=== design 1 ===
Design 1, where the registers sit:
Other sequential cells in the stronger gray, the rest of the logic in the fainter gray.
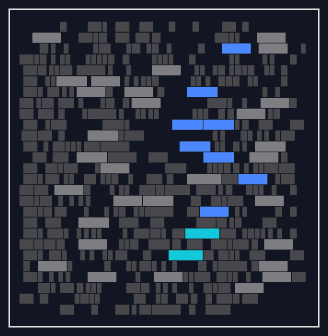
Design 1, a small window of the routed layout:
Window x 0 to 50, y 29 to 79 um. Cells in gray, sequential cells in the stronger gray; small squares are vias.
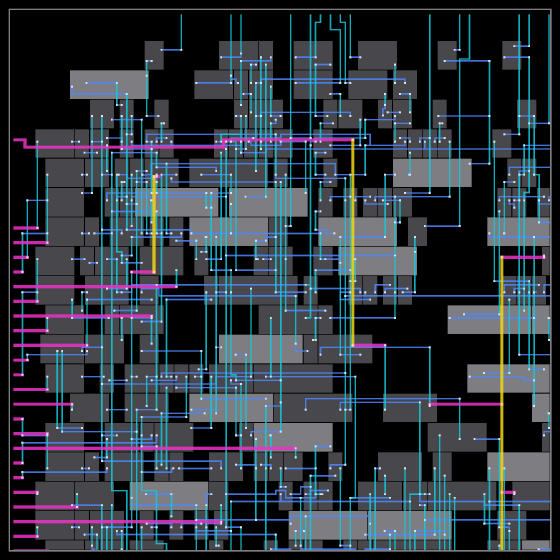
--- src/rtl/mem_bus_arbiter_pkg.sv ---
// ---------------------------------------------------------------------------
// mem_bus_arbiter_pkg
// Shared constants for the two-port data-memory arbiter:
//   - FSM state encoding (IDLE / ACCESS / RD_WAIT)
//   - requester port indices (CPU load/store path, auxiliary master)
//   - default address / data widths
// ---------------------------------------------------------------------------
package mem_bus_arbiter_pkg;

    localparam logic [1:0] IDLE    = 2'd0;
    localparam logic [1:0] ACCESS  = 2'd1;
    localparam logic [1:0] RD_WAIT = 2'd2;

    localparam logic PORT_CPU = 1'b0;
    localparam logic PORT_AUX = 1'b1;

    localparam int DEF_AW = 8;
    localparam int DEF_DW = 8;

endpackage

--- src/rtl/mem_bus_arbiter_rr_pick2.sv ---
// ---------------------------------------------------------------------------
// mem_bus_arbiter_rr_pick2
// Combinational two-way round-robin picker.
//   i_req_0, i_req_1 : requests
//   i_last_gnt       : index of the port granted most recently
//   i_lock_en        : when high only i_lock_port may win
//   i_lock_port      : port that owns the lock
//   o_any            : at least one eligible request
//   o_winner         : index of the winning port (valid when o_any)
// ---------------------------------------------------------------------------
module mem_bus_arbiter_rr_pick2
    import mem_bus_arbiter_pkg::*;
(
    input  logic i_req_0,
    input  logic i_req_1,
    input  logic i_last_gnt,
    input  logic i_lock_en,
    input  logic i_lock_port,
    output logic o_any,
    output logic o_winner
);

    logic w_req_0;
    logic w_req_1;

    always_comb begin
        // A held lock masks out the port that does not own it.
        w_req_0  = i_req_0 & ~(i_lock_en & (i_lock_port == PORT_AUX));
        w_req_1  = i_req_1 & ~(i_lock_en & (i_lock_port == PORT_CPU));
        o_any    = w_req_0 | w_req_1;
        o_winner = PORT_CPU;
        if (w_req_0 && w_req_1) begin
            o_winner = ~i_last_gnt;
        end else if (w_req_1) begin
            o_winner = PORT_AUX;
        end
    end

endmodule

--- src/rtl/mem_bus_arbiter.sv ---
// ---------------------------------------------------------------------------
// mem_bus_arbiter
// Shares one data memory between port 0 (CPU load/store) and port 1
// (auxiliary master). Round-robin arbitration, one access at a time.
//
// Parameters: AW address width, DW data width, RD_LAT read latency (>= 1).
//
// Ports:
//   clk, reset              clock, synchronous active-high reset
//   req_x, we_x, addr_x,    per-port request, direction, address,
//   wdata_x                 write data (held until gnt_x)
//   gnt_x                   one-cycle pulse, access issued this cycle
//   rvalid_x, rdata_x       read-return pulse and registered read data
//   busy                    FSM not in IDLE
//   mem_addr, mem_wdata     memory address / write data (hold outside ACCESS)
//   M_read, M_write         one-cycle memory strobes
//   mem_rdata               memory read data, valid RD_LAT after M_read
//
// Optional build macro MEM_ARB_LOCK_EN adds lock_0 / lock_1 inputs: a port
// whose access carries lock keeps exclusive ownership of the next
// arbitration, enabling atomic read-modify-write sequences.
// ---------------------------------------------------------------------------
module mem_bus_arbiter
    import mem_bus_arbiter_pkg::*;
#(
    parameter int AW     = DEF_AW,
    parameter int DW     = DEF_DW,
    parameter int RD_LAT = 1
)
(
    input  logic          clk,
    input  logic          reset,
    input  logic          req_0,
    input  logic          req_1,
    input  logic          we_0,
    input  logic          we_1,
    input  logic [AW-1:0] addr_0,
    input  logic [AW-1:0] addr_1,
    input  logic [DW-1:0] wdata_0,
    input  logic [DW-1:0] wdata_1,
`ifdef MEM_ARB_LOCK_EN
    input  logic          lock_0,
    input  logic          lock_1,
`endif
    output logic          gnt_0,
    output logic          gnt_1,
    output logic          rvalid_0,
    output logic          rvalid_1,
    output logic [DW-1:0] rdata_0,
    output logic [DW-1:0] rdata_1,
    output logic          busy,
    output logic [AW-1:0] mem_addr,
    output logic [DW-1:0] mem_wdata,
    output logic          M_read,
    output logic          M_write,
    input  logic [DW-1:0] mem_rdata
);

    localparam int CW = (RD_LAT < 1) ? 1 : $clog2(RD_LAT + 1);

    logic [1:0]    r_state;
    logic          r_idx;
    logic          r_last_gnt;
    logic          r_we;
    logic [AW-1:0] r_addr;
    logic [DW-1:0] r_wdata;
    logic [CW-1:0] r_cnt;
    logic          r_rvalid_0;
    logic          r_rvalid_1;
    logic [DW-1:0] r_rdata_0;
    logic [DW-1:0] r_rdata_1;

    logic          w_any;
    logic          w_winner;
    logic          w_lock_en;
    logic          w_lock_port;
    logic          w_access;

`ifdef MEM_ARB_LOCK_EN
    logic          r_lock;
    logic          r_lock_port;
    logic          r_lock_req;
    logic          w_lock_port_req;

    // The lock only binds while its owner is still asking for the bus.
    assign w_lock_port_req = (r_lock_port == PORT_AUX) ? req_1 : req_0;
    assign w_lock_en       = r_lock & w_lock_port_req;
    assign w_lock_port     = r_lock_port;
`else
    assign w_lock_en       = 1'b0;
    assign w_lock_port     = PORT_CPU;
`endif

    mem_bus_arbiter_rr_pick2 u_pick (
        .i_req_0     (req_0),
        .i_req_1     (req_1),
        .i_last_gnt  (r_last_gnt),
        .i_lock_en   (w_lock_en),
        .i_lock_port (w_lock_port),
        .o_any       (w_any),
        .o_winner    (w_winner)
    );

    // Strobes and grants are decoded from the state so they can only be
    // high during the single ACCESS cycle, and only for the latched winner.
    assign w_access  = (r_state == ACCESS);
    assign gnt_0     = w_access & (r_idx == PORT_CPU);
    assign gnt_1     = w_access & (r_idx == PORT_AUX);
    assign M_write   = w_access & r_we;
    assign M_read    = w_access & ~r_we;
    assign busy      = (r_state != IDLE);
    assign mem_addr  = r_addr;
    assign mem_wdata = r_wdata;
    assign rvalid_0  = r_rvalid_0;
    assign rvalid_1  = r_rvalid_1;
    assign rdata_0   = r_rdata_0;
    assign rdata_1   = r_rdata_1;

    always_ff @(posedge clk) begin
        if (reset) begin
            r_state    <= IDLE;
            r_idx      <= PORT_CPU;
            r_last_gnt <= PORT_AUX;  // port 0 wins the first tie
            r_we       <= 1'b0;
            r_addr     <= '0;
            r_wdata    <= '0;
            r_cnt      <= '0;
            r_rvalid_0 <= 1'b0;
            r_rvalid_1 <= 1'b0;
            r_rdata_0  <= '0;
            r_rdata_1  <= '0;
`ifdef MEM_ARB_LOCK_EN
            r_lock      <= 1'b0;
            r_lock_port <= PORT_CPU;
            r_lock_req  <= 1'b0;
`endif
        end else begin
            r_rvalid_0 <= 1'b0;
            r_rvalid_1 <= 1'b0;
            case (r_state)
                IDLE: begin
`ifdef MEM_ARB_LOCK_EN
                    if (r_lock && !w_lock_port_req) begin
                        r_lock <= 1'b0;
                    end
`endif
                    if (w_any) begin
                        r_idx      <= w_winner;
                        r_last_gnt <= w_winner;
                        r_we       <= (w_winner == PORT_AUX) ? we_1    : we_0;
                        r_addr     <= (w_winner == PORT_AUX) ? addr_1  : addr_0;
                        r_wdata    <= (w_winner == PORT_AUX) ? wdata_1 : wdata_0;
`ifdef MEM_ARB_LOCK_EN
                        r_lock_req <= (w_winner == PORT_AUX) ? lock_1  : lock_0;
`endif
                        r_state    <= ACCESS;
                    end
                end
                ACCESS: begin
`ifdef MEM_ARB_LOCK_EN
                    // Lock is (re)armed or released by each access of its owner.
                    r_lock      <= r_lock_req;
                    r_lock_port <= r_idx;
`endif
                    if (r_we) begin
                        r_state <= IDLE;
                    end else begin
                        r_cnt   <= CW'(RD_LAT);
                        r_state <= RD_WAIT;
                    end
                end
                RD_WAIT: begin
                    // Count reaches 1 in the cycle mem_rdata is valid.
                    if (r_cnt == CW'(1)) begin
                        if (r_idx == PORT_AUX) begin
                            r_rdata_1  <= mem_rdata;
                            r_rvalid_1 <= 1'b1;
                        end else begin
                            r_rdata_0  <= mem_rdata;
                            r_rvalid_0 <= 1'b1;
                        end
                        r_state <= IDLE;
                    end else begin
                        r_cnt <= r_cnt - CW'(1);
                    end
                end
                default: begin
                    r_state <= IDLE;
                end
            endcase
        end
    end

endmodule

--- config.mk ---
export PLATFORM = sky130hd
export DESIGN_NAME = mem_bus_arbiter
export DESIGN_NICKNAME = d
export VERILOG_FILES = /design/src/rtl/mem_bus_arbiter_pkg.sv /design/src/rtl/mem_bus_arbiter_rr_pick2.sv /design/src/rtl/mem_bus_arbiter.sv
export SDC_FILE = /design/constraint.sdc
export NUM_CORES = 1
export LEC_CHECK = 0
export ABC_AREA = 1
export CAP_MARGIN = 20
export CORE_AREA = 2 2 75 77
export DETAILED_ROUTE_END_ITERATION = 8
export DIE_AREA = 0 0 77 79
export GPL_TIMING_DRIVEN = 0
export PLACE_DENSITY_LB_ADDON = 0.12
export REMOVE_ABC_BUFFERS = 1
export SYNTH_ARGS = -nofsm -noshare
export SYNTH_HDL_FRONTEND = slang
export SYNTH_HIERARCHICAL = 1
export SYNTH_SLANG_ARGS = --single-unit
--- constraint.sdc ---
create_clock -name clk -period 1.1 [get_ports clk]
set_input_delay 0.22 -clock clk [delete_from_list [all_inputs] [get_ports clk]]
set_output_delay 0.22 -clock clk [all_outputs]
set_load 0.01 [all_outputs]
==> notes.md <==
Results of the full flow below.

Die:
- The run puts the I/O pin count at 85.

Routing:
- The routed wirelength on the met1 layer is recorded as 2.13 mm.
- The run puts the number of DRC markers in iteration 0 at 44.

Clocking:
- The run gives the number of buffers added for setup after CTS as 13.

Final timing:
- The run gives the setup total negative slack as -1.73 ns.
- The critical path in the final layout is reported with a setup slack of -0.178 ns.
- Per the finish-stage timing summary, setup violations number 37.

Power and ir drop:
- The run puts the final total power at 3.89 mW.

Run status:
- The run finished, with violations left.
- The checks that failed: setup timing.

Worst setup path:
- The run puts the worst-case reg-to-reg path depth at 9.
- The run gives the setup slack of the worst register-to-register path as -0.08 ns.
- The critical path in this run is classified as reg -> out.
- The timing report shows that the slowest cell on the worst path is dfxtp_4.

Synthesis:
- The run puts the number of storage elements in the synthesis netlist at 40.
- The run puts the adder and majority gate portion of the synthesized area at 0%.

Placed design:
- The run gives the weighted congestion at the end of routability-driven global placement as 0.734.

Global route:
- The run puts the met1 global-route usage at 20.1%.
- For met3 alone, demand over resource in global routing was 5.80%.

Cells and area:
- Ranking logic cells in the layout by count gives the top entries nor2_1 (70), nand2_1 (54), inv_1 (46).
## Picture notes: 'where the registers sit' of design 1
color	netlist name	sequential cells
blue	rdata_1	8
cyan	r_state	2
not colored	30

## Picture notes: 'a small window of the routed layout' of design 1
color	layer
magenta	metal 3
blue	metal 1
yellow	metal 4
cyan	metal 2
sequential cells in the window	17
most frequent	nor2_1 (29), nand2_1 (24), clkdlybuf4s50_1 (23)
netlist names of flops here include	mem_addr (6), mem_wdata (6), rdata_1 (3)
cells with their middle in the window	166

[final cells by class]
class	instances	area (um2)
timing repair inverter	1	6.26
clock buffer	6	82.6
fill	532	2120
sequential	40	826
tap	72	90.1
timing repair buffer	102	908
clock inverter	2	10.0
inverter	52	203
multi-input combinational	203	1090
[power groups by stage]
stage	clock [mW]	combinational [mW]	sequential [mW]
detailed placement	0	0.959	1.67
finish	0.999	1.25	1.64
global route	1.12	1.37	1.66
floorplan	0	0.442	1.71
CTS	1.04	1.22	1.64
global placement	0	0.946	1.66
[registers in the layout, indices dropped and copies added, names as in the netlist]
name,count
mem_addr,8
mem_wdata,8
rdata_0,8
rdata_1,8
r_state,2
r_cnt,1
r_idx,1
r_last_gnt,1
r_we,1
rvalid_0,1
rvalid_1,1
[worst max-delay path by stage]
stage / start / to / slack, ns / cells after the start
after floorplan: r_last_gnt / mem_addr[0] / -0.71 / 6
after global placement: req_1 / mem_wdata[6] / -1.67 / 6
after detailed placement: reset / rdata_1[0] / -1.13 / 4
after CTS: r_state[1] / M_read / -0.16 / 5
after global routing: r_state[1] / M_read / -0.22 / 5
final: r_state[1] / M_read / -0.18 / 5

=== design 2 ===
Design 2, where the registers sit:
Other sequential cells in the stronger gray, the rest of the logic in the fainter gray.
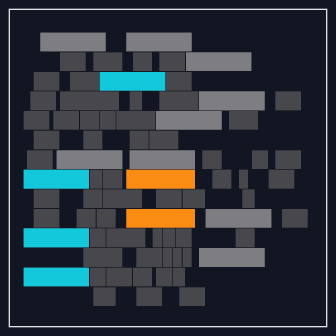
Design 2, supply network:
Pins as bars on the die edge.
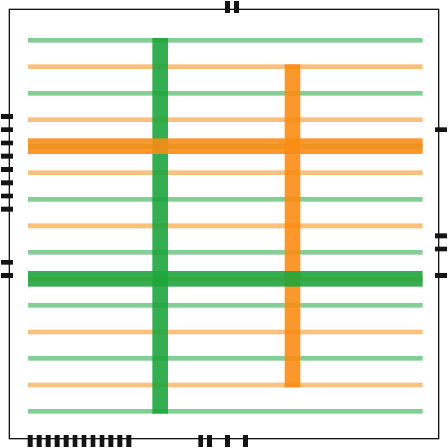
Design 2, clock wiring as the flow saved it:
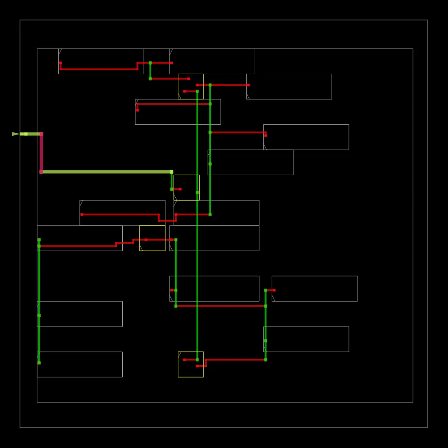
`src/rtl/msb_arb_pkg.sv`:
```
// Shared types and default sizes for the MSB-check arbiter.
// Imported by the arbiter top and its round-robin picker.
package msb_arb_pkg;

  typedef enum logic [1:0] {
    IDLE  = 2'd0,
    GRANT = 2'd1,
    RESP  = 2'd2
  } state_t;

  localparam int N_REQ_DEF = 4;
  localparam int W_DEF     = 4;

endpackage

```
`src/rtl/msb_check_arbiter_rr_pick.sv`:
```
// Combinational round-robin picker: searches upward from last+1
// with wrap and reports the first requesting index.
module rr_pick
  import msb_arb_pkg::*;
#(
  parameter int N  = N_REQ_DEF,
  parameter int IW = $clog2(N)
) (
  input  logic [N-1:0]  req,
  input  logic [IW-1:0] last,
  output logic          valid,
  output logic [IW-1:0] idx
);

  // Walk offsets from farthest to nearest so the nearest hit wins.
  always_comb begin
    valid = 1'b0;
    idx   = '0;
    for (int i = N; i >= 1; i--) begin
      if (req[(int'(last) + i) % N]) begin
        valid = 1'b1;
        idx   = IW'((int'(last) + i) % N);
      end
    end
  end

endmodule

```
`src/rtl/msb_check_arbiter.sv`:
```
// Round-robin arbiter that grants one requester, captures its data
// and returns the captured slice's MSB over a valid/ready result.
module msb_check_arbiter
  import msb_arb_pkg::*;
#(
  parameter int N_REQ = N_REQ_DEF,
  parameter int W     = W_DEF
) (
  input  logic                     clk,
  input  logic                     rst_n,
  input  logic [N_REQ-1:0]         req,
  input  logic [N_REQ*W-1:0]       data,
  output logic [N_REQ-1:0]         gnt,
  output logic                     out_valid,
  input  logic                     out_ready,
  output logic [$clog2(N_REQ)-1:0] out_id,
  output logic                     out_msb,
  output logic                     busy
);

  localparam int IW = $clog2(N_REQ);

  state_t          state;
  logic [W-1:0]    data_q;
  logic [IW-1:0]   id_q;
  logic [IW-1:0]   last;
  logic            pick_valid;
  logic [IW-1:0]   pick_idx;
  logic [N_REQ-1:0] one;

  assign one  = {{(N_REQ-1){1'b0}}, 1'b1};
  assign busy = (state != IDLE);

  rr_pick #(
    .N  (N_REQ),
    .IW (IW)
  ) u_rr_pick (
    .req   (req),
    .last  (last),
    .valid (pick_valid),
    .idx   (pick_idx)
  );

  always_ff @(posedge clk or negedge rst_n) begin
    if (!rst_n) begin
      state     <= IDLE;
      gnt       <= '0;
      out_valid <= 1'b0;
      out_id    <= '0;
      out_msb   <= 1'b0;
      data_q    <= '0;
      id_q      <= '0;
      last      <= IW'(N_REQ - 1);
    end else begin
      unique case (state)
        IDLE: begin
          gnt <= '0;
          if (pick_valid) begin
            gnt    <= one << pick_idx;
            data_q <= data[pick_idx*W +: W];
            id_q   <= pick_idx;
            last   <= pick_idx;
            state  <= GRANT;
          end
        end
        GRANT: begin
          gnt       <= '0;
          out_valid <= 1'b1;
          out_id    <= id_q;
          out_msb   <= data_q[W-1];
          state     <= RESP;
        end
        RESP: begin
          gnt <= '0;
          if (out_ready) begin
            out_valid <= 1'b0;
            state     <= IDLE;
          end
        end
        default: begin
          gnt       <= '0;
          out_valid <= 1'b0;
          state     <= IDLE;
        end
      endcase
    end
  end

endmodule

```
`config.mk`:
```
export PLATFORM = sky130hd
export DESIGN_NAME = msb_check_arbiter
export DESIGN_NICKNAME = d
export VERILOG_FILES = /design/src/rtl/msb_arb_pkg.sv /design/src/rtl/msb_check_arbiter_rr_pick.sv /design/src/rtl/msb_check_arbiter.sv
export SDC_FILE = /design/constraint.sdc
export NUM_CORES = 1
export LEC_CHECK = 0
export CORE_MARGIN = 1.5
export CORE_UTILIZATION = 41
export CTS_BUF_LIST = sky130_fd_sc_hd__clkbuf_4 sky130_fd_sc_hd__clkbuf_8
export CTS_CLUSTER_DIAMETER = 60
export DETAILED_ROUTE_END_ITERATION = 10
export PLACE_DENSITY = 0.82
export SLEW_MARGIN = 20
export SYNTH_ARGS = -nofsm -noshare
export SYNTH_HDL_FRONTEND = slang
export SYNTH_HIERARCHICAL = 1
export SYNTH_SLANG_ARGS = --single-unit
```
`constraint.sdc`:
```
create_clock -name clk -period 2.45 [get_ports clk]
set_input_delay 0.3675 -clock clk [delete_from_list [all_inputs] [get_ports clk]]
set_output_delay 0.3675 -clock clk [all_outputs]
set_load 0.05 [all_outputs]
```
==> notes.md <==
Results of the full flow below.

Run status:
- The flow ran to the end, and the final reports show no timing, DRC or antenna violations.

Worst setup path:
- By startpoint and endpoint, the worst setup path is classified as reg -> out.
- The run gives the critical-path maximum fanout as 5.
- Grouping stages by cell kind, the critical path spends the most delay in buffers and inverters.

Power and ir drop:
- The internal portion of the total power is 0.797 mW.
- The run gives the cell leakage power as 0.415 nW.

Synthesis:
- Ranked by instance count, the synthesized netlist is headed by dfrtp_1 (13), mux2_2 (4), mux2_4 (4), nand2b_1 (3), nor2_1 (3).
- The run puts the post-synthesis async set-or-reset flop share at 100%.
- For this run, the leading register cell type out of synthesis is dfrtp_1.

Routing:
- The run gives the number of detailed-routing iterations run before antenna repair as 4.
- The run gives the antenna violation net count after detailed routing as 0.

Die:
- The run puts the floorplan-stage core utilization at 44.5%.
- The run puts the vertical die dimension at 43.9 um.

Cells and area:
- Leaving out buffers and inverters, the combinational logic in the layout accounts for 288 um2.

Placed design:
- Counting tap cells, the placed design contains a total of 87 instances.
Notes on 'where the registers sit' of design 2 above:
color	netlist name	sequential cells
orange	last	2
cyan	gnt	4
share of the core filled with cells: 60.3%
Seq area share: 40.6%
power attributed to sequential cells: 0.457 mW
Storage cell area: 378 um2

Notes on 'supply network' of design 2 above:
color	net
orange	VDD
green	VSS
met5 straps	2
rows	14
met4 straps	2
signal pins	32
placeable core region: 1540 um2
maximum VDD drop: 0.000746 V

Notes on 'clock wiring as the flow saved it' of design 2 above:
Worst-Skew Late Latency: 0.28 ns
sinks on the clock net: 15
number of sequential cells: 15
TritonCTS buffer count: 3

-- metal layers --
metal  routed length (um)  vias to the layer above  global-route usage (%)
li1                     -                      229                       -
met1                  557                      230                    20.7
met2                  602                       14                    25.3
met3                   71                        2                    2.92
met4                    4                        0                    9.09
met5                    0                        -                       0
-- kinds of logic (layout without fill, tap and decap cells) --
logic type / after synthesis / after routing / share of synthesized area [%]
DFF: 15 / 15 / 55.1
buffers and inverters: 3 / 27 / 2.92
AOI/OAI and AO/OA: 8 / 8 / 8.76
muxes: 10 / 10 / 20.1
and+or+nand+nor: 15 / 15 / 13.1
-- worst min-delay path by stage --
stage,startpoint,endpoint,cells after the start,slack (ns)
CTS,rst_n,gnt[0],1,0.49
finish,rst_n,data_q[3],1,0.48
global placement,out_valid,out_valid,1,0.46
global route,out_valid,out_valid,1,0.53
floorplan,rst_n,data_q[3],0,0.07
detailed placement,out_valid,out_valid,1,0.47
-- cell type report --
class / count / share of cell area [%]
flip-flops and latches: 15 / 40.6
multi-input cells: 33 / 31.0
repair buffers: 21 / 22.1
clock buffers: 4 / 3.23
well taps: 16 / 2.15
inverters: 2 / 0.942

=== design 3 ===
==> src/rtl/key_event_decoder.sv <==
// Turns a debounced active-low key level into press/release/short/long/repeat pulses and a held level.
// Define KEY_EVENT_REPEAT_EN to enable auto-repeat while a long press is held.
module key_event_decoder #(
    parameter int unsigned LONG_CNT   = 25000000,
    parameter int unsigned REPEAT_CNT = 5000000,
    parameter int unsigned CNT_W      = 25
) (
    input  logic clk,
    input  logic rst_n,
    input  logic key_level,
    output logic press_pulse,
    output logic release_pulse,
    output logic short_pulse,
    output logic long_pulse,
    output logic repeat_pulse,
    output logic key_held
);

    typedef enum logic [1:0] {ARM, IDLE, PRESSED, LONG} state_t;

    localparam logic [CNT_W-1:0] LONG_LAST   = CNT_W'(LONG_CNT - 1);
    localparam logic [CNT_W-1:0] REPEAT_LAST = CNT_W'(REPEAT_CNT - 1);
`ifdef KEY_EVENT_REPEAT_EN
    localparam logic REPEAT_ON = 1'b1;
`else
    localparam logic REPEAT_ON = 1'b0;
`endif

    state_t           state_q, state_d;
    logic [CNT_W-1:0] cnt_q, cnt_d;
    logic             press_d, release_d, short_d, long_d, repeat_d, held_d;

    always_ff @(posedge clk or negedge rst_n) begin
        if (!rst_n) begin
            state_q       <= ARM;
            cnt_q         <= '0;
            press_pulse   <= 1'b0;
            release_pulse <= 1'b0;
            short_pulse   <= 1'b0;
            long_pulse    <= 1'b0;
            repeat_pulse  <= 1'b0;
            key_held      <= 1'b0;
        end else begin
            state_q       <= state_d;
            cnt_q         <= cnt_d;
            press_pulse   <= press_d;
            release_pulse <= release_d;
            short_pulse   <= short_d;
            long_pulse    <= long_d;
            repeat_pulse  <= repeat_d;
            key_held      <= held_d;
        end
    end

    // A release always wins over a terminal count sampled on the same edge.
    always_comb begin
        state_d   = state_q;
        cnt_d     = cnt_q;
        press_d   = 1'b0;
        release_d = 1'b0;
        short_d   = 1'b0;
        long_d    = 1'b0;
        repeat_d  = 1'b0;
        case (state_q)
            ARM: begin
                if (key_level) begin
                    state_d = IDLE;
                end
                cnt_d = '0;
            end
            IDLE: begin
                cnt_d = '0;
                if (!key_level) begin
                    state_d = PRESSED;
                    press_d = 1'b1;
                end
            end
            PRESSED: begin
                if (key_level) begin
                    state_d   = IDLE;
                    release_d = 1'b1;
                    short_d   = 1'b1;
                    cnt_d     = '0;
                end else if (cnt_q == LONG_LAST) begin
                    state_d = LONG;
                    long_d  = 1'b1;
                    cnt_d   = '0;
                end else begin
                    cnt_d = cnt_q + 1'b1;
                end
            end
            LONG: begin
                if (key_level) begin
                    state_d   = IDLE;
                    release_d = 1'b1;
                    cnt_d     = '0;
                end else if (!REPEAT_ON) begin
                    cnt_d = '0;
                end else if (cnt_q == REPEAT_LAST) begin
                    repeat_d = 1'b1;
                    cnt_d    = '0;
                end else begin
                    cnt_d = cnt_q + 1'b1;
                end
            end
            default: begin
                state_d = ARM;
                cnt_d   = '0;
            end
        endcase
        held_d = (state_d == PRESSED) || (state_d == LONG);
    end

endmodule

==> config.mk <==
export PLATFORM = sky130hd
export DESIGN_NAME = key_event_decoder
export DESIGN_NICKNAME = d
export VERILOG_FILES = /design/src/rtl/key_event_decoder.sv
export SDC_FILE = /design/constraint.sdc
export NUM_CORES = 1
export LEC_CHECK = 0
export CAP_MARGIN = 20
export CORE_AREA = 3 3 85 87
export CTS_CLUSTER_SIZE = 20
export DETAILED_ROUTE_END_ITERATION = 10
export DIE_AREA = 0 0 88 90
export HOLD_SLACK_MARGIN = 0.02
export PLACE_DENSITY = 0.4
export SLEW_MARGIN = 20
export SYNTH_ARGS = -nofsm -noshare
export SYNTH_HDL_FRONTEND = slang
export SYNTH_SLANG_ARGS = --single-unit
==> constraint.sdc <==
create_clock -name clk -period 2.3 [get_ports clk]
set_input_delay 0.69 -clock clk [delete_from_list [all_inputs] [get_ports clk]]
set_output_delay 0.69 -clock clk [all_outputs]
set_load 0.01 [all_outputs]
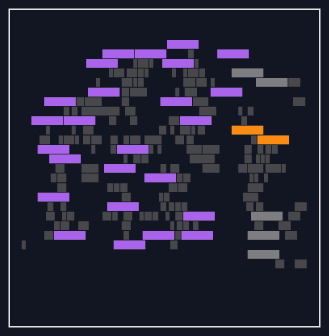
Design 3: where the registers sit
Other sequential cells in the stronger gray, the rest of the logic in the fainter gray.
color	netlist name	sequential cells
purple	cnt_q	25
orange	state_q	2
not colored	5

==> notes.md <==
Results of the full flow below.

Run status:
- The run finished with clean final reports.

Power and ir drop:
- The run puts the power of the clock network at 0.596 mW.
- The run puts the combinational power share at 15.3%.
- The largest part of the power goes to sequential cells.

Synthesis:
- Per the post-synthesis report, the nets total 176.
- Of all flip-flops after synthesis, the portion carrying an async set or reset was 100%.
- The run puts the post-synthesis chip area from yosys at 1630 um2.
- dfrtp_1 is the most common cell in the netlist.
- The run puts the adder and majority gate portion of the synthesized area at 3.85%.
- Looking at the cell usage after synthesis, the top flip-flop cell is dfrtp_1.
- The run gives the and-or/or-and share of the synthesized area as 10.9%.
- The run gives the post-synthesis area per instance as 9.67 um2.
- The cell type that accounts for the most area after synthesis is dfrtp_1.
- The run gives the number of cell instances after yosys synthesis as 168.

Worst setup path:
- STA classifies the critical path startpoint as a register.
- The critical path contains buffers and inverters numbering 0 combined.
- On the critical path, the stage with the largest delay is an instance of or4b_4.
- Per STA, the worst path is made up of and2_1 -> or4b_4 -> or4_1 -> a21oi_1.
- The run gives the critical path startpoint as cnt_q[9].

Die:
- The run puts the area of the die at 7920 um2.

Placed design:
- Summing all placed instances gives a cell area of 1790 um2.

Cells and area:
- The run puts the sequential cell area share at 41.7%.
- The run gives the highest-count logic cell in the final layout as dfrtp_1.
- The run gives the fill cell instance count of the final layout as 656.
- The run puts the data-path buffer share of cell area in the final layout at 5.47%.

Final timing:
- The run gives the count of pins over their slew limit as 0.

Global route:
- The run puts the leftover overflow at the end of global routing at 0.

Worst hold path:
- The launch point of the worst min-delay path is recorded as cnt_q[0].
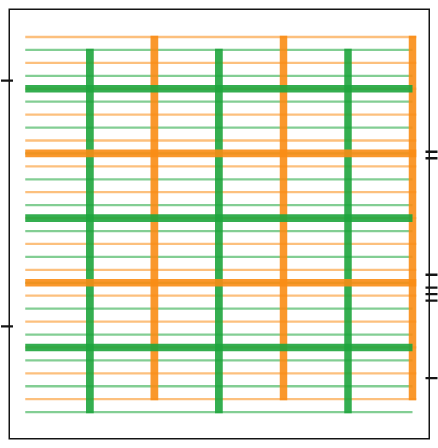
Design 3: supply network
Pins as bars on the die edge.
color	net
orange	VDD
green	VSS
rows	29
met1 rails	30
met4 straps	6
met5 straps	5
signal pins	9

[through the flow]
step / util, % / hold WS (ns) / setup slack, ns
2_1_floorplan: - / 0.394 / 0.366
6_report: 29.9 / 0.496 / 0.334
5_1_grt: 29.9 / 0.520 / 0.198
4_1_cts: 29.9 / 0.498 / 0.332
3_5_place_dp: 27.9 / 0.485 / 0.320
3_3_place_gp: 27.9 / 0.466 / 0.380
[state kept, by name, summed over array words and instances, names as in the netlist]
| signal | cells |
|---|---|
| cnt_q | 25 |
| key_held | 1 |
| long_pulse | 1 |
| press_pulse | 1 |
| release_pulse | 1 |
| short_pulse | 1 |
| state_q | 2 |
[cells by family (layout without fill, tap and decap cells)]
logic type	after synthesis	in the layout
XOR/XNOR	12	12
other	1	1
adder cells (fa/ha/maj)	5	5
buffers and inverters	10	22
flip-flops	32	32
AND-OR/OR-AND	31	31
AND/OR/NAND/NOR	77	77
[routing by layer]
layer / track usage, % / routed length (um) / up-vias
met5: 0 / 0 / -
met1: 12.5 / 1700 / 644
met4: 3.07 / 36 / 0
met2: 15.3 / 1650 / 18
met3: 2.74 / 122 / 4
li1: - / - / 622

=== design 4 ===
Design 4, supply network:
Pins as bars on the die edge.
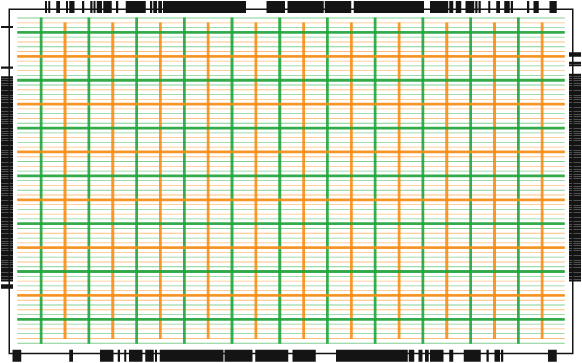
File: src/rtl/wr_ddr_burst_ctrl_if.sv
// Write-side DDR bus bundle for wr_ddr_burst_ctrl.
// Carries the address, write-data and write-response channels.
// The controller uses the master modport and the memory side uses the slave modport.
interface wr_ddr_burst_ctrl_if #(
  parameter int ADDR_WIDTH = 28
);
  logic [ADDR_WIDTH-1:0] awaddr;
  logic [7:0]            awlen;
  logic                  awvalid;
  logic                  awready;
  logic [255:0]          wdata;
  logic                  wvalid;
  logic                  wready;
  logic                  wlast;
  logic                  bvalid;
  logic                  bready;

  modport master (
    output awaddr, awlen, awvalid, wdata, wvalid, wlast, bready,
    input  awready, wready, bvalid
  );

  modport slave (
    input  awaddr, awlen, awvalid, wdata, wvalid, wlast, bready,
    output awready, wready, bvalid
  );
endinterface

File: src/rtl/wr_ddr_burst_ctrl.sv
// wr_ddr_burst_ctrl: moves fixed-length bursts from a write FIFO to a DDR write port.
// Each burst goes through the states IDLE, ADDR, DATA and RESP.
// The burst address walks base_addr + offset*BURST_LEN*32 and wraps after FRAME_BURSTS bursts.
// A 2-entry skid buffer decouples the FIFO read latency from W-channel backpressure.
// Optional feature: define WR_DDR_BURST_CTRL_UNDERFLOW_CHK_EN to enable the sticky
// err_underflow flag. It flags a FIFO read issued while the FIFO is empty.
module wr_ddr_burst_ctrl #(
  parameter int BURST_LEN    = 16,
  parameter int FRAME_BURSTS = 3600,
  parameter int ADDR_WIDTH   = 28
) (
  input  logic                  clk,
  input  logic                  rst_n,
  input  logic                  enable,
  input  logic                  frame_start,
  input  logic [ADDR_WIDTH-1:0] base_addr,
  input  logic [9:0]            fifo_rd_water_level,
  input  logic                  fifo_rd_empty,
  output logic                  fifo_rd_en,
  input  logic [255:0]          fifo_rd_data,
  wr_ddr_burst_ctrl_if.master   axi,
  output logic                  busy,
  output logic                  err_underflow
);

  localparam int OFF_W = (FRAME_BURSTS > 1) ? $clog2(FRAME_BURSTS) : 1;
  localparam int CNT_W = 9;
  localparam logic [ADDR_WIDTH-1:0] BURST_BYTES = ADDR_WIDTH'(BURST_LEN * 32);
  localparam logic [CNT_W-1:0]      BURST_CNT   = CNT_W'(BURST_LEN);
  localparam logic [CNT_W-1:0]      LAST_BEAT   = CNT_W'(BURST_LEN - 1);
  localparam logic [OFF_W-1:0]      LAST_OFFSET = OFF_W'(FRAME_BURSTS - 1);

  typedef enum logic [1:0] {IDLE, ADDR, DATA, RESP} state_t;

  state_t           state;
  state_t           next_state;
  logic [OFF_W-1:0] offset;
  logic             pending;
  logic [CNT_W-1:0] beat_cnt;
  logic [CNT_W-1:0] rd_cnt;
  logic [1:0]       buf_cnt;
  logic             rd_inflight;
  logic [255:0]     buf0;
  logic [255:0]     buf1;
  logic             beat;
  logic             push;
  logic             resp_exit;

  assign beat      = axi.wvalid & axi.wready;
  assign push      = rd_inflight;
  assign resp_exit = (state == RESP) && axi.bvalid;

  assign busy       = (state != IDLE);
  assign axi.awlen  = 8'(BURST_LEN - 1);
  assign axi.awaddr = base_addr + ADDR_WIDTH'(offset) * BURST_BYTES;
  assign axi.wvalid = (state == DATA) && (buf_cnt != 2'd0);
  assign axi.wlast  = axi.wvalid && (beat_cnt == LAST_BEAT);
  assign axi.wdata  = buf0;

  // State register; reset drops any burst in progress back to IDLE.
  always_ff @(posedge clk or negedge rst_n) begin
    if (!rst_n) state <= IDLE;
    else        state <= next_state;
  end

  // Next-state and handshake outputs; FIFO reads stop once two words are buffered or on their way.
  always_comb begin
    next_state = state;
    axi.awvalid = 1'b0;
    axi.bready = 1'b0;
    fifo_rd_en = 1'b0;
    case (state)
      IDLE: begin
        if (enable && (fifo_rd_water_level >= 10'(BURST_LEN))) next_state = ADDR;
      end
      ADDR: begin
        axi.awvalid = 1'b1;
        if (axi.awready) next_state = DATA;
      end
      DATA: begin
        fifo_rd_en = (rd_cnt < BURST_CNT) &&
                     (({1'b0, buf_cnt} + {2'b00, rd_inflight}) < 3'd2);
        if (beat && axi.wlast) next_state = RESP;
      end
      RESP: begin
        axi.bready = 1'b1;
        if (axi.bvalid) next_state = IDLE;
      end
      default: next_state = IDLE;
    endcase
  end

  // Per-burst beat and read counters; they restart whenever the FSM is outside DATA.
  always_ff @(posedge clk or negedge rst_n) begin
    if (!rst_n) begin
      beat_cnt    <= '0;
      rd_cnt      <= '0;
      rd_inflight <= 1'b0;
    end else begin
      rd_inflight <= fifo_rd_en;
      if (state != DATA) begin
        beat_cnt <= '0;
        rd_cnt   <= '0;
      end else begin
        if (beat)       beat_cnt <= beat_cnt + 1'b1;
        if (fifo_rd_en) rd_cnt   <= rd_cnt + 1'b1;
      end
    end
  end

  // Two-entry skid buffer; buf0 is the head and drives wdata directly.
  always_ff @(posedge clk or negedge rst_n) begin
    if (!rst_n) begin
      buf_cnt <= 2'd0;
      buf0    <= '0;
      buf1    <= '0;
    end else begin
      case ({push, beat})
        2'b10: begin
          if (buf_cnt == 2'd0) buf0 <= fifo_rd_data;
          else                 buf1 <= fifo_rd_data;
          buf_cnt <= buf_cnt + 2'd1;
        end
        2'b01: begin
          buf0    <= buf1;
          buf_cnt <= buf_cnt - 2'd1;
        end
        2'b11: begin
          if (buf_cnt == 2'd1) begin
            buf0 <= fifo_rd_data;
          end else begin
            buf0 <= buf1;
            buf1 <= fifo_rd_data;
          end
        end
        default: ;
      endcase
    end
  end

  // Burst offset: a frame_start seen mid-burst is remembered and takes priority over increment.
  always_ff @(posedge clk or negedge rst_n) begin
    if (!rst_n) begin
      offset  <= '0;
      pending <= 1'b0;
    end else if ((state == IDLE) && frame_start) begin
      offset <= '0;
    end else if (resp_exit) begin
      pending <= 1'b0;
      if (pending || frame_start)   offset <= '0;
      else if (offset == LAST_OFFSET) offset <= '0;
      else                          offset <= offset + 1'b1;
    end else if (frame_start && (state != IDLE)) begin
      pending <= 1'b1;
    end
  end

`ifdef WR_DDR_BURST_CTRL_UNDERFLOW_CHK_EN
  // Sticky flag for a FIFO read issued while the FIFO reports empty.
  always_ff @(posedge clk or negedge rst_n) begin
    if (!rst_n)                             err_underflow <= 1'b0;
    else if (fifo_rd_en && fifo_rd_empty) err_underflow <= 1'b1;
  end
`else
  // Without the check the empty flag has no consumer.
  logic unused_empty;
  assign unused_empty  = fifo_rd_empty;
  assign err_underflow = 1'b0;
`endif

endmodule

File: src/flat_wrapper.sv
// flat-port wrapper written by rule: the top's interface ports become plain ports
module wr_ddr_burst_ctrl_flat 
#(
  parameter int BURST_LEN    = 16,
  parameter int FRAME_BURSTS = 3600,
  parameter int ADDR_WIDTH   = 28
)
  (clk, rst_n, enable, frame_start, base_addr, fifo_rd_water_level, fifo_rd_empty, fifo_rd_en, fifo_rd_data, busy, err_underflow, axi_awaddr, axi_awlen, axi_awvalid, axi_wdata, axi_wvalid, axi_wlast, axi_bready, axi_awready, axi_wready, axi_bvalid);
  wr_ddr_burst_ctrl_if #(.ADDR_WIDTH(ADDR_WIDTH)) axi_i ();
  input  logic clk;
  input  logic rst_n;
  input  logic enable;
  input  logic frame_start;
  input  logic [ADDR_WIDTH-1:0] base_addr;
  input  logic [9:0] fifo_rd_water_level;
  input  logic fifo_rd_empty;
  output logic fifo_rd_en;
  input  logic [255:0] fifo_rd_data;
  output logic busy;
  output logic err_underflow;
  output wire logic [$bits(axi_i.awaddr)-1:0] axi_awaddr;
  output wire logic [$bits(axi_i.awlen)-1:0] axi_awlen;
  output wire logic [$bits(axi_i.awvalid)-1:0] axi_awvalid;
  output wire logic [$bits(axi_i.wdata)-1:0] axi_wdata;
  output wire logic [$bits(axi_i.wvalid)-1:0] axi_wvalid;
  output wire logic [$bits(axi_i.wlast)-1:0] axi_wlast;
  output wire logic [$bits(axi_i.bready)-1:0] axi_bready;
  input wire logic [$bits(axi_i.awready)-1:0] axi_awready;
  input wire logic [$bits(axi_i.wready)-1:0] axi_wready;
  input wire logic [$bits(axi_i.bvalid)-1:0] axi_bvalid;
  assign axi_awaddr = axi_i.awaddr;
  assign axi_awlen = axi_i.awlen;
  assign axi_awvalid = axi_i.awvalid;
  assign axi_wdata = axi_i.wdata;
  assign axi_wvalid = axi_i.wvalid;
  assign axi_wlast = axi_i.wlast;
  assign axi_bready = axi_i.bready;
  assign axi_i.awready = axi_awready;
  assign axi_i.wready = axi_wready;
  assign axi_i.bvalid = axi_bvalid;
  wr_ddr_burst_ctrl #(.BURST_LEN(BURST_LEN), .FRAME_BURSTS(FRAME_BURSTS), .ADDR_WIDTH(ADDR_WIDTH)) u_core (.clk(clk), .rst_n(rst_n), .enable(enable), .frame_start(frame_start), .base_addr(base_addr), .fifo_rd_water_level(fifo_rd_water_level), .fifo_rd_empty(fifo_rd_empty), .fifo_rd_en(fifo_rd_en), .fifo_rd_data(fifo_rd_data), .axi(axi_i), .busy(busy), .err_underflow(err_underflow));
endmodule
File: config.mk
export PLATFORM = sky130hd
export DESIGN_NAME = wr_ddr_burst_ctrl_flat
export DESIGN_NICKNAME = d
export VERILOG_FILES = /design/src/rtl/wr_ddr_burst_ctrl_if.sv /design/src/rtl/wr_ddr_burst_ctrl.sv /design/src/flat_wrapper.sv
export SDC_FILE = /design/constraint.sdc
export NUM_CORES = 1
export LEC_CHECK = 0
export CAP_MARGIN = 20
export CELL_PAD_IN_SITES_DETAIL_PLACEMENT = 0
export CELL_PAD_IN_SITES_GLOBAL_PLACEMENT = 1
export CORE_ASPECT_RATIO = 0.6
export CORE_MARGIN = 4
export CORE_UTILIZATION = 40
export CTS_CLUSTER_SIZE = 25
export DETAILED_ROUTE_END_ITERATION = 6
export MAX_ROUTING_LAYER = met4
export PLACE_DENSITY_LB_ADDON = 0.1
export SLEW_MARGIN = 20
export SYNTH_ARGS = -nofsm -noshare
export SYNTH_HDL_FRONTEND = slang
export SYNTH_SLANG_ARGS = --single-unit
File: constraint.sdc
create_clock -name clk -period 7.86 [get_ports clk]
set_input_delay 1.179 -clock clk [delete_from_list [all_inputs] [get_ports clk]]
set_output_delay 1.179 -clock clk [all_outputs]
set_load 0.1 [all_outputs]
==> notes.md <==
Results of the full flow below.

Run status:
- The run finished with clean final reports.

Global route:
- The run gives the layer with the highest usage after global routing as met2.
- The run puts the pin count of the biggest net entering global routing at 247.
- The first global-routing pass estimated 106 mm of wire.
- The run gives the met3 layer usage reported by global route as 6.06%.
- The run puts the leftover overflow at the end of global routing at 0.

Final timing:
- The clock period could shrink to 5.93 ns.
- The run gives the pin slew with the least headroom to its limit as 1.24 ns.

Routing:
- The run gives the average wire length per cell after detail routing as 20.8 um.

Cells and area:
- Per the cell usage report, the commonest logic cells after layout are clkdlybuf4s50_1 (566), dfrtp_1 (548), a21oi_1 (277).
- Per the area breakdown, the dominant cell category is sequential cells.
- The run gives the final core utilization as 54.3%.
- The fraction of final cell area spent on clock buffers and inverters in this run is 5.47%.

Placed design:
- The run puts the number of I/O port buffers at 568.

Synthesis:
- Per the synth stats, the flop cell with the highest instance count is dfrtp_1.

Worst setup path:
- The worst register-to-register path begins at u_core.state[0].
- The run gives the critical path launch point type as an input pin.

Worst hold path:
- The worst hold path belongs to the class reg -> reg.

Die:
- The run puts the cell row count at 68.

Clocking:
- The run puts the clock-pin slew reported for the worst setup and hold paths after clock tree synthesis at 0.06 ns.
## Picture notes: 'supply network' of design 4
color	net
green	VSS
orange	VDD
met5 straps	13
met1 rails	69

==> synthesized netlist by cell type, types with 2 or more instances <==
master,instances
nor2b_1,8
a211oi_1,4
buf_4,18
buf_1,4
o31ai_1,2
clkbuf_1,102
xor2_1,12
nor2_1,270
o21ai_0,17
a21o_1,4
a21oi_1,278
buf_2,39
dfrtp_1,548
nor3_1,4
conb_1,2
nand4_1,4
nand2_1,23
o22ai_1,2
and2_2,2
mux2i_1,5
a22oi_1,258
a311o_1,2
nor4_1,3
ha_1,25
a221oi_1,2
and3_1,3
and4_1,2
inv_1,28
mux2_2,258
xnor2_1,15
or3_1,5
nand3_1,12
and2_1,14
o21a_1,3
==> logic make-up (layout without fill, tap and decap cells) <==
family,count (synthesis),count (layout),synth area share [%]
AOI/OAI and AO/OA,584,584,15.8
xor gates and xnor gates,27,27,1.01
adders and majority gates,26,26,1.43
buffers and inverters,191,703,3.58
DFF,548,548,58.8
muxes,263,263,12.7
other,2,30,0.0322
and+or+nand+nor,362,362,6.65
==> per-stage QoR <==
stage                     cells  setup slack (ns)
after floorplan            2010              1.13
after global placement     3199              1.98
after detailed placement   3199              1.98
after CTS                  3291              1.98
after global routing       3313              1.78
final                      3313              1.93

=== design 5 ===
$ cat src/rtl/univ_shift_reg.sv
// N-bit universal register: hold/load/shift/rotate/clear/preset plus an
// autonomous LSB-first parallel-to-serial burst with busy/done handshake.
module univ_shift_reg #(
  parameter int N = 8
) (
  input  logic         clk,
  input  logic         rst_n,
  input  logic [2:0]   op,
  input  logic [N-1:0] d,
  input  logic         sin_l,
  input  logic         sin_r,
  input  logic         ser_start,
  output logic [N-1:0] q,
  output logic         sout,
  output logic         busy,
  output logic         done
);

  localparam int CW = (N > 1) ? $clog2(N) : 1;
  localparam logic [CW-1:0] CNT_LAST = CW'(N - 1);

  localparam logic [2:0] OP_HOLD = 3'b000;
  localparam logic [2:0] OP_LOAD = 3'b001;
  localparam logic [2:0] OP_SHL  = 3'b010;
  localparam logic [2:0] OP_SHR  = 3'b011;
  localparam logic [2:0] OP_ROL  = 3'b100;
  localparam logic [2:0] OP_ROR  = 3'b101;
  localparam logic [2:0] OP_CLR  = 3'b110;
  localparam logic [2:0] OP_SET  = 3'b111;

  typedef enum logic {
    IDLE = 1'b0,
    SER  = 1'b1
  } state_t;

  state_t        state, state_nxt;
  logic [N-1:0]  q_nxt;
  logic [CW-1:0] cnt, cnt_nxt;
  logic          done_nxt;

  always_comb begin
    state_nxt = state;
    q_nxt     = q;
    cnt_nxt   = cnt;
    done_nxt  = 1'b0;
    if (state == SER) begin
      // CLR/SET are the only ops honoured mid-burst; they abort without done
      if (op == OP_CLR || op == OP_SET) begin
        q_nxt     = (op == OP_SET) ? '1 : '0;
        cnt_nxt   = '0;
        state_nxt = IDLE;
      end else begin
        q_nxt = {1'b0, q[N-1:1]};
        if (cnt == CNT_LAST) begin
          cnt_nxt   = '0;
          done_nxt  = 1'b1;
          state_nxt = IDLE;
        end else begin
          cnt_nxt = cnt + 1'b1;
        end
      end
    end else if (ser_start) begin
      q_nxt     = d;
      cnt_nxt   = '0;
      state_nxt = SER;
    end else begin
      case (op)
        OP_HOLD: q_nxt = q;
        OP_LOAD: q_nxt = d;
        OP_SHL:  q_nxt = {q[N-2:0], sin_r};
        OP_SHR:  q_nxt = {sin_l, q[N-1:1]};
        OP_ROL:  q_nxt = {q[N-2:0], q[N-1]};
        OP_ROR:  q_nxt = {q[0], q[N-1:1]};
        OP_CLR:  q_nxt = '0;
        OP_SET:  q_nxt = '1;
        default: q_nxt = q;
      endcase
    end
  end

  always_ff @(posedge clk) begin
    if (!rst_n) begin
      state <= IDLE;
      q     <= '0;
      cnt   <= '0;
      done  <= 1'b0;
    end else begin
      state <= state_nxt;
      q     <= q_nxt;
      cnt   <= cnt_nxt;
      done  <= done_nxt;
    end
  end

  assign busy = (state == SER);
  assign sout = busy & q[0];

endmodule

$ cat config.mk
export PLATFORM = sky130hd
export DESIGN_NAME = univ_shift_reg
export DESIGN_NICKNAME = d
export VERILOG_FILES = /design/src/rtl/univ_shift_reg.sv
export SDC_FILE = /design/constraint.sdc
export NUM_CORES = 1
export LEC_CHECK = 0
export CAP_MARGIN = 0
export CORE_MARGIN = 1.5
export CORE_UTILIZATION = 49
export CTS_CLUSTER_DIAMETER = 40
export DETAILED_ROUTE_END_ITERATION = 16
export GPL_ROUTABILITY_DRIVEN = 0
export GPL_TIMING_DRIVEN = 0
export PLACE_DENSITY = 0.8
export SLEW_MARGIN = 20
export SYNTH_ARGS = -nofsm -noshare
export SYNTH_HDL_FRONTEND = slang
export SYNTH_SLANG_ARGS = --single-unit
$ cat constraint.sdc
create_clock -name clk -period 2 [get_ports clk]
set_input_delay 0.4 -clock clk [delete_from_list [all_inputs] [get_ports clk]]
set_output_delay 0.4 -clock clk [all_outputs]
set_load 0.005 [all_outputs]
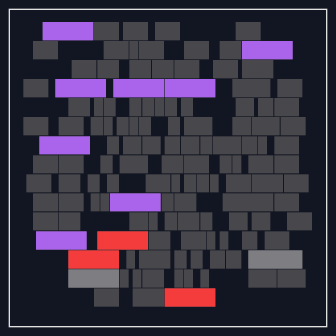
Design 5: where the registers sit
Other sequential cells in the stronger gray, the rest of the logic in the fainter gray.
color	netlist name	sequential cells
red	cnt	3
purple	q	8
not colored	2
Seq area share: 22.3%
share of the core filled with cells: 69.5%
Storage cell area: 262 um2

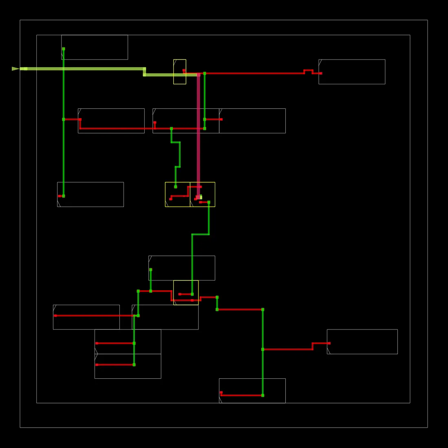
Design 5: clock wiring as the flow saved it
sinks on the clock net: 13
Post-Route Skew: 0.00193 ns

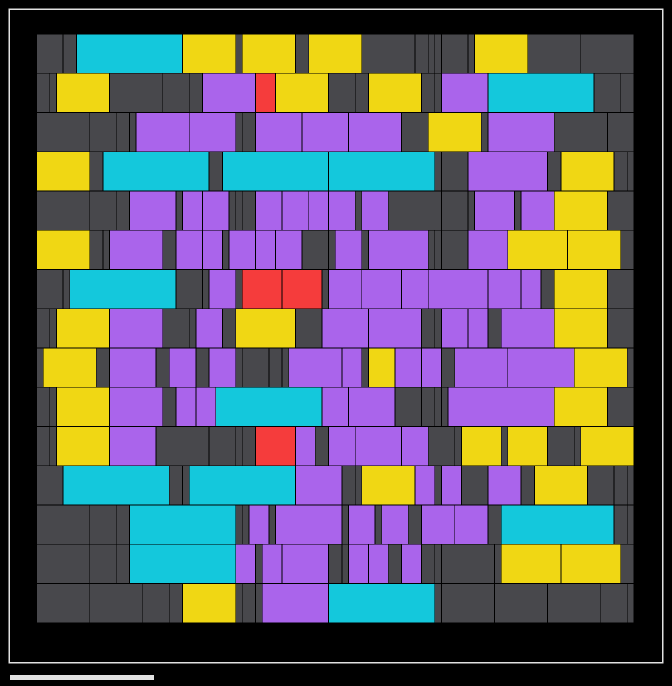
Design 5: cell classes on the final placement
Scale bar: 10 um. Fill, decap, tap and diode cells in gray.
color	class	cells
yellow	other buffers and delay cells	32
purple	combinational and other logic	79
cyan	flops	13
red	clock drivers and dummy loads	4
placeable core region: 1690 um2
post-route cell area: 1170 um2
total number of placement rows: 15

==> notes.md <==
Results of the full flow below.

Final timing:
- Per the final timing report, the hold violations number 0.
- The run gives the shortest period the worst path allows as 1.87 ns.
- The run puts the count of pins over their slew limit at 0.

Worst hold path:
- Along the worst hold path, the cell count comes to 3.

Die:
- 27 I/O pins were placed.

Run status:
- The flow ran to the end, and the final reports show no timing, DRC or antenna violations.

Routing:
- The run puts the mean number of vias per cell at 5.99.

Power and ir drop:
- Combinational cells account for 31.1% of the total power.
- The run puts the switching part of the total power at 29.7%.
- In this run, power in the clock network comes to 0.164 mW.
- The run puts the maximum vdd ir drop at 0.000440 V.

Synthesis:
- The run gives the and-or/or-and share of the synthesized area as 43.0%.
- The run gives the commonest register cell after synthesis as dfxtp_1.
- The run puts the sequential element share of the synthesized area at 29.8%.
- The run puts the post-synthesis chip area from yosys at 872 um2.

Cells and area:
- The run gives the fill cell instance count of the final layout as 144.
- The layout summary lists the proportion of cells stronger than drive strength 1 as 17.2%.

Clocking:
- The run gives the clock-pin slew reported for the worst setup and hold paths after clock tree synthesis as 0.08 ns.

Global route:
- The run puts the via count of the first global-routing pass at 725.
-- placed cells by master, fill, tap and decap left out, drive strengths merged, types with 2 or more instances in the layout --
cell,count
a21bo,2
a21oi,11
a22oi,2
a32o,6
a32oi,2
and2,2
buf,6
clkbuf,5
clkdlybuf4s50,25
dfxtp,13
ha,2
inv,3
nand2,4
nor2,14
nor3,2
o21ai,10
o221ai,2
o22a,6
-- worst max path at each step --
stage	endpoint
finish	sout
global route	sout
CTS	sout
detailed placement	q[2]
global placement	q[4]
floorplan	q[0]
-- cell type report --
| type | count | area share [%] |
|---|---|---|
| buffer | 7 | 5.54 |
| clock buffer | 4 | 2.24 |
| inverter | 3 | 0.959 |
| multi-input combinational | 76 | 45.8 |
| sequential | 13 | 22.3 |
| tap | 17 | 1.81 |
| timing repair buffer | 25 | 21.3 |
-- logic make-up after synthesis --
kind of cell | after synthesis
xor gates and xnor gates | 1
and+or+nand+nor | 25
buffers and inverters | 10
AOI/OAI and AO/OA | 48
adders and majority gates | 2
DFF | 13
-- flip-flops by register name, summed over array words and instances (netlist names) --
name  cells
busy      1
cnt       3
done      1
q         8

=== design 6 ===
Design 6, where the registers sit:
Other sequential cells in the stronger gray, the rest of the logic in the fainter gray.
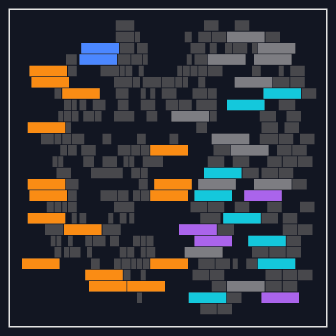
File: src/rtl/alu_operand_loader.sv
// alu_operand_loader
// Assembles {opcode, A, B} command frames from a byte stream for the ALU tile.
// Frame: header byte (SYNC nibble + opcode), then A and B, little-endian,
// WIDTH/8 bytes each. The completed frame is held on a valid/ready handshake.
// Bad headers, mid-frame timeouts and overruns raise sticky error flags.
//
//   state  | meaning
//   -------+------------------------------------------------------------
//   IDLE   | waiting for a header byte
//   LOAD_A | collecting operand A bytes, inter-byte timer running
//   LOAD_B | collecting operand B bytes, inter-byte timer running
//   ISSUE  | op_valid high, waiting for op_ready; new bytes are overruns

module alu_operand_loader #(
    parameter int         WIDTH   = 8,
    parameter logic [3:0] SYNC    = 4'hA,
    parameter int         TIMEOUT = 255
) (
    input  logic             clk,
    input  logic             rst,
    input  logic             ena,
    input  logic [7:0]       byte_in,
    input  logic             byte_valid,
    input  logic             clr_err,
    output logic [WIDTH-1:0] op_a,
    output logic [WIDTH-1:0] op_b,
    output logic [3:0]       opcode,
    output logic             op_valid,
    input  logic             op_ready,
    output logic             busy,
    output logic             err_hdr,
    output logic             err_tmo,
    output logic             err_ovr
);

    localparam int            NBYTES   = WIDTH / 8;
    localparam int            CW       = $clog2(NBYTES) + 1;
    localparam logic [CW-1:0] CNT_LAST = CW'(NBYTES - 1);
    // Abort fires on the idle cycle that would bring the timer to TIMEOUT.
    localparam logic [15:0]   TMR_LAST = 16'(TIMEOUT - 1);

    typedef enum logic [1:0] {
        IDLE   = 2'd0,
        LOAD_A = 2'd1,
        LOAD_B = 2'd2,
        ISSUE  = 2'd3
    } state_t;

    state_t        state;
    logic [CW-1:0] cnt;
    logic [15:0]   timer;

    // busy reflects the state register directly
    assign busy = (state != IDLE);

    // Frame assembly FSM, operand registers, timer and sticky error flags
    always_ff @(posedge clk or posedge rst) begin
        if (rst) begin
            state    <= IDLE;
            cnt      <= '0;
            timer    <= '0;
            op_a     <= '0;
            op_b     <= '0;
            opcode   <= '0;
            op_valid <= 1'b0;
            err_hdr  <= 1'b0;
            err_tmo  <= 1'b0;
            err_ovr  <= 1'b0;
        end else begin
            // Clear first; any set below overrides it in the same cycle.
            if (clr_err) begin
                err_hdr <= 1'b0;
                err_tmo <= 1'b0;
                err_ovr <= 1'b0;
            end

            if (ena) begin
                case (state)
                    IDLE: begin
                        if (byte_valid) begin
                            if (byte_in[7:4] == SYNC) begin
                                opcode <= byte_in[3:0];
                                cnt    <= '0;
                                timer  <= '0;
                                state  <= LOAD_A;
                            end else begin
                                err_hdr <= 1'b1;
                            end
                        end
                    end

                    LOAD_A: begin
                        if (byte_valid) begin
                            for (int i = 0; i < NBYTES; i++) begin
                                if (cnt == CW'(i)) op_a[8*i +: 8] <= byte_in;
                            end
                            timer <= '0;
                            if (cnt == CNT_LAST) begin
                                cnt   <= '0;
                                state <= LOAD_B;
                            end else begin
                                cnt <= cnt + CW'(1);
                            end
                        end else if (timer == TMR_LAST) begin
                            err_tmo <= 1'b1;
                            timer   <= '0;
                            cnt     <= '0;
                            state   <= IDLE;
                        end else begin
                            timer <= timer + 16'd1;
                        end
                    end

                    LOAD_B: begin
                        if (byte_valid) begin
                            for (int i = 0; i < NBYTES; i++) begin
                                if (cnt == CW'(i)) op_b[8*i +: 8] <= byte_in;
                            end
                            timer <= '0;
                            if (cnt == CNT_LAST) begin
                                cnt      <= '0;
                                op_valid <= 1'b1;
                                state    <= ISSUE;
                            end else begin
                                cnt <= cnt + CW'(1);
                            end
                        end else if (timer == TMR_LAST) begin
                            err_tmo <= 1'b1;
                            timer   <= '0;
                            cnt     <= '0;
                            state   <= IDLE;
                        end else begin
                            timer <= timer + 16'd1;
                        end
                    end

                    ISSUE: begin
                        // Frames are not queued: a byte here is dropped even
                        // when the handshake completes in the same cycle.
                        if (byte_valid) err_ovr <= 1'b1;
                        if (op_ready) begin
                            op_valid <= 1'b0;
                            state    <= IDLE;
                        end
                    end

                    default: state <= IDLE;
                endcase
            end
        end
    end

endmodule

File: config.mk
export PLATFORM = sky130hd
export DESIGN_NAME = alu_operand_loader
export DESIGN_NICKNAME = d
export VERILOG_FILES = /design/src/rtl/alu_operand_loader.sv
export SDC_FILE = /design/constraint.sdc
export NUM_CORES = 1
export LEC_CHECK = 0
export CAP_MARGIN = 15
export CELL_PAD_IN_SITES_DETAIL_PLACEMENT = 0
export CELL_PAD_IN_SITES_GLOBAL_PLACEMENT = 1
export CORE_MARGIN = 2
export CORE_UTILIZATION = 40
export DETAILED_ROUTE_END_ITERATION = 10
export PLACE_DENSITY_LB_ADDON = 0.1
export REMOVE_ABC_BUFFERS = 1
export SETUP_SLACK_MARGIN = 0.2
export SLEW_MARGIN = 20
export SYNTH_ARGS = -nofsm -noshare
export SYNTH_HDL_FRONTEND = slang
export SYNTH_SLANG_ARGS = --single-unit
File: constraint.sdc
create_clock -name clk -period 3.2 [get_ports clk]
set_clock_uncertainty 0.1 [all_clocks]
set_input_delay 0.8 -clock clk [delete_from_list [all_inputs] [get_ports clk]]
set_output_delay 0.8 -clock clk [all_outputs]
set_load 0.02 [all_outputs]
==> notes.md <==
Results of the full flow below.

Clocking:
- The run gives the number of H-tree levels as 2.
- The run gives the number of buffers on the longest clock path as 2.

Final timing:
- The run gives the count of pins over their slew limit as 0.
- Setup repair after global routing left no endpoint under its margin.
- Timing would allow up to 380 MHz.
- Adding up every negative setup slack in the final design gives 0 ns.
- The end-of-flow timing check tallies setup violations at 0.

Synthesis:
- The run gives the count of synthesis-stage warnings from yosys as 0.
- The run puts the post-synthesis chip area from yosys at 2060 um2.
- The run puts the number of storage elements in the synthesis netlist at 42.

Die:
- The run gives the die width as 75.8 um.
- The run gives the number of tap cells added at floorplan as 70.

Worst setup path:
- The setup path with the least slack is of type reg -> out.
- The run puts the worst-case reg-to-reg path depth at 8.
- The critical path contains buffers and inverters numbering 3 combined.
- The worst register-to-register path ends at timer[3].
- STA classifies the critical path endpoint as an output port.

Global route:
- The run puts the aggregate global-route resource usage at 17.6%.
- Entering global routing, the biggest net connects 43 pins.
- The run puts the met3 layer usage reported by global route at 3.44%.

Cells and area:
- The run gives the number of buffers other than clock buffers in the final layout as 41.
- The final antenna diode tally reported by the flow is 0.

Power and ir drop:
- Net switching is 37.8% of the power.

Run status:
- The run finished with clean final reports.

Routing:
- The detailed router reports a met2 wire length of 2.30 mm.
- The run puts the number of detailed-routing iterations run before antenna repair at 4.

Placed design:
- The run gives the placement-stage worst setup slack as 0.350 ns.
## Picture notes: 'where the registers sit' of design 6
color	netlist name	sequential cells
orange	timer	16
cyan	op_b	8
blue	state	2
purple	opcode	4
not colored	12
share of the core filled with cells: 52.0%
power attributed to sequential cells: 0.771 mW
Seq area share: 40.1%
Storage cell area: 1050 um2

[stage by stage]
step	hold slack [ns]	power (mW)	instance area [um2]	util, %
after detailed placement	0.374	1.72	2530	50.1
final	0.393	2.05	2620	52.0
after global routing	0.433	2.18	2620	52.0
after floorplan	0.350	1.31	2040	-
after global placement	0.371	1.68	2530	50.1
after CTS	0.393	2.07	2620	52.0
[logic make-up after synthesis]
logic type               Yosys count  share of synthesized area, %
AND-OR/OR-AND                     49                          15.3
adder cells (fa/ha/maj)            7                          4.24
multiplexers                      20                          10.9
buffers and inverters             16                          3.27
flip-flops                        42                          50.9
AND/OR/NAND/NOR                   54                          15.3
[power by group through the flow]
| stage | clock [mW] | combinational [mW] | sequential, mW |
|---|---|---|---|
| 2_1_floorplan | 0 | 0.397 | 0.909 |
| 3_3_place_gp | 0 | 0.914 | 0.769 |
| 3_5_place_dp | 0 | 0.932 | 0.784 |
| 4_1_cts | 0.365 | 0.934 | 0.772 |
| 5_1_grt | 0.383 | 1.01 | 0.791 |
| 6_report | 0.353 | 0.926 | 0.771 |
[registers in the layout (all words and copies together) (netlist names)]
register  cells
op_b          8
err_ovr       1
err_tmo       1
state         2
op_a          8
timer        16
err_hdr       1
opcode        4
op_valid      1

=== design 7 ===
--- src/rtl/multicycle_ctrl.sv ---
// Control unit for a multicycle RV32 subset (lw, sw, R, I, beq, jal): one state
// register sequences each instruction, with memory waits held on mem_ready.
module multicycle_ctrl (
    input  logic        clk,
    input  logic        rst,
    input  logic [6:0]  op,
    input  logic [2:0]  funct3,
    input  logic        funct7,
    input  logic        Zero,
    input  logic        mem_ready,
    output logic        MemRead,
    output logic        MemWrite,
    output logic        AdrSrc,
    output logic        IRWrite,
    output logic        PCWrite,
    output logic        RegWrite,
    output logic [1:0]  ALUSrcA,
    output logic [1:0]  ALUSrcB,
    output logic [1:0]  ResultSrc,
    output logic [1:0]  ImmSrc,
    output logic [2:0]  ALUControl,
    output logic        Illegal,
    output logic [31:0] InstRet,
    output logic [3:0]  state_o
);
    localparam logic [6:0] OP_LW  = 7'b0000011;
    localparam logic [6:0] OP_SW  = 7'b0100011;
    localparam logic [6:0] OP_R   = 7'b0110011;
    localparam logic [6:0] OP_I   = 7'b0010011;
    localparam logic [6:0] OP_BEQ = 7'b1100011;
    localparam logic [6:0] OP_JAL = 7'b1101111;

    typedef enum logic [3:0] {
        S_FETCH, S_DECODE, S_MEMADR, S_MEMREAD, S_MEMWB, S_MEMWRITE,
        S_EXECR, S_EXECI, S_ALUWB, S_BEQ, S_JAL, S_TRAP
    } state_t;

    state_t      state_q, state_d;
    logic [31:0] instret_q, instret_d;
    logic [2:0]  alu_dec;
    logic        retire;

    always_ff @(posedge clk) begin
        if (rst) begin
            state_q   <= S_FETCH;
            instret_q <= 32'd0;
        end else begin
            state_q   <= state_d;
            instret_q <= instret_d;
        end
    end

    // funct7 only selects sub for register-register ops (op[5]=1), never addi.
    always_comb begin
        case (funct3)
            3'b000:  alu_dec = (funct7 && op[5]) ? 3'b001 : 3'b000;
            3'b010:  alu_dec = 3'b101;
            3'b110:  alu_dec = 3'b011;
            3'b111:  alu_dec = 3'b010;
            default: alu_dec = 3'b000;
        endcase
    end

    always_comb begin
        state_d = state_q;
        case (state_q)
            S_FETCH:    if (mem_ready) state_d = S_DECODE;
            S_DECODE: begin
                case (op)
                    OP_LW, OP_SW: state_d = S_MEMADR;
                    OP_R:         state_d = S_EXECR;
                    OP_I:         state_d = S_EXECI;
                    OP_BEQ:       state_d = S_BEQ;
                    OP_JAL:       state_d = S_JAL;
                    default:      state_d = S_TRAP;
                endcase
            end
            S_MEMADR:   state_d = (op == OP_SW) ? S_MEMWRITE : S_MEMREAD;
            S_MEMREAD:  if (mem_ready) state_d = S_MEMWB;
            S_MEMWB:    state_d = S_FETCH;
            S_MEMWRITE: if (mem_ready) state_d = S_FETCH;
            S_EXECR,
            S_EXECI:    state_d = S_ALUWB;
            S_ALUWB,
            S_BEQ:      state_d = S_FETCH;
            S_JAL:      state_d = S_ALUWB;
            S_TRAP:     state_d = S_TRAP;
            default:    state_d = S_FETCH;
        endcase
    end

    assign retire = (state_d == S_FETCH) &&
                    ((state_q == S_MEMWB) || (state_q == S_MEMWRITE) ||
                     (state_q == S_ALUWB) || (state_q == S_BEQ));
    assign instret_d = retire ? instret_q + 32'd1 : instret_q;

    always_comb begin
        MemRead    = 1'b0;
        MemWrite   = 1'b0;
        AdrSrc     = 1'b0;
        IRWrite    = 1'b0;
        PCWrite    = 1'b0;
        RegWrite   = 1'b0;
        ALUSrcA    = 2'b00;
        ALUSrcB    = 2'b00;
        ResultSrc  = 2'b00;
        ImmSrc     = 2'b00;
        ALUControl = 3'b000;
        Illegal    = 1'b0;
        case (state_q)
            S_FETCH: begin
                MemRead   = 1'b1;
                ALUSrcB   = 2'b10;
                ResultSrc = 2'b10;
                IRWrite   = mem_ready;
                PCWrite   = mem_ready;
            end
            S_DECODE: begin
                ALUSrcA = 2'b01;
                ALUSrcB = 2'b01;
                case (op)
                    OP_SW:   ImmSrc = 2'b01;
                    OP_BEQ:  ImmSrc = 2'b10;
                    OP_JAL:  ImmSrc = 2'b11;
                    default: ImmSrc = 2'b00;
                endcase
            end
            S_MEMADR: begin
                ALUSrcA = 2'b10;
                ALUSrcB = 2'b01;
                ImmSrc  = (op == OP_SW) ? 2'b01 : 2'b00;
            end
            S_MEMREAD: begin
                MemRead = 1'b1;
                AdrSrc  = 1'b1;
            end
            S_MEMWB: begin
                ResultSrc = 2'b01;
                RegWrite  = 1'b1;
            end
            S_MEMWRITE: begin
                MemWrite = 1'b1;
                AdrSrc   = 1'b1;
            end
            S_EXECR: begin
                ALUSrcA    = 2'b10;
                ALUControl = alu_dec;
            end
            S_EXECI: begin
                ALUSrcA    = 2'b10;
                ALUSrcB    = 2'b01;
                ALUControl = alu_dec;
            end
            S_ALUWB:    RegWrite = 1'b1;
            S_BEQ: begin
                ALUSrcA    = 2'b10;
                ALUControl = 3'b001;
                ImmSrc     = 2'b10;
                PCWrite    = Zero;
            end
            S_JAL: begin
                ALUSrcA = 2'b01;
                ALUSrcB = 2'b10;
                ImmSrc  = 2'b11;
                PCWrite = 1'b1;
            end
            S_TRAP:     Illegal = 1'b1;
            default:    Illegal = 1'b0;
        endcase
        // Reset blanks every control output immediately, not just from the next edge.
        if (rst) begin
            MemRead    = 1'b0;
            MemWrite   = 1'b0;
            AdrSrc     = 1'b0;
            IRWrite    = 1'b0;
            PCWrite    = 1'b0;
            RegWrite   = 1'b0;
            ALUSrcA    = 2'b00;
            ALUSrcB    = 2'b00;
            ResultSrc  = 2'b00;
            ImmSrc     = 2'b00;
            ALUControl = 3'b000;
            Illegal    = 1'b0;
        end
    end

    assign InstRet = instret_q;
    assign state_o = state_q;
endmodule

--- config.mk ---
export PLATFORM = sky130hd
export DESIGN_NAME = multicycle_ctrl
export DESIGN_NICKNAME = d
export VERILOG_FILES = /design/src/rtl/multicycle_ctrl.sv
export SDC_FILE = /design/constraint.sdc
export NUM_CORES = 1
export LEC_CHECK = 0
export CAP_MARGIN = 15
export CELL_PAD_IN_SITES_DETAIL_PLACEMENT = 1
export CELL_PAD_IN_SITES_GLOBAL_PLACEMENT = 1
export CORE_MARGIN = 2
export CORE_UTILIZATION = 37
export CTS_BUF_LIST = sky130_fd_sc_hd__clkbuf_4
export CTS_CLUSTER_SIZE = 30
export DETAILED_ROUTE_END_ITERATION = 6
export PLACE_DENSITY = 0.88
export SYNTH_ARGS = -nofsm -noshare
export SYNTH_HDL_FRONTEND = slang
export SYNTH_SLANG_ARGS = --single-unit
--- constraint.sdc ---
create_clock -name clk -period 5.7 [get_ports clk]
set_input_delay 1.14 -clock clk [delete_from_list [all_inputs] [get_ports clk]]
set_output_delay 1.14 -clock clk [all_outputs]
set_load 0.01 [all_outputs]
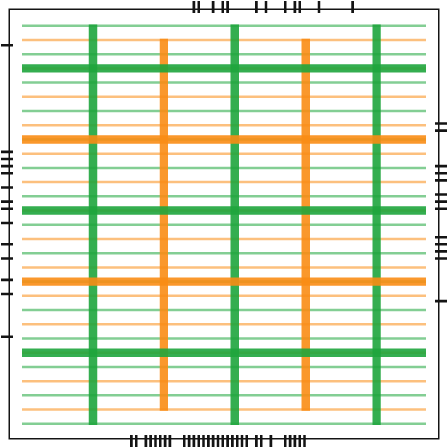
Design 7: supply network
Pins as bars on the die edge.
color	net
orange	VDD
green	VSS
met4 straps	5
rows	28

==> notes.md <==
Results of the full flow below.

Run status:
- The run finished with clean final reports.

Power and ir drop:
- The run gives the final total power as 0.823 mW.

Worst hold path:
- The run puts the cell count of the worst hold path at 2.

Cells and area:
- Per the layout area report, the sequential fraction of cell area is 23.6%.
- The run gives the synthesis-to-finish area growth as 35.8%.
- The run gives the total inserted antenna cells as 0.
- The run puts the number of nets in the finished design at 369.

Final timing:
- The run gives the final count of negative-setup-slack endpoints as 0.
- Setup repair after global routing left no endpoint under its margin.

Placed design:
- The run gives the sum of net half-perimeters after detailed placement as 5.18 mm.

Synthesis:
- Of all cell types, the one taking the most synthesized area is dfxtp_1.
- The run puts the area share of the leading cell type in the synthesized netlist at 32.1%.
- The run puts the post-synthesis area per instance at 7.71 um2.
- The run puts the sequential element share of the synthesized area at 32.1%.
- Per the post-synthesis report, the nets total 307.
- The run gives the adder and majority gate portion of the synthesized area as 0.557%.

Worst setup path:
- The run puts the critical-path maximum fanout at 6.
- The run gives the launch instance of the worst register-to-register path as state_o[1].
- The critical path ends at ImmSrc[0].

Routing:
- In the per-layer summary, the met1 wirelength comes to 3.14 mm.
- The routed design uses 3.45 mm of met2 wire.
==> registers in the layout, summed over array words and instances, names as in the netlist <==
signal / cells
state_o: 4
InstRet: 32
==> power by group <==
part	internal (mW)	total, mW	leakage [nW]	switching, mW
registers	0.263	0.323	0.290	0.0598
logic	0.150	0.316	0.656	0.166
clock network	0.0968	0.184	0.0456	0.0873
==> stage by stage <==
step | std cells | area [um2] | utilization (%) | worst slack [ns] | hold WS (ns)
2_1_floorplan | 291 | 2240 | - | 2.47 | 0.508
3_3_place_gp | 421 | 2970 | 50.4 | 1.43 | 0.480
3_5_place_dp | 421 | 2970 | 50.4 | 1.37 | 0.500
4_1_cts | 429 | 3050 | 51.8 | 1.36 | 0.516
5_1_grt | 429 | 3050 | 51.8 | 1.17 | 0.542
6_report | 429 | 3050 | 51.8 | 1.37 | 0.516
==> critical path, stage by stage <==
cell             delay (ns)
clkdlybuf4s50_1        0.47
nor2b_1                0.33
nand2_1                0.10
nor2_1                 0.18
a22oi_1                0.10
nor3_1                 0.17
o21a_1                 0.18
clkdlybuf4s50_1        0.54

=== design 8 ===
===== src/rtl/etch_pkg.sv =====
// Shared types and constants for the etch-a-sketch front-panel logic.
package etch_pkg;

    typedef enum logic [1:0] {
        S_IDLE   = 2'd0,
        S_HOLD   = 2'd1,
        S_REPEAT = 2'd2
    } state_t;

    // Bit positions inside the direction vector {up, down, left, right}
    localparam int unsigned DIR_UP    = 3;
    localparam int unsigned DIR_DOWN  = 2;
    localparam int unsigned DIR_LEFT  = 1;
    localparam int unsigned DIR_RIGHT = 0;
    localparam int unsigned DIR_W     = 4;

endpackage


===== src/rtl/edge_detector.sv =====
// Rising-edge detector: compares the input with its registered previous level.
module edge_detector (
    input  logic clk,
    input  logic rst,
    input  logic in,
    output logic rise
);

    logic prev_q;
    logic prev_d;

    // Next value of the previous-level register
    always_comb begin
        prev_d = in;
    end

    // Previous-level register
    always_ff @(posedge clk or posedge rst) begin
        if (rst) begin
            prev_q <= 1'b0;
        end else begin
            prev_q <= prev_d;
        end
    end

    // The consumer registers this pulse, so the input-to-output latency stays one clock
    assign rise = in & ~prev_q;

endmodule


===== src/rtl/cursor_controller.sv =====
// Turns debounced direction/draw button levels into a saturating cursor position,
// a move pulse and a draw-enable toggle. Held directions auto-repeat.
module cursor_controller #(
    parameter int unsigned WIDTH        = 240,
    parameter int unsigned HEIGHT       = 320,
    parameter int unsigned HOLD_TICKS   = 1000,
    parameter int unsigned REPEAT_TICKS = 100
) (
    input  logic                      clk,
    input  logic                      rst,
    input  logic                      up,
    input  logic                      down,
    input  logic                      left,
    input  logic                      right,
    input  logic                      draw_toggle,
    output logic [$clog2(WIDTH)-1:0]  x,
    output logic [$clog2(HEIGHT)-1:0] y,
    output logic                      moved,
    output logic                      draw_en
);

    import etch_pkg::*;

    localparam int unsigned XW = $clog2(WIDTH);
    localparam int unsigned YW = $clog2(HEIGHT);
    localparam int unsigned CW = $clog2(HOLD_TICKS);

    if (HOLD_TICKS < 2 || REPEAT_TICKS < 1 || REPEAT_TICKS > HOLD_TICKS) begin : g_param_check
        $error("cursor_controller: need HOLD_TICKS >= 2 and 1 <= REPEAT_TICKS <= HOLD_TICKS");
    end

    // Saturating +/-1 step; inc and dec are never both set after axis cancellation
    function automatic int unsigned sat_step(input int unsigned pos, input logic inc,
                                             input logic dec, input int unsigned max_pos);
        if (inc && pos < max_pos) begin
            return pos + 1;
        end else if (dec && pos > 0) begin
            return pos - 1;
        end
        return pos;
    endfunction

    logic [DIR_W-1:0] dir;
    logic [DIR_W-1:0] eff;
    logic [DIR_W-1:0] prev_eff_q;
    logic             press;

    state_t           state_q, state_d;
    logic [CW-1:0]    count_q, count_d;
    logic             do_move;

    logic [XW-1:0]    x_q, x_d;
    logic [YW-1:0]    y_q, y_d;
    logic             moved_q, moved_d;
    logic             draw_en_q, draw_en_d;
    logic             draw_rise;

    assign dir = {up, down, left, right};

    // Cancel an axis whose two opposing buttons are both held, then detect press events
    always_comb begin
        eff = dir;
        if (dir[DIR_UP] && dir[DIR_DOWN]) begin
            eff[DIR_UP]   = 1'b0;
            eff[DIR_DOWN] = 1'b0;
        end
        if (dir[DIR_LEFT] && dir[DIR_RIGHT]) begin
            eff[DIR_LEFT]  = 1'b0;
            eff[DIR_RIGHT] = 1'b0;
        end
        press = (eff != '0) && (eff != prev_eff_q);
    end

    // Hold / auto-repeat FSM: next state, tick counter and move request
    always_comb begin
        state_d = state_q;
        count_d = count_q;
        do_move = 1'b0;
        case (state_q)
            S_IDLE: begin
                if (press) begin
                    do_move = 1'b1;
                    count_d = '0;
                    state_d = S_HOLD;
                end
            end
            S_HOLD: begin
                if (eff == '0) begin
                    count_d = '0;
                    state_d = S_IDLE;
                end else if (press) begin
                    do_move = 1'b1;
                    count_d = '0;
                end else if (count_q == CW'(HOLD_TICKS - 1)) begin
                    do_move = 1'b1;
                    count_d = '0;
                    state_d = S_REPEAT;
                end else begin
                    count_d = count_q + 1'b1;
                end
            end
            S_REPEAT: begin
                if (eff == '0) begin
                    count_d = '0;
                    state_d = S_IDLE;
                end else if (press) begin
                    do_move = 1'b1;
                    count_d = '0;
                    state_d = S_HOLD;
                end else if (count_q == CW'(REPEAT_TICKS - 1)) begin
                    do_move = 1'b1;
                    count_d = '0;
                end else begin
                    count_d = count_q + 1'b1;
                end
            end
            default: begin
                count_d = '0;
                state_d = S_IDLE;
            end
        endcase
    end

    // Apply a requested move to both axes; pulse moved only if the cursor really changed
    always_comb begin
        x_d = x_q;
        y_d = y_q;
        if (do_move) begin
            x_d = XW'(sat_step(32'(x_q), eff[DIR_RIGHT], eff[DIR_LEFT], WIDTH - 1));
            y_d = YW'(sat_step(32'(y_q), eff[DIR_DOWN], eff[DIR_UP], HEIGHT - 1));
        end
        moved_d   = do_move && ((x_d != x_q) || (y_d != y_q));
        draw_en_d = draw_en_q ^ draw_rise;
    end

    edge_detector u_draw_edge (
        .clk  (clk),
        .rst  (rst),
        .in   (draw_toggle),
        .rise (draw_rise)
    );

    // State and output registers
    always_ff @(posedge clk or posedge rst) begin
        if (rst) begin
            state_q    <= S_IDLE;
            count_q    <= '0;
            prev_eff_q <= '0;
            x_q        <= XW'(WIDTH / 2);
            y_q        <= YW'(HEIGHT / 2);
            moved_q    <= 1'b0;
            draw_en_q  <= 1'b0;
        end else begin
            state_q    <= state_d;
            count_q    <= count_d;
            prev_eff_q <= eff;
            x_q        <= x_d;
            y_q        <= y_d;
            moved_q    <= moved_d;
            draw_en_q  <= draw_en_d;
        end
    end

    assign x       = x_q;
    assign y       = y_q;
    assign moved   = moved_q;
    assign draw_en = draw_en_q;

endmodule


===== config.mk =====
export PLATFORM = sky130hd
export DESIGN_NAME = cursor_controller
export DESIGN_NICKNAME = d
export VERILOG_FILES = /design/src/rtl/etch_pkg.sv /design/src/rtl/edge_detector.sv /design/src/rtl/cursor_controller.sv
export SDC_FILE = /design/constraint.sdc
export NUM_CORES = 1
export LEC_CHECK = 0
export ABC_AREA = 0
export CAP_MARGIN = 40
export CORE_MARGIN = 2
export CORE_UTILIZATION = 30
export DETAILED_ROUTE_END_ITERATION = 8
export PLACE_DENSITY_LB_ADDON = 0.08
export SKIP_CTS_REPAIR_TIMING = 1
export SYNTH_ARGS = -nofsm -noshare
export SYNTH_HDL_FRONTEND = slang
export SYNTH_HIERARCHICAL = 1
export SYNTH_SLANG_ARGS = --single-unit
export TNS_END_PERCENT = 50

===== constraint.sdc =====
create_clock -name clk -period 2.7 [get_ports clk]
set_input_delay 0.675 -clock clk [delete_from_list [all_inputs] [get_ports clk]]
set_output_delay 0.675 -clock clk [all_outputs]
set_load 0.01 [all_outputs]

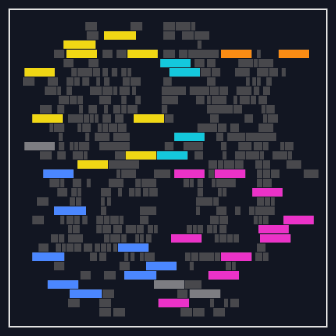
Design 8: where the registers sit
Other sequential cells in the stronger gray, the rest of the logic in the fainter gray.
color	netlist name	sequential cells
orange	state_q	2
blue	x	8
yellow	y	9
cyan	prev_eff_q	4
magenta	count_q	10
Seq area share: 28.4%
Storage cell area: 908 um2
power attributed to sequential cells: 0.971 mW
share of the core filled with cells: 41.4%

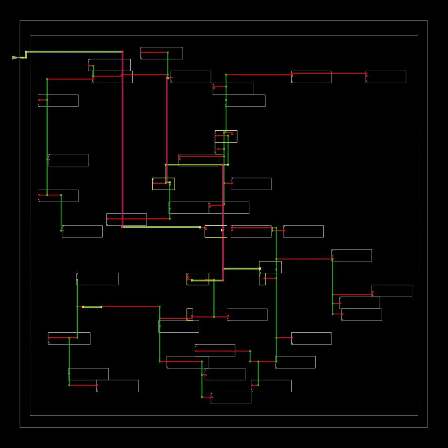
Design 8: clock wiring as the flow saved it
TritonCTS buffer count: 5
sinks on the clock net: 36
layout clock buffer count: 7

==> notes.md <==
Results of the full flow below.

Run status:
- The flow ran to the end, and the final reports show no timing, DRC or antenna violations.

Worst setup path:
- The run gives the setup slack of the worst register-to-register path as 0.25 ns.
- STA classifies the critical path startpoint as an input pin.

Global route:
- Looking at the global route congestion table, the highest-usage layer is met2.
- Total global-route track usage over all layers is 14.4%.

Placed design:
- The run puts the number of I/O port buffers at 25.
- The run gives the post-place instance area as 2950 um2.

Run:
- The number of warnings reported in the stage logs is 35.

Synthesis:
- The run puts the post-synthesis chip area from yosys at 2390 um2.
- Yosys attributes the largest share of cell area to dfrtp_1 (31%), ha_1 (7.3%), dfstp_2 (6.6%).
- The run puts the count of library flops with an enable pin at 0.
- The run gives the number of cells produced by synthesis as 268.

Power and ir drop:
- The run gives the final total power as 2.60 mW.
- The power report attributes to the clock group a share of 14.9%.

Routing:
- The run gives the mean number of vias per cell as 5.11.

Clocking:
- Clock tree synthesis selected as its root buffer the cell clkbuf_8.

Die:
- The run gives the I/O pin count as 26.

Cells and area:
- The run gives the number of standard cells in the final layout excluding fillers as 432.

Worst hold path:
- The run puts the cell count of the worst hold path at 1.

Final timing:
- In this build the clock could be raised as far as 382 MHz.
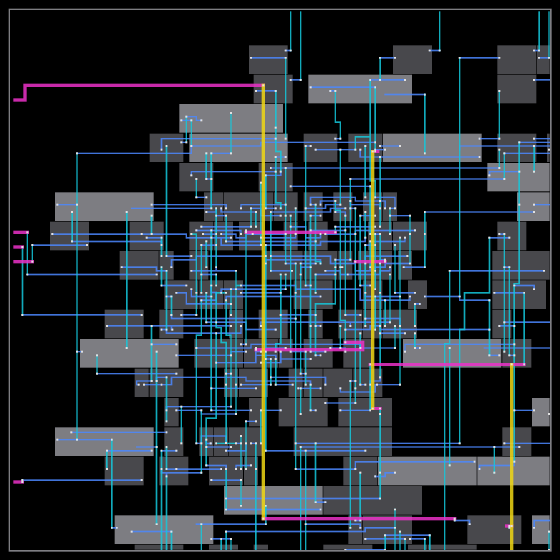
Design 8: a small window of the routed layout
Window x 0 to 50, y 43 to 93 um. Cells in gray, sequential cells in the stronger gray; small squares are vias.
color	layer
yellow	metal 4
magenta	metal 3
blue	metal 1
cyan	metal 2
sequential cells in the window	13
cells with their middle in the window	100
netlist names of flops here include	y (9), prev_eff_q (2)
most frequent	dfrtp_1 (11), nor2_1 (10), clkdlybuf4s50_1 (10)

[state kept, by name, summed over array words and instances (netlist names)]
signal and flops:
state_q 2, x 8, u_draw_edge/prev_q 1, draw_en 1, count_q 10, moved 1
prev_eff_q 4, y 9
[critical path: stages]
cell             delay (ns)
clkdlybuf4s50_1        0.42
ha_1                   0.23
xor2_1                 0.18
o41ai_2                0.39
nor2_1                 0.12
o31ai_4                0.21
buf_4                  0.16
buf_12                 0.10
o32ai_1                0.08
a211o_1                0.22
[logic make-up (layout without fill, tap and decap cells)]
logic type | count (synthesis) | after routing | synth area share, %
xor gates and xnor gates | 17 | 17 | 6.24
and+or+nand+nor | 111 | 111 | 23.9
adders and majority gates | 14 | 14 | 7.34
DFF | 36 | 36 | 38.1
AOI/OAI and AO/OA | 64 | 64 | 19.7
buffers and inverters | 26 | 88 | 4.72
[layout make-up]
| cell class | count | area [um2] |
|---|---|---|
| Timing Repair Buffer | 63 | 592 |
| Tap cell | 102 | 128 |
| Inverter | 17 | 63.8 |
| Multi-Input combinational cell | 206 | 1430 |
| Clock buffer | 7 | 76.3 |
| Clock inverter | 1 | 5.00 |
| Sequential cell | 36 | 908 |
| Fill cell | 762 | 4530 |

=== design 9 ===
Design 9, where the registers sit:
Other sequential cells in the stronger gray, the rest of the logic in the fainter gray.
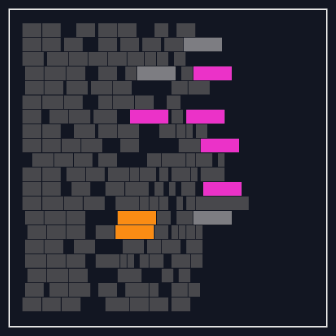
Design 9, selected gate families:
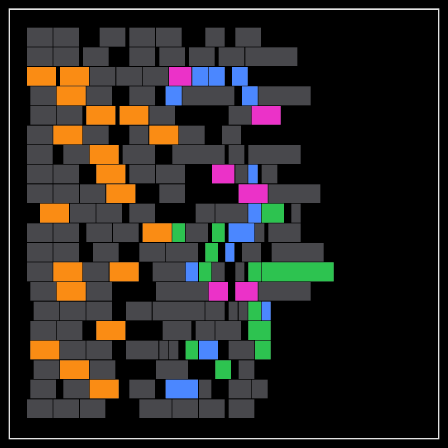
<file path="src/rtl/bram_port_arbiter_pkg.sv">
// Shared types and constants for the block-RAM port arbiter: default widths,
// FSM state encoding and the {valid,id} owner codes.
package bram_port_arbiter_pkg;

    localparam int unsigned ADDR_W_DEF   = 11;
    localparam int unsigned DATA_W_DEF   = 8;
    localparam int unsigned MAX_LOCK_DEF = 16;

    typedef enum logic [1:0] {
        StIdle = 2'd0,
        StOwn0 = 2'd1,
        StOwn1 = 2'd2
    } arb_state_e;

    localparam logic [1:0] OWNER_NONE = 2'b00;
    localparam logic [1:0] OWNER_R0   = 2'b10;
    localparam logic [1:0] OWNER_R1   = 2'b11;

    function automatic logic [1:0] owner_code(arb_state_e state);
        logic [1:0] code;
        code = OWNER_NONE;
        unique case (state)
            StOwn0:  code = OWNER_R0;
            StOwn1:  code = OWNER_R1;
            default: code = OWNER_NONE;
        endcase
        return code;
    endfunction

endpackage

</file>
<file path="src/rtl/bram_port_arbiter.sv">
// Two-requester arbiter for one block-RAM port: single-cycle accept, burst lock with forced
// release after MAX_LOCK grants, 1-cycle read return. Define ARB_ROUND_ROBIN_EN for round robin.
module bram_port_arbiter
    import bram_port_arbiter_pkg::*;
#(
    parameter int unsigned ADDR_W   = ADDR_W_DEF,
    parameter int unsigned DATA_W   = DATA_W_DEF,
    parameter int unsigned MAX_LOCK = MAX_LOCK_DEF
) (
    input  logic              clk,
    input  logic              rst,
    input  logic              req0,
    input  logic              lock0,
    input  logic              we0,
    input  logic [ADDR_W-1:0] addr0,
    input  logic [DATA_W-1:0] wdata0,
    output logic              gnt0,
    output logic              rvalid0,
    output logic [DATA_W-1:0] rdata0,
    input  logic              req1,
    input  logic              lock1,
    input  logic              we1,
    input  logic [ADDR_W-1:0] addr1,
    input  logic [DATA_W-1:0] wdata1,
    output logic              gnt1,
    output logic              rvalid1,
    output logic [DATA_W-1:0] rdata1,
    output logic [ADDR_W-1:0] ram_addr,
    output logic [DATA_W-1:0] ram_din,
    output logic              ram_we,
    input  logic [DATA_W-1:0] ram_dout,
    output logic [1:0]        owner
);

    localparam int unsigned CNT_W = $clog2(MAX_LOCK + 1);

    arb_state_e       state_q, state_d;
    logic [CNT_W-1:0] lock_cnt_q, lock_cnt_d;
    logic             last_winner_q, last_winner_d;
    logic             rvalid0_q, rvalid1_q;
    logic             contested;
    logic             win1;
    logic             cnt_at_limit;

    assign contested = req0 & req1;
    // lock_cnt counts grants already given in this burst; the grant that reaches MAX_LOCK releases
    assign cnt_at_limit = (lock_cnt_q == CNT_W'(MAX_LOCK - 1));

`ifdef ARB_ROUND_ROBIN_EN
    assign win1 = ~last_winner_q;
`else
    // Fixed priority, except that a forced release of an r0 burst yields one contested cycle
    logic force_r1_q, force_r1_d;
    assign win1 = force_r1_q;
`endif

    always_comb begin
        state_d       = state_q;
        lock_cnt_d    = lock_cnt_q;
        last_winner_d = last_winner_q;
        gnt0          = 1'b0;
        gnt1          = 1'b0;
`ifndef ARB_ROUND_ROBIN_EN
        force_r1_d    = force_r1_q;
`endif
        if (!rst) begin
            unique case (state_q)
                StIdle: begin
                    if (contested) begin
                        gnt0 = ~win1;
                        gnt1 = win1;
`ifndef ARB_ROUND_ROBIN_EN
                        force_r1_d = 1'b0;
`endif
                    end else begin
                        gnt0 = req0;
                        gnt1 = req1;
                    end
                    if (gnt0) begin
                        last_winner_d = 1'b0;
                        if (lock0) begin
                            state_d    = StOwn0;
                            lock_cnt_d = CNT_W'(1);
                        end
                    end
                    if (gnt1) begin
                        last_winner_d = 1'b1;
                        if (lock1) begin
                            state_d    = StOwn1;
                            lock_cnt_d = CNT_W'(1);
                        end
                    end
                end
                StOwn0: begin
                    gnt0          = req0;
                    last_winner_d = 1'b0;
                    if (req0 && lock0 && !cnt_at_limit) begin
                        lock_cnt_d = lock_cnt_q + CNT_W'(1);
                    end else begin
                        state_d    = StIdle;
                        lock_cnt_d = '0;
`ifndef ARB_ROUND_ROBIN_EN
                        if (req0 && lock0) force_r1_d = 1'b1;
`endif
                    end
                end
                StOwn1: begin
                    gnt1          = req1;
                    last_winner_d = 1'b1;
                    if (req1 && lock1 && !cnt_at_limit) begin
                        lock_cnt_d = lock_cnt_q + CNT_W'(1);
                    end else begin
                        state_d    = StIdle;
                        lock_cnt_d = '0;
                    end
                end
                default: begin
                    state_d    = StIdle;
                    lock_cnt_d = '0;
                end
            endcase
        end
    end

    always_ff @(posedge clk) begin
        if (rst) begin
            state_q       <= StIdle;
            lock_cnt_q    <= '0;
            last_winner_q <= 1'b1;
            rvalid0_q     <= 1'b0;
            rvalid1_q     <= 1'b0;
`ifndef ARB_ROUND_ROBIN_EN
            force_r1_q    <= 1'b0;
`endif
        end else begin
            state_q       <= state_d;
            lock_cnt_q    <= lock_cnt_d;
            last_winner_q <= last_winner_d;
            rvalid0_q     <= gnt0 & ~we0;
            rvalid1_q     <= gnt1 & ~we1;
`ifndef ARB_ROUND_ROBIN_EN
            force_r1_q    <= force_r1_d;
`endif
        end
    end

    assign ram_we   = (gnt0 & we0) | (gnt1 & we1);
    assign ram_addr = gnt1 ? addr1 : addr0;
    assign ram_din  = gnt1 ? wdata1 : wdata0;

    // Gated by rst so a read in flight when reset arrives is never reported
    assign rvalid0 = rvalid0_q & ~rst;
    assign rvalid1 = rvalid1_q & ~rst;
    assign rdata0  = ram_dout;
    assign rdata1  = ram_dout;
    assign owner   = owner_code(state_q);

    a_one_grant: assert property (@(posedge clk) disable iff (rst) !(gnt0 && gnt1));

endmodule
</file>
<file path="config.mk">
export PLATFORM = sky130hd
export DESIGN_NAME = bram_port_arbiter
export DESIGN_NICKNAME = d
export VERILOG_FILES = /design/src/rtl/bram_port_arbiter_pkg.sv /design/src/rtl/bram_port_arbiter.sv
export SDC_FILE = /design/constraint.sdc
export NUM_CORES = 1
export LEC_CHECK = 0
export CORE_MARGIN = 2
export CORE_UTILIZATION = 32
export DETAILED_ROUTE_END_ITERATION = 16
export PLACE_DENSITY = 0.84
export SETUP_SLACK_MARGIN = 0.5
export SYNTH_ARGS = -nofsm -noshare
export SYNTH_HDL_FRONTEND = slang
export SYNTH_SLANG_ARGS = --single-unit
</file>
<file path="constraint.sdc">
create_clock -name clk -period 3.95 [get_ports clk]
set_input_delay 0.79 -clock clk [delete_from_list [all_inputs] [get_ports clk]]
set_output_delay 0.79 -clock clk [all_outputs]
set_load 0.005 [all_outputs]
</file>
==> notes.md <==
Results of the full flow below.

Routing:
- The run puts the wire length after detailed routing at 3.10 mm.
- The run gives the number of DRC markers in iteration 0 as 16.

Cells and area:
- The run puts the combinational gate area at 624 um2.
- The run gives the number of clock buffers in the layout as 3.
- The run puts the number of logic gates at 71.

Clocking:
- TritonCTS built the clock tree.
- The run puts the post-cts repair resize count at 5.
- The run gives the clock-pin slew reported for the worst setup and hold paths after clock tree synthesis as 0.06 ns.
- In this run the post-CTS setup repair buffer count came out at 1.

Power and ir drop:
- Combinational cells consume a total of 0.144 mW.
- The run gives the sequential-cell power consumption as 0.108 mW.
- The run gives the top contributor to total power as combinational cells.
- Summed over the clock group, the power is 0.0700 mW.

Global route:
- The run puts the pin count of the biggest net entering global routing at 12.
- The run puts the leftover overflow at the end of global routing at 0.
- The run gives the via count of the first global-routing pass as 1,060.

Final timing:
- The run gives the highest achievable clock rate as 297 MHz.
- The run puts the worst relative slew slack at 68.1%.

Worst setup path:
- The most critical setup path has its startpoint at rst.
- Per the timing report, the most critical flop-to-flop path originates at lock_cnt_q[0].
- The kind of cell with the highest combined delay along the critical path is buffers and inverters.
- Walking the worst path, the cells encountered are clkdlybuf4s50_1 -> nor3b_2 -> buf_4 -> buf_6 -> mux2_2 -> clkdlybuf4s50_1.
- The critical path maximum fanout is 11.

Run status:
- The run finished with clean final reports.

Synthesis:
- After synthesis, the netlist uses 33 different library cells.
- The run puts the number of cell instances after yosys synthesis at 104.
- After synthesis, the chip area reported by Yosys is 987 um2.
- The synthesis run shows the most used standard cells to be mux2_2 (17), buf_4 (16), dfxtp_1 (10), ha_1 (7).

Placed design:
- The run gives the number of I/O port buffers as 71.
About 'where the registers sit' of design 9:
color	netlist name	sequential cells
magenta	lock_cnt_q	5
orange	state_q	2
not colored	3

About 'selected gate families' of design 9:
color	family	cells
blue	NOR gates	13
orange	multiplexers	19
green	inverting AOI/OAI gates	12
magenta	AND-OR and OR-AND gates	6
proportion of cell area occupied by multi-input gates: 37.7%
leading cell type in the layout, fill and taps excluded: clkdlybuf4s50_1

cells in the final DEF, fill, tap and decap left out, types with 3 or more instances in the layout:
master | synthesis | final
clkbuf_4 | 0 | 3
ha_1 | 7 | 7
nor2_1 | 3 | 3
and3_1 | 3 | 3
clkdlybuf4s50_1 | 0 | 68
mux2_2 | 17 | 17
a21oi_1 | 5 | 5
buf_4 | 16 | 3
nand2_1 | 3 | 3
dfxtp_1 | 10 | 10
nor2b_1 | 5 | 5
inv_1 | 4 | 4
worst register-to-register path, stage by stage, from the launching register on:
cell and delay, ns:
dfxtp_1 0.35, ha_1 0.24, and3_1 0.19, ha_1 0.24, a2111oi_4 0.45, and3_1 0.22, a221o_2 0.10
state kept, by name (all words and copies together), names as in the netlist:
name / cells
force_r1_q: 1
state_q: 2
lock_cnt_q: 5
rvalid1_q: 1
rvalid0_q: 1
routing by layer:
metal | part of all wire, % | global-route usage (%) | vias to the layer above
met1 | 34 | 16.4 | 471
met4 | 4.2 | 10.5 | 0
met5 | 0 | 0 | -
met2 | 51 | 31.7 | 64
li1 | - | - | 480
met3 | 11 | 8.30 | 12

=== design 10 ===
Design 10, clock wiring as the flow saved it:
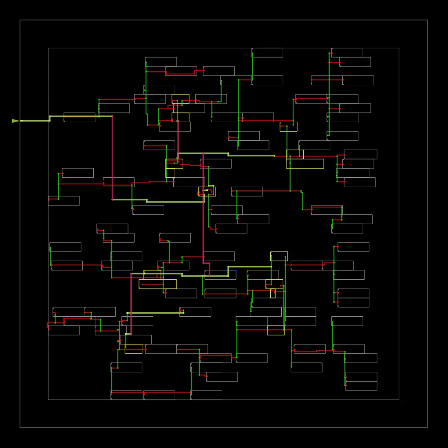
Design 10, supply network:
Pins as bars on the die edge.
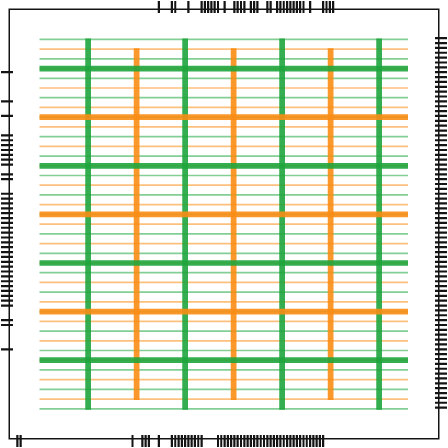
Design 10, where the registers sit:
Other sequential cells in the stronger gray, the rest of the logic in the fainter gray.
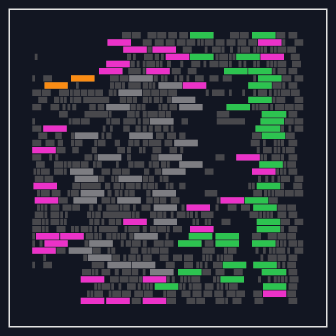
$ cat config.mk
export PLATFORM = sky130hd
export DESIGN_NAME = instr_fetch
export DESIGN_NICKNAME = d
export VERILOG_FILES = /design/src/rtl/fetch_pkg.sv /design/src/rtl/instr_fetch.sv
export SDC_FILE = /design/constraint.sdc
export NUM_CORES = 1
export LEC_CHECK = 0
export CAP_MARGIN = 20
export CORE_MARGIN = 8
export CORE_UTILIZATION = 43
export DETAILED_ROUTE_END_ITERATION = 10
export PLACE_DENSITY = 0.89
export SYNTH_ARGS = -nofsm -noshare
export SYNTH_HDL_FRONTEND = slang
export SYNTH_SLANG_ARGS = --single-unit
$ cat constraint.sdc
create_clock -name clk -period 3.4 [get_ports clk]
set_input_delay 0.68 -clock clk [delete_from_list [all_inputs] [get_ports clk]]
set_output_delay 0.68 -clock clk [all_outputs]
set_load 0.02 [all_outputs]
$ cat src/rtl/fetch_pkg.sv
// Shared fetch-stage types and constants: FSM state encoding, the NOP word and
// the major opcodes used by the fetch and decode stages.
package fetch_pkg;

  typedef enum logic [1:0] {
    REQ,
    WAIT,
    FULL,
    DROP
  } fetch_state_e;

  localparam logic [31:0] NOP_INSTR = 32'h0000_0013;

  localparam logic [6:0] OP     = 7'h33;
  localparam logic [6:0] OP_IMM = 7'h13;
  localparam logic [6:0] LOAD   = 7'h03;
  localparam logic [6:0] STORE  = 7'h23;
  localparam logic [6:0] BRANCH = 7'h63;

endpackage

$ cat src/rtl/instr_fetch.sv
// Single-outstanding instruction fetch: issues a request at the PC, holds the
// returned word for decode and follows execute-stage redirects.
module instr_fetch
  import fetch_pkg::*;
#(
  parameter logic [31:0] RESET_PC = 32'h0000_0000
) (
  input  logic        clk,
  input  logic        rst,
  output logic        imem_req_valid,
  input  logic        imem_req_ready,
  output logic [31:0] imem_req_addr,
  input  logic        imem_rsp_valid,
  input  logic [31:0] imem_rsp_data,
  input  logic        redirect_valid,
  input  logic [31:0] redirect_pc,
  output logic        instr_valid,
  input  logic        instr_ready,
  output logic [31:0] instr,
  output logic [31:0] instr_pc,
  output logic [6:0]  opcode,
  output logic [2:0]  funct3,
  output logic [6:0]  funct7,
  output logic [4:0]  rd,
  output logic [4:0]  rs1,
  output logic [4:0]  rs2
);

  fetch_state_e state_q, state_d;
  logic [31:0]  pc_q, pc_d;
  logic [31:0]  instr_q, instr_d;
  logic [31:0]  instr_pc_q, instr_pc_d;
  logic [31:0]  redirect_tgt;
  logic         unused_redirect_lsb;

  // Targets are word aligned; the low bits of the redirect are ignored.
  assign redirect_tgt        = {redirect_pc[31:2], 2'b00};
  assign unused_redirect_lsb = ^redirect_pc[1:0];

  always_comb begin
    state_d        = state_q;
    pc_d           = pc_q;
    instr_d        = instr_q;
    instr_pc_d     = instr_pc_q;
    imem_req_valid = 1'b0;
    instr_valid    = 1'b0;

    unique case (state_q)
      REQ: begin
        imem_req_valid = 1'b1;
        if (redirect_valid) begin
          pc_d = redirect_tgt;
          // A request accepted alongside a redirect fetches a stale PC.
          if (imem_req_ready) state_d = DROP;
        end else if (imem_req_ready) begin
          state_d = WAIT;
        end
      end
      WAIT: begin
        if (redirect_valid) begin
          pc_d    = redirect_tgt;
          state_d = imem_rsp_valid ? REQ : DROP;
        end else if (imem_rsp_valid) begin
          instr_d    = imem_rsp_data;
          instr_pc_d = pc_q;
          pc_d       = pc_q + 32'd4;
          state_d    = FULL;
        end
      end
      FULL: begin
        instr_valid = ~redirect_valid;
        if (redirect_valid) begin
          pc_d    = redirect_tgt;
          state_d = REQ;
        end else if (instr_ready) begin
          state_d = REQ;
        end
      end
      DROP: begin
        if (redirect_valid) pc_d = redirect_tgt;
        // Once the stale response is consumed nothing is outstanding.
        if (imem_rsp_valid) state_d = REQ;
      end
      default: state_d = REQ;
    endcase
  end

  always_ff @(posedge clk or posedge rst) begin
    if (rst) begin
      state_q    <= REQ;
      pc_q       <= RESET_PC;
      instr_q    <= NOP_INSTR;
      instr_pc_q <= RESET_PC;
    end else begin
      state_q    <= state_d;
      pc_q       <= pc_d;
      instr_q    <= instr_d;
      instr_pc_q <= instr_pc_d;
    end
  end

  assign imem_req_addr = pc_q;
  assign instr         = instr_q;
  assign instr_pc      = instr_pc_q;

  assign opcode = instr_q[6:0];
  assign rd     = instr_q[11:7];
  assign funct3 = instr_q[14:12];
  assign rs1    = instr_q[19:15];
  assign rs2    = instr_q[24:20];
  assign funct7 = instr_q[31:25];

endmodule

==> notes.md <==
Results of the full flow below.

Cells and area:
- The run gives the number of buffers other than clock buffers in the final layout as 204.
- Clock tree buffers and inverters occupy 3.32% of the routed design's cell area.
- Per the layout area report, the combinational fraction of cell area is 27.8%.
- The fraction of cell area in sequential cells is reported as 35.1%.
- The run gives the combinational gate area as 1870 um2.

Routing:
- Per the post-route antenna check, the number of violating nets is 0.
- Per the detail_route report, vias per standard cell equal 5.32.
- The run puts the number of DRC markers in iteration 0 at 381.

Run status:
- The flow ran to the end, and the final reports show no timing, DRC or antenna violations.

Global route:
- The run gives the pin count of the biggest net entering global routing as 52.
- Global routing finished with a remaining overflow of 0.

Worst hold path:
- For the worst min-delay path, the startpoint reported by OpenROAD is instr_pc[12].

Synthesis:
- The run puts the and-or/or-and share of the synthesized area at 9.57%.
- The synthesis report lists the most area-consuming cells as dfrtp_1 (49%), nand2_1 (15%), buf_4 (5.8%).

Worst setup path:
- The critical path is of the in -> out type.

Clocking:
- The clock drives 94 sinks.
- The root buffer cell chosen for the clock tree is clkbuf_8.

Final timing:
- The run gives the pin slew with the least headroom to its limit as 0.834 ns.
## Picture notes: 'clock wiring as the flow saved it' of design 10
power in the clock group: 0.839 mW
layout clock buffer count: 12
Worst-Skew Late Latency: 0.36 ns
Post-Route Skew: 0.00919 ns
number of sequential cells: 94

## Picture notes: 'supply network' of design 10
color	net
green	VSS
orange	VDD
signal pins	200
met4 straps	7
rows	38
met1 rails	39
placeable core region: 10,700 um2
maximum VDD drop: 0.000440 V
chip width: 120 um

## Picture notes: 'where the registers sit' of design 10
color	netlist name	sequential cells
green	instr	32
orange	state_q	2
magenta	instr_pc	30
not colored	30

==> layout by cell type (no fill, tap or decap), drive strengths merged, types with 2 or more instances in the layout <==
| cell | instances |
|---|---|
| clkdlybuf4s50 | 193 |
| a211oi | 7 |
| bufinv | 2 |
| a311oi | 7 |
| dfrtp | 91 |
| and4 | 5 |
| a31oi | 5 |
| o22ai | 2 |
| nand3 | 11 |
| dfstp | 3 |
| a221oi | 3 |
| nor2 | 28 |
| nand2 | 185 |
| or4 | 6 |
| and3 | 6 |
| inv | 18 |
| o31ai | 2 |
| mux2i | 2 |
| a21boi | 2 |
| clkbuf | 12 |
| nor4 | 10 |
| xnor2 | 6 |
| conb | 4 |
| buf | 11 |
| o21ai | 18 |
| nand4 | 13 |
| a21oi | 9 |
| nor3 | 9 |
| xor2 | 2 |
==> flip-flops by register name, summed over array words and instances, names as in the netlist <==
signal and count:
instr_pc 30, state_q 2, imem_req_addr 30, instr 32
==> report_power, final <==
| group | switching, mW | internal [mW] |
|---|---|---|
| logic | 1.41 | 1.25 |
| clock network | 0.388 | 0.451 |
| registers | 0.335 | 1.52 |

=== design 11 ===
Design 11, a small window of the routed layout:
Window x 7 to 57, y 71 to 121 um. Cells in gray, sequential cells in the stronger gray; small squares are vias.
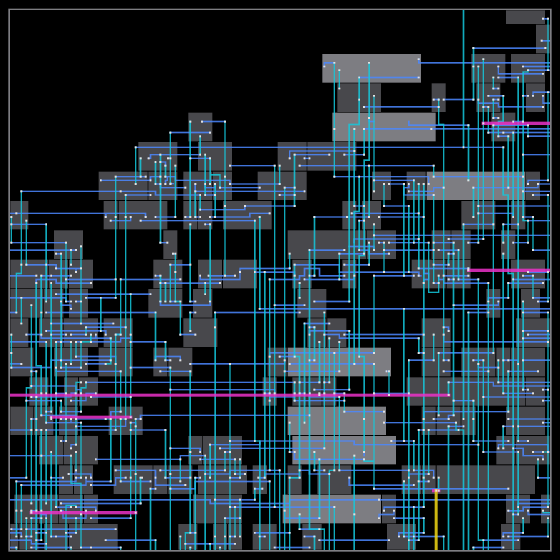
$ cat src/rtl/breakout_pkg.sv
// breakout_pkg: constants and types shared by the breakout game blocks
// (ball engine, brick block, frame tick decoder).
//   H_ACTIVE / V_ACTIVE : visible area of the 640x480 scan
//   VBLANK_LINE         : first line of vertical blanking (frame tick line)
//   COL_BALL / COL_BG   : 3-bit pixel colours
//   ball_state_t        : ball engine FSM states
package breakout_pkg;

    localparam int H_ACTIVE    = 640;
    localparam int V_ACTIVE    = 480;
    localparam int VBLANK_LINE = 480;

    localparam logic [2:0] COL_BALL = 3'b111;
    localparam logic [2:0] COL_BG   = 3'b000;

    typedef enum logic [1:0] {
        ST_IDLE = 2'd0,
        ST_RUN  = 2'd1,
        ST_MISS = 2'd2,
        ST_OVER = 2'd3
    } ball_state_t;

endpackage

$ cat src/rtl/frame_tick.sv
// frame_tick: decodes the scan position into a one-cycle frame tick at the
// first pixel of vertical blanking. The scan position advances every pixel
// clock, so the decode is high for exactly one cycle per frame.
//   hor_count_i : scan column, 0..799
//   ver_count_i : scan line, 0..524
//   tick_o      : high while the scan sits at (0, VBLANK_LINE)
module frame_tick
    import breakout_pkg::*;
(
    input  logic [9:0] hor_count_i,
    input  logic [9:0] ver_count_i,
    output logic       tick_o
);

    assign tick_o = (hor_count_i == 10'd0) && (ver_count_i == 10'(VBLANK_LINE));

endmodule

$ cat src/rtl/ball_engine.sv
// ball_engine: ball motion, wall/ceiling/paddle reflection, miss detection
// and life counting for the breakout game, plus the registered ball pixel.
// Motion and the FSM advance only on the frame tick (start of vblank).
//   CLK_25MH   : pixel clock
//   reset      : asynchronous, active-high
//   hor_count  : scan column 0..799
//   ver_count  : scan line 0..524
//   paddle_pos : paddle left edge, sampled at the tick
//   launch     : serve request, sampled at the tick while IDLE
//   ball_rgb   : 3'b111 on a visible ball pixel, one cycle after the scan
//   ball_x/y   : ball top-left corner
//   lives      : remaining lives
//   miss_pulse : one cycle high after a miss tick
//   game_over  : high once lives reach zero
module ball_engine
    import breakout_pkg::*;
#(
    parameter int BALL_SIZE   = 8,
    parameter int SPEED       = 2,
    parameter int PADDLE_W    = 100,
    parameter int PADDLE_TOP  = 441,
    parameter int LIVES       = 3,
    parameter int MISS_FRAMES = 60
) (
    input  logic       CLK_25MH,
    input  logic       reset,
    input  logic [9:0] hor_count,
    input  logic [9:0] ver_count,
    input  logic [9:0] paddle_pos,
    input  logic       launch,
    output logic [2:0] ball_rgb,
    output logic [9:0] ball_x,
    output logic [9:0] ball_y,
    output logic [1:0] lives,
    output logic       miss_pulse,
    output logic       game_over
);

    localparam logic [9:0]  PARK_Y   = 10'(PADDLE_TOP - BALL_SIZE);
    localparam logic [9:0]  X_MAX    = 10'(H_ACTIVE - BALL_SIZE);
    localparam logic [9:0]  RST_X    = 10'd316;
    localparam logic [10:0] PARK_OFS = 11'(PADDLE_W / 2 - BALL_SIZE / 2);
    localparam logic [10:0] BS_U     = 11'(BALL_SIZE);
    localparam logic [10:0] HALF_B   = 11'(BALL_SIZE / 2);
    localparam logic [10:0] PW_U     = 11'(PADDLE_W);
    localparam logic [10:0] HALF_PW  = 11'(PADDLE_W / 2);
    localparam logic [10:0] PT_U     = 11'(PADDLE_TOP);

    localparam logic signed [11:0] BS_S   = 12'(BALL_SIZE);
    localparam logic signed [11:0] SPD_S  = 12'(SPEED);
    localparam logic signed [11:0] PT_S   = 12'(PADDLE_TOP);
    localparam logic signed [11:0] HACT_S = 12'(H_ACTIVE);
    localparam logic signed [11:0] VACT_S = 12'(V_ACTIVE);

    localparam int              MCW       = (MISS_FRAMES > 1) ? $clog2(MISS_FRAMES) : 1;
    localparam logic [MCW-1:0]  MISS_LAST = MCW'(MISS_FRAMES - 1);

    // ------------------------------------------------------------------
    // State
    // ------------------------------------------------------------------
    ball_state_t     state_q;
    logic [9:0]      ball_x_q, ball_y_q;
    logic            dx_neg_q, dy_neg_q;     // 1 = moving left / up
    logic [1:0]      lives_q;
    logic [MCW-1:0]  miss_cnt_q;
    logic            miss_pulse_q;
    logic            game_over_q;
    logic [2:0]      ball_rgb_q;

    // ------------------------------------------------------------------
    // Frame tick
    // ------------------------------------------------------------------
    logic tick;

    frame_tick u_frame_tick (
        .hor_count_i (hor_count),
        .ver_count_i (ver_count),
        .tick_o      (tick)
    );

    // ------------------------------------------------------------------
    // Axis update for the RUN state
    // ------------------------------------------------------------------
    logic signed [11:0] nx, ny;
    logic [10:0]        pad_u, bx_u, by_u, park_sum;
    logic               paddle_hit, centre_left, run_miss;
    logic [9:0]         ball_x_d, ball_y_d, park_x;
    logic               dx_neg_d, dy_neg_d;

    always_comb begin
        nx    = $signed({2'b00, ball_x_q}) + (dx_neg_q ? -SPD_S : SPD_S);
        ny    = $signed({2'b00, ball_y_q}) + (dy_neg_q ? -SPD_S : SPD_S);
        pad_u = {1'b0, paddle_pos};
        bx_u  = {1'b0, ball_x_q};
        by_u  = {1'b0, ball_y_q};

        // Hit only when the ball crosses the paddle top this tick while
        // overlapping the paddle horizontally.
        paddle_hit  = !dy_neg_q
                      && (by_u + BS_U <= PT_U)
                      && (ny + BS_S >= PT_S)
                      && (bx_u + BS_U > pad_u)
                      && (bx_u < pad_u + PW_U);
        centre_left = (bx_u + HALF_B) < (pad_u + HALF_PW);

        // X axis: paddle picks a direction, a side wall then overrides it so
        // the ball is never steered back into the wall it just touched.
        ball_x_d = nx[9:0];
        dx_neg_d = dx_neg_q;
        if (paddle_hit)
            dx_neg_d = centre_left;
        if (nx <= 12'sd0) begin
            ball_x_d = '0;
            dx_neg_d = 1'b0;
        end else if (nx + BS_S >= HACT_S) begin
            ball_x_d = X_MAX;
            dx_neg_d = 1'b1;
        end

        // Y axis: ceiling and paddle are mutually exclusive (paddle needs
        // downward motion near the bottom).
        ball_y_d = ny[9:0];
        dy_neg_d = dy_neg_q;
        if (ny <= 12'sd0) begin
            ball_y_d = '0;
            dy_neg_d = 1'b0;
        end else if (paddle_hit) begin
            ball_y_d = PARK_Y;
            dy_neg_d = 1'b1;
        end

        run_miss = !paddle_hit && (ny >= VACT_S);

        // Parked position: centred on the paddle, clamped to the right edge.
        park_sum = pad_u + PARK_OFS;
        park_x   = (park_sum > {1'b0, X_MAX}) ? X_MAX : park_sum[9:0];
    end

    // ------------------------------------------------------------------
    // Pixel decode
    // ------------------------------------------------------------------
    logic pix_on;

    always_comb begin
        pix_on = ({1'b0, hor_count} >= bx_u)
              && ({1'b0, hor_count} <  bx_u + BS_U)
              && ({1'b0, ver_count} >= by_u)
              && ({1'b0, ver_count} <  by_u + BS_U)
              && (hor_count < 10'(H_ACTIVE))
              && (ver_count < 10'(V_ACTIVE))
              && ((state_q == ST_IDLE) || (state_q == ST_RUN));
    end

    // ------------------------------------------------------------------
    // FSM with registered outputs
    // ------------------------------------------------------------------
    always_ff @(posedge CLK_25MH or posedge reset) begin
        if (reset) begin
            state_q      <= ST_IDLE;
            ball_x_q     <= RST_X;
            ball_y_q     <= PARK_Y;
            dx_neg_q     <= 1'b0;
            dy_neg_q     <= 1'b1;
            lives_q      <= 2'(LIVES);
            miss_cnt_q   <= '0;
            miss_pulse_q <= 1'b0;
            game_over_q  <= 1'b0;
            ball_rgb_q   <= COL_BG;
        end else begin
            miss_pulse_q <= 1'b0;
            ball_rgb_q   <= pix_on ? COL_BALL : COL_BG;

            if (tick) begin
                case (state_q)
                    ST_IDLE: begin
                        ball_x_q <= park_x;
                        ball_y_q <= PARK_Y;
                        if (launch) begin
                            state_q  <= ST_RUN;
                            dx_neg_q <= 1'b0;
                            dy_neg_q <= 1'b1;
                        end
                    end
                    ST_RUN: begin
                        ball_x_q <= ball_x_d;
                        ball_y_q <= ball_y_d;
                        dx_neg_q <= dx_neg_d;
                        dy_neg_q <= dy_neg_d;
                        if (run_miss) begin
                            miss_pulse_q <= 1'b1;
                            miss_cnt_q   <= '0;
                            if (lives_q > 2'd1) begin
                                lives_q <= lives_q - 2'd1;
                                state_q <= ST_MISS;
                            end else begin
                                lives_q     <= 2'd0;
                                state_q     <= ST_OVER;
                                game_over_q <= 1'b1;
                            end
                        end
                    end
                    ST_MISS: begin
                        // Park on the way out so the first frame back in
                        // IDLE already shows the ball on the paddle.
                        if (miss_cnt_q == MISS_LAST) begin
                            miss_cnt_q <= '0;
                            state_q    <= ST_IDLE;
                            ball_x_q   <= park_x;
                            ball_y_q   <= PARK_Y;
                        end else begin
                            miss_cnt_q <= miss_cnt_q + 1'b1;
                        end
                    end
                    default: ;  // ST_OVER: only reset leaves
                endcase
            end
        end
    end

    assign ball_rgb   = ball_rgb_q;
    assign ball_x     = ball_x_q;
    assign ball_y     = ball_y_q;
    assign lives      = lives_q;
    assign miss_pulse = miss_pulse_q;
    assign game_over  = game_over_q;

endmodule

$ cat config.mk
export PLATFORM = sky130hd
export DESIGN_NAME = ball_engine
export DESIGN_NICKNAME = d
export VERILOG_FILES = /design/src/rtl/breakout_pkg.sv /design/src/rtl/frame_tick.sv /design/src/rtl/ball_engine.sv
export SDC_FILE = /design/constraint.sdc
export NUM_CORES = 1
export LEC_CHECK = 0
export CAP_MARGIN = 20
export CORE_UTILIZATION = 35
export CTS_CLUSTER_SIZE = 30
export DETAILED_ROUTE_END_ITERATION = 8
export PLACE_DENSITY = 0.56
export RECOVER_POWER = 100
export SYNTH_ARGS = -nofsm -noshare
export SYNTH_HDL_FRONTEND = slang
export SYNTH_SLANG_ARGS = --single-unit
export TNS_END_PERCENT = 100
$ cat constraint.sdc
create_clock -name CLK_25MH -period 8.5 [get_ports CLK_25MH]
set_clock_uncertainty 0.15 [all_clocks]
set_input_delay 1.7 -clock CLK_25MH [delete_from_list [all_inputs] [get_ports CLK_25MH]]
set_output_delay 1.7 -clock CLK_25MH [all_outputs]
set_load 0.01 [all_outputs]
==> notes.md <==
Results of the full flow below.

Clocking:
- The run gives the number of buffers created by CTS as 5.
- The run gives the post-cts repair resize count as 0.

Run:
- The run puts the max-cap check violation count at 1.

Synthesis:
- The run gives the sequential element share of the synthesized area as 16.1%.

Global route:
- The run gives the aggregate global-route resource usage as 21.3%.

Worst setup path:
- The run gives the type of destination of the critical path as a register.
- The report shows a maximum critical-path fanout of 11.
- The run gives the endpoint required time on the critical path as 8.53 ns.

Run status:
- The flow ran to the end, but the final reports show violations.
- The final reports fail on capacitance limit, slew limit.

Routing:
- Signal routing reaches up to met4.

Cells and area:
- Per the layout area report, the combinational fraction of cell area is 66.3%.
- Non-clock buffering takes up 9.48% of total cell area after layout.

Final timing:
- The run gives the count of pins over their slew limit as 36.

Power and ir drop:
- Summed over all cells, the static leakage comes to 2.82 nW.
Notes on 'a small window of the routed layout' of design 11 above:
color	layer
blue	metal 1
cyan	metal 2
magenta	metal 3
yellow	metal 4
most frequent	nor2_1 (18), a21oi_1 (12)
sequential cells in the window	7
cells with their middle in the window	135
netlist names of flops here include	ball_x (7)

critical path, cell delays in order:
cell and delay (ns):
dlygate4sd3_1 0.66, ha_1 0.28, a211oi_1 0.53, nor2_1 0.11
xnor2_1 0.15, ha_1 0.32, a211oi_1 0.29, o21bai_1 0.09
nor4b_1 0.41, nand3_1 0.12, or4_1 0.55, o21ai_0 0.88
nor2_1 0.39, a21o_1 0.27
through the flow:
stage	cells	hold slack, ns	utilization [%]	setup slack (ns)
floorplan	716	0.331	-	3.48
global placement	970	0.319	41.4	2.39
detailed placement	970	0.333	41.4	2.30
CTS	978	0.346	42.6	2.60
global route	979	0.345	42.5	1.45
finish	979	0.326	42.5	1.77
cell usage in the layout, fill, tap and decap left out, drive strengths merged, types with 8 or more instances in the layout:
cell	count
o21ai	48
a21o	12
dfrtp	22
nand3	22
o211ai	9
nor2b	15
a31oi	8
inv	61
xnor2	40
clkdlybuf4s50	37
a21oi	45
dfstp	13
nand2b	9
and3	9
nor2	59
ha	92
a211oi	14
or3	10
o21a	16
nand2	50
nor3	23
dlygate4sd3	22
nor4	13
where the power goes:
group          switching, mW  internal [mW]
registers          0.0000214          0.167
logic                 0.0486         0.0415
clock network         0.0738          0.168
total                  0.122          0.377

=== design 12 ===
Design 12, supply network:
Pins as bars on the die edge.
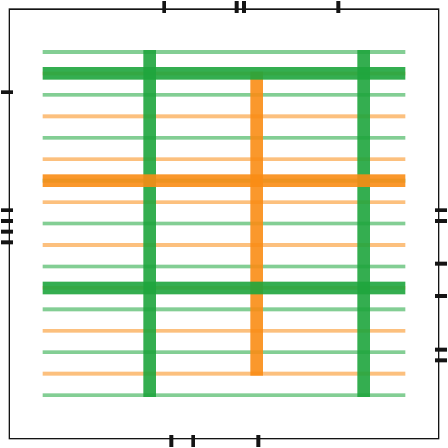
Design 12, where the registers sit:
Other sequential cells in the stronger gray, the rest of the logic in the fainter gray.
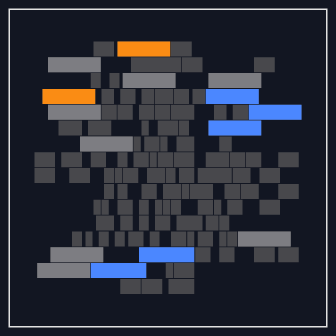
Design 12, cell classes on the final placement:
Scale bar: 20 um. Fill, decap, tap and diode cells in gray.
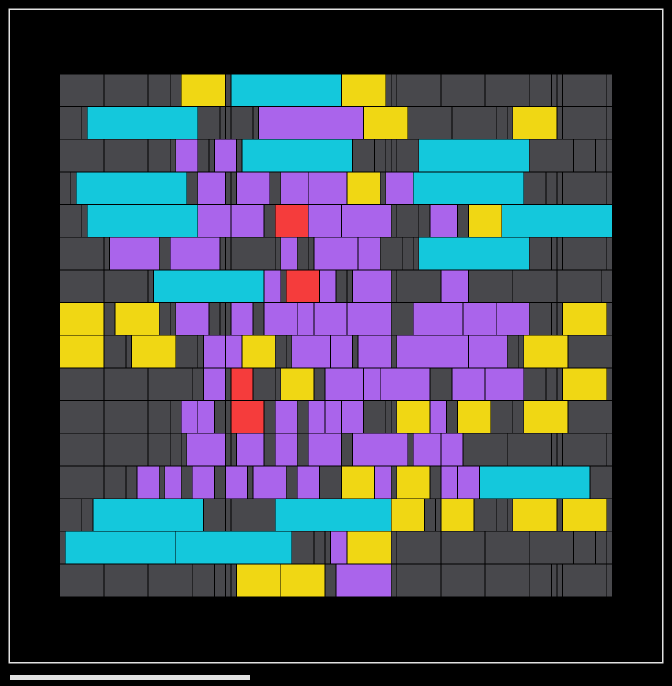
==> config.mk <==
export PLATFORM = sky130hd
export DESIGN_NAME = countdown_timer
export DESIGN_NICKNAME = d
export VERILOG_FILES = /design/src/rtl/countdown_timer_pkg.sv /design/src/rtl/countdown_timer.sv
export SDC_FILE = /design/constraint.sdc
export NUM_CORES = 1
export LEC_CHECK = 0
export CORE_MARGIN = 4
export CORE_UTILIZATION = 41
export DETAILED_ROUTE_END_ITERATION = 10
export GPL_ROUTABILITY_DRIVEN = 1
export PLACE_DENSITY = 0.66
export SYNTH_ARGS = -nofsm -noshare
export SYNTH_HDL_FRONTEND = slang
export SYNTH_SLANG_ARGS = --single-unit
==> constraint.sdc <==
create_clock -name clk -period 1.7 [get_ports clk]
set_input_delay 0.17 -clock clk [delete_from_list [all_inputs] [get_ports clk]]
set_output_delay 0.17 -clock clk [all_outputs]
set_load 0.02 [all_outputs]
==> src/rtl/countdown_timer_pkg.sv <==
// Shared constants for the counter family: default width and FSM state encodings.
package countdown_timer_pkg;

  // Default counter / load-data width in bits.
  localparam int unsigned CntWidthDefault = 5;

  // FSM state encodings, kept as plain constants so legacy users can share them.
  localparam logic [1:0] StIdle = 2'd0;
  localparam logic [1:0] StRun  = 2'd1;
  localparam logic [1:0] StDone = 2'd2;

endpackage

==> src/rtl/countdown_timer.sv <==
// Loadable down-counter with optional auto-reload and a one-cycle terminal-count strobe.
// All outputs are registered; reset is asynchronous and active-low.
module countdown_timer
  import countdown_timer_pkg::*;
#(
  parameter int unsigned WIDTH = CntWidthDefault
) (
  input  logic             clk,
  input  logic             rst,
  input  logic             load,
  input  logic [WIDTH-1:0] data,
  input  logic             en,
  input  logic             reload,
  output logic [WIDTH-1:0] cnt,
  output logic             busy,
  output logic             done,
  output logic             tc
);

  logic [1:0]       state_q, state_d;
  logic [WIDTH-1:0] cnt_q, cnt_d;
  logic [WIDTH-1:0] preset_q, preset_d;
  logic             busy_q, busy_d;
  logic             done_q, done_d;
  logic             tc_q, tc_d;

  // Next-state and datapath: load has priority over counting, so a load on the
  // terminal cycle suppresses the strobe.
  always_comb begin
    state_d  = state_q;
    cnt_d    = cnt_q;
    preset_d = preset_q;
    tc_d     = 1'b0;

    if (load) begin
      cnt_d    = data;
      preset_d = data;
      state_d  = (data != '0) ? StRun : StIdle;
    end else begin
      unique case (state_q)
        StRun: begin
          if (en) begin
            if (cnt_q > WIDTH'(1)) begin
              cnt_d = cnt_q - WIDTH'(1);
            end else if (cnt_q == WIDTH'(1)) begin
              tc_d = 1'b1;
              if (reload) begin
                cnt_d = preset_q;
              end else begin
                cnt_d   = '0;
                state_d = StDone;
              end
            end
            // cnt_q == 0 in RUN is unreachable; holding avoids any wrap.
          end
        end
        StIdle, StDone: begin
          // Count holds; en and reload have no effect here.
        end
        default: begin
          state_d = StIdle;
        end
      endcase
    end

    // Status flags track the upcoming state so they are registered alongside it.
    busy_d = (state_d == StRun);
    done_d = (state_d == StDone);
  end

  // State and output registers with asynchronous active-low reset.
  always_ff @(posedge clk or negedge rst) begin
    if (!rst) begin
      state_q  <= StIdle;
      cnt_q    <= '0;
      preset_q <= '0;
      busy_q   <= 1'b0;
      done_q   <= 1'b0;
      tc_q     <= 1'b0;
    end else begin
      state_q  <= state_d;
      cnt_q    <= cnt_d;
      preset_q <= preset_d;
      busy_q   <= busy_d;
      done_q   <= done_d;
      tc_q     <= tc_d;
    end
  end

  assign cnt  = cnt_q;
  assign busy = busy_q;
  assign done = done_q;
  assign tc   = tc_q;

endmodule

==> notes.md <==
Results of the full flow below.

Run status:
- The run finished with clean final reports.

Synthesis:
- By count the netlist is led by dfrtp_1 (15), a21oi_1 (8), inv_1 (8), o21ai_0 (6), nand2_1 (5).
- In the Yosys report, the sequential cells make up 42.7% of the chip area.
- For this run, the chip area from Yosys synthesis comes to 878 um2.

Final timing:
- The run gives the setup total negative slack as 0 ns.
- The run puts the worst relative slew slack at 74.2%.

Global route:
- The run puts the number of antenna violations at the first check in global routing at 0.
- The run puts the via count of the first global-routing pass at 732.
- The run gives the met2 demand-to-capacity share in global routing as 23.7%.

Routing:
- The run puts the met1 wire length at 977 um.
- The run gives the vias after detailed routing as 776.
- In the detailed route, the total length drawn on met2 is 945 um.

Die:
- The run puts the area of the die at 2950 um2.

Worst setup path:
- The run gives the endpoint required time on the critical path as 1.53 ns.
- The run puts the number of stages on the worst setup path at 1.
- For reference, the most critical setup path is categorized as reg -> out.
- The run puts the largest stage delay on the critical path at 0.66 ns.

Clocking:
- The run puts the post-cts hold-fix buffer tally at 0.
- The run gives the number of buffers created by CTS as 3.

Cells and area:
- Per the layout area report, the combinational fraction of cell area is 38.7%.
- Of all the cell area in the finished design, non-clock buffers hold 21.1%.
Notes on 'supply network' of design 12 above:
color	net
orange	VDD
green	VSS
rows	16
met5 straps	3
met4 straps	3
met1 rails	17
signal pins	18
chip width: 54.3 um
maximum VDD drop: 0.000423 V
placeable core region: 2000 um2

Notes on 'where the registers sit' of design 12 above:
color	netlist name	sequential cells
blue	cnt	5
orange	state_q	2
not colored	8
share of the core filled with cells: 58.2%
power attributed to sequential cells: 0.424 mW

Notes on 'cell classes on the final placement' of design 12 above:
color	class	cells
cyan	flops	15
yellow	other buffers and delay cells	27
red	clock drivers and dummy loads	4
purple	combinational and other logic	69
total number of placement rows: 16
post-route cell area: 1160 um2
Seq area share: 32.4%

## power by group
part,internal [mW],total [mW],switching [mW]
combinational,0.159,0.325,0.166
sequential,0.389,0.424,0.0344
clock,0.0873,0.207,0.120
total,0.636,0.956,0.320
## per-stage QoR
| stage | std cells | hold WS [ns] | power, mW | area (um2) |
|---|---|---|---|---|
| final | 142 | 0.114 | 0.956 | 1160 |
| after global routing | 142 | 0.117 | 1.02 | 1160 |
| after CTS | 142 | 0.119 | 0.958 | 1160 |
| after detailed placement | 138 | 0.428 | 0.751 | 1130 |
| after global placement | 138 | 0.430 | 0.747 | 1130 |
| after floorplan | 89 | -0.126 | 0.614 | 881 |
## state kept, by name, indices dropped and copies added, names as in the netlist
signal and count:
tc 1, preset_q 5, busy 1, state_q 2, done 1, cnt 5
## cells by family after synthesis
group / after synthesis / share of synthesized area [%]
AND-OR/OR-AND: 31 / 24.5
AND/OR/NAND/NOR: 24 / 18.8
flip-flops: 15 / 42.7
buffers and inverters: 13 / 6.41
multiplexers: 3 / 3.70
adder cells (fa/ha/maj): 2 / 2.85
XOR/XNOR: 1 / 0.997

=== design 13 ===
Design 13, cell classes on the final placement:
Scale bar: 20 um. Fill, decap, tap and diode cells in gray.
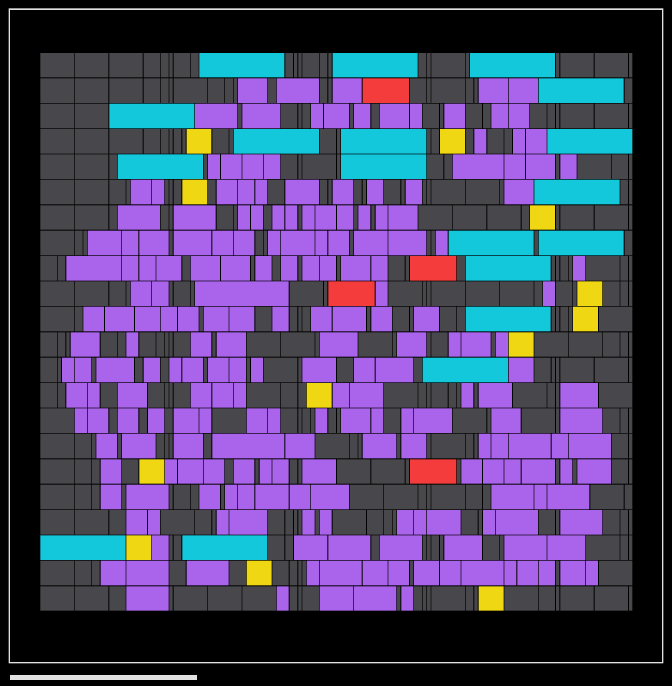
Design 13, supply network:
Pins as bars on the die edge.
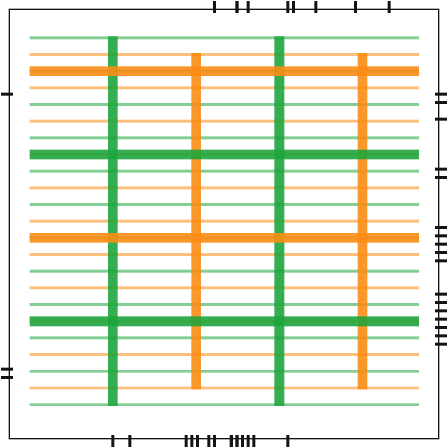
Design 13, cell density map:
Scale bar: 20 um. 7 x 7 tiles, from dark blue (low) to red (high), 0 to 100% covered.
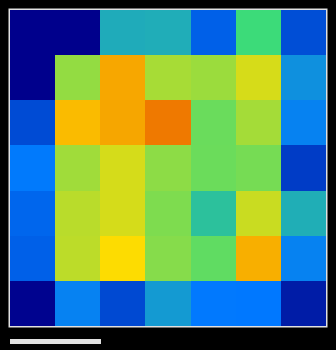
`config.mk`:
```
export PLATFORM = sky130hd
export DESIGN_NAME = multi_mode_counter
export DESIGN_NICKNAME = d
export VERILOG_FILES = /design/src/rtl/multi_mode_counter.sv
export SDC_FILE = /design/constraint.sdc
export NUM_CORES = 1
export LEC_CHECK = 0
export ABC_CLOCK_PERIOD_IN_PS = 2900
export CAP_MARGIN = 10
export CORE_MARGIN = 3
export CORE_UTILIZATION = 50
export DETAILED_ROUTE_END_ITERATION = 12
export DONT_BUFFER_PORTS = 1
export GPL_ROUTABILITY_DRIVEN = 0
export MAX_ROUTING_LAYER = met4
export SLEW_MARGIN = 15
export SYNTH_ARGS = -nofsm -noshare
export SYNTH_HDL_FRONTEND = slang
export SYNTH_SLANG_ARGS = --single-unit
```
`constraint.sdc`:
```
create_clock -name clk -period 2.9 [get_ports clk]
set_input_delay 0.58 -clock clk [delete_from_list [all_inputs] [get_ports clk]]
set_output_delay 0.58 -clock clk [all_outputs]
set_load 0.005 [all_outputs]
```
`src/rtl/multi_mode_counter.sv`:
```
// multi_mode_counter: up / down / ping-pong / hold counter over the range 0..limit.
// Supports wrap or saturate at the boundaries, synchronous load, a registered
// terminal-count pulse and a saturating boundary-event counter.
module multi_mode_counter #(
   parameter int WIDTH     = 8,
   parameter int EVT_WIDTH = 8
) (
   input  logic                 clk,
   input  logic                 reset,
   input  logic                 en,
   input  logic                 load,
   input  logic [WIDTH-1:0]     load_val,
   input  logic [1:0]           mode,
   input  logic                 sat,
   input  logic [WIDTH-1:0]     limit,
   output logic [WIDTH-1:0]     count,
   output logic                 dir,
   output logic                 tc,
   output logic [EVT_WIDTH-1:0] events
);

   typedef enum logic [1:0] {
      MODE_UP   = 2'b00,
      MODE_DOWN = 2'b01,
      MODE_PP   = 2'b10,
      MODE_HOLD = 2'b11
   } mode_e;

   localparam logic [WIDTH-1:0]     CNT_ONE = WIDTH'(1);
   localparam logic [EVT_WIDTH-1:0] EVT_ONE = EVT_WIDTH'(1);

   mode_e                mode_q;
   logic                 step_dn;     // direction of this cycle's step (1 = down)
   logic                 over;        // count sits above a lowered limit
   logic                 at_bound;    // step would leave 0..limit
   logic [WIDTH-1:0]     count_nx;
   logic                 dir_nx;
   logic                 tc_nx;
   logic [EVT_WIDTH-1:0] events_nx;

   assign mode_q = mode_e'(mode);

   // Step direction: fixed for up/down modes, the stored dir for ping-pong and hold.
   always_comb begin
      case (mode_q)
         MODE_UP:   step_dn = 1'b0;
         MODE_DOWN: step_dn = 1'b1;
         default:   step_dn = dir;
      endcase
   end

   assign over     = (count > limit);
   assign at_bound = step_dn ? (count == '0) : (count == limit);

   // Next-state: load beats stepping; an out-of-range count is clamped before any
   // boundary logic so count never leaves 0..limit on an enabled step.
   always_comb begin
      count_nx  = count;
      dir_nx    = dir;
      tc_nx     = 1'b0;
      events_nx = events;
      if (load) begin
         count_nx = (load_val > limit) ? limit : load_val;
      end else if (en && (mode_q != MODE_HOLD)) begin
         dir_nx = step_dn;
         if (over) begin
            count_nx = limit;
         end else if (!at_bound) begin
            count_nx = step_dn ? (count - CNT_ONE) : (count + CNT_ONE);
         end else begin
            // Boundary event
            tc_nx = 1'b1;
            if (events != '1)
               events_nx = events + EVT_ONE;
            if (mode_q == MODE_PP) begin
               // Bounce: reverse and take one step the other way (stuck at 0 when limit is 0)
               dir_nx = ~step_dn;
               if (limit != '0)
                  count_nx = step_dn ? (count + CNT_ONE) : (count - CNT_ONE);
            end else if (!sat) begin
               count_nx = step_dn ? limit : '0;
            end
         end
      end
   end

   // State registers; reset clears everything immediately.
   always_ff @(posedge clk or posedge reset) begin
      if (reset) begin
         count  <= '0;
         dir    <= 1'b0;
         tc     <= 1'b0;
         events <= '0;
      end else begin
         count  <= count_nx;
         dir    <= dir_nx;
         tc     <= tc_nx;
         events <= events_nx;
      end
   end

endmodule

```
==> notes.md <==
Results of the full flow below.

Final timing:
- Setup repair after global routing left no endpoint under its margin.
- For this run, the final setup violation count is recorded as 0.
- The run gives the count of endpoints failing hold in the final timing report as 0.

Synthesis:
- The run gives the area share of and/or/nand/nor cells after synthesis as 26.5%.
- The run gives the netlist area before placement as 2040 um2.
- Counting flops with an async set or reset pin after synthesis yields a share of 100%.
- The run gives the most numerous cell in the Yosys netlist as inv_1.

Run status:
- The run finished with clean final reports.

Clocking:
- Clock tree synthesis found a total of 18 sinks.

Routing:
- The routed layout has 2,032 vias.
- The run gives the mean number of vias per cell as 6.84.
- The run puts the number of detailed-routing iterations run before antenna repair at 5.

Die:
- The floorplan report gives the top-level pin count as 41.

Power and ir drop:
- Net switching is 41.5% of the power.
- The run puts the combinational power at 0.508 mW.
- Sequential cells account for 29.8% of the total power.
Notes on 'cell classes on the final placement' of design 13 above:
color	class	cells
purple	combinational and other logic	215
red	clock drivers and dummy loads	4
yellow	other buffers and delay cells	12
cyan	flops	18

Notes on 'supply network' of design 13 above:
color	net
orange	VDD
green	VSS
met5 straps	4
met1 rails	23
rows	22
signal pins	41

Notes on 'cell density map' of design 13 above:
emptiest ninth of the die	upper left
densest ninth of the die	center
tiles over 75% full	10%
mean over tiles	44%
nearly empty tiles	8.2%
fullest tile	86%
share of the core filled with cells: 58.3%
placeable core region: 3800 um2
pre-placement core utilization: 53.6%

## final timing paths
path                            cells after the start  startpoint  slack, ns         to
worst max-delay path                                8    count[1]       0.11   count[2]
worst min-delay path                                1       reset       0.32   count[7]
worst max register to register                      8    count[1]       0.11   count[2]
worst min register to register                      1   events[6]       0.53  events[6]
max in group asynchronous                           1       reset       2.11  events[7]
min in group clk                                    2        load       0.49   count[6]
## critical path, stage by stage, from the launching register on
cell	delay, ns
dfrtp_1	0.50
inv_1	0.16
ha_1	0.20
or3b_2	0.50
nor3_4	0.24
o2bb2a_1	0.21
a31oi_1	0.18
or2_1	0.37
o221a_1	0.31
## flip-flops by register name, indices dropped and copies added, names as in the netlist
register  cells
count         8
dir           1
events        8
tc            1
## per-stage QoR
step | instance area [um2] | setup WS (ns) | power, mW | hold slack (ns) | util, %
2_1_floorplan | 2040 | 0.380 | 0.665 | 0.484 | -
3_3_place_gp | 2150 | 0.101 | 0.794 | 0.508 | 56.5
3_5_place_dp | 2150 | 0.0559 | 0.804 | 0.523 | 56.5
4_1_cts | 2200 | 0.171 | 1.02 | 0.350 | 58.0
5_1_grt | 2210 | 0.00663 | 1.10 | 0.388 | 58.3
6_report | 2210 | 0.106 | 1.03 | 0.323 | 58.3

=== design 14 ===
### config.mk
export PLATFORM = sky130hd
export DESIGN_NAME = multi_ball_engine
export DESIGN_NICKNAME = d
export VERILOG_FILES = /design/src/rtl/multi_ball_engine.sv
export SDC_FILE = /design/constraint.sdc
export NUM_CORES = 1
export LEC_CHECK = 0
export CAP_MARGIN = 25
export CELL_PAD_IN_SITES_DETAIL_PLACEMENT = 0
export CELL_PAD_IN_SITES_GLOBAL_PLACEMENT = 2
export CORE_MARGIN = 2
export CORE_UTILIZATION = 44
export CTS_CLUSTER_SIZE = 14
export DETAILED_ROUTE_END_ITERATION = 7
export GPL_TIMING_DRIVEN = 0
export PLACE_DENSITY = 0.92
export SKIP_CTS_REPAIR_TIMING = 1
export SYNTH_ARGS = -nofsm -noshare
export SYNTH_HDL_FRONTEND = slang
export SYNTH_SLANG_ARGS = --single-unit
### constraint.sdc
create_clock -name clk -period 7.4 [get_ports clk]
set_input_delay 1.85 -clock clk [delete_from_list [all_inputs] [get_ports clk]]
set_output_delay 1.85 -clock clk [all_outputs]
set_load 0.005 [all_outputs]
### src/rtl/multi_ball_engine.sv
// Multi-ball pong physics engine: on each accepted frame tick it walks every ball slot,
// one per clock, applying wall bounce, paddle hit-test, scoring, motion and periodic speed-up.
module multi_ball_engine #(
    parameter int N_BALLS       = 4,
    parameter int X_MAX         = 640,
    parameter int Y_MIN         = 20,
    parameter int Y_MAX         = 480,
    parameter int BOX           = 4,
    parameter int PADDLE_X      = 4,
    parameter int PADDLE_OFFSET = 2,
    parameter int PADDLE_H      = 15,
    parameter int RATE          = 1,
    parameter int MAX_RATE      = 15,
    parameter int ACCEL_FRAMES  = 30,
    localparam int XW = $clog2(X_MAX) + 1,
    localparam int YW = $clog2(Y_MAX) + 1,
    localparam int RW = $clog2(MAX_RATE) + 1,
    localparam int IW = (N_BALLS > 1) ? $clog2(N_BALLS) : 1
) (
    input  logic               clk,
    input  logic               resetn,
    input  logic               enable,
    input  logic               frame_tick,
    input  logic               spawn,
    input  logic [IW-1:0]      spawn_idx,
    input  logic               spawn_dir,
    input  logic [YW-1:0]      left_paddle_y,
    input  logic [YW-1:0]      right_paddle_y,
    input  logic [IW-1:0]      rd_idx,
    output logic [XW-1:0]      rd_x,
    output logic [YW-1:0]      rd_y,
    output logic [XW-1:0]      rd_old_x,
    output logic [YW-1:0]      rd_old_y,
    output logic [RW-1:0]      rd_rate,
    output logic [N_BALLS-1:0] active_mask,
    output logic               busy,
    output logic               update_done,
    output logic               lhs_score,
    output logic               rhs_score,
    output logic               bounce,
    output logic [IW-1:0]      event_idx
);

    localparam int AW = ((XW > YW) ? XW : YW) + 1;
    localparam int CW = $clog2(ACCEL_FRAMES) + 1;

    localparam logic [AW-1:0] BOX_A  = AW'(BOX);
    localparam logic [AW-1:0] XMAX_A = AW'(X_MAX);
    localparam logic [AW-1:0] XMIN_A = AW'(PADDLE_X + PADDLE_OFFSET);
    localparam logic [AW-1:0] YMIN_A = AW'(Y_MIN);
    localparam logic [AW-1:0] YMAX_A = AW'(Y_MAX);
    localparam logic [AW-1:0] PH_A   = AW'(PADDLE_H);

    localparam logic [XW-1:0] CX       = XW'(X_MAX / 2);
    localparam logic [YW-1:0] CY       = YW'((Y_MIN + Y_MAX) / 2);
    localparam logic [RW-1:0] RATE_V   = RW'(RATE);
    localparam logic [RW-1:0] MAXR_V   = RW'(MAX_RATE);
    localparam logic [IW-1:0] LAST_IDX = IW'(N_BALLS - 1);
    localparam logic [CW-1:0] ACC_LAST = CW'(ACCEL_FRAMES - 1);

    typedef enum logic [1:0] {IDLE, SCAN, DONE} state_t;

    state_t             state;
    logic [IW-1:0]      idx;
    logic [CW-1:0]      accel_cnt;
    logic               accel_pass;

    logic [XW-1:0]      x_q     [N_BALLS];
    logic [YW-1:0]      y_q     [N_BALLS];
    logic [XW-1:0]      old_x_q [N_BALLS];
    logic [YW-1:0]      old_y_q [N_BALLS];
    logic [RW-1:0]      rate_q  [N_BALLS];
    logic [N_BALLS-1:0] x_dir_q;
    logic [N_BALLS-1:0] y_dir_q;
    logic [N_BALLS-1:0] active_q;

    logic [AW-1:0] cur_x, cur_y, cur_r, lp_a, rp_a;
    logic          left_hit, right_hit;
    logic          y_bounce, x_bounce, lhs_evt, rhs_evt;
    logic [XW-1:0] next_x;
    logic [YW-1:0] next_y;
    logic          next_x_dir, next_y_dir;
    logic [RW-1:0] next_rate;

    assign rd_x        = x_q[rd_idx];
    assign rd_y        = y_q[rd_idx];
    assign rd_old_x    = old_x_q[rd_idx];
    assign rd_old_y    = old_y_q[rd_idx];
    assign rd_rate     = rate_q[rd_idx];
    assign active_mask = active_q;
    assign busy        = (state != IDLE);

    // Next-state of the slot under the scan pointer; all compares are widened so nothing wraps.
    always_comb begin
        cur_x = AW'(x_q[idx]);
        cur_y = AW'(y_q[idx]);
        cur_r = AW'(rate_q[idx]);
        lp_a  = AW'(left_paddle_y);
        rp_a  = AW'(right_paddle_y);

        left_hit  = (cur_y < lp_a + PH_A) && (cur_y + BOX_A > lp_a);
        right_hit = (cur_y < rp_a + PH_A) && (cur_y + BOX_A > rp_a);

        y_bounce   = 1'b0;
        next_y     = y_q[idx];
        next_y_dir = y_dir_q[idx];
        if (y_dir_q[idx]) begin
            if (cur_y + BOX_A + cur_r > YMAX_A) begin
                y_bounce   = 1'b1;
                next_y_dir = 1'b0;
            end else begin
                next_y = YW'(cur_y + cur_r);
            end
        end else begin
            if (cur_y < YMIN_A + cur_r) begin
                y_bounce   = 1'b1;
                next_y_dir = 1'b1;
            end else begin
                next_y = YW'(cur_y - cur_r);
            end
        end

        x_bounce   = 1'b0;
        lhs_evt    = 1'b0;
        rhs_evt    = 1'b0;
        next_x     = x_q[idx];
        next_x_dir = x_dir_q[idx];
        if (x_dir_q[idx] && (cur_x + BOX_A + cur_r > XMAX_A)) begin
            if (right_hit) begin
                x_bounce   = 1'b1;
                next_x_dir = 1'b0;
            end else begin
                lhs_evt = 1'b1;
            end
        end else if (!x_dir_q[idx] && (cur_x < XMIN_A + cur_r)) begin
            if (left_hit) begin
                x_bounce   = 1'b1;
                next_x_dir = 1'b1;
            end else begin
                rhs_evt = 1'b1;
            end
        end else if (x_dir_q[idx]) begin
            next_x = XW'(cur_x + cur_r);
        end else begin
            next_x = XW'(cur_x - cur_r);
        end

        next_rate = rate_q[idx];
        if (accel_pass) begin
            next_rate = (rate_q[idx] < MAXR_V) ? rate_q[idx] + RW'(1) : MAXR_V;
        end
    end

    // Scan FSM plus all slot state; enable low freezes everything and silences the pulses.
    always_ff @(posedge clk) begin
        if (!resetn) begin
            state       <= IDLE;
            idx         <= '0;
            accel_cnt   <= '0;
            accel_pass  <= 1'b0;
            update_done <= 1'b0;
            lhs_score   <= 1'b0;
            rhs_score   <= 1'b0;
            bounce      <= 1'b0;
            event_idx   <= '0;
            x_dir_q     <= '1;
            y_dir_q     <= '1;
            active_q    <= '0;
            for (int i = 0; i < N_BALLS; i++) begin
                x_q[i]     <= CX;
                y_q[i]     <= CY;
                old_x_q[i] <= CX;
                old_y_q[i] <= CY;
                rate_q[i]  <= RATE_V;
            end
        end else if (!enable) begin
            update_done <= 1'b0;
            lhs_score   <= 1'b0;
            rhs_score   <= 1'b0;
            bounce      <= 1'b0;
        end else begin
            update_done <= 1'b0;
            lhs_score   <= 1'b0;
            rhs_score   <= 1'b0;
            bounce      <= 1'b0;
            case (state)
                IDLE: begin
                    if (spawn) begin
                        active_q[spawn_idx] <= 1'b1;
                        x_q[spawn_idx]      <= CX;
                        y_q[spawn_idx]      <= CY;
                        old_x_q[spawn_idx]  <= CX;
                        old_y_q[spawn_idx]  <= CY;
                        rate_q[spawn_idx]   <= RATE_V;
                        x_dir_q[spawn_idx]  <= spawn_dir;
                        y_dir_q[spawn_idx]  <= 1'b1;
                    end
                    if (frame_tick) begin
                        state <= SCAN;
                        idx   <= '0;
                        if (accel_cnt == ACC_LAST) begin
                            accel_cnt  <= '0;
                            accel_pass <= 1'b1;
                        end else begin
                            accel_cnt  <= accel_cnt + CW'(1);
                            accel_pass <= 1'b0;
                        end
                    end
                end
                SCAN: begin
                    if (active_q[idx]) begin
                        old_x_q[idx] <= x_q[idx];
                        old_y_q[idx] <= y_q[idx];
                        if (lhs_evt || rhs_evt) begin
                            active_q[idx] <= 1'b0;
                            x_q[idx]      <= CX;
                            y_q[idx]      <= CY;
                            rate_q[idx]   <= RATE_V;
                            lhs_score     <= lhs_evt;
                            rhs_score     <= rhs_evt;
                            event_idx     <= idx;
                        end else begin
                            x_q[idx]     <= next_x;
                            y_q[idx]     <= next_y;
                            x_dir_q[idx] <= next_x_dir;
                            y_dir_q[idx] <= next_y_dir;
                            rate_q[idx]  <= next_rate;
                            bounce       <= x_bounce || y_bounce;
                            if (x_bounce || y_bounce) begin
                                event_idx <= idx;
                            end
                        end
                    end
                    if (idx == LAST_IDX) begin
                        state       <= DONE;
                        update_done <= 1'b1;
                    end else begin
                        idx <= idx + IW'(1);
                    end
                end
                DONE: begin
                    state <= IDLE;
                end
                default: begin
                    state <= IDLE;
                end
            endcase
        end
    end

endmodule

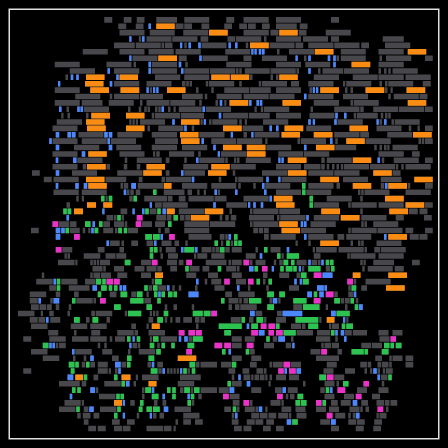
Design 14: selected gate families
color	family	cells
magenta	AND-OR and OR-AND gates	47
blue	NOR gates	204
green	inverting AOI/OAI gates	172
orange	multiplexers	87

==> notes.md <==
Results of the full flow below.

Run status:
- The run finished with clean final reports.

Cells and area:
- The most common logic cell in the final layout is edfxtp_1.
- The run puts the number of clock buffers in the layout at 29.
- Per the cell usage report, the commonest logic cells after layout are edfxtp_1 (188), nor2_1 (152), nand2_1 (129).
- The run puts the number of logic gates at 885.
- Multi-input logic gates represent a cell area share of 43.7%.

Synthesis:
- Yosys reports that the most numerous cell types are edfxtp_1 (188), nor2_1 (152), nand2_1 (129), ha_1 (98), inv_1 (89).
- In the synthesized netlist the dominant register cell turns out to be edfxtp_1.
- The run gives the number of cell instances after yosys synthesis as 1,251.
- The run puts the number of cells produced by synthesis at 1,251.
- The run gives the netlist area before placement as 14,000 um2.
- The run puts the number of storage elements in the synthesis netlist at 219.

Final timing:
- The run gives the highest achievable clock rate as 159 MHz.
- The run gives the final clock skew as 0.0192 ns.
- The run gives the pin slew with the least headroom to its limit as 1.03 ns.

Worst setup path:
- For the worst reg-to-reg path, the endpoint reported by OpenROAD is x_q[3][10].
- The run puts the number of stages on the worst setup path at 4.
- The critical path is of the in -> out type.

Die:
- The die is 182 um wide.
- The run gives the cell row count as 65.

Placed design:
- The run gives the number of I/O port buffers as 82.
- The run gives the sum of net half-perimeters after detailed placement as 28.3 mm.

Global route:
- The via count of the first global-routing pass was 10,200.
- The run gives the met1 global-route usage as 32.5%.
- The run gives the aggregate global-route resource usage as 23.5%.

Clocking:
- Per the CTS log, the root buffer master is clkbuf_16.

Run:
- Across the run, the number of max-cap violations was 0.

Power and ir drop:
- The run gives the total power divided by cell area as 190 nW/um2.
- The run gives the final total power as 3.11 mW.
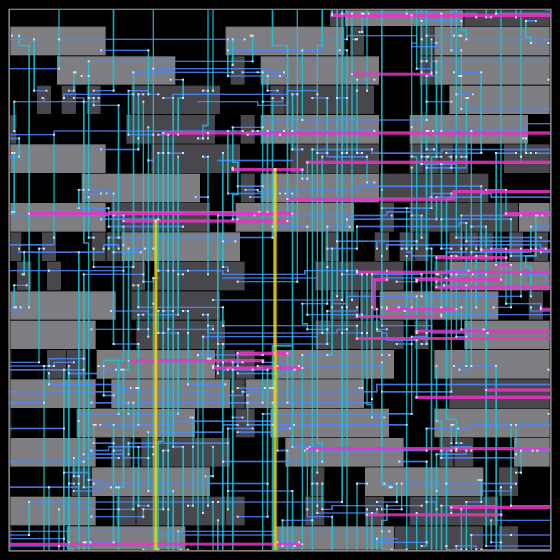
Design 14: a small window of the routed layout
Window x 21 to 71, y 112 to 162 um. Cells in gray, sequential cells in the stronger gray; small squares are vias.
color	layer
yellow	metal 4
cyan	metal 2
blue	metal 1
magenta	metal 3
netlist names of flops here include	x_q (29), old_x_q (6), old_y_q (2)
cells with their middle in the window	112
most frequent	edfxtp_1 (37), nor2_1 (17), mux4_2 (16)
sequential cells in the window	37

kinds of logic (layout without fill, tap and decap cells):
group           Yosys count  count (layout)  synth area share (%)
buf+inv                 147             282                  4.46
fa+ha+maj               102             102                  9.33
simple gates            433             433                  14.5
flops                   219             219                  44.8
mux                      87              87                  12.9
compound gates          219             219                  11.1
xor+xnor                 44              44                  2.94
power breakdown:
group	leakage (nW)	internal (mW)	switching, mW	total [mW]
clock	0.366	0.665	0.496	1.16
combinational	3.40	0.237	0.321	0.558
sequential	1.97	1.37	0.0149	1.39
state kept, by name (all words and copies together) (netlist names), 6 cells and up, named ones only:
name       cells
accel_cnt      6
x_q           44
old_y_q       40
old_x_q       44
y_q           40
rate_q        20
worst register-to-register path: stages, from the launching register on:
cell	delay, ns
dfxtp_1	0.30
buf_2	0.33
buf_2	0.37
buf_1	0.67
mux4_2	0.57
inv_1	0.34
ha_1	0.34
inv_1	0.07
ha_1	0.24
a211oi_1	0.22
o21bai_1	0.15
a21oi_1	0.32
mux2i_1	0.13
a221oi_1	0.30
o21ai_1	0.14
and2_1	0.17
buf_6	0.13
o21ai_2	0.62
buf_2	0.48
nor2_1	0.10

=== design 15 ===
Design 15, selected gate families:
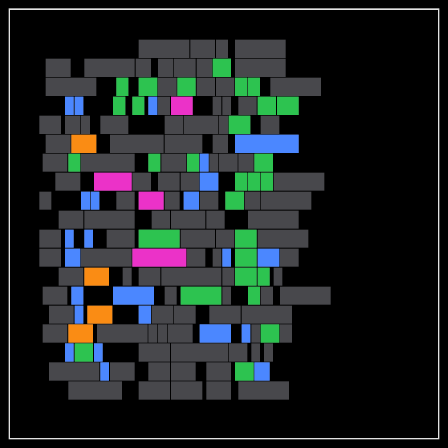
Design 15, cell classes on the final placement:
Scale bar: 20 um. Fill, decap, tap and diode cells in gray.
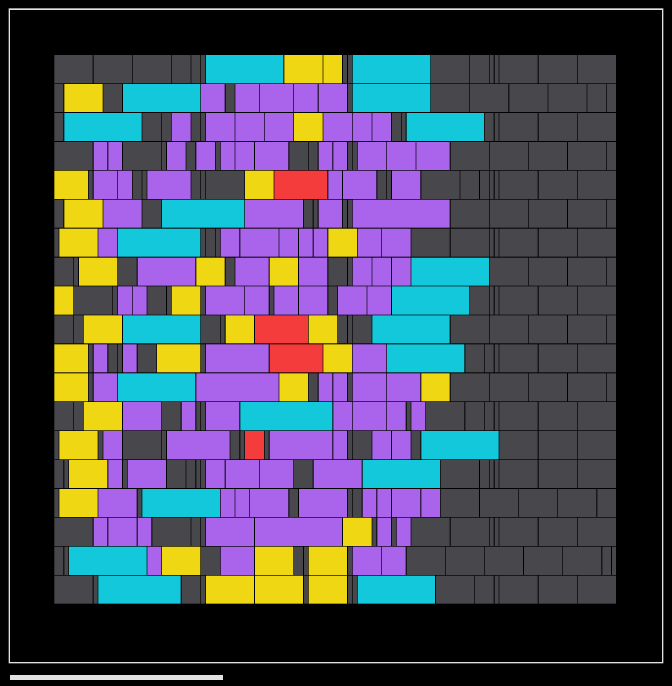
Design 15, supply network:
Pins as bars on the die edge.
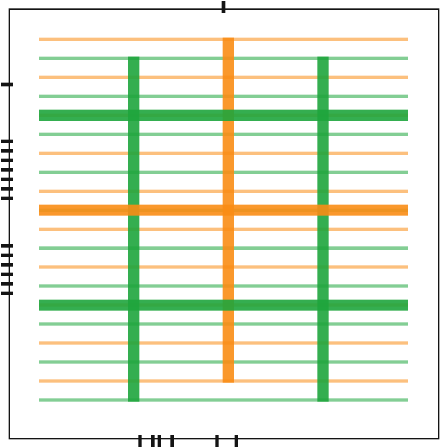
## config.mk

```make
export PLATFORM = sky130hd
export DESIGN_NAME = request_unit_burst
export DESIGN_NICKNAME = d
export VERILOG_FILES = /design/src/rtl/request_unit_burst.sv
export SDC_FILE = /design/constraint.sdc
export NUM_CORES = 1
export LEC_CHECK = 0
export CORE_MARGIN = 4
export CORE_UTILIZATION = 40
export CTS_BUF_LIST = sky130_fd_sc_hd__clkbuf_8
export CTS_CLUSTER_SIZE = 8
export DETAILED_ROUTE_END_ITERATION = 6
export PLACE_DENSITY = 0.73
export SETUP_SLACK_MARGIN = 0.2
export SYNTH_ARGS = -nofsm -noshare
export SYNTH_HDL_FRONTEND = slang
export SYNTH_SLANG_ARGS = --single-unit
```

## constraint.sdc

```tcl
create_clock -name CLK -period 1.9 [get_ports CLK]
set_clock_uncertainty 0.05 [all_clocks]
set_input_delay 0.19 -clock CLK [delete_from_list [all_inputs] [get_ports CLK]]
set_output_delay 0.19 -clock CLK [all_outputs]
set_load 0.03 [all_outputs]
```

## src/rtl/request_unit_burst.sv

```systemverilog
// Burst-capable memory request unit: issues iREN/dREN/dWEN, steps a word
// index through data bursts, drains in-flight bursts on halt, flags stalls.
module request_unit_burst #(
    parameter int BW             = 4,
    parameter bit IFETCH_OVERLAP = 1'b0,
    parameter int TIMEOUT        = 64,
    parameter int TW             = 8
) (
    input  logic          CLK,
    input  logic          RST,
    input  logic          DataRead,
    input  logic          DataWrite,
    input  logic [BW-1:0] burst_len,
    input  logic          ihit,
    input  logic          dhit,
    input  logic          halt,
    output logic          req_iREN,
    output logic          req_dREN,
    output logic          req_dWEN,
    output logic [BW-1:0] word_idx,
    output logic          busy,
    output logic          halted,
    output logic          timeout
);

    typedef enum logic [1:0] {
        IDLE,
        DREQ,
        HALTED
    } state_t;

    localparam logic [BW-1:0] ONE_W   = BW'(1);
    localparam logic [TW-1:0] ONE_T   = TW'(1);
    localparam logic [TW-1:0] WD_MAX  = '1;
    localparam logic [TW-1:0] TO_LAST = (TIMEOUT > 0) ? TW'(TIMEOUT - 1) : '0;
    localparam logic          TO_EN   = (TIMEOUT != 0);

    state_t        state_q, state_d;
    logic          op_wr_q, op_wr_d;
    logic [BW-1:0] len_q, len_d;
    logic [BW-1:0] idx_q, idx_d;
    logic [TW-1:0] wdog_q, wdog_d;
    logic          hpend_q, hpend_d;
    logic          tmo_q, tmo_d;
    logic          stop_req;

    always_ff @(posedge CLK) begin
        if (RST) begin
            state_q <= IDLE;
            op_wr_q <= 1'b0;
            len_q   <= '0;
            idx_q   <= '0;
            wdog_q  <= '0;
            hpend_q <= 1'b0;
            tmo_q   <= 1'b0;
        end else begin
            state_q <= state_d;
            op_wr_q <= op_wr_d;
            len_q   <= len_d;
            idx_q   <= idx_d;
            wdog_q  <= wdog_d;
            hpend_q <= hpend_d;
            tmo_q   <= tmo_d;
        end
    end

    // A halt seen this cycle counts as pending even before it is latched.
    assign stop_req = hpend_q | halt;

    always_comb begin
        state_d  = state_q;
        op_wr_d  = op_wr_q;
        len_d    = len_q;
        idx_d    = idx_q;
        wdog_d   = wdog_q;
        hpend_d  = stop_req;
        tmo_d    = tmo_q;
        req_iREN = 1'b0;
        req_dREN = 1'b0;
        req_dWEN = 1'b0;
        busy     = 1'b0;
        halted   = 1'b0;

        unique case (state_q)
            IDLE: begin
                req_iREN = 1'b1;
                if (stop_req) begin
                    state_d = HALTED;
                end else if (ihit && (DataRead || DataWrite)) begin
                    state_d = DREQ;
                    op_wr_d = DataWrite;
                    len_d   = (burst_len == '0) ? ONE_W : burst_len;
                    idx_d   = '0;
                    wdog_d  = '0;
                end
            end
            DREQ: begin
                busy     = 1'b1;
                req_iREN = IFETCH_OVERLAP;
                req_dREN = ~op_wr_q;
                req_dWEN = op_wr_q;
                if (dhit) begin
                    wdog_d = '0;
                    if (idx_q == len_q - ONE_W) begin
                        idx_d   = '0;
                        state_d = stop_req ? HALTED : IDLE;
                    end else begin
                        idx_d = idx_q + ONE_W;
                    end
                end else begin
                    if (wdog_q != WD_MAX) wdog_d = wdog_q + ONE_T;
                    if (TO_EN && (wdog_q == TO_LAST)) tmo_d = 1'b1;
                end
            end
            HALTED: begin
                halted = 1'b1;
            end
            default: begin
                state_d = IDLE;
            end
        endcase
    end

    assign word_idx = idx_q;
    assign timeout  = tmo_q;

endmodule
```

==> notes.md <==
Results of the full flow below.

Routing:
- The run gives the number of remaining DRC errors as 0.
- The run puts the routed length on met2 at 1.32 mm.

Worst hold path:
- The startpoint identified for the worst hold timing path is hpend_q.

Global route:
- The run puts the met3 layer usage reported by global route at 2.31%.

Final timing:
- The most critical hold endpoint after final layout shows a slack of 0.432 ns.
- The run puts the count of pins over their slew limit at 0.
- In this run the tightest slew margin relative to its limit is 62.4%.
- The run puts the count of endpoints failing hold in the final timing report at 0.

Cells and area:
- The run gives the number of standard cells in the final layout excluding fillers as 195.
- The run gives the highest-count logic cell in the final layout as dfxtp_1.
- Cells with a size suffix above 1 make up 24.4% of the layout.

Worst setup path:
- The critical path is of the reg -> reg type.
- Looking at the critical path, the highest net fanout was 7.
- The worst register-to-register path begins at state_q[1].

Synthesis:
- The run gives the post-synthesis area per instance as 8.75 um2.
- The run gives the commonest register cell after synthesis as dfxtp_1.

Die:
- The die is 61.3 um tall.
- The run puts the area of the die at 3760 um2.

Power and ir drop:
- Summed over all cells, the static leakage comes to 0.614 nW.

Run status:
- The flow ran to the end, and the final reports show no timing, DRC or antenna violations.
Notes on 'selected gate families' of design 15 above:
color	family	cells
orange	multiplexers	4
blue	NOR gates	24
green	inverting AOI/OAI gates	29
magenta	AND-OR and OR-AND gates	4

Notes on 'cell classes on the final placement' of design 15 above:
color	class	cells
purple	combinational and other logic	105
yellow	other buffers and delay cells	34
red	clock drivers and dummy loads	4
cyan	flops	21
placeable core region: 2730 um2
Seq area share: 27.1%
total number of placement rows: 19

Notes on 'supply network' of design 15 above:
color	net
green	VSS
orange	VDD
signal pins	21
met5 straps	3
met4 straps	3

[repair_timing]
action / 4_1_cts / 5_1_grt
resized: 5 / 28
setup endpoints to repair: 8 / 23
buffers inserted: 1 / 1
pin swaps: 1 / 2
cloned: 0 / 2
[cells by family after synthesis]
kind of cell	synth area share, %
xor+xnor	5.06
flops	37.0
mux	3.52
compound gates	19.5
simple gates	26.3
fa+ha+maj	3.30
buf+inv	5.39
[cell type report]
| class | instances | area, um2 |
|---|---|---|
| sequential | 21 | 428 |
| timing repair buffer | 34 | 303 |
| clock inverter | 1 | 5.00 |
| fill | 202 | 1160 |
| inverter | 7 | 26.3 |
| multi-input combinational | 98 | 736 |
| tap | 31 | 38.8 |
| clock buffer | 3 | 41.3 |
[worst reg2reg max path, stage by stage (launching register included)]
cell	delay, ns
dfxtp_4	0.37
or3_4	0.39
o21a_4	0.23
or4_1	0.49
a21oi_1	0.13
[power groups by stage]
stage | clock network (mW) | registers (mW) | logic (mW)
CTS | 0.302 | 0.462 | 0.137
detailed placement | 0 | 0.472 | 0.139
finish | 0.295 | 0.463 | 0.157
global route | 0.319 | 0.465 | 0.170
floorplan | 0 | 0.469 | 0.0819
global placement | 0 | 0.472 | 0.137

=== design 16 ===
Design 16, selected gate families:
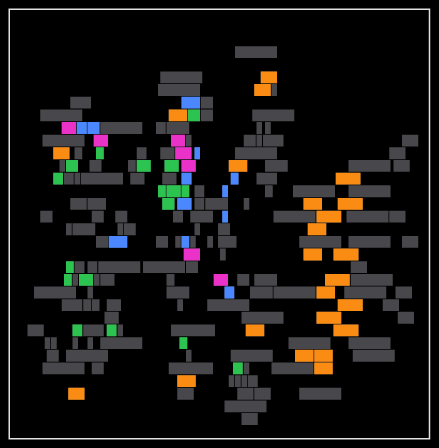
Design 16, where the registers sit:
Other sequential cells in the stronger gray, the rest of the logic in the fainter gray.
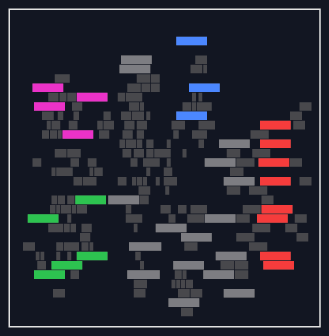
Design 16, supply network:
Pins as bars on the die edge.
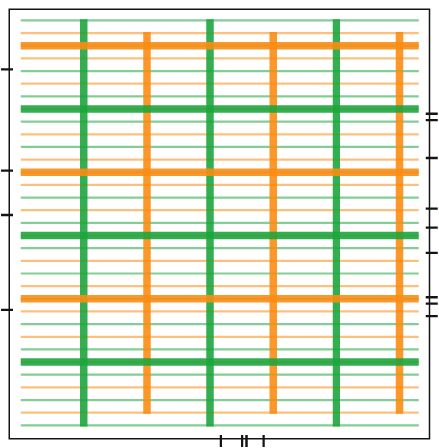
### src/rtl/uart_pkg.sv
// Shared UART definitions: receiver state encoding, framing constants and
// the baud divisor helper used by both the receive and transmit paths.
package uart_pkg;

    typedef enum logic [2:0] {
        IDLE,
        START,
        DATA,
        STOP,
        BREAK
    } uart_rx_state_t;

    localparam int unsigned UART_OVERSAMPLE  = 16;
    localparam int unsigned UART_SAMPLE_TICK = 7;
    localparam int unsigned UART_DATA_BITS   = 8;

    // Clocks per oversample tick, rounded to nearest.
    function automatic int unsigned uart_divisor(input int unsigned from,
                                                 input int unsigned baud);
        int unsigned per_tick;
        per_tick = baud * UART_OVERSAMPLE;
        return (from + per_tick / 2) / per_tick;
    endfunction

endpackage

### src/rtl/uart_rx_if.sv
// Byte delivery handshake and status flags between the UART receiver and
// its consumer.
interface uart_rx_if;
    import uart_pkg::*;

    logic [UART_DATA_BITS-1:0] rx_data;
    logic                      rx_valid;
    logic                      rx_ready;
    logic                      frame_error;
    logic                      overrun;
    logic                      busy;

    modport master (
        output rx_data,
        output rx_valid,
        output frame_error,
        output overrun,
        output busy,
        input  rx_ready
    );

    modport slave (
        input  rx_data,
        input  rx_valid,
        input  frame_error,
        input  overrun,
        input  busy,
        output rx_ready
    );

endinterface

### src/rtl/uart_baud_tick.sv
// Oversample tick generator: counts 0..Divisor-1 and pulses tick on wrap.
// clear holds the count at zero so the tick phase can be realigned.
module uart_baud_tick #(
    parameter int unsigned Divisor = 27
) (
    input  logic clock,
    input  logic reset,
    input  logic ckena,
    input  logic clear,
    output logic tick
);

    localparam int unsigned CntW = (Divisor > 1) ? $clog2(Divisor) : 1;
    localparam logic [CntW-1:0] CntLast = CntW'(Divisor - 1);

    logic [CntW-1:0] cnt_q;
    logic [CntW-1:0] cnt_d;

    always_comb begin
        cnt_d = cnt_q;
        tick  = 1'b0;
        if (clear) begin
            cnt_d = '0;
        end else if (cnt_q == CntLast) begin
            cnt_d = '0;
            tick  = ckena;
        end else begin
            cnt_d = cnt_q + 1'b1;
        end
    end

    always_ff @(posedge clock or posedge reset) begin
        if (reset) begin
            cnt_q <= '0;
        end else if (ckena) begin
            cnt_q <= cnt_d;
        end
    end

endmodule

### src/rtl/uart_rx.sv
// 8N1 UART receiver, LSB first, 16x oversampled with a mid-bit sample point.
// Delivers bytes through a one-entry holding register with valid/ready.
module uart_rx
    import uart_pkg::*;
#(
    parameter int unsigned From = 50000000,
    parameter int unsigned Baud = 115200
) (
    input  logic         clock,
    input  logic         reset,
    input  logic         ckena,
    input  logic         rx,
    uart_rx_if.master    rxif
);

    localparam int unsigned Oversample = UART_OVERSAMPLE;
    localparam int unsigned Divisor    = uart_divisor(From, Baud);
    localparam int unsigned BitCntW    = $clog2(UART_DATA_BITS);

    localparam logic [3:0]         TickSample = 4'(UART_SAMPLE_TICK);
    localparam logic [3:0]         TickLast   = 4'(Oversample - 1);
    localparam logic [BitCntW-1:0] BitLast    = BitCntW'(UART_DATA_BITS - 1);

    logic rx_s1_q;
    logic rx_s2_q;
    logic rxs;

    uart_rx_state_t state_q;
    uart_rx_state_t state_d;

    logic [3:0]                tick_cnt_q;
    logic [3:0]                tick_cnt_d;
    logic [BitCntW-1:0]        bit_cnt_q;
    logic [BitCntW-1:0]        bit_cnt_d;
    logic [UART_DATA_BITS-1:0] shift_q;
    logic [UART_DATA_BITS-1:0] shift_d;
    logic [UART_DATA_BITS-1:0] rx_data_q;
    logic [UART_DATA_BITS-1:0] rx_data_d;
    logic                      rx_valid_q;
    logic                      rx_valid_d;
    logic                      frame_error_q;
    logic                      frame_error_d;
    logic                      overrun_q;
    logic                      overrun_d;

    logic tick;
    logic tick_clear;
    logic commit;

    assign rxs        = rx_s2_q;
    assign tick_clear = (state_q == IDLE);

    uart_baud_tick #(
        .Divisor (Divisor)
    ) u_tick (
        .clock (clock),
        .reset (reset),
        .ckena (ckena),
        .clear (tick_clear),
        .tick  (tick)
    );

    always_comb begin
        state_d       = state_q;
        tick_cnt_d    = tick_cnt_q;
        bit_cnt_d     = bit_cnt_q;
        shift_d       = shift_q;
        rx_data_d     = rx_data_q;
        rx_valid_d    = rx_valid_q;
        frame_error_d = 1'b0;
        overrun_d     = 1'b0;
        commit        = 1'b0;

        if (rx_valid_q && rxif.rx_ready) begin
            rx_valid_d = 1'b0;
        end

        case (state_q)
            IDLE: begin
                if (!rxs) begin
                    state_d    = START;
                    tick_cnt_d = '0;
                    bit_cnt_d  = '0;
                end
            end
            START: begin
                if (tick) begin
                    if (tick_cnt_q == TickSample) begin
                        tick_cnt_d = '0;
                        bit_cnt_d  = '0;
                        state_d    = rxs ? IDLE : DATA;
                    end else begin
                        tick_cnt_d = tick_cnt_q + 1'b1;
                    end
                end
            end
            DATA: begin
                if (tick) begin
                    if (tick_cnt_q == TickLast) begin
                        tick_cnt_d = '0;
                        shift_d    = {rxs, shift_q[UART_DATA_BITS-1:1]};
                        if (bit_cnt_q == BitLast) begin
                            state_d = STOP;
                        end else begin
                            bit_cnt_d = bit_cnt_q + 1'b1;
                        end
                    end else begin
                        tick_cnt_d = tick_cnt_q + 1'b1;
                    end
                end
            end
            STOP: begin
                if (tick) begin
                    if (tick_cnt_q == TickLast) begin
                        tick_cnt_d = '0;
                        if (rxs) begin
                            commit  = 1'b1;
                            state_d = IDLE;
                        end else begin
                            frame_error_d = 1'b1;
                            state_d       = BREAK;
                        end
                    end else begin
                        tick_cnt_d = tick_cnt_q + 1'b1;
                    end
                end
            end
            BREAK: begin
                if (rxs) begin
                    state_d = IDLE;
                end
            end
            default: begin
                state_d = IDLE;
            end
        endcase

        // A commit overrides the drain above, so a simultaneous drain+commit keeps valid high.
        if (commit) begin
            if (!rx_valid_q || rxif.rx_ready) begin
                rx_data_d  = shift_q;
                rx_valid_d = 1'b1;
            end else begin
                overrun_d = 1'b1;
            end
        end
    end

    always_ff @(posedge clock or posedge reset) begin
        if (reset) begin
            rx_s1_q       <= 1'b1;
            rx_s2_q       <= 1'b1;
            state_q       <= IDLE;
            tick_cnt_q    <= '0;
            bit_cnt_q     <= '0;
            shift_q       <= '0;
            rx_data_q     <= '0;
            rx_valid_q    <= 1'b0;
            frame_error_q <= 1'b0;
            overrun_q     <= 1'b0;
        end else if (ckena) begin
            rx_s1_q       <= rx;
            rx_s2_q       <= rx_s1_q;
            state_q       <= state_d;
            tick_cnt_q    <= tick_cnt_d;
            bit_cnt_q     <= bit_cnt_d;
            shift_q       <= shift_d;
            rx_data_q     <= rx_data_d;
            rx_valid_q    <= rx_valid_d;
            frame_error_q <= frame_error_d;
            overrun_q     <= overrun_d;
        end
    end

    assign rxif.rx_data     = rx_data_q;
    assign rxif.rx_valid    = rx_valid_q;
    assign rxif.frame_error = frame_error_q;
    assign rxif.overrun     = overrun_q;
    assign rxif.busy        = (state_q != IDLE);

    a_data_stable: assert property (@(posedge clock) disable iff (reset)
        (rx_valid_q && !rxif.rx_ready && ckena) |=> (rx_valid_q && $stable(rx_data_q)));

    a_flags_exclusive: assert property (@(posedge clock) disable iff (reset)
        !(frame_error_q && overrun_q));

endmodule

### src/flat_wrapper.sv
// flat-port wrapper written by rule: the top's interface ports become plain ports
module uart_rx_flat import uart_pkg::*;
#(
    parameter int unsigned From = 50000000,
    parameter int unsigned Baud = 115200
)
  (clock, reset, ckena, rx, rxif_rx_data, rxif_rx_valid, rxif_frame_error, rxif_overrun, rxif_busy, rxif_rx_ready);
  uart_rx_if rxif_i ();
  input  logic clock;
  input  logic reset;
  input  logic ckena;
  input  logic rx;
  output wire logic [$bits(rxif_i.rx_data)-1:0] rxif_rx_data;
  output wire logic [$bits(rxif_i.rx_valid)-1:0] rxif_rx_valid;
  output wire logic [$bits(rxif_i.frame_error)-1:0] rxif_frame_error;
  output wire logic [$bits(rxif_i.overrun)-1:0] rxif_overrun;
  output wire logic [$bits(rxif_i.busy)-1:0] rxif_busy;
  input wire logic [$bits(rxif_i.rx_ready)-1:0] rxif_rx_ready;
  assign rxif_rx_data = rxif_i.rx_data;
  assign rxif_rx_valid = rxif_i.rx_valid;
  assign rxif_frame_error = rxif_i.frame_error;
  assign rxif_overrun = rxif_i.overrun;
  assign rxif_busy = rxif_i.busy;
  assign rxif_i.rx_ready = rxif_rx_ready;
  uart_rx #(.From(From), .Baud(Baud)) u_core (.clock(clock), .reset(reset), .ckena(ckena), .rx(rx), .rxif(rxif_i));
endmodule
### config.mk
export PLATFORM = sky130hd
export DESIGN_NAME = uart_rx_flat
export DESIGN_NICKNAME = d
export VERILOG_FILES = /design/src/rtl/uart_pkg.sv /design/src/rtl/uart_rx_if.sv /design/src/rtl/uart_baud_tick.sv /design/src/rtl/uart_rx.sv /design/src/flat_wrapper.sv
export SDC_FILE = /design/constraint.sdc
export NUM_CORES = 1
export LEC_CHECK = 0
export CAP_MARGIN = 20
export CORE_AREA = 2 2 88 90
export CTS_CLUSTER_SIZE = 40
export DETAILED_ROUTE_END_ITERATION = 6
export DIE_AREA = 0 0 90 92
export HOLD_SLACK_MARGIN = 0.02
export PLACE_DENSITY = 0.39
export SYNTH_ARGS = -nofsm -noshare
export SYNTH_HDL_FRONTEND = slang
export SYNTH_HIERARCHICAL = 1
export SYNTH_SLANG_ARGS = --single-unit
export TNS_END_PERCENT = 20
### constraint.sdc
create_clock -name clock -period 2.3 [get_ports clock]
set_input_delay 0.46 -clock clock [delete_from_list [all_inputs] [get_ports clock]]
set_output_delay 0.46 -clock clock [all_outputs]
set_load 0.05 [all_outputs]
==> notes.md <==
Results of the full flow below.

Run status:
- The flow ran to the end, and the final reports show no timing, DRC or antenna violations.

Final timing:
- The run gives the final clock skew as 0.00853 ns.
- The smallest clock period supported by the final layout is computed as 2.15 ns.

Die:
- During I/O placement, the number of pins put on the boundary was 17.
- The run puts the vertical die dimension at 92 um.
- The run puts the core region area at 7450 um2.

Cells and area:
- From synthesis to final layout, the design area changed by 26.8%.
- The layout report gives the register share of total cell area as 39.7%.
- The run puts the fraction of layout cells with a size suffix above 1 at 29.5%.

Synthesis:
- The warning tally printed by Yosys for this design is 6.
- By count the netlist is led by dfrtp_1 (34), inv_1 (15), nand2_1 (15), mux2_2 (10), mux2_4 (8).
- The run gives the most numerous cell in the Yosys netlist as dfrtp_1.

Power and ir drop:
- Combinational logic is responsible for 19.1% of the overall power.

Clocking:
- Post-CTS repair ended up resizing 0 cells.

Routing:
- The routed design shows a wire length per standard cell of 12.3 um.

Worst setup path:
- On the critical path the largest part of the delay comes from simple AND/OR/NAND/NOR gates.
About 'selected gate families' of design 16:
color	family	cells
green	inverting AOI/OAI gates	17
orange	multiplexers	23
blue	NOR gates	12
magenta	AND-OR and OR-AND gates	7
proportion of cell area occupied by multi-input gates: 36.8%
fin cells: 292

About 'where the registers sit' of design 16:
color	netlist name	sequential cells
green	u_core/u_tick/cnt_q	5
blue	u_core/bit_cnt_q	3
red	u_core/rxif.rx_data	8
magenta	u_core/tick_cnt_q	4

About 'supply network' of design 16:
color	net
orange	VDD
green	VSS
met1 rails	33
met5 straps	6
met4 straps	6
rows	32

-- metal layers --
metal | track usage [%] | routed length (um)
met1 | 11.3 | 1630
met2 | 16.2 | 1740
met3 | 3.53 | 179
met4 | 4.87 | 64
met5 | 0 | 0
-- power groups by stage --
stage	Combinational, mW	Sequential [mW]	Clock, mW
5_1_grt	0.357	0.833	0.512
6_report	0.301	0.814	0.456
3_3_place_gp	0.287	0.824	0
3_5_place_dp	0.302	0.828	0
4_1_cts	0.303	0.815	0.479
2_1_floorplan	0.223	0.808	0
-- stage by stage --
| step | TNS (ns) | area [um2] | std cells | util (%) |
|---|---|---|---|---|
| after floorplan | 0 | 1830 | 156 | - |
| after global placement | -0.348 | 2170 | 282 | 29.2 |
| after detailed placement | -0.456 | 2170 | 282 | 29.2 |
| final | 0 | 2280 | 292 | 30.6 |
| after global routing | 0 | 2280 | 292 | 30.6 |
| after CTS | 0 | 2260 | 290 | 30.4 |
-- kinds of logic after synthesis --
group | synth area share, %
fa+ha+maj | 3.49
buf+inv | 4.60
flops | 50.3
mux | 15.8
compound gates | 9.83
simple gates | 14.4
xor+xnor | 1.46

=== design 17 ===
Design 17, clock wiring as the flow saved it:
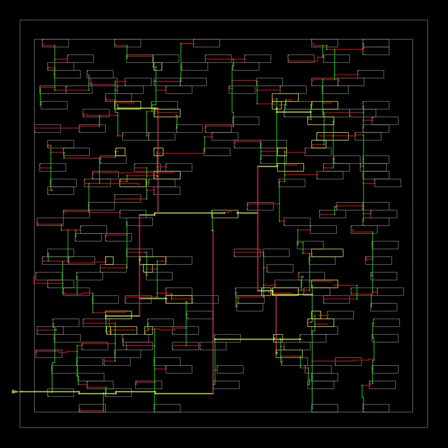
Design 17, selected gate families:
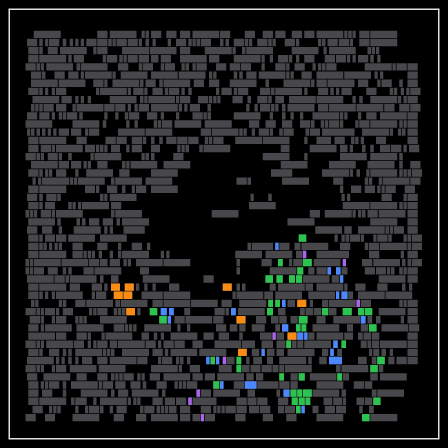
Design 17, a small window of the routed layout:
Window x 11 to 61, y 82 to 132 um. Cells in gray, sequential cells in the stronger gray; small squares are vias.
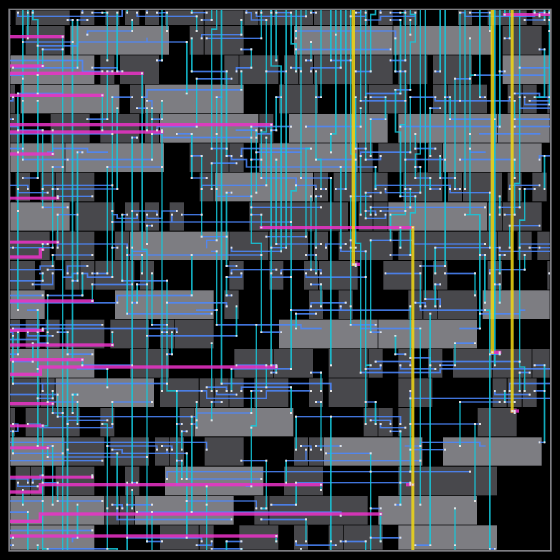
`src/rtl/wb_stage_2way.sv`:
```
// wb_stage_2way: dual-lane writeback stage.
// Registers the results of the two execution lanes and drives the two register
// file write ports. Lane 2 always holds the younger instruction, so when both
// lanes write the same destination only lane 2's write is kept. Writes to x0
// are dropped. Every valid instruction accepted here counts as retired, and the
// counter saturates at its maximum value instead of wrapping.
// All outputs come straight from flops, so there is no combinational path from
// any input to any output.
module wb_stage_2way #(
    parameter int XLEN  = 64,
    parameter int CNT_W = 32
) (
    input  logic             clk,
    input  logic             rst_n,
    input  logic             stall,
    input  logic             flush,
    input  logic             l1_valid,
    input  logic             l1_regwrite,
    input  logic [4:0]       l1_rd,
    input  logic [XLEN-1:0]  l1_data,
    input  logic             l2_valid,
    input  logic             l2_regwrite,
    input  logic [4:0]       l2_rd,
    input  logic [XLEN-1:0]  l2_data,
    output logic             Wen1,
    output logic [4:0]       Rd_addr1,
    output logic [XLEN-1:0]  write_data1,
    output logic             Wen2,
    output logic [4:0]       Rd_addr2,
    output logic [XLEN-1:0]  write_data2,
    output logic             waw_kill,
    output logic [CNT_W-1:0] retire_cnt
);

    // Stage registers
    logic             r_wen1;
    logic [4:0]       r_addr1;
    logic [XLEN-1:0]  r_data1;
    logic             r_wen2;
    logic [4:0]       r_addr2;
    logic [XLEN-1:0]  r_data2;
    logic             r_waw_kill;
    logic [CNT_W-1:0] r_retire_cnt;

    // Combinational decode of the current lane inputs
    logic             w_acc;
    logic             w_w1;
    logic             w_w2;
    logic             w_waw;
    logic [1:0]       w_inc;
    logic [CNT_W:0]   w_cnt_sum;
    logic [CNT_W-1:0] w_cnt_next;

    // Decode acceptance, per-lane write intent, WAW conflict and the retire increment
    always_comb begin
        w_acc = 1'b0;
        w_w1  = 1'b0;
        w_w2  = 1'b0;
        w_waw = 1'b0;
        w_inc = 2'd0;
        // Flush wins over stall: either one blocks acceptance
        if (!flush && !stall) begin
            w_acc = 1'b1;
        end else begin
            w_acc = 1'b0;
        end
        // A lane writes only if valid, regwrite and not targeting x0
        w_w1  = l1_valid & l1_regwrite & (l1_rd != 5'd0);
        w_w2  = l2_valid & l2_regwrite & (l2_rd != 5'd0);
        // Same destination in both lanes: younger lane 2 wins
        w_waw = w_w1 & w_w2 & (l1_rd == l2_rd);
        // Retire count ignores regwrite and rd, only validity matters
        w_inc = {1'b0, l1_valid} + {1'b0, l2_valid};
    end

    // Saturating next value of the retire counter
    always_comb begin
        w_cnt_sum  = {1'b0, r_retire_cnt} + {{(CNT_W-1){1'b0}}, w_inc};
        w_cnt_next = r_retire_cnt;
        // Carry out of CNT_W bits means the true sum exceeds the maximum
        if (w_cnt_sum[CNT_W]) begin
            w_cnt_next = {CNT_W{1'b1}};
        end else begin
            w_cnt_next = w_cnt_sum[CNT_W-1:0];
        end
    end

    // Write-enable and WAW pulse registers: single-cycle per accepted instruction
    always_ff @(posedge clk or negedge rst_n) begin
        if (!rst_n) begin
            r_wen1     <= 1'b0;
            r_wen2     <= 1'b0;
            r_waw_kill <= 1'b0;
        end else if (w_acc) begin
            r_wen1     <= w_w1 & ~w_waw;
            r_wen2     <= w_w2;
            r_waw_kill <= w_waw;
        end else begin
            r_wen1     <= 1'b0;
            r_wen2     <= 1'b0;
            r_waw_kill <= 1'b0;
        end
    end

    // Address/data registers: load on every accept, hold while stalled or flushed
    always_ff @(posedge clk or negedge rst_n) begin
        if (!rst_n) begin
            r_addr1 <= 5'd0;
            r_data1 <= {XLEN{1'b0}};
            r_addr2 <= 5'd0;
            r_data2 <= {XLEN{1'b0}};
        end else if (w_acc) begin
            r_addr1 <= l1_rd;
            r_data1 <= l1_data;
            r_addr2 <= l2_rd;
            r_data2 <= l2_data;
        end else begin
            r_addr1 <= r_addr1;
            r_data1 <= r_data1;
            r_addr2 <= r_addr2;
            r_data2 <= r_data2;
        end
    end

    // Retired-instruction counter: advances only on accepted cycles
    always_ff @(posedge clk or negedge rst_n) begin
        if (!rst_n) begin
            r_retire_cnt <= {CNT_W{1'b0}};
        end else if (w_acc) begin
            r_retire_cnt <= w_cnt_next;
        end else begin
            r_retire_cnt <= r_retire_cnt;
        end
    end

    assign Wen1        = r_wen1;
    assign Rd_addr1    = r_addr1;
    assign write_data1 = r_data1;
    assign Wen2        = r_wen2;
    assign Rd_addr2    = r_addr2;
    assign write_data2 = r_data2;
    assign waw_kill    = r_waw_kill;
    assign retire_cnt  = r_retire_cnt;

endmodule

```
`config.mk`:
```
export PLATFORM = sky130hd
export DESIGN_NAME = wb_stage_2way
export DESIGN_NICKNAME = d
export VERILOG_FILES = /design/src/rtl/wb_stage_2way.sv
export SDC_FILE = /design/constraint.sdc
export NUM_CORES = 1
export LEC_CHECK = 0
export CAP_MARGIN = 20
export CORE_MARGIN = 5
export CORE_UTILIZATION = 40
export CTS_CLUSTER_SIZE = 30
export DETAILED_ROUTE_END_ITERATION = 8
export PLACE_DENSITY = 0.74
export SLEW_MARGIN = 20
export SYNTH_ARGS = -nofsm -noshare
export SYNTH_HDL_FRONTEND = slang
export SYNTH_SLANG_ARGS = --single-unit
```
`constraint.sdc`:
```
create_clock -name clk -period 2.5 [get_ports clk]
set_input_delay 0.5 -clock clk [delete_from_list [all_inputs] [get_ports clk]]
set_output_delay 0.5 -clock clk [all_outputs]
set_load 0.005 [all_outputs]
```
==> notes.md <==
Results of the full flow below.

Run:
- Warnings raised by the tools during the run amount to 26.

Placed design:
- The run gives the post-place instance area as 10,700 um2.
- The run puts the number of placed cells counting well taps at 1,327.
- In this run the tool buffered the top-level ports with 318 buffer cells.

Final timing:
- The pin closest to its max-slew limit shows a slew of 0.849 ns.
- The run puts the shortest period the worst path allows at 2.40 ns.
- The run puts the worst relative slew slack at 43.4%.

Cells and area:
- The run gives the final core utilization as 65.3%.
- For this run, the post-layout net count is 1,269.
- The flow measured a signed area growth from synthesis to layout of 60.1%.

Die:
- Row generation in the floorplan step produced 48 rows.

Global route:
- The run gives the met1 global-route usage as 26.7%.
- Entering global routing, the biggest net connects 82 pins.
- For met2 alone, demand over resource in global routing was 36.4%.
- The run gives the aggregate global-route resource usage as 22.2%.

Synthesis:
- The synthesis log from Yosys contains 0 warnings.
- The synthesized design contains 173 register bits.
- The run gives the area share of and/or/nand/nor cells after synthesis as 30.6%.

Run status:
- The run finished with clean final reports.

Power and ir drop:
- The run puts the switching part of the total power at 26.1%.

Routing:
- The run gives the number of remaining DRC errors as 0.
Notes on 'clock wiring as the flow saved it' of design 17 above:
power in the clock group: 2.68 mW
sinks on the clock net: 173
Post-Route Skew: 0.00700 ns

Notes on 'selected gate families' of design 17 above:
color	family	cells
orange	XOR/XNOR gates	10
purple	inverters	8
blue	NOR gates	25
green	inverting AOI/OAI gates	41

Notes on 'a small window of the routed layout' of design 17 above:
color	layer
blue	metal 1
yellow	metal 4
cyan	metal 2
magenta	metal 3
most frequent	nand2_1 (95), clkdlybuf4s50_1 (59), dfrtp_1 (34)
cells with their middle in the window	195
netlist names of flops here include	write_data2 (25), write_data1 (9)
sequential cells in the window	34

cells by family (layout without fill, tap and decap cells):
kind of cell             after synthesis  in the layout
AND-OR/OR-AND                         41             41
buffers and inverters                 45            389
XOR/XNOR                              10             10
multiplexers                           1              1
adder cells (fa/ha/maj)                2              2
AND/OR/NAND/NOR                      518            518
flip-flops                           173            173
cells in the mapped netlist, drive strengths merged (2+ instances only):
cell type	n
a21oi	9
a31oi	12
a41oi	3
and2	4
and3	4
and4	5
buf	10
clkbuf	27
dfrtp	173
inv	8
nand2	431
nand3	18
nand3b	2
nand4	11
nand4b	2
nor2	14
nor3	5
nor4	5
o211ai	2
o21ai	6
o31ai	6
or3	3
or4	10
xnor2	7
xor2	3
worst max-delay path, cell delays in order:
cell             delay (ns)
clkdlybuf4s50_1        0.48
inv_1                  0.06
fa_2                   0.39
nand3b_1               0.24
or4_4                  0.50
or4_1                  0.49
nand3_1                0.09
metrics by stage:
stage | setup TNS, ns | setup WS [ns]
global route | 0 | 0.0396
floorplan | 0 | 0.175
global placement | -9.05 | -0.418
detailed placement | -10.10 | -0.461
CTS | 0 | 0.0290
finish | 0 | 0.101

=== design 18 ===
==> src/rtl/instruction_fetch.sv <==
// Fetch stage: reads 1- or 2-byte instructions at pc_in over a req/ack port.
// Presents opcode/imm to control under valid/ready and strobes the PC once per byte.
module instruction_fetch #(
    parameter int ADDR_W  = 8,
    parameter int DATA_W  = 8,
    parameter int TIMEOUT = 16
) (
    input  logic              clk,
    input  logic              reset,
    input  logic [ADDR_W-1:0] pc_in,
    output logic              pc_enable,
    input  logic              flush,
    output logic [ADDR_W-1:0] mem_addr,
    output logic              mem_req,
    input  logic              mem_ack,
    input  logic [DATA_W-1:0] mem_rdata,
    output logic [DATA_W-1:0] ir_opcode,
    output logic [DATA_W-1:0] ir_imm,
    output logic              ir_valid,
    input  logic              ir_ready,
    output logic              fetch_err
);

    localparam int WAIT_W = $clog2(TIMEOUT);

    typedef enum logic [2:0] {
        IDLE,
        REQ_OP,
        STEP,
        REQ_IMM,
        HOLD,
        ERR
    } state_t;

    state_t state_q;
    state_t state_d;

    logic [WAIT_W-1:0] wait_cnt;
    logic              mem_req_q;
    logic              pc_en_q;
    logic              pc_en_d;
    logic              ld_op;
    logic              ld_imm;
    logic              req_d;
    logic              req_entry;
    logic              timeout;

    assign timeout   = (wait_cnt == WAIT_W'(TIMEOUT - 1));
    assign mem_addr  = pc_in;
    assign mem_req   = mem_req_q;
    // A branch load on the same edge must never be combined with an increment
    assign pc_enable = pc_en_q & ~flush;
    assign ir_valid  = (state_q == HOLD);
    assign fetch_err = (state_q == ERR);

    always_comb begin
        state_d = state_q;
        pc_en_d = 1'b0;
        ld_op   = 1'b0;
        ld_imm  = 1'b0;
        unique case (state_q)
            IDLE: state_d = REQ_OP;
            REQ_OP: begin
                if (flush) begin
                    state_d = REQ_OP;
                end else if (mem_ack) begin
                    ld_op   = 1'b1;
                    pc_en_d = 1'b1;
                    state_d = mem_rdata[DATA_W-1] ? STEP : HOLD;
                end else if (timeout) begin
                    state_d = ERR;
                end
            end
            STEP: state_d = flush ? REQ_OP : REQ_IMM;
            REQ_IMM: begin
                if (flush) begin
                    state_d = REQ_OP;
                end else if (mem_ack) begin
                    ld_imm  = 1'b1;
                    pc_en_d = 1'b1;
                    state_d = HOLD;
                end else if (timeout) begin
                    state_d = ERR;
                end
            end
            HOLD: begin
                if (flush || ir_ready) state_d = REQ_OP;
            end
            ERR: state_d = ERR;
            default: state_d = IDLE;
        endcase
    end

    assign req_d     = (state_d == REQ_OP) || (state_d == REQ_IMM);
    // A flush restarts the opcode request even when already in REQ_OP
    assign req_entry = req_d && ((state_d != state_q) || flush);

    always_ff @(posedge clk) begin
        if (reset) begin
            state_q   <= IDLE;
            mem_req_q <= 1'b0;
            pc_en_q   <= 1'b0;
            wait_cnt  <= '0;
            ir_opcode <= '0;
            ir_imm    <= '0;
        end else begin
            state_q   <= state_d;
            mem_req_q <= req_d;
            pc_en_q   <= pc_en_d;
            if (req_entry) begin
                wait_cnt <= '0;
            end else if (mem_req_q && !mem_ack) begin
                wait_cnt <= wait_cnt + WAIT_W'(1);
            end
            if (ld_op) begin
                ir_opcode <= mem_rdata;
                if (!mem_rdata[DATA_W-1]) ir_imm <= '0;
            end
            if (ld_imm) ir_imm <= mem_rdata;
        end
    end

endmodule
==> config.mk <==
export PLATFORM = sky130hd
export DESIGN_NAME = instruction_fetch
export DESIGN_NICKNAME = d
export VERILOG_FILES = /design/src/rtl/instruction_fetch.sv
export SDC_FILE = /design/constraint.sdc
export NUM_CORES = 1
export LEC_CHECK = 0
export CORE_ASPECT_RATIO = 1.75
export CORE_MARGIN = 1.5
export CORE_UTILIZATION = 37
export CTS_CLUSTER_DIAMETER = 120
export DETAILED_ROUTE_END_ITERATION = 7
export PLACE_DENSITY = 0.75
export SETUP_SLACK_MARGIN = 0.3
export SYNTH_ARGS = -nofsm -noshare
export SYNTH_HDL_FRONTEND = slang
export SYNTH_SLANG_ARGS = --single-unit
==> constraint.sdc <==
create_clock -name clk -period 1.3 [get_ports clk]
set_input_delay 0.13 -clock clk [delete_from_list [all_inputs] [get_ports clk]]
set_output_delay 0.13 -clock clk [all_outputs]
set_load 0.01 [all_outputs]
==> notes.md <==
Results of the full flow below.

Routing:
- The run puts the number of remaining DRC errors at 1.
- The run gives the average wire length per cell after detail routing as 16.3 um.
- The run gives the routed length on met2 as 1.92 mm.

Worst setup path:
- The arrival time of data at the worst endpoint is listed as 1.49 ns.
- The run gives the largest stage delay on the critical path as 0.34 ns.
- The run gives the category of the most critical setup path as reg -> reg.
- The run gives the type of destination of the critical path as a register.
- Grouping stages by cell kind, the critical path spends the most delay in flip-flops.
- At the worst endpoint, the required time is 1.51 ns.

Synthesis:
- Per the Yosys statistics, synthesis produced 120 cells.
- The run gives the number of cells produced by synthesis as 120.
- After synthesis, the netlist uses 37 different library cells.
- The synthesis run shows the most used standard cells to be dfxtp_1 (25), nor2_1 (11), a21oi_1 (9), nand2_1 (9).

Global route:
- The run gives the met2 demand-to-capacity share in global routing as 35.1%.
- The number of antenna violations at the first check in global routing came to 0.

Clocking:
- The run gives the number of H-tree levels as 1.

Run status:
- The checks that failed: DRC.
- The flow ran to the end, but the final reports show violations.

Final timing:
- The run gives the final count of negative-setup-slack endpoints as 0.
- The run puts the ratio of final minimum period to clock period at 98.4%.

Run:
- The run puts the max-cap check violation count at 0.
## worst reg2reg max path: stages (launching register included)
cell and delay [ns]:
dfxtp_2 0.34, ha_4 0.16, a31oi_1 0.13, nor2b_1 0.09
buf_4 0.14, a32oi_4 0.19, and2_4 0.18
## registers in the layout, indices dropped and copies added, names as in the netlist
register   cells
ir_imm         8
ir_opcode      8
wait_cnt       4
state_q        3
mem_req        1
pc_en_q        1
## worst max path at each step
| stage | startpoint | end |
|---|---|---|
| 2_1_floorplan | wait_cnt[1] | state_q[1] |
| 3_3_place_gp | flush | mem_req |
| 3_5_place_dp | flush | mem_req |
| 4_1_cts | state_q[1] | fetch_err |
| 5_1_grt | wait_cnt[1] | mem_req |
| 6_report | wait_cnt[1] | mem_req |
## stage by stage
step / std cells / total power [mW]
floorplan: 120 / 0.925
global placement: 184 / 1.01
detailed placement: 184 / 1.02
CTS: 196 / 1.47
global route: 202 / 1.57
finish: 202 / 1.51
## area by class of cell
cell class,instances,area [um2]
repair buffers,63,512
well taps,28,35.0
multi-input cells,79,739
clock buffers,4,45.0
flip-flops and latches,25,517
fillers,220,1040
inverters,3,11.3
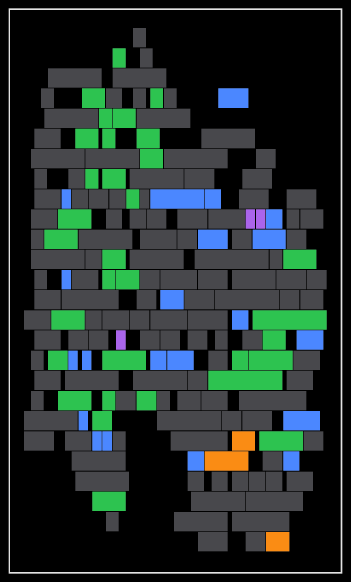
Design 18: selected gate families
color	family	cells
blue	NOR gates	21
orange	XOR/XNOR gates	3
purple	inverters	3
green	inverting AOI/OAI gates	32

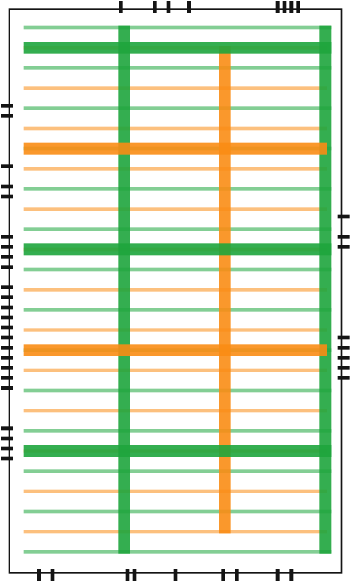
Design 18: supply network
Pins as bars on the die edge.
color	net
orange	VDD
green	VSS
met4 straps	3
met5 straps	5
met1 rails	27
maximum VDD drop: 0.000750 V
placeable core region: 2900 um2
chip width: 44.6 um


=== design 19 ===
Design 19, supply network:
Pins as bars on the die edge.
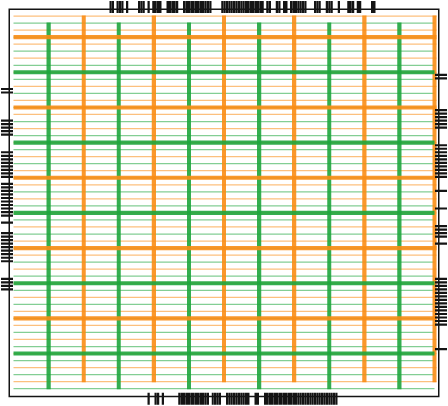
Design 19, a small window of the routed layout:
Window x 16 to 66, y 87 to 137 um. Cells in gray, sequential cells in the stronger gray; small squares are vias.
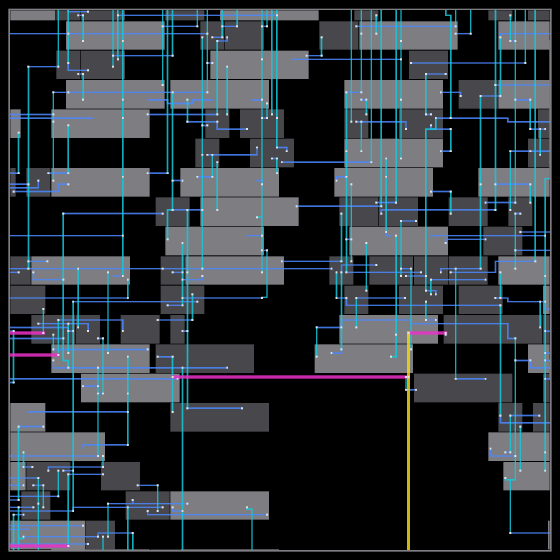
## src/rtl/opb_master_simulink2ppc.sv

```systemverilog
// rtl/opb_master_simulink2ppc.sv - single-beat OPB master bridge for fabric-issued read/write commands.
// One command in flight; arbitration, retry back-off and transfer timeout are handled here.
module opb_master_simulink2ppc #(
  parameter int    C_OPB_AWIDTH = 32,
  parameter int    C_OPB_DWIDTH = 32,
  parameter int    C_TIMEOUT    = 16,
  parameter int    C_MAX_RETRY  = 3,
  parameter string C_FAMILY     = "virtex6"
) (
  input  logic                        OPB_Clk,
  input  logic                        OPB_Rst,
  input  logic                        cmd_valid,
  output logic                        cmd_ready,
  input  logic                        cmd_rnw,
  input  logic [0:C_OPB_AWIDTH-1]     cmd_addr,
  input  logic [0:C_OPB_DWIDTH/8-1]   cmd_be,
  input  logic [0:C_OPB_DWIDTH-1]     cmd_wdata,
  output logic                        rsp_valid,
  input  logic                        rsp_ready,
  output logic [0:C_OPB_DWIDTH-1]     rsp_rdata,
  output logic [1:0]                  rsp_status,
  output logic                        M_request,
  output logic                        M_select,
  output logic                        M_RNW,
  output logic [0:C_OPB_AWIDTH-1]     M_ABus,
  output logic [0:C_OPB_DWIDTH/8-1]   M_BE,
  output logic [0:C_OPB_DWIDTH-1]     M_DBus,
  output logic                        M_seqAddr,
  output logic                        M_busLock,
  input  logic                        OPB_MGrant,
  input  logic                        OPB_xferAck,
  input  logic                        OPB_errAck,
  input  logic                        OPB_retry,
  input  logic                        OPB_toutSup,
  input  logic [0:C_OPB_DWIDTH-1]     OPB_DBus
);

  typedef enum logic [2:0] {S_IDLE, S_REQ, S_XFER, S_BACKOFF, S_RESP} state_t;

  localparam logic [1:0] ST_OK      = 2'b00;
  localparam logic [1:0] ST_ERR     = 2'b01;
  localparam logic [1:0] ST_TIMEOUT = 2'b10;
  localparam logic [1:0] ST_RETRY   = 2'b11;
  localparam logic [3:0] MAX_RETRY  = 4'(C_MAX_RETRY);
  localparam logic [7:0] TOUT_LAST  = 8'(C_TIMEOUT - 1);

  state_t                      state_q, state_d;
  logic                        rnw_q, rnw_d;
  logic [0:C_OPB_AWIDTH-1]     addr_q, addr_d;
  logic [0:C_OPB_DWIDTH/8-1]   be_q, be_d;
  logic [0:C_OPB_DWIDTH-1]     wdata_q, wdata_d;
  logic [3:0]                  retry_q, retry_d;
  logic [7:0]                  tout_q, tout_d;
  logic [0:C_OPB_DWIDTH-1]     rdata_q, rdata_d;
  logic [1:0]                  status_q, status_d;
  logic                        cmd_ready_q, cmd_ready_d;
  logic                        rsp_valid_q, rsp_valid_d;
  logic                        m_request_q, m_request_d;
  logic                        m_select_q, m_select_d;
  logic                        m_rnw_q, m_rnw_d;
  logic [0:C_OPB_AWIDTH-1]     m_abus_q, m_abus_d;
  logic [0:C_OPB_DWIDTH/8-1]   m_be_q, m_be_d;
  logic [0:C_OPB_DWIDTH-1]     m_dbus_q, m_dbus_d;

  always_comb begin
    state_d  = state_q;
    rnw_d    = rnw_q;
    addr_d   = addr_q;
    be_d     = be_q;
    wdata_d  = wdata_q;
    retry_d  = retry_q;
    tout_d   = tout_q;
    rdata_d  = rdata_q;
    status_d = status_q;

    case (state_q)
      S_IDLE: begin
        if (cmd_valid && cmd_ready_q) begin
          rnw_d   = cmd_rnw;
          addr_d  = cmd_addr;
          be_d    = cmd_be;
          wdata_d = cmd_wdata;
          retry_d = '0;
          state_d = S_REQ;
        end
      end
      S_REQ: begin
        if (OPB_MGrant) begin
          tout_d  = '0;
          state_d = S_XFER;
        end
      end
      S_XFER: begin
        // Error beats ack beats retry beats timeout when several arrive together.
        if (OPB_errAck) begin
          status_d = ST_ERR;
          rdata_d  = '0;
          state_d  = S_RESP;
        end else if (OPB_xferAck) begin
          status_d = ST_OK;
          rdata_d  = rnw_q ? OPB_DBus : '0;
          state_d  = S_RESP;
        end else if (OPB_retry) begin
          if (retry_q < MAX_RETRY) begin
            retry_d = retry_q + 4'd1;
            state_d = S_BACKOFF;
          end else begin
            status_d = ST_RETRY;
            rdata_d  = '0;
            state_d  = S_RESP;
          end
        end else if (OPB_toutSup) begin
          tout_d = '0;
        end else if (tout_q == TOUT_LAST) begin
          status_d = ST_TIMEOUT;
          rdata_d  = '0;
          state_d  = S_RESP;
        end else begin
          tout_d = tout_q + 8'd1;
        end
      end
      S_BACKOFF: state_d = S_REQ;
      S_RESP: begin
        if (rsp_ready) state_d = S_IDLE;
      end
      default: state_d = S_IDLE;
    endcase

    // Bus outputs follow the next state so they are registered and the OR-bus stays clean.
    cmd_ready_d = (state_d == S_IDLE);
    rsp_valid_d = (state_d == S_RESP);
    m_request_d = (state_d == S_REQ);
    m_select_d  = (state_d == S_XFER);
    m_rnw_d     = m_select_d & rnw_d;
    m_abus_d    = m_select_d ? addr_d : '0;
    m_be_d      = m_select_d ? be_d : '0;
    m_dbus_d    = (m_select_d && !rnw_d) ? wdata_d : '0;
  end

  always_ff @(posedge OPB_Clk or posedge OPB_Rst) begin
    if (OPB_Rst) begin
      state_q     <= S_IDLE;
      rnw_q       <= 1'b0;
      addr_q      <= '0;
      be_q        <= '0;
      wdata_q     <= '0;
      retry_q     <= '0;
      tout_q      <= '0;
      rdata_q     <= '0;
      status_q    <= '0;
      cmd_ready_q <= 1'b0;
      rsp_valid_q <= 1'b0;
      m_request_q <= 1'b0;
      m_select_q  <= 1'b0;
      m_rnw_q     <= 1'b0;
      m_abus_q    <= '0;
      m_be_q      <= '0;
      m_dbus_q    <= '0;
    end else begin
      state_q     <= state_d;
      rnw_q       <= rnw_d;
      addr_q      <= addr_d;
      be_q        <= be_d;
      wdata_q     <= wdata_d;
      retry_q     <= retry_d;
      tout_q      <= tout_d;
      rdata_q     <= rdata_d;
      status_q    <= status_d;
      cmd_ready_q <= cmd_ready_d;
      rsp_valid_q <= rsp_valid_d;
      m_request_q <= m_request_d;
      m_select_q  <= m_select_d;
      m_rnw_q     <= m_rnw_d;
      m_abus_q    <= m_abus_d;
      m_be_q      <= m_be_d;
      m_dbus_q    <= m_dbus_d;
    end
  end

  assign cmd_ready  = cmd_ready_q;
  assign rsp_valid  = rsp_valid_q;
  assign rsp_rdata  = rdata_q;
  assign rsp_status = status_q;
  assign M_request  = m_request_q;
  assign M_select   = m_select_q;
  assign M_RNW      = m_rnw_q;
  assign M_ABus     = m_abus_q;
  assign M_BE       = m_be_q;
  assign M_DBus     = m_dbus_q;
  assign M_seqAddr  = 1'b0;
  assign M_busLock  = 1'b0;

endmodule

```

## config.mk

```make
export PLATFORM = sky130hd
export DESIGN_NAME = opb_master_simulink2ppc
export DESIGN_NICKNAME = d
export VERILOG_FILES = /design/src/rtl/opb_master_simulink2ppc.sv
export SDC_FILE = /design/constraint.sdc
export NUM_CORES = 1
export LEC_CHECK = 0
export CORE_ASPECT_RATIO = 0.9
export CORE_MARGIN = 1
export CORE_UTILIZATION = 30
export DETAILED_ROUTE_END_ITERATION = 6
export HOLD_SLACK_MARGIN = 0.06
export PLACE_DENSITY_LB_ADDON = 0.25
export SYNTH_ARGS = -nofsm -noshare
export SYNTH_HDL_FRONTEND = slang
export SYNTH_SLANG_ARGS = --single-unit
```

## constraint.sdc

```tcl
create_clock -name OPB_Clk -period 7.04 [get_ports OPB_Clk]
set_clock_uncertainty 0.2 [all_clocks]
set_input_delay 1.056 -clock OPB_Clk [delete_from_list [all_inputs] [get_ports OPB_Clk]]
set_output_delay 1.056 -clock OPB_Clk [all_outputs]
set_load 0.02 [all_outputs]
```

==> notes.md <==
Results of the full flow below.

Power and ir drop:
- The run puts the cell leakage power at 4.31 nW.
- The run puts the total power divided by cell area at 401 nW/um2.

Worst setup path:
- For this design, the slowest cell found on the critical path is or2_1.
- The run gives the endpoint required time on the critical path as 7.08 ns.

Clocking:
- CTS added clock buffers totalling 17.
- In the CTS report, the clock slew at the register clock pins of the worst setup and hold paths is listed as 0.07 ns.
- TritonCTS built the clock tree.

Routing:
- For this run, design rule violations remaining after detail routing come to 18.
- The run gives the highest routing layer actually used as met4.

Run status:
- The checks that failed: DRC.
- The flow ran to the end, but the final reports show violations.

Final timing:
- The run puts the worst relative slew slack at 15.5%.
- Across all hold checks on the routed design, the worst slack comes to 0.292 ns.
- The final timing report gives a worst setup slack of 2.93 ns.
- The run puts the shortest period the worst path allows at 4.11 ns.

Synthesis:
- The run gives the netlist area before placement as 7220 um2.
- The run puts the count of cell types in the netlist at 46.

Die:
- According to the floorplan report, the total die area is 24,700 um2.

Placed design:
- The run puts the post-place instance area at 9620 um2.
## Picture notes: 'supply network' of design 19
color	net
green	VSS
orange	VDD
met4 straps	12
rows	53
met1 rails	54
signal pins	219
maximum VDD drop: 0.000133 V
chip width: 166 um
placeable core region: 23,500 um2

## Picture notes: 'a small window of the routed layout' of design 19
color	layer
cyan	metal 2
blue	metal 1
yellow	metal 4
magenta	metal 3
netlist names of flops here include	M_ABus (15), addr_q (10), wdata_q (2)
sequential cells in the window	28
cells with their middle in the window	74
most frequent	dfrtp_1 (28), and2_1 (14), clkdlybuf4s50_1 (12)

==> area by class of cell <==
| cell class | count | area, um2 |
|---|---|---|
| sequential | 191 | 4780 |
| inverter | 5 | 26.3 |
| clock inverter | 14 | 169 |
| tap | 302 | 378 |
| multi-input combinational | 310 | 2240 |
| fill | 2171 | 13300 |
| timing repair buffer | 220 | 2190 |
| clock buffer | 18 | 429 |
==> state kept, by name (all words and copies together) (netlist names) <==
signal      flops
M_request       1
cmd_ready       1
M_DBus         32
addr_q         32
rsp_valid       1
M_ABus         32
retry_q         4
rsp_rdata      32
M_RNW           1
rsp_status      2
M_BE            4
M_select        1
rnw_q           1
wdata_q        32
state_q         3
be_q            4
tout_q          8
==> where the power goes <==
group          switching [mW]  total, mW  internal, mW
Combinational           0.764       1.50         0.732
Clock                   0.460      0.970         0.510
Sequential              0.142       1.63          1.49
Total                    1.37       4.10          2.73
==> routing by layer <==
metal / vias up / GRT usage (%)
li1: 2264 / -
met1: 2479 / 17.7
met2: 146 / 24.3
met3: 21 / 3.36
met4: 0 / 5.82
met5: - / 0

=== design 20 ===
==> config.mk <==
export PLATFORM = sky130hd
export DESIGN_NAME = alu_pipe_flat
export DESIGN_NICKNAME = d
export VERILOG_FILES = /design/src/rtl/alu_pipe_pkg.sv /design/src/rtl/alu_pipe_if.sv /design/src/rtl/alu_core.sv /design/src/rtl/alu_pipe.sv /design/src/flat_wrapper.sv
export SDC_FILE = /design/constraint.sdc
export NUM_CORES = 1
export LEC_CHECK = 0
export CAP_MARGIN = 20
export CORE_ASPECT_RATIO = 1.5
export CORE_MARGIN = 4
export CORE_UTILIZATION = 45
export CTS_CLUSTER_DIAMETER = 50
export DETAILED_ROUTE_END_ITERATION = 10
export HOLD_SLACK_MARGIN = 0.15
export PLACE_DENSITY = 0.73
export SLEW_MARGIN = 0
export SYNTH_ARGS = -nofsm -noshare
export SYNTH_HDL_FRONTEND = slang
export SYNTH_HIERARCHICAL = 1
export SYNTH_SLANG_ARGS = --single-unit
==> constraint.sdc <==
create_clock -name CLK -period 9.4 [get_ports CLK]
set_input_delay 1.41 -clock CLK [delete_from_list [all_inputs] [get_ports CLK]]
set_output_delay 1.41 -clock CLK [all_outputs]
set_load 0.02 [all_outputs]
==> src/rtl/alu_pipe_pkg.sv <==
// Shared types and constants for the pipelined ALU: opcodes, B-operand select,
// FSM states and flag bit positions.
package alu_pipe_pkg;

    typedef enum logic [3:0] {
        OP_ADD  = 4'd0,
        OP_SUB  = 4'd1,
        OP_MULT = 4'd2,
        OP_SHL  = 4'd3,
        OP_SHR  = 4'd4,
        OP_ROL  = 4'd5,
        OP_ROR  = 4'd6,
        OP_NOT  = 4'd7,
        OP_AND  = 4'd8,
        OP_OR   = 4'd9,
        OP_XOR  = 4'd10,
        OP_NAND = 4'd11,
        OP_NOR  = 4'd12,
        OP_XNOR = 4'd13,
        OP_INC  = 4'd14,
        OP_DEC  = 4'd15
    } alu_op_t;

    typedef enum logic [1:0] {
        MOVI_REG_B = 2'b00,
        MOVI_MEM   = 2'b01,
        MOVI_IMM   = 2'b10,
        MOVI_RSVD  = 2'b11
    } movi_t;

    typedef enum logic {
        S_IDLE     = 1'b0,
        S_MEM_WAIT = 1'b1
    } fsm_state_t;

    localparam int FLAG_W = 4;
    localparam int FLAG_C = 0;
    localparam int FLAG_Z = 1;
    localparam int FLAG_N = 2;
    localparam int FLAG_V = 3;

    localparam int PIPE_STAGES_MIN = 1;
    localparam int PIPE_STAGES_MAX = 4;

endpackage

==> src/rtl/alu_pipe_if.sv <==
// Transaction-in / memory-operand / result-out bundle of the pipelined ALU.
// master = driver/consumer side, slave = the ALU.
interface alu_pipe_if #(parameter int DATA_WIDTH = 8);

    logic                  ACT;
    logic                  ALU_RDY;
    logic [3:0]            OP;
    logic [1:0]            MOVI;
    logic [DATA_WIDTH-1:0] REG_A;
    logic [DATA_WIDTH-1:0] REG_B;
    logic [DATA_WIDTH-1:0] IMM;
    logic                  MEM_REQ;
    logic                  MEM_VLD;
    logic [DATA_WIDTH-1:0] MEM;
    logic [DATA_WIDTH-1:0] EX_ALU;
    logic                  EX_ALU_VLD;
    logic                  EX_ALU_RDY;
    logic [3:0]            EX_FLAGS;

    modport master (
        output ACT, OP, MOVI, REG_A, REG_B, IMM, MEM_VLD, MEM, EX_ALU_RDY,
        input  ALU_RDY, MEM_REQ, EX_ALU, EX_ALU_VLD, EX_FLAGS
    );

    modport slave (
        input  ACT, OP, MOVI, REG_A, REG_B, IMM, MEM_VLD, MEM, EX_ALU_RDY,
        output ALU_RDY, MEM_REQ, EX_ALU, EX_ALU_VLD, EX_FLAGS
    );

endinterface

==> src/rtl/alu_core.sv <==
// Combinational ALU: (op, a, b) -> result and {V,N,Z,C} flags.
// Shifts and rotates move a_i by one bit; b_i is ignored for unary ops.
module alu_core import alu_pipe_pkg::*; #(
    parameter int DATA_WIDTH = 8
) (
    input  alu_op_t               op_i,
    input  logic [DATA_WIDTH-1:0] a_i,
    input  logic [DATA_WIDTH-1:0] b_i,
    output logic [DATA_WIDTH-1:0] result_o,
    output logic [FLAG_W-1:0]     flags_o
);

    localparam int MSB = DATA_WIDTH - 1;

    logic [DATA_WIDTH:0]     sum, diff, inc, dec;
    logic [2*DATA_WIDTH-1:0] prod;
    logic [DATA_WIDTH-1:0]   res;
    logic                    carry, ovf;

    // The extra top bit is the carry out / borrow.
    assign sum  = {1'b0, a_i} + {1'b0, b_i};
    assign diff = {1'b0, a_i} - {1'b0, b_i};
    assign inc  = {1'b0, a_i} + {{DATA_WIDTH{1'b0}}, 1'b1};
    assign dec  = {1'b0, a_i} - {{DATA_WIDTH{1'b0}}, 1'b1};
    assign prod = {{DATA_WIDTH{1'b0}}, a_i} * {{DATA_WIDTH{1'b0}}, b_i};

    always_comb begin
        // NOTE: every output of this block gets a default first, so no path leaves one unassigned and no latch is inferred.
        res   = '0;
        carry = 1'b0;
        ovf   = 1'b0;
        case (op_i)
            OP_ADD:  begin res = sum[MSB:0];  carry = sum[DATA_WIDTH];
                           ovf = (a_i[MSB] == b_i[MSB]) && (res[MSB] != a_i[MSB]); end
            OP_SUB:  begin res = diff[MSB:0]; carry = diff[DATA_WIDTH];
                           ovf = (a_i[MSB] != b_i[MSB]) && (res[MSB] != a_i[MSB]); end
            OP_MULT: begin res = prod[MSB:0]; carry = |prod[2*DATA_WIDTH-1:DATA_WIDTH]; end
            OP_SHL:  begin res = {a_i[MSB-1:0], 1'b0};     carry = a_i[MSB]; end
            OP_SHR:  begin res = {1'b0, a_i[MSB:1]};       carry = a_i[0];   end
            OP_ROL:  begin res = {a_i[MSB-1:0], a_i[MSB]}; carry = a_i[MSB]; end
            OP_ROR:  begin res = {a_i[0], a_i[MSB:1]};     carry = a_i[0];   end
            OP_NOT:  res = ~a_i;
            OP_AND:  res = a_i & b_i;
            OP_OR:   res = a_i | b_i;
            OP_XOR:  res = a_i ^ b_i;
            OP_NAND: res = ~(a_i & b_i);
            OP_NOR:  res = ~(a_i | b_i);
            OP_XNOR: res = ~(a_i ^ b_i);
            OP_INC:  begin res = inc[MSB:0]; carry = inc[DATA_WIDTH];
                           ovf = !a_i[MSB] && res[MSB]; end
            OP_DEC:  begin res = dec[MSB:0]; carry = dec[DATA_WIDTH];
                           ovf = a_i[MSB] && !res[MSB]; end
        endcase
        flags_o         = '0;
        flags_o[FLAG_C] = carry;
        flags_o[FLAG_Z] = ~|res;
        flags_o[FLAG_N] = res[MSB];
        flags_o[FLAG_V] = ovf;
    end

    assign result_o = res;

endmodule

==> src/rtl/alu_pipe.sv <==
// Pipelined ALU: accept FSM with memory-operand fetch, operand mux, and a
// valid/data shift pipeline that freezes as a whole under output backpressure.
module alu_pipe import alu_pipe_pkg::*; #(
    parameter int DATA_WIDTH  = 8,
    parameter int PIPE_STAGES = 2
) (
    input logic       CLK,
    input logic       RST,
    alu_pipe_if.slave bus
);

    localparam int STAGES = (PIPE_STAGES < PIPE_STAGES_MIN) ? PIPE_STAGES_MIN :
                            (PIPE_STAGES > PIPE_STAGES_MAX) ? PIPE_STAGES_MAX : PIPE_STAGES;
    localparam int LAST   = STAGES - 1;

    typedef struct packed {
        logic                  vld;
        logic [DATA_WIDTH-1:0] res;
        logic [FLAG_W-1:0]     flags;
    } stage_t;

    fsm_state_t            state_q;
    alu_op_t               op_q;
    logic [DATA_WIDTH-1:0] a_q;
    stage_t                pipe_q [STAGES];
    stage_t                stage_in_d;

    movi_t                 movi;
    alu_op_t               core_op;
    logic [DATA_WIDTH-1:0] core_a, core_b, core_res;
    logic [FLAG_W-1:0]     core_flags;
    logic                  stall, accept, mem_take, entry_vld;

    assign stall       = pipe_q[LAST].vld && !bus.EX_ALU_RDY;
    assign bus.ALU_RDY = (state_q == S_IDLE) && !stall && !RST;
    assign bus.MEM_REQ = (state_q == S_MEM_WAIT) && !stall;
    assign accept      = bus.ACT && bus.ALU_RDY;
    assign mem_take    = bus.MEM_REQ && bus.MEM_VLD;

    // Stage-1 source: live inputs in IDLE, latched A/OP plus MEM while waiting.
    always_comb begin
        movi      = movi_t'(bus.MOVI);
        core_op   = alu_op_t'(bus.OP);
        core_a    = bus.REG_A;
        core_b    = (movi == MOVI_IMM) ? bus.IMM : bus.REG_B;
        entry_vld = accept && (movi != MOVI_MEM);
        if (state_q == S_MEM_WAIT) begin
            core_op   = op_q;
            core_a    = a_q;
            core_b    = bus.MEM;
            entry_vld = mem_take;
        end
        stage_in_d       = '0;
        stage_in_d.vld   = entry_vld;
        stage_in_d.res   = entry_vld ? core_res : '0;
        stage_in_d.flags = entry_vld ? core_flags : '0;
    end

    alu_core #(.DATA_WIDTH(DATA_WIDTH)) u_core (
        .op_i     (core_op),
        .a_i      (core_a),
        .b_i      (core_b),
        .result_o (core_res),
        .flags_o  (core_flags)
    );

    always_ff @(posedge CLK) begin
        // NOTE: the pipeline data is reset along with the valids because EX_ALU/EX_FLAGS must read 0 out of reset.
        if (RST) begin
            state_q <= S_IDLE;
            op_q    <= OP_ADD;
            a_q     <= '0;
            for (int i = 0; i < STAGES; i++) pipe_q[i] <= '0;
        end else begin
            // NOTE: non-blocking assignments let every stage sample its predecessor's pre-edge value.
            if (state_q == S_IDLE) begin
                if (accept && movi == MOVI_MEM) begin
                    state_q <= S_MEM_WAIT;
                    op_q    <= alu_op_t'(bus.OP);
                    a_q     <= bus.REG_A;
                end
            end else if (mem_take) begin
                state_q <= S_IDLE;
            end
            if (!stall) begin
                pipe_q[0] <= stage_in_d;
                for (int i = 1; i < STAGES; i++) pipe_q[i] <= pipe_q[i-1];
            end
        end
    end

    assign bus.EX_ALU     = pipe_q[LAST].res;
    assign bus.EX_FLAGS   = pipe_q[LAST].flags;
    assign bus.EX_ALU_VLD = pipe_q[LAST].vld;

endmodule

==> src/flat_wrapper.sv <==
// flat-port wrapper written by rule: the top's interface ports become plain ports
module alu_pipe_flat import alu_pipe_pkg::*;
#(
    parameter int DATA_WIDTH  = 8,
    parameter int PIPE_STAGES = 2
)
  (CLK, RST, bus_ACT, bus_OP, bus_MOVI, bus_REG_A, bus_REG_B, bus_IMM, bus_MEM_VLD, bus_MEM, bus_EX_ALU_RDY, bus_ALU_RDY, bus_MEM_REQ, bus_EX_ALU, bus_EX_ALU_VLD, bus_EX_FLAGS);
  alu_pipe_if #(.DATA_WIDTH(DATA_WIDTH)) bus_i ();
  input logic CLK;
  input logic RST;
  input wire logic [$bits(bus_i.ACT)-1:0] bus_ACT;
  input wire logic [$bits(bus_i.OP)-1:0] bus_OP;
  input wire logic [$bits(bus_i.MOVI)-1:0] bus_MOVI;
  input wire logic [$bits(bus_i.REG_A)-1:0] bus_REG_A;
  input wire logic [$bits(bus_i.REG_B)-1:0] bus_REG_B;
  input wire logic [$bits(bus_i.IMM)-1:0] bus_IMM;
  input wire logic [$bits(bus_i.MEM_VLD)-1:0] bus_MEM_VLD;
  input wire logic [$bits(bus_i.MEM)-1:0] bus_MEM;
  input wire logic [$bits(bus_i.EX_ALU_RDY)-1:0] bus_EX_ALU_RDY;
  output wire logic [$bits(bus_i.ALU_RDY)-1:0] bus_ALU_RDY;
  output wire logic [$bits(bus_i.MEM_REQ)-1:0] bus_MEM_REQ;
  output wire logic [$bits(bus_i.EX_ALU)-1:0] bus_EX_ALU;
  output wire logic [$bits(bus_i.EX_ALU_VLD)-1:0] bus_EX_ALU_VLD;
  output wire logic [$bits(bus_i.EX_FLAGS)-1:0] bus_EX_FLAGS;
  assign bus_i.ACT = bus_ACT;
  assign bus_i.OP = bus_OP;
  assign bus_i.MOVI = bus_MOVI;
  assign bus_i.REG_A = bus_REG_A;
  assign bus_i.REG_B = bus_REG_B;
  assign bus_i.IMM = bus_IMM;
  assign bus_i.MEM_VLD = bus_MEM_VLD;
  assign bus_i.MEM = bus_MEM;
  assign bus_i.EX_ALU_RDY = bus_EX_ALU_RDY;
  assign bus_ALU_RDY = bus_i.ALU_RDY;
  assign bus_MEM_REQ = bus_i.MEM_REQ;
  assign bus_EX_ALU = bus_i.EX_ALU;
  assign bus_EX_ALU_VLD = bus_i.EX_ALU_VLD;
  assign bus_EX_FLAGS = bus_i.EX_FLAGS;
  alu_pipe #(.DATA_WIDTH(DATA_WIDTH), .PIPE_STAGES(PIPE_STAGES)) u_core (.CLK(CLK), .RST(RST), .bus(bus_i));
endmodule
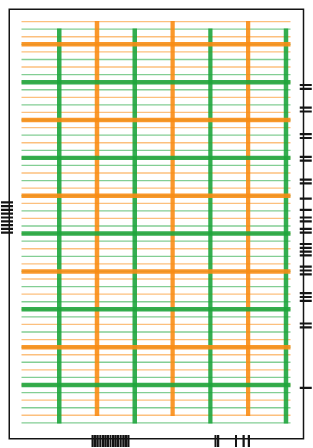
Design 20: supply network
Pins as bars on the die edge.
color	net
orange	VDD
green	VSS
met1 rails	54
met5 straps	10
rows	53

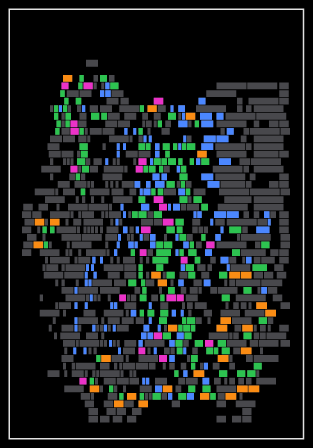
Design 20: selected gate families
color	family	cells
magenta	AND-OR and OR-AND gates	23
blue	NOR gates	126
green	inverting AOI/OAI gates	131
orange	multiplexers	30

==> notes.md <==
Results of the full flow below.

Final timing:
- The run gives the count of pins over their slew limit as 0.

Routing:
- The run puts the vias after detailed routing at 5,780.
- The run puts the number of remaining DRC errors at 0.

Synthesis:
- The run puts the adder and majority gate portion of the synthesized area at 24.5%.
- At floorplan, the net count of the design was reported as 908.
- The synthesis stats list as the most numerous cell inv_1.
- The run gives the post-synthesis area per instance as 8.35 um2.
- The run gives the largest family of logic cells by area as adder cells.

Cells and area:
- The run puts the area fraction of clock buffers and clock inverters at 2.40%.
- The run puts the number of clock buffers in the layout at 5.
- The run gives the fill cell instance count of the final layout as 1,355.

Power and ir drop:
- The run puts the share of power burned in registers at 17.2%.

Worst hold path:
- The run gives the worst min-delay path endpoint as u_core/a_q[1].

Global route:
- The run gives the via count of the first global-routing pass as 5,629.

Run status:
- The run finished with clean final reports.

Worst setup path:
- Per STA, the endpoint of the critical path is u_core/pipe_q[0][0].
[per-stage QoR]
stage / cells / area [um2] / utilization [%] / power, mW
after floorplan: 763 / 6370 / - / 0.785
after global placement: 929 / 6830 / 49.0 / 0.957
after detailed placement: 929 / 6830 / 49.0 / 0.969
after CTS: 937 / 7000 / 50.3 / 1.16
after global routing: 938 / 7030 / 50.4 / 1.28
final: 938 / 7030 / 50.4 / 1.16
[registers in the layout, summed over array words and instances (netlist names)]
register,count
u_core/state_q,1
u_core/op_q,4
u_core/pipe_q,26
u_core/a_q,8
[cell usage in the layout (no fill, tap or decap), types with 8 or more instances in the layout]
cell type         n
a211oi_1          8
a21o_1            8
a21oi_1          26
and3_1           20
buf_4             8
clkdlybuf4s50_1  57
dfxtp_1          12
edfxtp_1         26
fa_1             38
ha_1             64
inv_1            79
mux2_1           13
mux2i_1          17
nand2_1          64
nand2b_1         12
nand3_1          11
nand4_1          15
nor2_1           65
nor2b_1          12
nor3_1           14
nor3b_1          14
nor3b_2           9
o21ai_0          21
o311ai_1         11
xnor2_1          14

=== design 21 ===
--- src/rtl/instr_issue_scheduler_pkg.sv ---
// Shared types for the instruction issue path: instruction format, control
// opcodes and the opcode classifier used by the scheduler.
package instr_issue_scheduler_pkg;

  typedef struct packed {
    logic [7:0]  opcode;
    logic [31:0] length;
    logic [15:0] acc_addr;
  } instr_type;

  localparam instr_type INIT_INSTR = '0;

  localparam logic [7:0] OPCODE_NOP  = 8'h00;
  localparam logic [7:0] OPCODE_HALT = 8'h01;
  localparam logic [7:0] OPCODE_SYNC = 8'hFF;

  typedef enum logic [2:0] {
    CLS_NOP,
    CLS_HALT,
    CLS_SYNC,
    CLS_WEIGHT,
    CLS_MATRIX,
    CLS_ACTIVATION,
    CLS_ILLEGAL
  } instr_class_type;

  // Exact control opcodes are tested first so 8'hFF never lands in ACTIVATION.
  function automatic instr_class_type classify_opcode(input logic [7:0] op);
    if (op == OPCODE_NOP)            return CLS_NOP;
    else if (op == OPCODE_HALT)      return CLS_HALT;
    else if (op == OPCODE_SYNC)      return CLS_SYNC;
    else if (op[7:3] == 5'b00001)    return CLS_WEIGHT;
    else if (op[7:5] == 3'b001)      return CLS_MATRIX;
    else if (op[7])                  return CLS_ACTIVATION;
    else                             return CLS_ILLEGAL;
  endfunction

endpackage

--- src/rtl/instr_issue_scheduler_if.sv ---
// Host-side and coordinator-side signals of the issue scheduler; the slave
// modport is the scheduler's view, master is the surrounding logic's view.
interface instr_issue_scheduler_if;
  import instr_issue_scheduler_pkg::*;

  logic        enable;
  instr_type   in_instr;
  logic        in_valid;
  logic        in_ready;
  logic        resume;
  logic        coord_busy;
  logic        weight_busy;
  logic        matrix_busy;
  logic        activation_busy;
  instr_type   instr;
  logic        instr_enable;
  logic        synchronize;
  logic        halted;
  logic        illegal_opcode;
  logic [31:0] issue_count;

  modport slave (
    input  enable, in_instr, in_valid, resume,
    input  coord_busy, weight_busy, matrix_busy, activation_busy,
    output in_ready, instr, instr_enable, synchronize, halted,
    output illegal_opcode, issue_count
  );

  modport master (
    output enable, in_instr, in_valid, resume,
    output coord_busy, weight_busy, matrix_busy, activation_busy,
    input  in_ready, instr, instr_enable, synchronize, halted,
    input  illegal_opcode, issue_count
  );

endinterface

--- src/rtl/instr_issue_scheduler_fifo.sv ---
// Synchronous instruction FIFO; head is the registered oldest entry, so there
// is no fall-through from push to head within a cycle.
module instr_fifo
  import instr_issue_scheduler_pkg::*;
#(
  parameter int unsigned DEPTH = 8
) (
  input  logic      clk,
  input  logic      rst,
  input  logic      push_i,
  input  instr_type data_i,
  input  logic      pop_i,
  output instr_type head_o,
  output logic      full_o,
  output logic      empty_o
);

  localparam int unsigned AW = $clog2(DEPTH);

  instr_type       mem_q [DEPTH];
  logic [AW:0]     wr_ptr_q, wr_ptr_d;
  logic [AW:0]     rd_ptr_q, rd_ptr_d;
  logic            push_ok, pop_ok;

  // Extra pointer MSB distinguishes full from empty when the indices match.
  assign full_o  = (wr_ptr_q[AW] != rd_ptr_q[AW]) &&
                   (wr_ptr_q[AW-1:0] == rd_ptr_q[AW-1:0]);
  assign empty_o = (wr_ptr_q == rd_ptr_q);
  assign head_o  = mem_q[rd_ptr_q[AW-1:0]];

  assign push_ok = push_i && !full_o;
  assign pop_ok  = pop_i && !empty_o;

  always_comb begin
    wr_ptr_d = wr_ptr_q;
    rd_ptr_d = rd_ptr_q;
    if (push_ok) wr_ptr_d = wr_ptr_q + 1'b1;
    if (pop_ok)  rd_ptr_d = rd_ptr_q + 1'b1;
  end

  always_ff @(posedge clk or negedge rst) begin
    if (!rst) begin
      wr_ptr_q <= '0;
      rd_ptr_q <= '0;
    end else begin
      wr_ptr_q <= wr_ptr_d;
      rd_ptr_q <= rd_ptr_d;
    end
  end

  always_ff @(posedge clk) begin
    if (push_ok) mem_q[wr_ptr_q[AW-1:0]] <= data_i;
  end

endmodule

--- src/rtl/instr_issue_scheduler.sv ---
// Issues buffered host instructions to the control coordinator one at a time
// and executes SYNC (drain then pulse) and HALT (park until resume) locally.
module instr_issue_scheduler
  import instr_issue_scheduler_pkg::*;
#(
  parameter int unsigned FIFO_DEPTH = 8,
  parameter int unsigned SYNC_GUARD = 2
) (
  input  logic                     clk,
  input  logic                     rst,
  instr_issue_scheduler_if.slave   bus
);

  localparam int unsigned GW = (SYNC_GUARD > 1) ? $clog2(SYNC_GUARD + 1) : 1;

  localparam logic [1:0] ST_ISSUE     = 2'd0;
  localparam logic [1:0] ST_WAIT_SYNC = 2'd1;
  localparam logic [1:0] ST_HALTED    = 2'd2;

  logic [1:0]      state_q, state_d;
  logic [GW-1:0]   guard_q, guard_d;
  instr_type       instr_q, instr_d;
  logic            instr_en_q, instr_en_d;
  logic            sync_q, sync_d;
  logic            illegal_q, illegal_d;
  logic [31:0]     count_q, count_d;

  instr_type       head;
  logic            full, empty, push, pop;
  instr_class_type head_cls;
  logic            units_idle;

  assign bus.in_ready = !full && (state_q != ST_HALTED);
  assign push         = bus.in_valid && bus.in_ready;
  assign head_cls     = classify_opcode(head.opcode);
  assign units_idle   = !(bus.coord_busy || bus.weight_busy ||
                          bus.matrix_busy || bus.activation_busy);

  instr_fifo #(.DEPTH(FIFO_DEPTH)) u_fifo (
    .clk     (clk),
    .rst     (rst),
    .push_i  (push),
    .data_i  (bus.in_instr),
    .pop_i   (pop),
    .head_o  (head),
    .full_o  (full),
    .empty_o (empty)
  );

  always_comb begin
    state_d    = state_q;
    guard_d    = guard_q;
    instr_d    = instr_q;
    instr_en_d = 1'b0;
    sync_d     = 1'b0;
    illegal_d  = illegal_q;
    count_d    = count_q;
    pop        = 1'b0;
    case (state_q)
      ST_ISSUE: begin
        if (bus.enable && !empty) begin
          case (head_cls)
            // Waiting on our own strobe limits issues to one every two cycles.
            CLS_WEIGHT, CLS_MATRIX, CLS_ACTIVATION: begin
              if (!bus.coord_busy && !instr_en_q) begin
                pop        = 1'b1;
                instr_d    = head;
                instr_en_d = 1'b1;
                count_d    = count_q + 32'd1;
              end
            end
            CLS_NOP: pop = 1'b1;
            CLS_ILLEGAL: begin
              pop       = 1'b1;
              illegal_d = 1'b1;
            end
            CLS_SYNC: begin
              pop     = 1'b1;
              state_d = ST_WAIT_SYNC;
              guard_d = GW'(SYNC_GUARD);
            end
            CLS_HALT: begin
              pop     = 1'b1;
              state_d = ST_HALTED;
            end
            default: ;
          endcase
        end
      end
      ST_WAIT_SYNC: begin
        if (guard_q != '0) begin
          guard_d = guard_q - GW'(1);
        end else if (units_idle) begin
          sync_d  = 1'b1;
          state_d = ST_ISSUE;
        end
      end
      ST_HALTED: begin
        if (bus.resume) state_d = ST_ISSUE;
      end
      default: state_d = ST_ISSUE;
    endcase
  end

  always_ff @(posedge clk or negedge rst) begin
    if (!rst) begin
      state_q    <= ST_ISSUE;
      guard_q    <= '0;
      instr_q    <= INIT_INSTR;
      instr_en_q <= 1'b0;
      sync_q     <= 1'b0;
      illegal_q  <= 1'b0;
      count_q    <= '0;
    end else begin
      state_q    <= state_d;
      guard_q    <= guard_d;
      instr_q    <= instr_d;
      instr_en_q <= instr_en_d;
      sync_q     <= sync_d;
      illegal_q  <= illegal_d;
      count_q    <= count_d;
    end
  end

  assign bus.instr          = instr_q;
  assign bus.instr_enable   = instr_en_q;
  assign bus.synchronize    = sync_q;
  assign bus.halted         = (state_q == ST_HALTED);
  assign bus.illegal_opcode = illegal_q;
  assign bus.issue_count    = count_q;

endmodule

--- src/flat_wrapper.sv ---
// flat-port wrapper written by rule: the top's interface ports become plain ports
module instr_issue_scheduler_flat import instr_issue_scheduler_pkg::*;
#(
  parameter int unsigned FIFO_DEPTH = 8,
  parameter int unsigned SYNC_GUARD = 2
)
  (clk, rst, bus_enable, bus_in_instr, bus_in_valid, bus_resume, bus_coord_busy, bus_weight_busy, bus_matrix_busy, bus_activation_busy, bus_in_ready, bus_instr, bus_instr_enable, bus_synchronize, bus_halted, bus_illegal_opcode, bus_issue_count);
  instr_issue_scheduler_if bus_i ();
  input  logic clk;
  input  logic rst;
  input wire logic [$bits(bus_i.enable)-1:0] bus_enable;
  input wire logic [$bits(bus_i.in_instr)-1:0] bus_in_instr;
  input wire logic [$bits(bus_i.in_valid)-1:0] bus_in_valid;
  input wire logic [$bits(bus_i.resume)-1:0] bus_resume;
  input wire logic [$bits(bus_i.coord_busy)-1:0] bus_coord_busy;
  input wire logic [$bits(bus_i.weight_busy)-1:0] bus_weight_busy;
  input wire logic [$bits(bus_i.matrix_busy)-1:0] bus_matrix_busy;
  input wire logic [$bits(bus_i.activation_busy)-1:0] bus_activation_busy;
  output wire logic [$bits(bus_i.in_ready)-1:0] bus_in_ready;
  output wire logic [$bits(bus_i.instr)-1:0] bus_instr;
  output wire logic [$bits(bus_i.instr_enable)-1:0] bus_instr_enable;
  output wire logic [$bits(bus_i.synchronize)-1:0] bus_synchronize;
  output wire logic [$bits(bus_i.halted)-1:0] bus_halted;
  output wire logic [$bits(bus_i.illegal_opcode)-1:0] bus_illegal_opcode;
  output wire logic [$bits(bus_i.issue_count)-1:0] bus_issue_count;
  assign bus_i.enable = bus_enable;
  assign bus_i.in_instr = bus_in_instr;
  assign bus_i.in_valid = bus_in_valid;
  assign bus_i.resume = bus_resume;
  assign bus_i.coord_busy = bus_coord_busy;
  assign bus_i.weight_busy = bus_weight_busy;
  assign bus_i.matrix_busy = bus_matrix_busy;
  assign bus_i.activation_busy = bus_activation_busy;
  assign bus_in_ready = bus_i.in_ready;
  assign bus_instr = bus_i.instr;
  assign bus_instr_enable = bus_i.instr_enable;
  assign bus_synchronize = bus_i.synchronize;
  assign bus_halted = bus_i.halted;
  assign bus_illegal_opcode = bus_i.illegal_opcode;
  assign bus_issue_count = bus_i.issue_count;
  instr_issue_scheduler #(.FIFO_DEPTH(FIFO_DEPTH), .SYNC_GUARD(SYNC_GUARD)) u_core (.clk(clk), .rst(rst), .bus(bus_i));
endmodule
--- config.mk ---
export PLATFORM = sky130hd
export DESIGN_NAME = instr_issue_scheduler_flat
export DESIGN_NICKNAME = d
export VERILOG_FILES = /design/src/rtl/instr_issue_scheduler_pkg.sv /design/src/rtl/instr_issue_scheduler_if.sv /design/src/rtl/instr_issue_scheduler_fifo.sv /design/src/rtl/instr_issue_scheduler.sv /design/src/flat_wrapper.sv
export SDC_FILE = /design/constraint.sdc
export NUM_CORES = 1
export LEC_CHECK = 0
export CORE_MARGIN = 5
export CORE_UTILIZATION = 50
export CTS_CLUSTER_SIZE = 20
export DETAILED_ROUTE_END_ITERATION = 10
export PLACE_DENSITY = 0.7
export SKIP_LAST_GASP = 1
export SLEW_MARGIN = 20
export SYNTH_ARGS = -nofsm -noshare
export SYNTH_HDL_FRONTEND = slang
export SYNTH_HIERARCHICAL = 1
export SYNTH_SLANG_ARGS = --single-unit
--- constraint.sdc ---
create_clock -name clk -period 23 [get_ports clk]
set_input_delay 2.3 -clock clk [delete_from_list [all_inputs] [get_ports clk]]
set_output_delay 2.3 -clock clk [all_outputs]
set_load 0.01 [all_outputs]
==> notes.md <==
Results of the full flow below.

Clocking:
- The run gives the post-cts hold-fix buffer tally as 0.
- The run puts the number of buffers created by CTS at 52.

Final timing:
- The run gives the count of endpoints failing hold in the final timing report as 0.
- The run puts the final count of negative-setup-slack endpoints at 0.

Die:
- The run gives the number of tap cells added at floorplan as 585.
- The run gives the cell row count as 76.
- The run puts the vertical die dimension at 218 um.

Worst setup path:
- The setup path with the least slack is of type reg -> out.
- STA lists the endpoint of the worst register-to-register path as u_core/bus.instr[40].
- The most critical setup path has its endpoint at bus_in_ready.
- Of all nets on the critical path, the largest fanout is 69.

Power and ir drop:
- The switching component of the power was reported as 0.965 mW.

Synthesis:
- The run puts the count of synthesis-stage warnings from yosys at 6.
- The run gives the number of storage elements in the synthesis netlist as 551.
- The run gives the post-synthesis chip area from yosys as 21,600 um2.
- The run puts the number of cells produced by synthesis at 1,122.
- The synthesis stats list as the most numerous cell edfxtp_1.

Run status:
- The run finished with clean final reports.

Worst hold path:
- The number of cells on the worst hold path is listed as 2.

Cells and area:
- The run puts the flip-flop count of the largest register, all copies and words added at 448.
- The run gives the number of nets in the finished design as 1,370.

Run:
- The run gives the max-cap check violation count as 0.
==> kinds of logic after synthesis <==
| family | Yosys count | share of synthesized area, % |
|---|---|---|
| AOI/OAI and AO/OA | 18 | 0.787 |
| and+or+nand+nor | 274 | 6.01 |
| muxes | 171 | 15.5 |
| adders and majority gates | 4 | 0.231 |
| buffers and inverters | 61 | 1.55 |
| DFF | 551 | 74.1 |
| xor gates and xnor gates | 43 | 1.74 |
==> cells in the final DEF (no fill, tap or decap), drive strengths merged, types with 2 or more instances in the layout <==
cell and n:
and2 4, edfxtp 448, and3 9, clkdlybuf4s50 156, nor3 5, xor2 14
o41ai 2, nand3 9, dfrtp 103, a41oi 2, ha 4, nor2 11
nand4 20, mux4 112, clkbuf 70, clkinv 20, and4 3, nor4b 7
nor2b 4, xnor2 29, or3b 2, mux2 58, nand2 187, a311oi 2
nor4 9, bufinv 6, buf 23, inv 8, o21ai 4
==> layer usage <==
layer / routed length [um] / vias to the layer above / track usage [%]
li1: - / 4749 / -
met1: 18800 / 5558 / 25.9
met2: 21700 / 252 / 30.8
met3: 2120 / 66 / 3.32
met4: 891 / 2 / 4.94
met5: 10 / - / 0
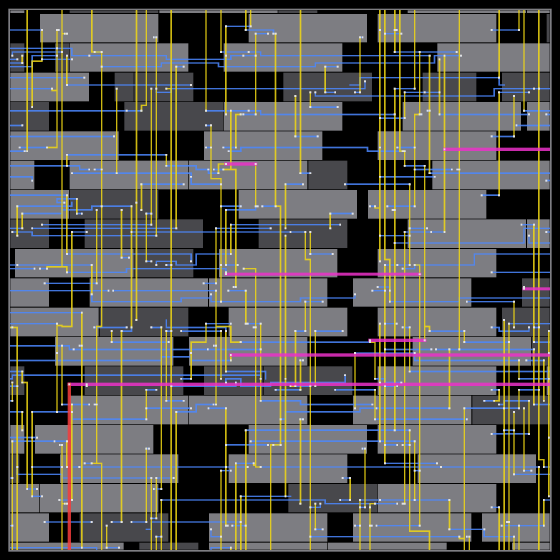
Design 21: a small window of the routed layout
Window x 29 to 79, y 138 to 188 um. Cells in gray, sequential cells in the stronger gray; small squares are vias.
color	layer
magenta	metal 3
red	metal 4
yellow	metal 2
blue	metal 1
cells with their middle in the window	68
netlist names of flops here include	u_core/u_fifo/mem_q (45)
sequential cells in the window	45
most frequent	edfxtp_1 (45), mux4_2 (10), nand2_1 (4)

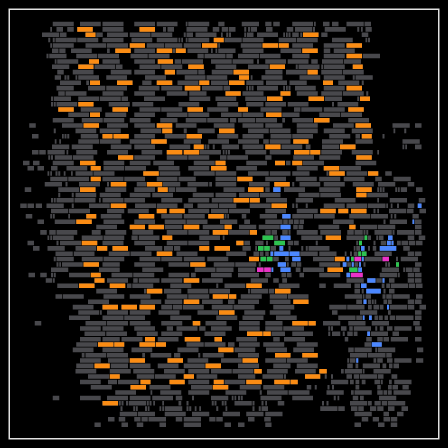
Design 21: selected gate families
color	family	cells
green	inverting AOI/OAI gates	13
orange	multiplexers	171
blue	NOR gates	37
magenta	AND-OR and OR-AND gates	5
fin cells: 1,931
leading cell type in the layout, fill and taps excluded: edfxtp_1


=== design 22 ===
===== config.mk =====
export PLATFORM = sky130hd
export DESIGN_NAME = pe_sequencer
export DESIGN_NICKNAME = d
export VERILOG_FILES = /design/src/rtl/pe_sequencer.sv
export SDC_FILE = /design/constraint.sdc
export NUM_CORES = 1
export LEC_CHECK = 0
export CAP_MARGIN = 20
export CELL_PAD_IN_SITES_DETAIL_PLACEMENT = 1
export CELL_PAD_IN_SITES_GLOBAL_PLACEMENT = 2
export CORE_MARGIN = 5
export CORE_UTILIZATION = 32
export CTS_BUF_LIST = sky130_fd_sc_hd__clkbuf_8
export DETAILED_ROUTE_END_ITERATION = 7
export PLACE_DENSITY = 0.91
export SYNTH_ARGS = -nofsm -noshare
export SYNTH_HDL_FRONTEND = slang
export SYNTH_SLANG_ARGS = --single-unit
export TNS_END_PERCENT = 100

===== constraint.sdc =====
create_clock -name CLK -period 2.76 [get_ports CLK]
set_input_delay 0.552 -clock CLK [delete_from_list [all_inputs] [get_ports CLK]]
set_output_delay 0.552 -clock CLK [all_outputs]
set_load 0.005 [all_outputs]

===== src/rtl/pe_sequencer.sv =====
// pe_sequencer: job sequencer for a dot-product PE. It loads vector A and
// then vector B from operand memory (one element every 4 cycles, covering the
// 2-cycle read latency), steps the MAC L times, presents the result until it
// is acknowledged and pulses DONE. Every output is a flop loaded from the
// next-state decode, so no input reaches an output combinationally.
module pe_sequencer #(
  parameter int N  = 16,
  parameter int AW = $clog2(N) + 1
) (
  input  logic          CLK,
  input  logic          RST,
  input  logic          START,
  input  logic [1:0]    DIMEN,
  output logic          MEM_RD,
  output logic [AW-1:0] MEM_ADDR,
  output logic [2:0]    latency_counter,
  output logic          RST_ADD,
  output logic          RST_ACC,
  output logic          RST_PC,
  output logic          WRITE_MAT,
  output logic          MAT_MUX,
  output logic          MAC_CTRL,
  output logic          OUT_READY,
  input  logic          OUT_ACK,
  input  logic          MAC_DONE,
  output logic          BUSY,
  output logic          DONE,
  output logic          ERR
);

  typedef enum logic [2:0] {
    IDLE, CLR, LOAD_A, REWIND, LOAD_B, MAC, OUT, FIN
  } state_t;

  // Control state
  state_t     state_q, state_d;
  logic [1:0] lreg_q, lreg_d;     // latched DIMEN of the running job
  logic [3:0] elem_q, elem_d;     // element index in loads, step count in MAC
  logic [1:0] phase_q, phase_d;   // read-latency phase within one element
  logic       out_first_q, out_first_d;
  logic       err_q, err_d;

  // Registered outputs
  logic          mem_rd_q, mem_rd_d;
  logic [AW-1:0] mem_addr_q, mem_addr_d;
  logic [2:0]    lat_q, lat_d;
  logic          rst_add_q, rst_add_d;
  logic          rst_acc_q, rst_acc_d;
  logic          rst_pc_q, rst_pc_d;
  logic          write_mat_q, write_mat_d;
  logic          mat_mux_q, mat_mux_d;
  logic          mac_ctrl_q, mac_ctrl_d;
  logic          out_ready_q, out_ready_d;
  logic          busy_q, busy_d;
  logic          done_q, done_d;

  logic [3:0] last_elem;
  logic       load_d;

  // L-1 for the latched length: L = 2 << DIMEN
  assign last_elem = 4'((5'd2 << lreg_q) - 5'd1);

  // Next-state and counter update; counters only advance below their
  // terminal value, so a load or MAC phase can never wrap into an extra element
  always_comb begin
    // NOTE: every signal gets a default before the case so no path leaves it unassigned and no latch is inferred.
    state_d = state_q;
    lreg_d  = lreg_q;
    elem_d  = elem_q;
    phase_d = phase_q;
    err_d   = err_q;
    unique case (state_q)
      IDLE: begin
        if (START) begin
          lreg_d  = DIMEN;
          err_d   = 1'b0;
          state_d = CLR;
        end
      end
      CLR: begin
        elem_d  = '0;
        phase_d = '0;
        state_d = LOAD_A;
      end
      LOAD_A, LOAD_B: begin
        if (phase_q != 2'd3) begin
          phase_d = phase_q + 2'd1;
        end else if (elem_q != last_elem) begin
          elem_d  = elem_q + 4'd1;
          phase_d = '0;
        end else begin
          elem_d  = '0;
          phase_d = '0;
          state_d = (state_q == LOAD_A) ? REWIND : MAC;
        end
      end
      REWIND: state_d = LOAD_B;
      MAC: begin
        if (elem_q != last_elem) begin
          elem_d = elem_q + 4'd1;
        end else begin
          elem_d  = '0;
          state_d = OUT;
        end
      end
      OUT: begin
        // The PE pointer must have reached the end by the first OUT cycle
        if (out_first_q && (lreg_q < 2'd3) && !MAC_DONE) err_d = 1'b1;
        if (OUT_ACK) state_d = FIN;
      end
      FIN:     state_d = IDLE;
      default: state_d = IDLE;
    endcase
  end

  // Output decode from the next state, so each output flop shows the state it belongs to
  always_comb begin
    load_d      = (state_d == LOAD_A) || (state_d == LOAD_B);
    out_first_d = (state_d == OUT) && (state_q != OUT);
    mem_rd_d    = load_d && (phase_d == 2'd0);
    mem_addr_d  = '0;
    if (state_d == LOAD_A) mem_addr_d = AW'(elem_d);
    if (state_d == LOAD_B) mem_addr_d = AW'(N) + AW'(elem_d);
    lat_d       = load_d ? {1'b0, phase_d} : 3'd0;
    rst_add_d   = (state_d == CLR) || (state_d == REWIND);
    rst_acc_d   = (state_d == CLR);
    rst_pc_d    = (state_d == CLR);
    write_mat_d = load_d;
    mat_mux_d   = (state_d == LOAD_A);
    mac_ctrl_d  = (state_d == MAC);
    out_ready_d = (state_d == OUT);
    busy_d      = (state_d != IDLE);
    done_d      = (state_d == FIN);
  end

  // FSM and output registers with synchronous reset; reset also clears the PE
  always_ff @(posedge CLK) begin
    // NOTE: non-blocking assignments make every flop sample pre-edge values, independent of statement order.
    if (RST) begin
      state_q     <= IDLE;
      lreg_q      <= '0;
      elem_q      <= '0;
      phase_q     <= '0;
      out_first_q <= 1'b0;
      err_q       <= 1'b0;
      mem_rd_q    <= 1'b0;
      mem_addr_q  <= '0;
      lat_q       <= '0;
      rst_add_q   <= 1'b1;
      rst_acc_q   <= 1'b1;
      rst_pc_q    <= 1'b1;
      write_mat_q <= 1'b0;
      mat_mux_q   <= 1'b0;
      mac_ctrl_q  <= 1'b0;
      out_ready_q <= 1'b0;
      busy_q      <= 1'b0;
      done_q      <= 1'b0;
    end else begin
      state_q     <= state_d;
      lreg_q      <= lreg_d;
      elem_q      <= elem_d;
      phase_q     <= phase_d;
      out_first_q <= out_first_d;
      err_q       <= err_d;
      mem_rd_q    <= mem_rd_d;
      mem_addr_q  <= mem_addr_d;
      lat_q       <= lat_d;
      rst_add_q   <= rst_add_d;
      rst_acc_q   <= rst_acc_d;
      rst_pc_q    <= rst_pc_d;
      write_mat_q <= write_mat_d;
      mat_mux_q   <= mat_mux_d;
      mac_ctrl_q  <= mac_ctrl_d;
      out_ready_q <= out_ready_d;
      busy_q      <= busy_d;
      done_q      <= done_d;
    end
  end

  assign MEM_RD          = mem_rd_q;
  assign MEM_ADDR        = mem_addr_q;
  assign latency_counter = lat_q;
  assign RST_ADD         = rst_add_q;
  assign RST_ACC         = rst_acc_q;
  assign RST_PC          = rst_pc_q;
  assign WRITE_MAT       = write_mat_q;
  assign MAT_MUX         = mat_mux_q;
  assign MAC_CTRL        = mac_ctrl_q;
  assign OUT_READY       = out_ready_q;
  assign BUSY            = busy_q;
  assign DONE            = done_q;
  assign ERR             = err_q;

endmodule

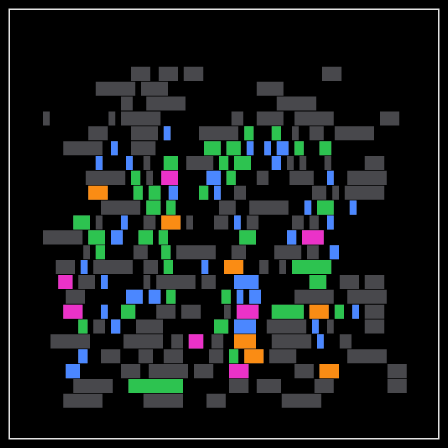
Design 22: selected gate families
color	family	cells
green	inverting AOI/OAI gates	36
blue	NOR gates	36
magenta	AND-OR and OR-AND gates	7
orange	multiplexers	7

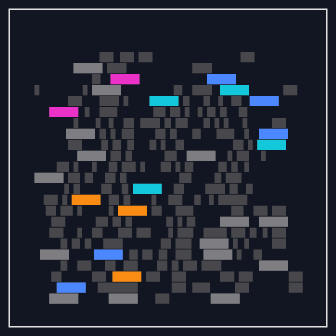
Design 22: where the registers sit
Other sequential cells in the stronger gray, the rest of the logic in the fainter gray.
color	netlist name	sequential cells
orange	state_q	3
magenta	latency_counter	2
blue	MEM_ADDR	5
cyan	elem_q	4
not colored	15

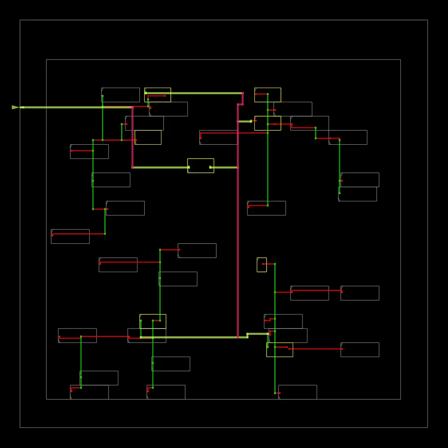
Design 22: clock wiring as the flow saved it
TritonCTS buffer count: 5
power in the clock group: 0.388 mW
Post-Route Skew: 0.00434 ns

-- state kept, by name (all words and copies together) (netlist names) --
| signal | flops |
|---|---|
| lreg_q | 2 |
| state_q | 3 |
| latency_counter | 2 |
| RST_PC | 1 |
| WRITE_MAT | 1 |
| MEM_RD | 1 |
| elem_q | 4 |
| ERR | 1 |
| MEM_ADDR | 5 |
| MAC_CTRL | 1 |
| out_first_q | 1 |
| RST_ADD | 1 |
| BUSY | 1 |
| phase_q | 2 |
| OUT_READY | 1 |
| DONE | 1 |
| MAT_MUX | 1 |
-- cell families after synthesis --
logic type,count (synthesis),synth area share [%]
AND-OR/OR-AND,43,22.7
XOR/XNOR,2,1.17
adder cells (fa/ha/maj),2,1.67
buffers and inverters,19,6.11
flip-flops,29,38.9
multiplexers,7,4.77
other,1,0.251
AND/OR/NAND/NOR,67,24.5
-- per-layer routing --
metal	vias up	track usage, %
li1	644	-
met1	609	15.7
met2	40	24.7
met3	12	4.46
met4	0	5.24
met5	-	0
-- cell type report --
class	count	area, um2	share of cell area (%)
inverter	3	11.3	0.604
timing repair buffer	30	285	15.3
clock buffer	7	96.3	5.16
multi-input combinational	122	822	44.1
tap	52	65.1	3.49
sequential	29	581	31.1
clock inverter	1	5.00	0.268
==> notes.md <==
Results of the full flow below.

Clocking:
- In this run the clock root is driven by a clkbuf_8.
- The run puts the number of H-tree levels at 2.
- The run gives the clock tree from TritonCTS as done.
- The run puts the number of buffers on the longest clock path at 2.

Routing:
- The pre-antenna-repair detailed-routing pass consisted of 4 iterations.
- The run puts the vias after detailed routing at 1,305.

Die:
- The region available for standard cell placement spans 4440 um2.
- Measured along the x axis, the die boundary spans 78.3 um.
- The run gives the cell row count as 24.

Final timing:
- For the final routed database, the setup TNS stands at 0 ns.
- The end-of-flow timing check tallies setup violations at 0.
- Setup repair after global routing left no endpoint under its margin.
- The run puts the count of endpoints failing hold in the final timing report at 0.
- The run gives the minimum setup slack in the final design as 0.486 ns.

Synthesis:
- The run gives the most numerous cell in the Yosys netlist as dfxtp_1.
- In the synthesized netlist the async set-or-reset flop fraction comes to 0%.

Worst setup path:
- The run gives the largest stage delay on the critical path as 0.63 ns.
- For the worst reg-to-reg path, the endpoint reported by OpenROAD is elem_q[1].
- The run puts the buffer-and-inverter tally for the worst setup path at 0.
- The run gives the setup slack of the worst register-to-register path as 0.49 ns.

Cells and area:
- The run gives the final core utilization as 42.0%.

Power and ir drop:
- The run gives the net switching component of the power as 0.295 mW.
- Dividing total power by cell area gives a power density of 568 nW/um2.

Run:
- The run puts the max-cap check violation count at 0.

Run status:
- The flow ran to the end, and the final reports show no timing, DRC or antenna violations.

Global route:
- The run gives the aggregate global-route resource usage as 14.0%.

=== design 23 ===
Design 23, a small window of the routed layout:
Window x 0 to 50, y 47 to 97 um. Cells in gray, sequential cells in the stronger gray; small squares are vias.
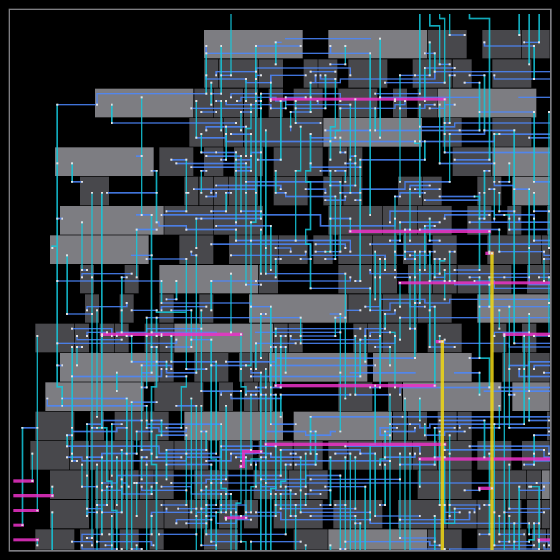
## src/rtl/ram_pkg.sv

```systemverilog
// Shared map-grid types and constants, plus the Bresenham step helper used by the
// line walker and intended for reuse by later scan-matching logic.
package ram_pkg;

  localparam int INDEX_W  = 6;
  localparam int ORIGIN_X = 32;
  localparam int ORIGIN_Y = 32;
  localparam int ERR_W    = INDEX_W + 2;

  typedef logic [INDEX_W-1:0]        index_t;
  typedef logic signed [ERR_W-1:0]   err_t;

  typedef enum logic {IDLE = 1'b0, WALK = 1'b1} walker_state_t;

  typedef struct packed {
    logic step_x;
    logic step_y;
    err_t err_next;
  } step_t;

  // Both tests use the pre-update 2*err so that a diagonal step is decided in one shot.
  function automatic step_t bresenham_step(input err_t err, input err_t dx, input err_t dy);
    logic signed [ERR_W:0] e2;
    logic signed [ERR_W:0] dx_w;
    logic signed [ERR_W:0] dy_w;
    step_t s;
    e2   = {err, 1'b0};
    dx_w = dx;
    dy_w = dy;
    s.step_x   = (e2 >= dy_w);
    s.step_y   = (e2 <= dx_w);
    s.err_next = err;
    if (s.step_x) s.err_next = s.err_next + dy;
    if (s.step_y) s.err_next = s.err_next + dx;
    return s;
  endfunction

endpackage

```

## src/rtl/bresenham_line_walker.sv

```systemverilog
// Walks the integer Bresenham line from the sensor origin cell to one beam endpoint,
// emitting free cells then the hit endpoint cell, one per accepted output beat.
module bresenham_line_walker #(
  parameter int INDEX_W  = ram_pkg::INDEX_W,
  parameter int ORIGIN_X = ram_pkg::ORIGIN_X,
  parameter int ORIGIN_Y = ram_pkg::ORIGIN_Y
) (
  input  logic               clock,
  input  logic               reset,
  input  logic               in_valid,
  output logic               in_ready,
  input  logic [INDEX_W-1:0] x_end,
  input  logic [INDEX_W-1:0] y_end,
  output logic               out_valid,
  input  logic               out_ready,
  output logic [INDEX_W-1:0] x_cell,
  output logic [INDEX_W-1:0] y_cell,
  output logic               out_hit,
  output logic               out_last,
  output logic               busy
);
  import ram_pkg::*;

  localparam logic [INDEX_W-1:0] OX  = INDEX_W'(ORIGIN_X);
  localparam logic [INDEX_W-1:0] OY  = INDEX_W'(ORIGIN_Y);
  localparam logic [INDEX_W-1:0] ONE = INDEX_W'(1);

  walker_state_t      r_state;
  logic [INDEX_W-1:0] r_x, r_y, r_x_end, r_y_end;
  err_t               r_err, r_dx, r_dy;
  logic               r_sx_neg, r_sy_neg;

  err_t  w_ddx, w_ddy, w_adx, w_ady;
  logic  w_walk, w_last;
  step_t w_step;

  assign w_ddx  = err_t'(x_end) - err_t'(OX);
  assign w_ddy  = err_t'(y_end) - err_t'(OY);
  assign w_adx  = (w_ddx < 0) ? -w_ddx : w_ddx;
  assign w_ady  = (w_ddy < 0) ? -w_ddy : w_ddy;

  assign w_walk = (r_state == WALK);
  assign w_last = (r_x == r_x_end) && (r_y == r_y_end);
  assign w_step = bresenham_step(r_err, r_dx, r_dy);

  assign in_ready  = (r_state == IDLE);
  assign out_valid = w_walk;
  assign busy      = w_walk;
  assign out_hit   = w_walk && w_last;
  assign out_last  = w_walk && w_last;
  assign x_cell    = r_x;
  assign y_cell    = r_y;

  always_ff @(posedge clock or posedge reset) begin
    if (reset) begin
      r_state  <= IDLE;
      r_x      <= OX;
      r_y      <= OY;
      r_x_end  <= OX;
      r_y_end  <= OY;
      r_err    <= '0;
      r_dx     <= '0;
      r_dy     <= '0;
      r_sx_neg <= 1'b0;
      r_sy_neg <= 1'b0;
    end else begin
      case (r_state)
        IDLE: begin
          if (in_valid) begin
            r_state  <= WALK;
            r_x      <= OX;
            r_y      <= OY;
            r_x_end  <= x_end;
            r_y_end  <= y_end;
            r_dx     <= w_adx;
            r_dy     <= -w_ady;
            r_err    <= w_adx - w_ady;
            r_sx_neg <= (w_ddx < 0);
            r_sy_neg <= (w_ddy < 0);
          end
        end
        WALK: begin
          // Nothing moves without the output handshake, so stalled beats hold.
          if (out_ready) begin
            if (w_last) begin
              r_state <= IDLE;
            end else begin
              if (w_step.step_x) r_x <= r_sx_neg ? (r_x - ONE) : (r_x + ONE);
              if (w_step.step_y) r_y <= r_sy_neg ? (r_y - ONE) : (r_y + ONE);
              r_err <= w_step.err_next;
            end
          end
        end
        default: r_state <= IDLE;
      endcase
    end
  end

endmodule

```

## config.mk

```make
export PLATFORM = sky130hd
export DESIGN_NAME = bresenham_line_walker
export DESIGN_NICKNAME = d
export VERILOG_FILES = /design/src/rtl/ram_pkg.sv /design/src/rtl/bresenham_line_walker.sv
export SDC_FILE = /design/constraint.sdc
export NUM_CORES = 1
export LEC_CHECK = 0
export ABC_CLOCK_PERIOD_IN_PS = 6600
export CORE_UTILIZATION = 46
export DETAILED_ROUTE_END_ITERATION = 7
export PLACE_DENSITY = 0.76
export SLEW_MARGIN = 30
export SYNTH_ARGS = -nofsm -noshare
export SYNTH_HDL_FRONTEND = slang
export SYNTH_SLANG_ARGS = --single-unit
```

## constraint.sdc

```tcl
create_clock -name clock -period 6.6 [get_ports clock]
set_input_delay 1.32 -clock clock [delete_from_list [all_inputs] [get_ports clock]]
set_output_delay 1.32 -clock clock [all_outputs]
set_load 0.05 [all_outputs]
```

==> notes.md <==
Results of the full flow below.

Final timing:
- The run gives the count of pins over their slew limit as 0.

Cells and area:
- The run gives the number of nets in the finished design as 568.
- Ranked by flip-flop count, first place goes to r_err.
- The run gives the number of sequential cells in the layout as 49.
- The layout contains a multi-input combinational cell count of 376.
- Clock tree buffers and inverters occupy 2.42% of the routed design's cell area.
- The run puts the data-path buffer share of cell area in the final layout at 7.20%.
- In the final layout, flip-flops and latches occupy 1230 um2.
- The run gives the number of buffers other than clock buffers in the final layout as 34.

Power and ir drop:
- Looking at the power breakdown, combinational cells take 66.2% of the total.
- The run gives the sequential-cell power consumption as 0.535 mW.
- The run puts the switching part of the total power at 47.6%.

Run status:
- The run finished with clean final reports.

Synthesis:
- For reference, simple AND, OR, NAND and NOR cells occupy 15.2% of the area reported after synthesis.
- The run gives the most numerous cell in the Yosys netlist as nand2_1.

Worst setup path:
- The run gives the category of the most critical setup path as in -> reg.
Notes on 'a small window of the routed layout' of design 23 above:
color	layer
blue	metal 1
cyan	metal 2
yellow	metal 4
magenta	metal 3
netlist names of flops here include	r_y_end (6), r_x_end (5), y_cell (5)
sequential cells in the window	21
most frequent	nand2_1 (34), xnor2_1 (21), dfrtp_1 (19)
cells with their middle in the window	184

stage by stage:
step                power (mW)  hold WS, ns  instances  utilization (%)  worst slack [ns]
floorplan                 1.65        0.446        472                -              1.73
global placement          1.95        0.458        598             52.0              2.54
detailed placement        2.01        0.457        598             52.1              2.40
CTS                       2.24        0.473        606             53.4              2.73
global route              2.44        0.491        606             53.4              2.45
finish                    2.25        0.471        606             53.4              2.74
layout by cell type (no fill, tap or decap), drive strengths merged, types with 6 or more instances in the layout:
master / netlist / final
a211oi: 7 / 7
a21o: 9 / 9
a21oi: 27 / 27
clkdlybuf4s50: 0 / 32
dfrtp: 45 / 45
ha: 50 / 50
inv: 31 / 32
mux2: 11 / 11
nand2: 60 / 60
nand3: 13 / 13
nand4: 8 / 8
nor2: 26 / 26
nor2b: 6 / 6
nor3: 15 / 15
o21a: 7 / 7
o21ai: 36 / 36
xnor2: 30 / 30
xor2: 14 / 14
per-layer routing:
metal	GRT usage (%)	wire length (um)	vias to the layer above
li1	-	-	1721
met1	30.0	4640	1701
met2	38.2	4960	96
met3	3.18	463	20
met4	8.15	240	0
met5	0	0	-


==> gallery <==
Clock wiring as the flow saved it.
image #1
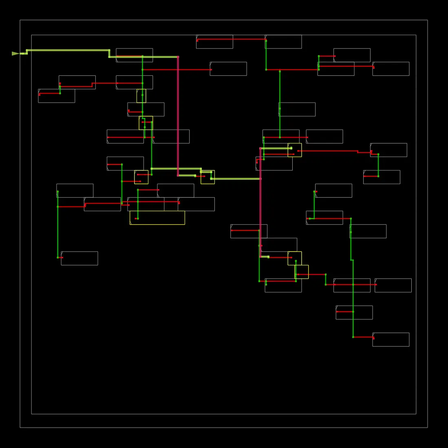
image #2
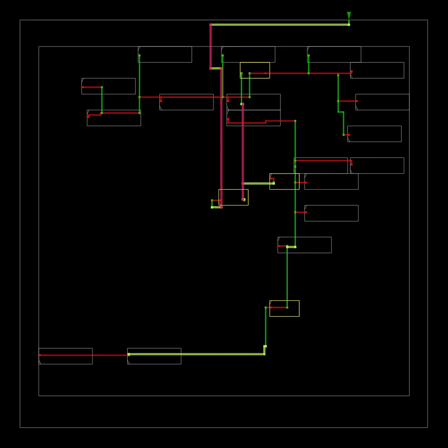
image #3
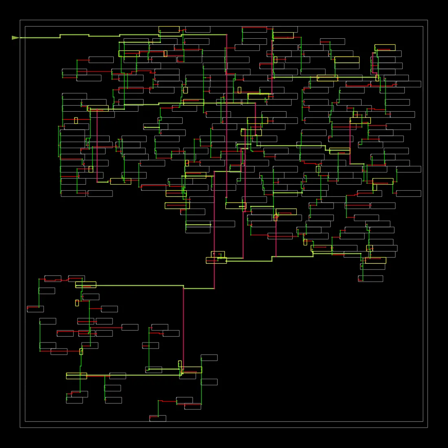
image #4
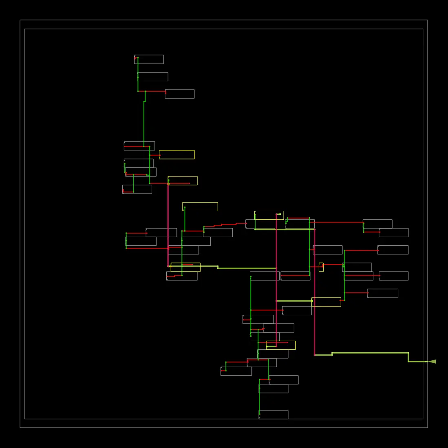
image #5
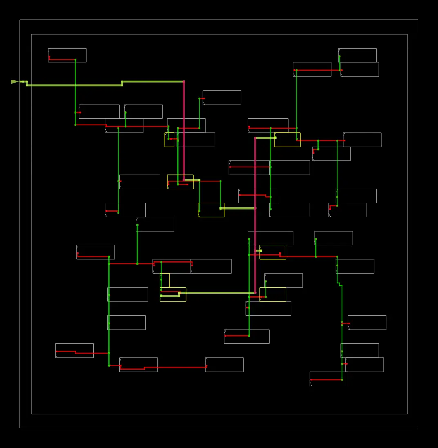
image #6
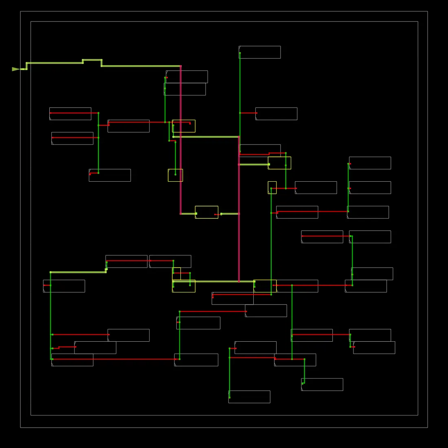
The one with the fewest sequential cells is image #2.
The one with the most sequential cells is image #3.
Image #2 is design 13.
Image #1 is design 7.
Image #5 is design 1.
Image #6 is design 16.
Image #4 is design 11.
Image #3 is design 14.


==> screenshots <==
Cell classes on the final placement.
Plate I
Scale bar: 10 um. Fill, decap, tap and diode cells in gray.
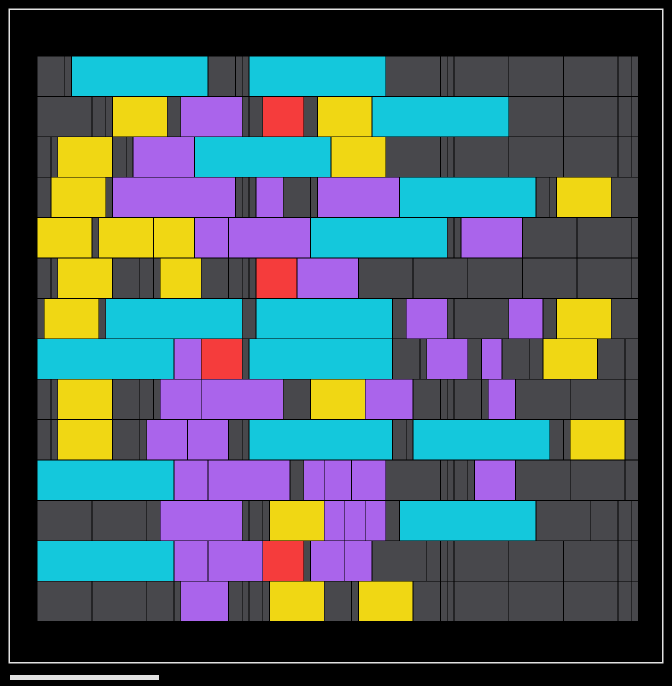
Plate II
Scale bar: 10 um. Fill, decap, tap and diode cells in gray.
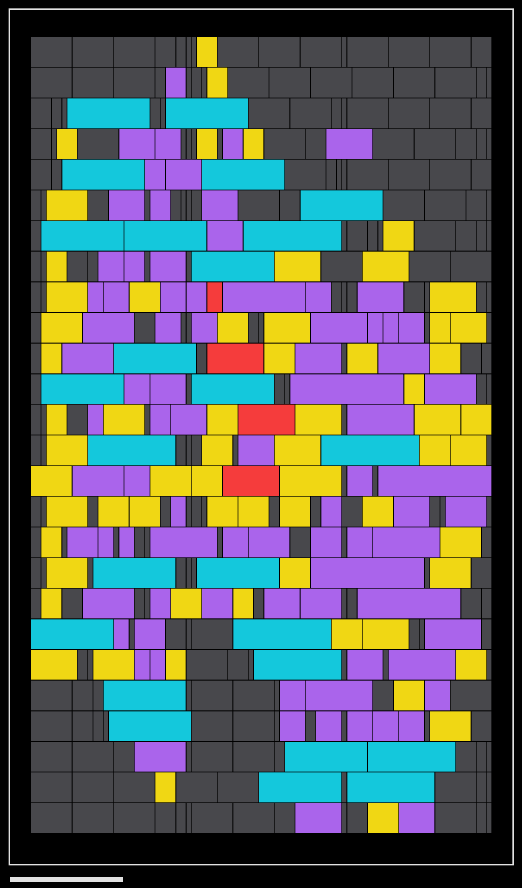
Plate III
Scale bar: 20 um. Fill, decap, tap and diode cells in gray.
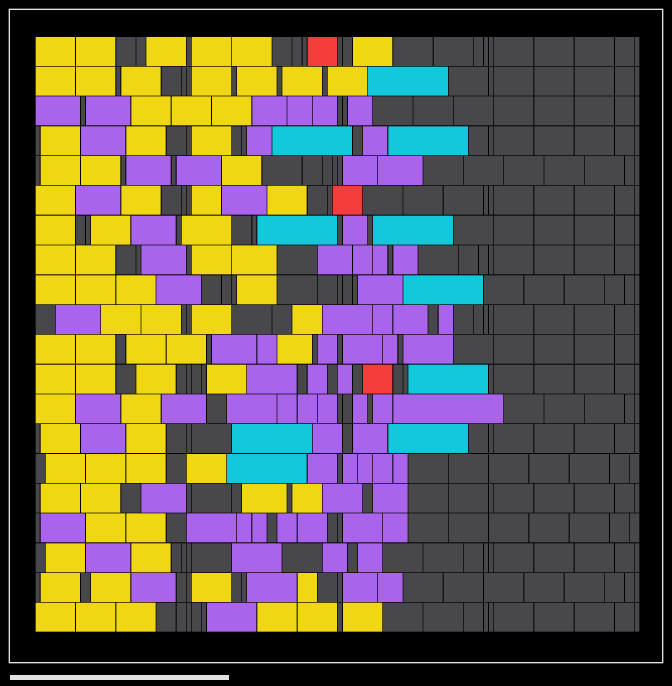
Plate II comes from design 18.
Plate III comes from design 9.
Plate I comes from design 2.
Of these, most sequential cells: Plate II
Of these, fewest cells: Plate I

Key to Plate III:
color	class	cells
yellow	other buffers and delay cells	76
purple	combinational and other logic	75
red	clock drivers	3
cyan	flops	10

Power is estimated from default activity; no workload was simulated.
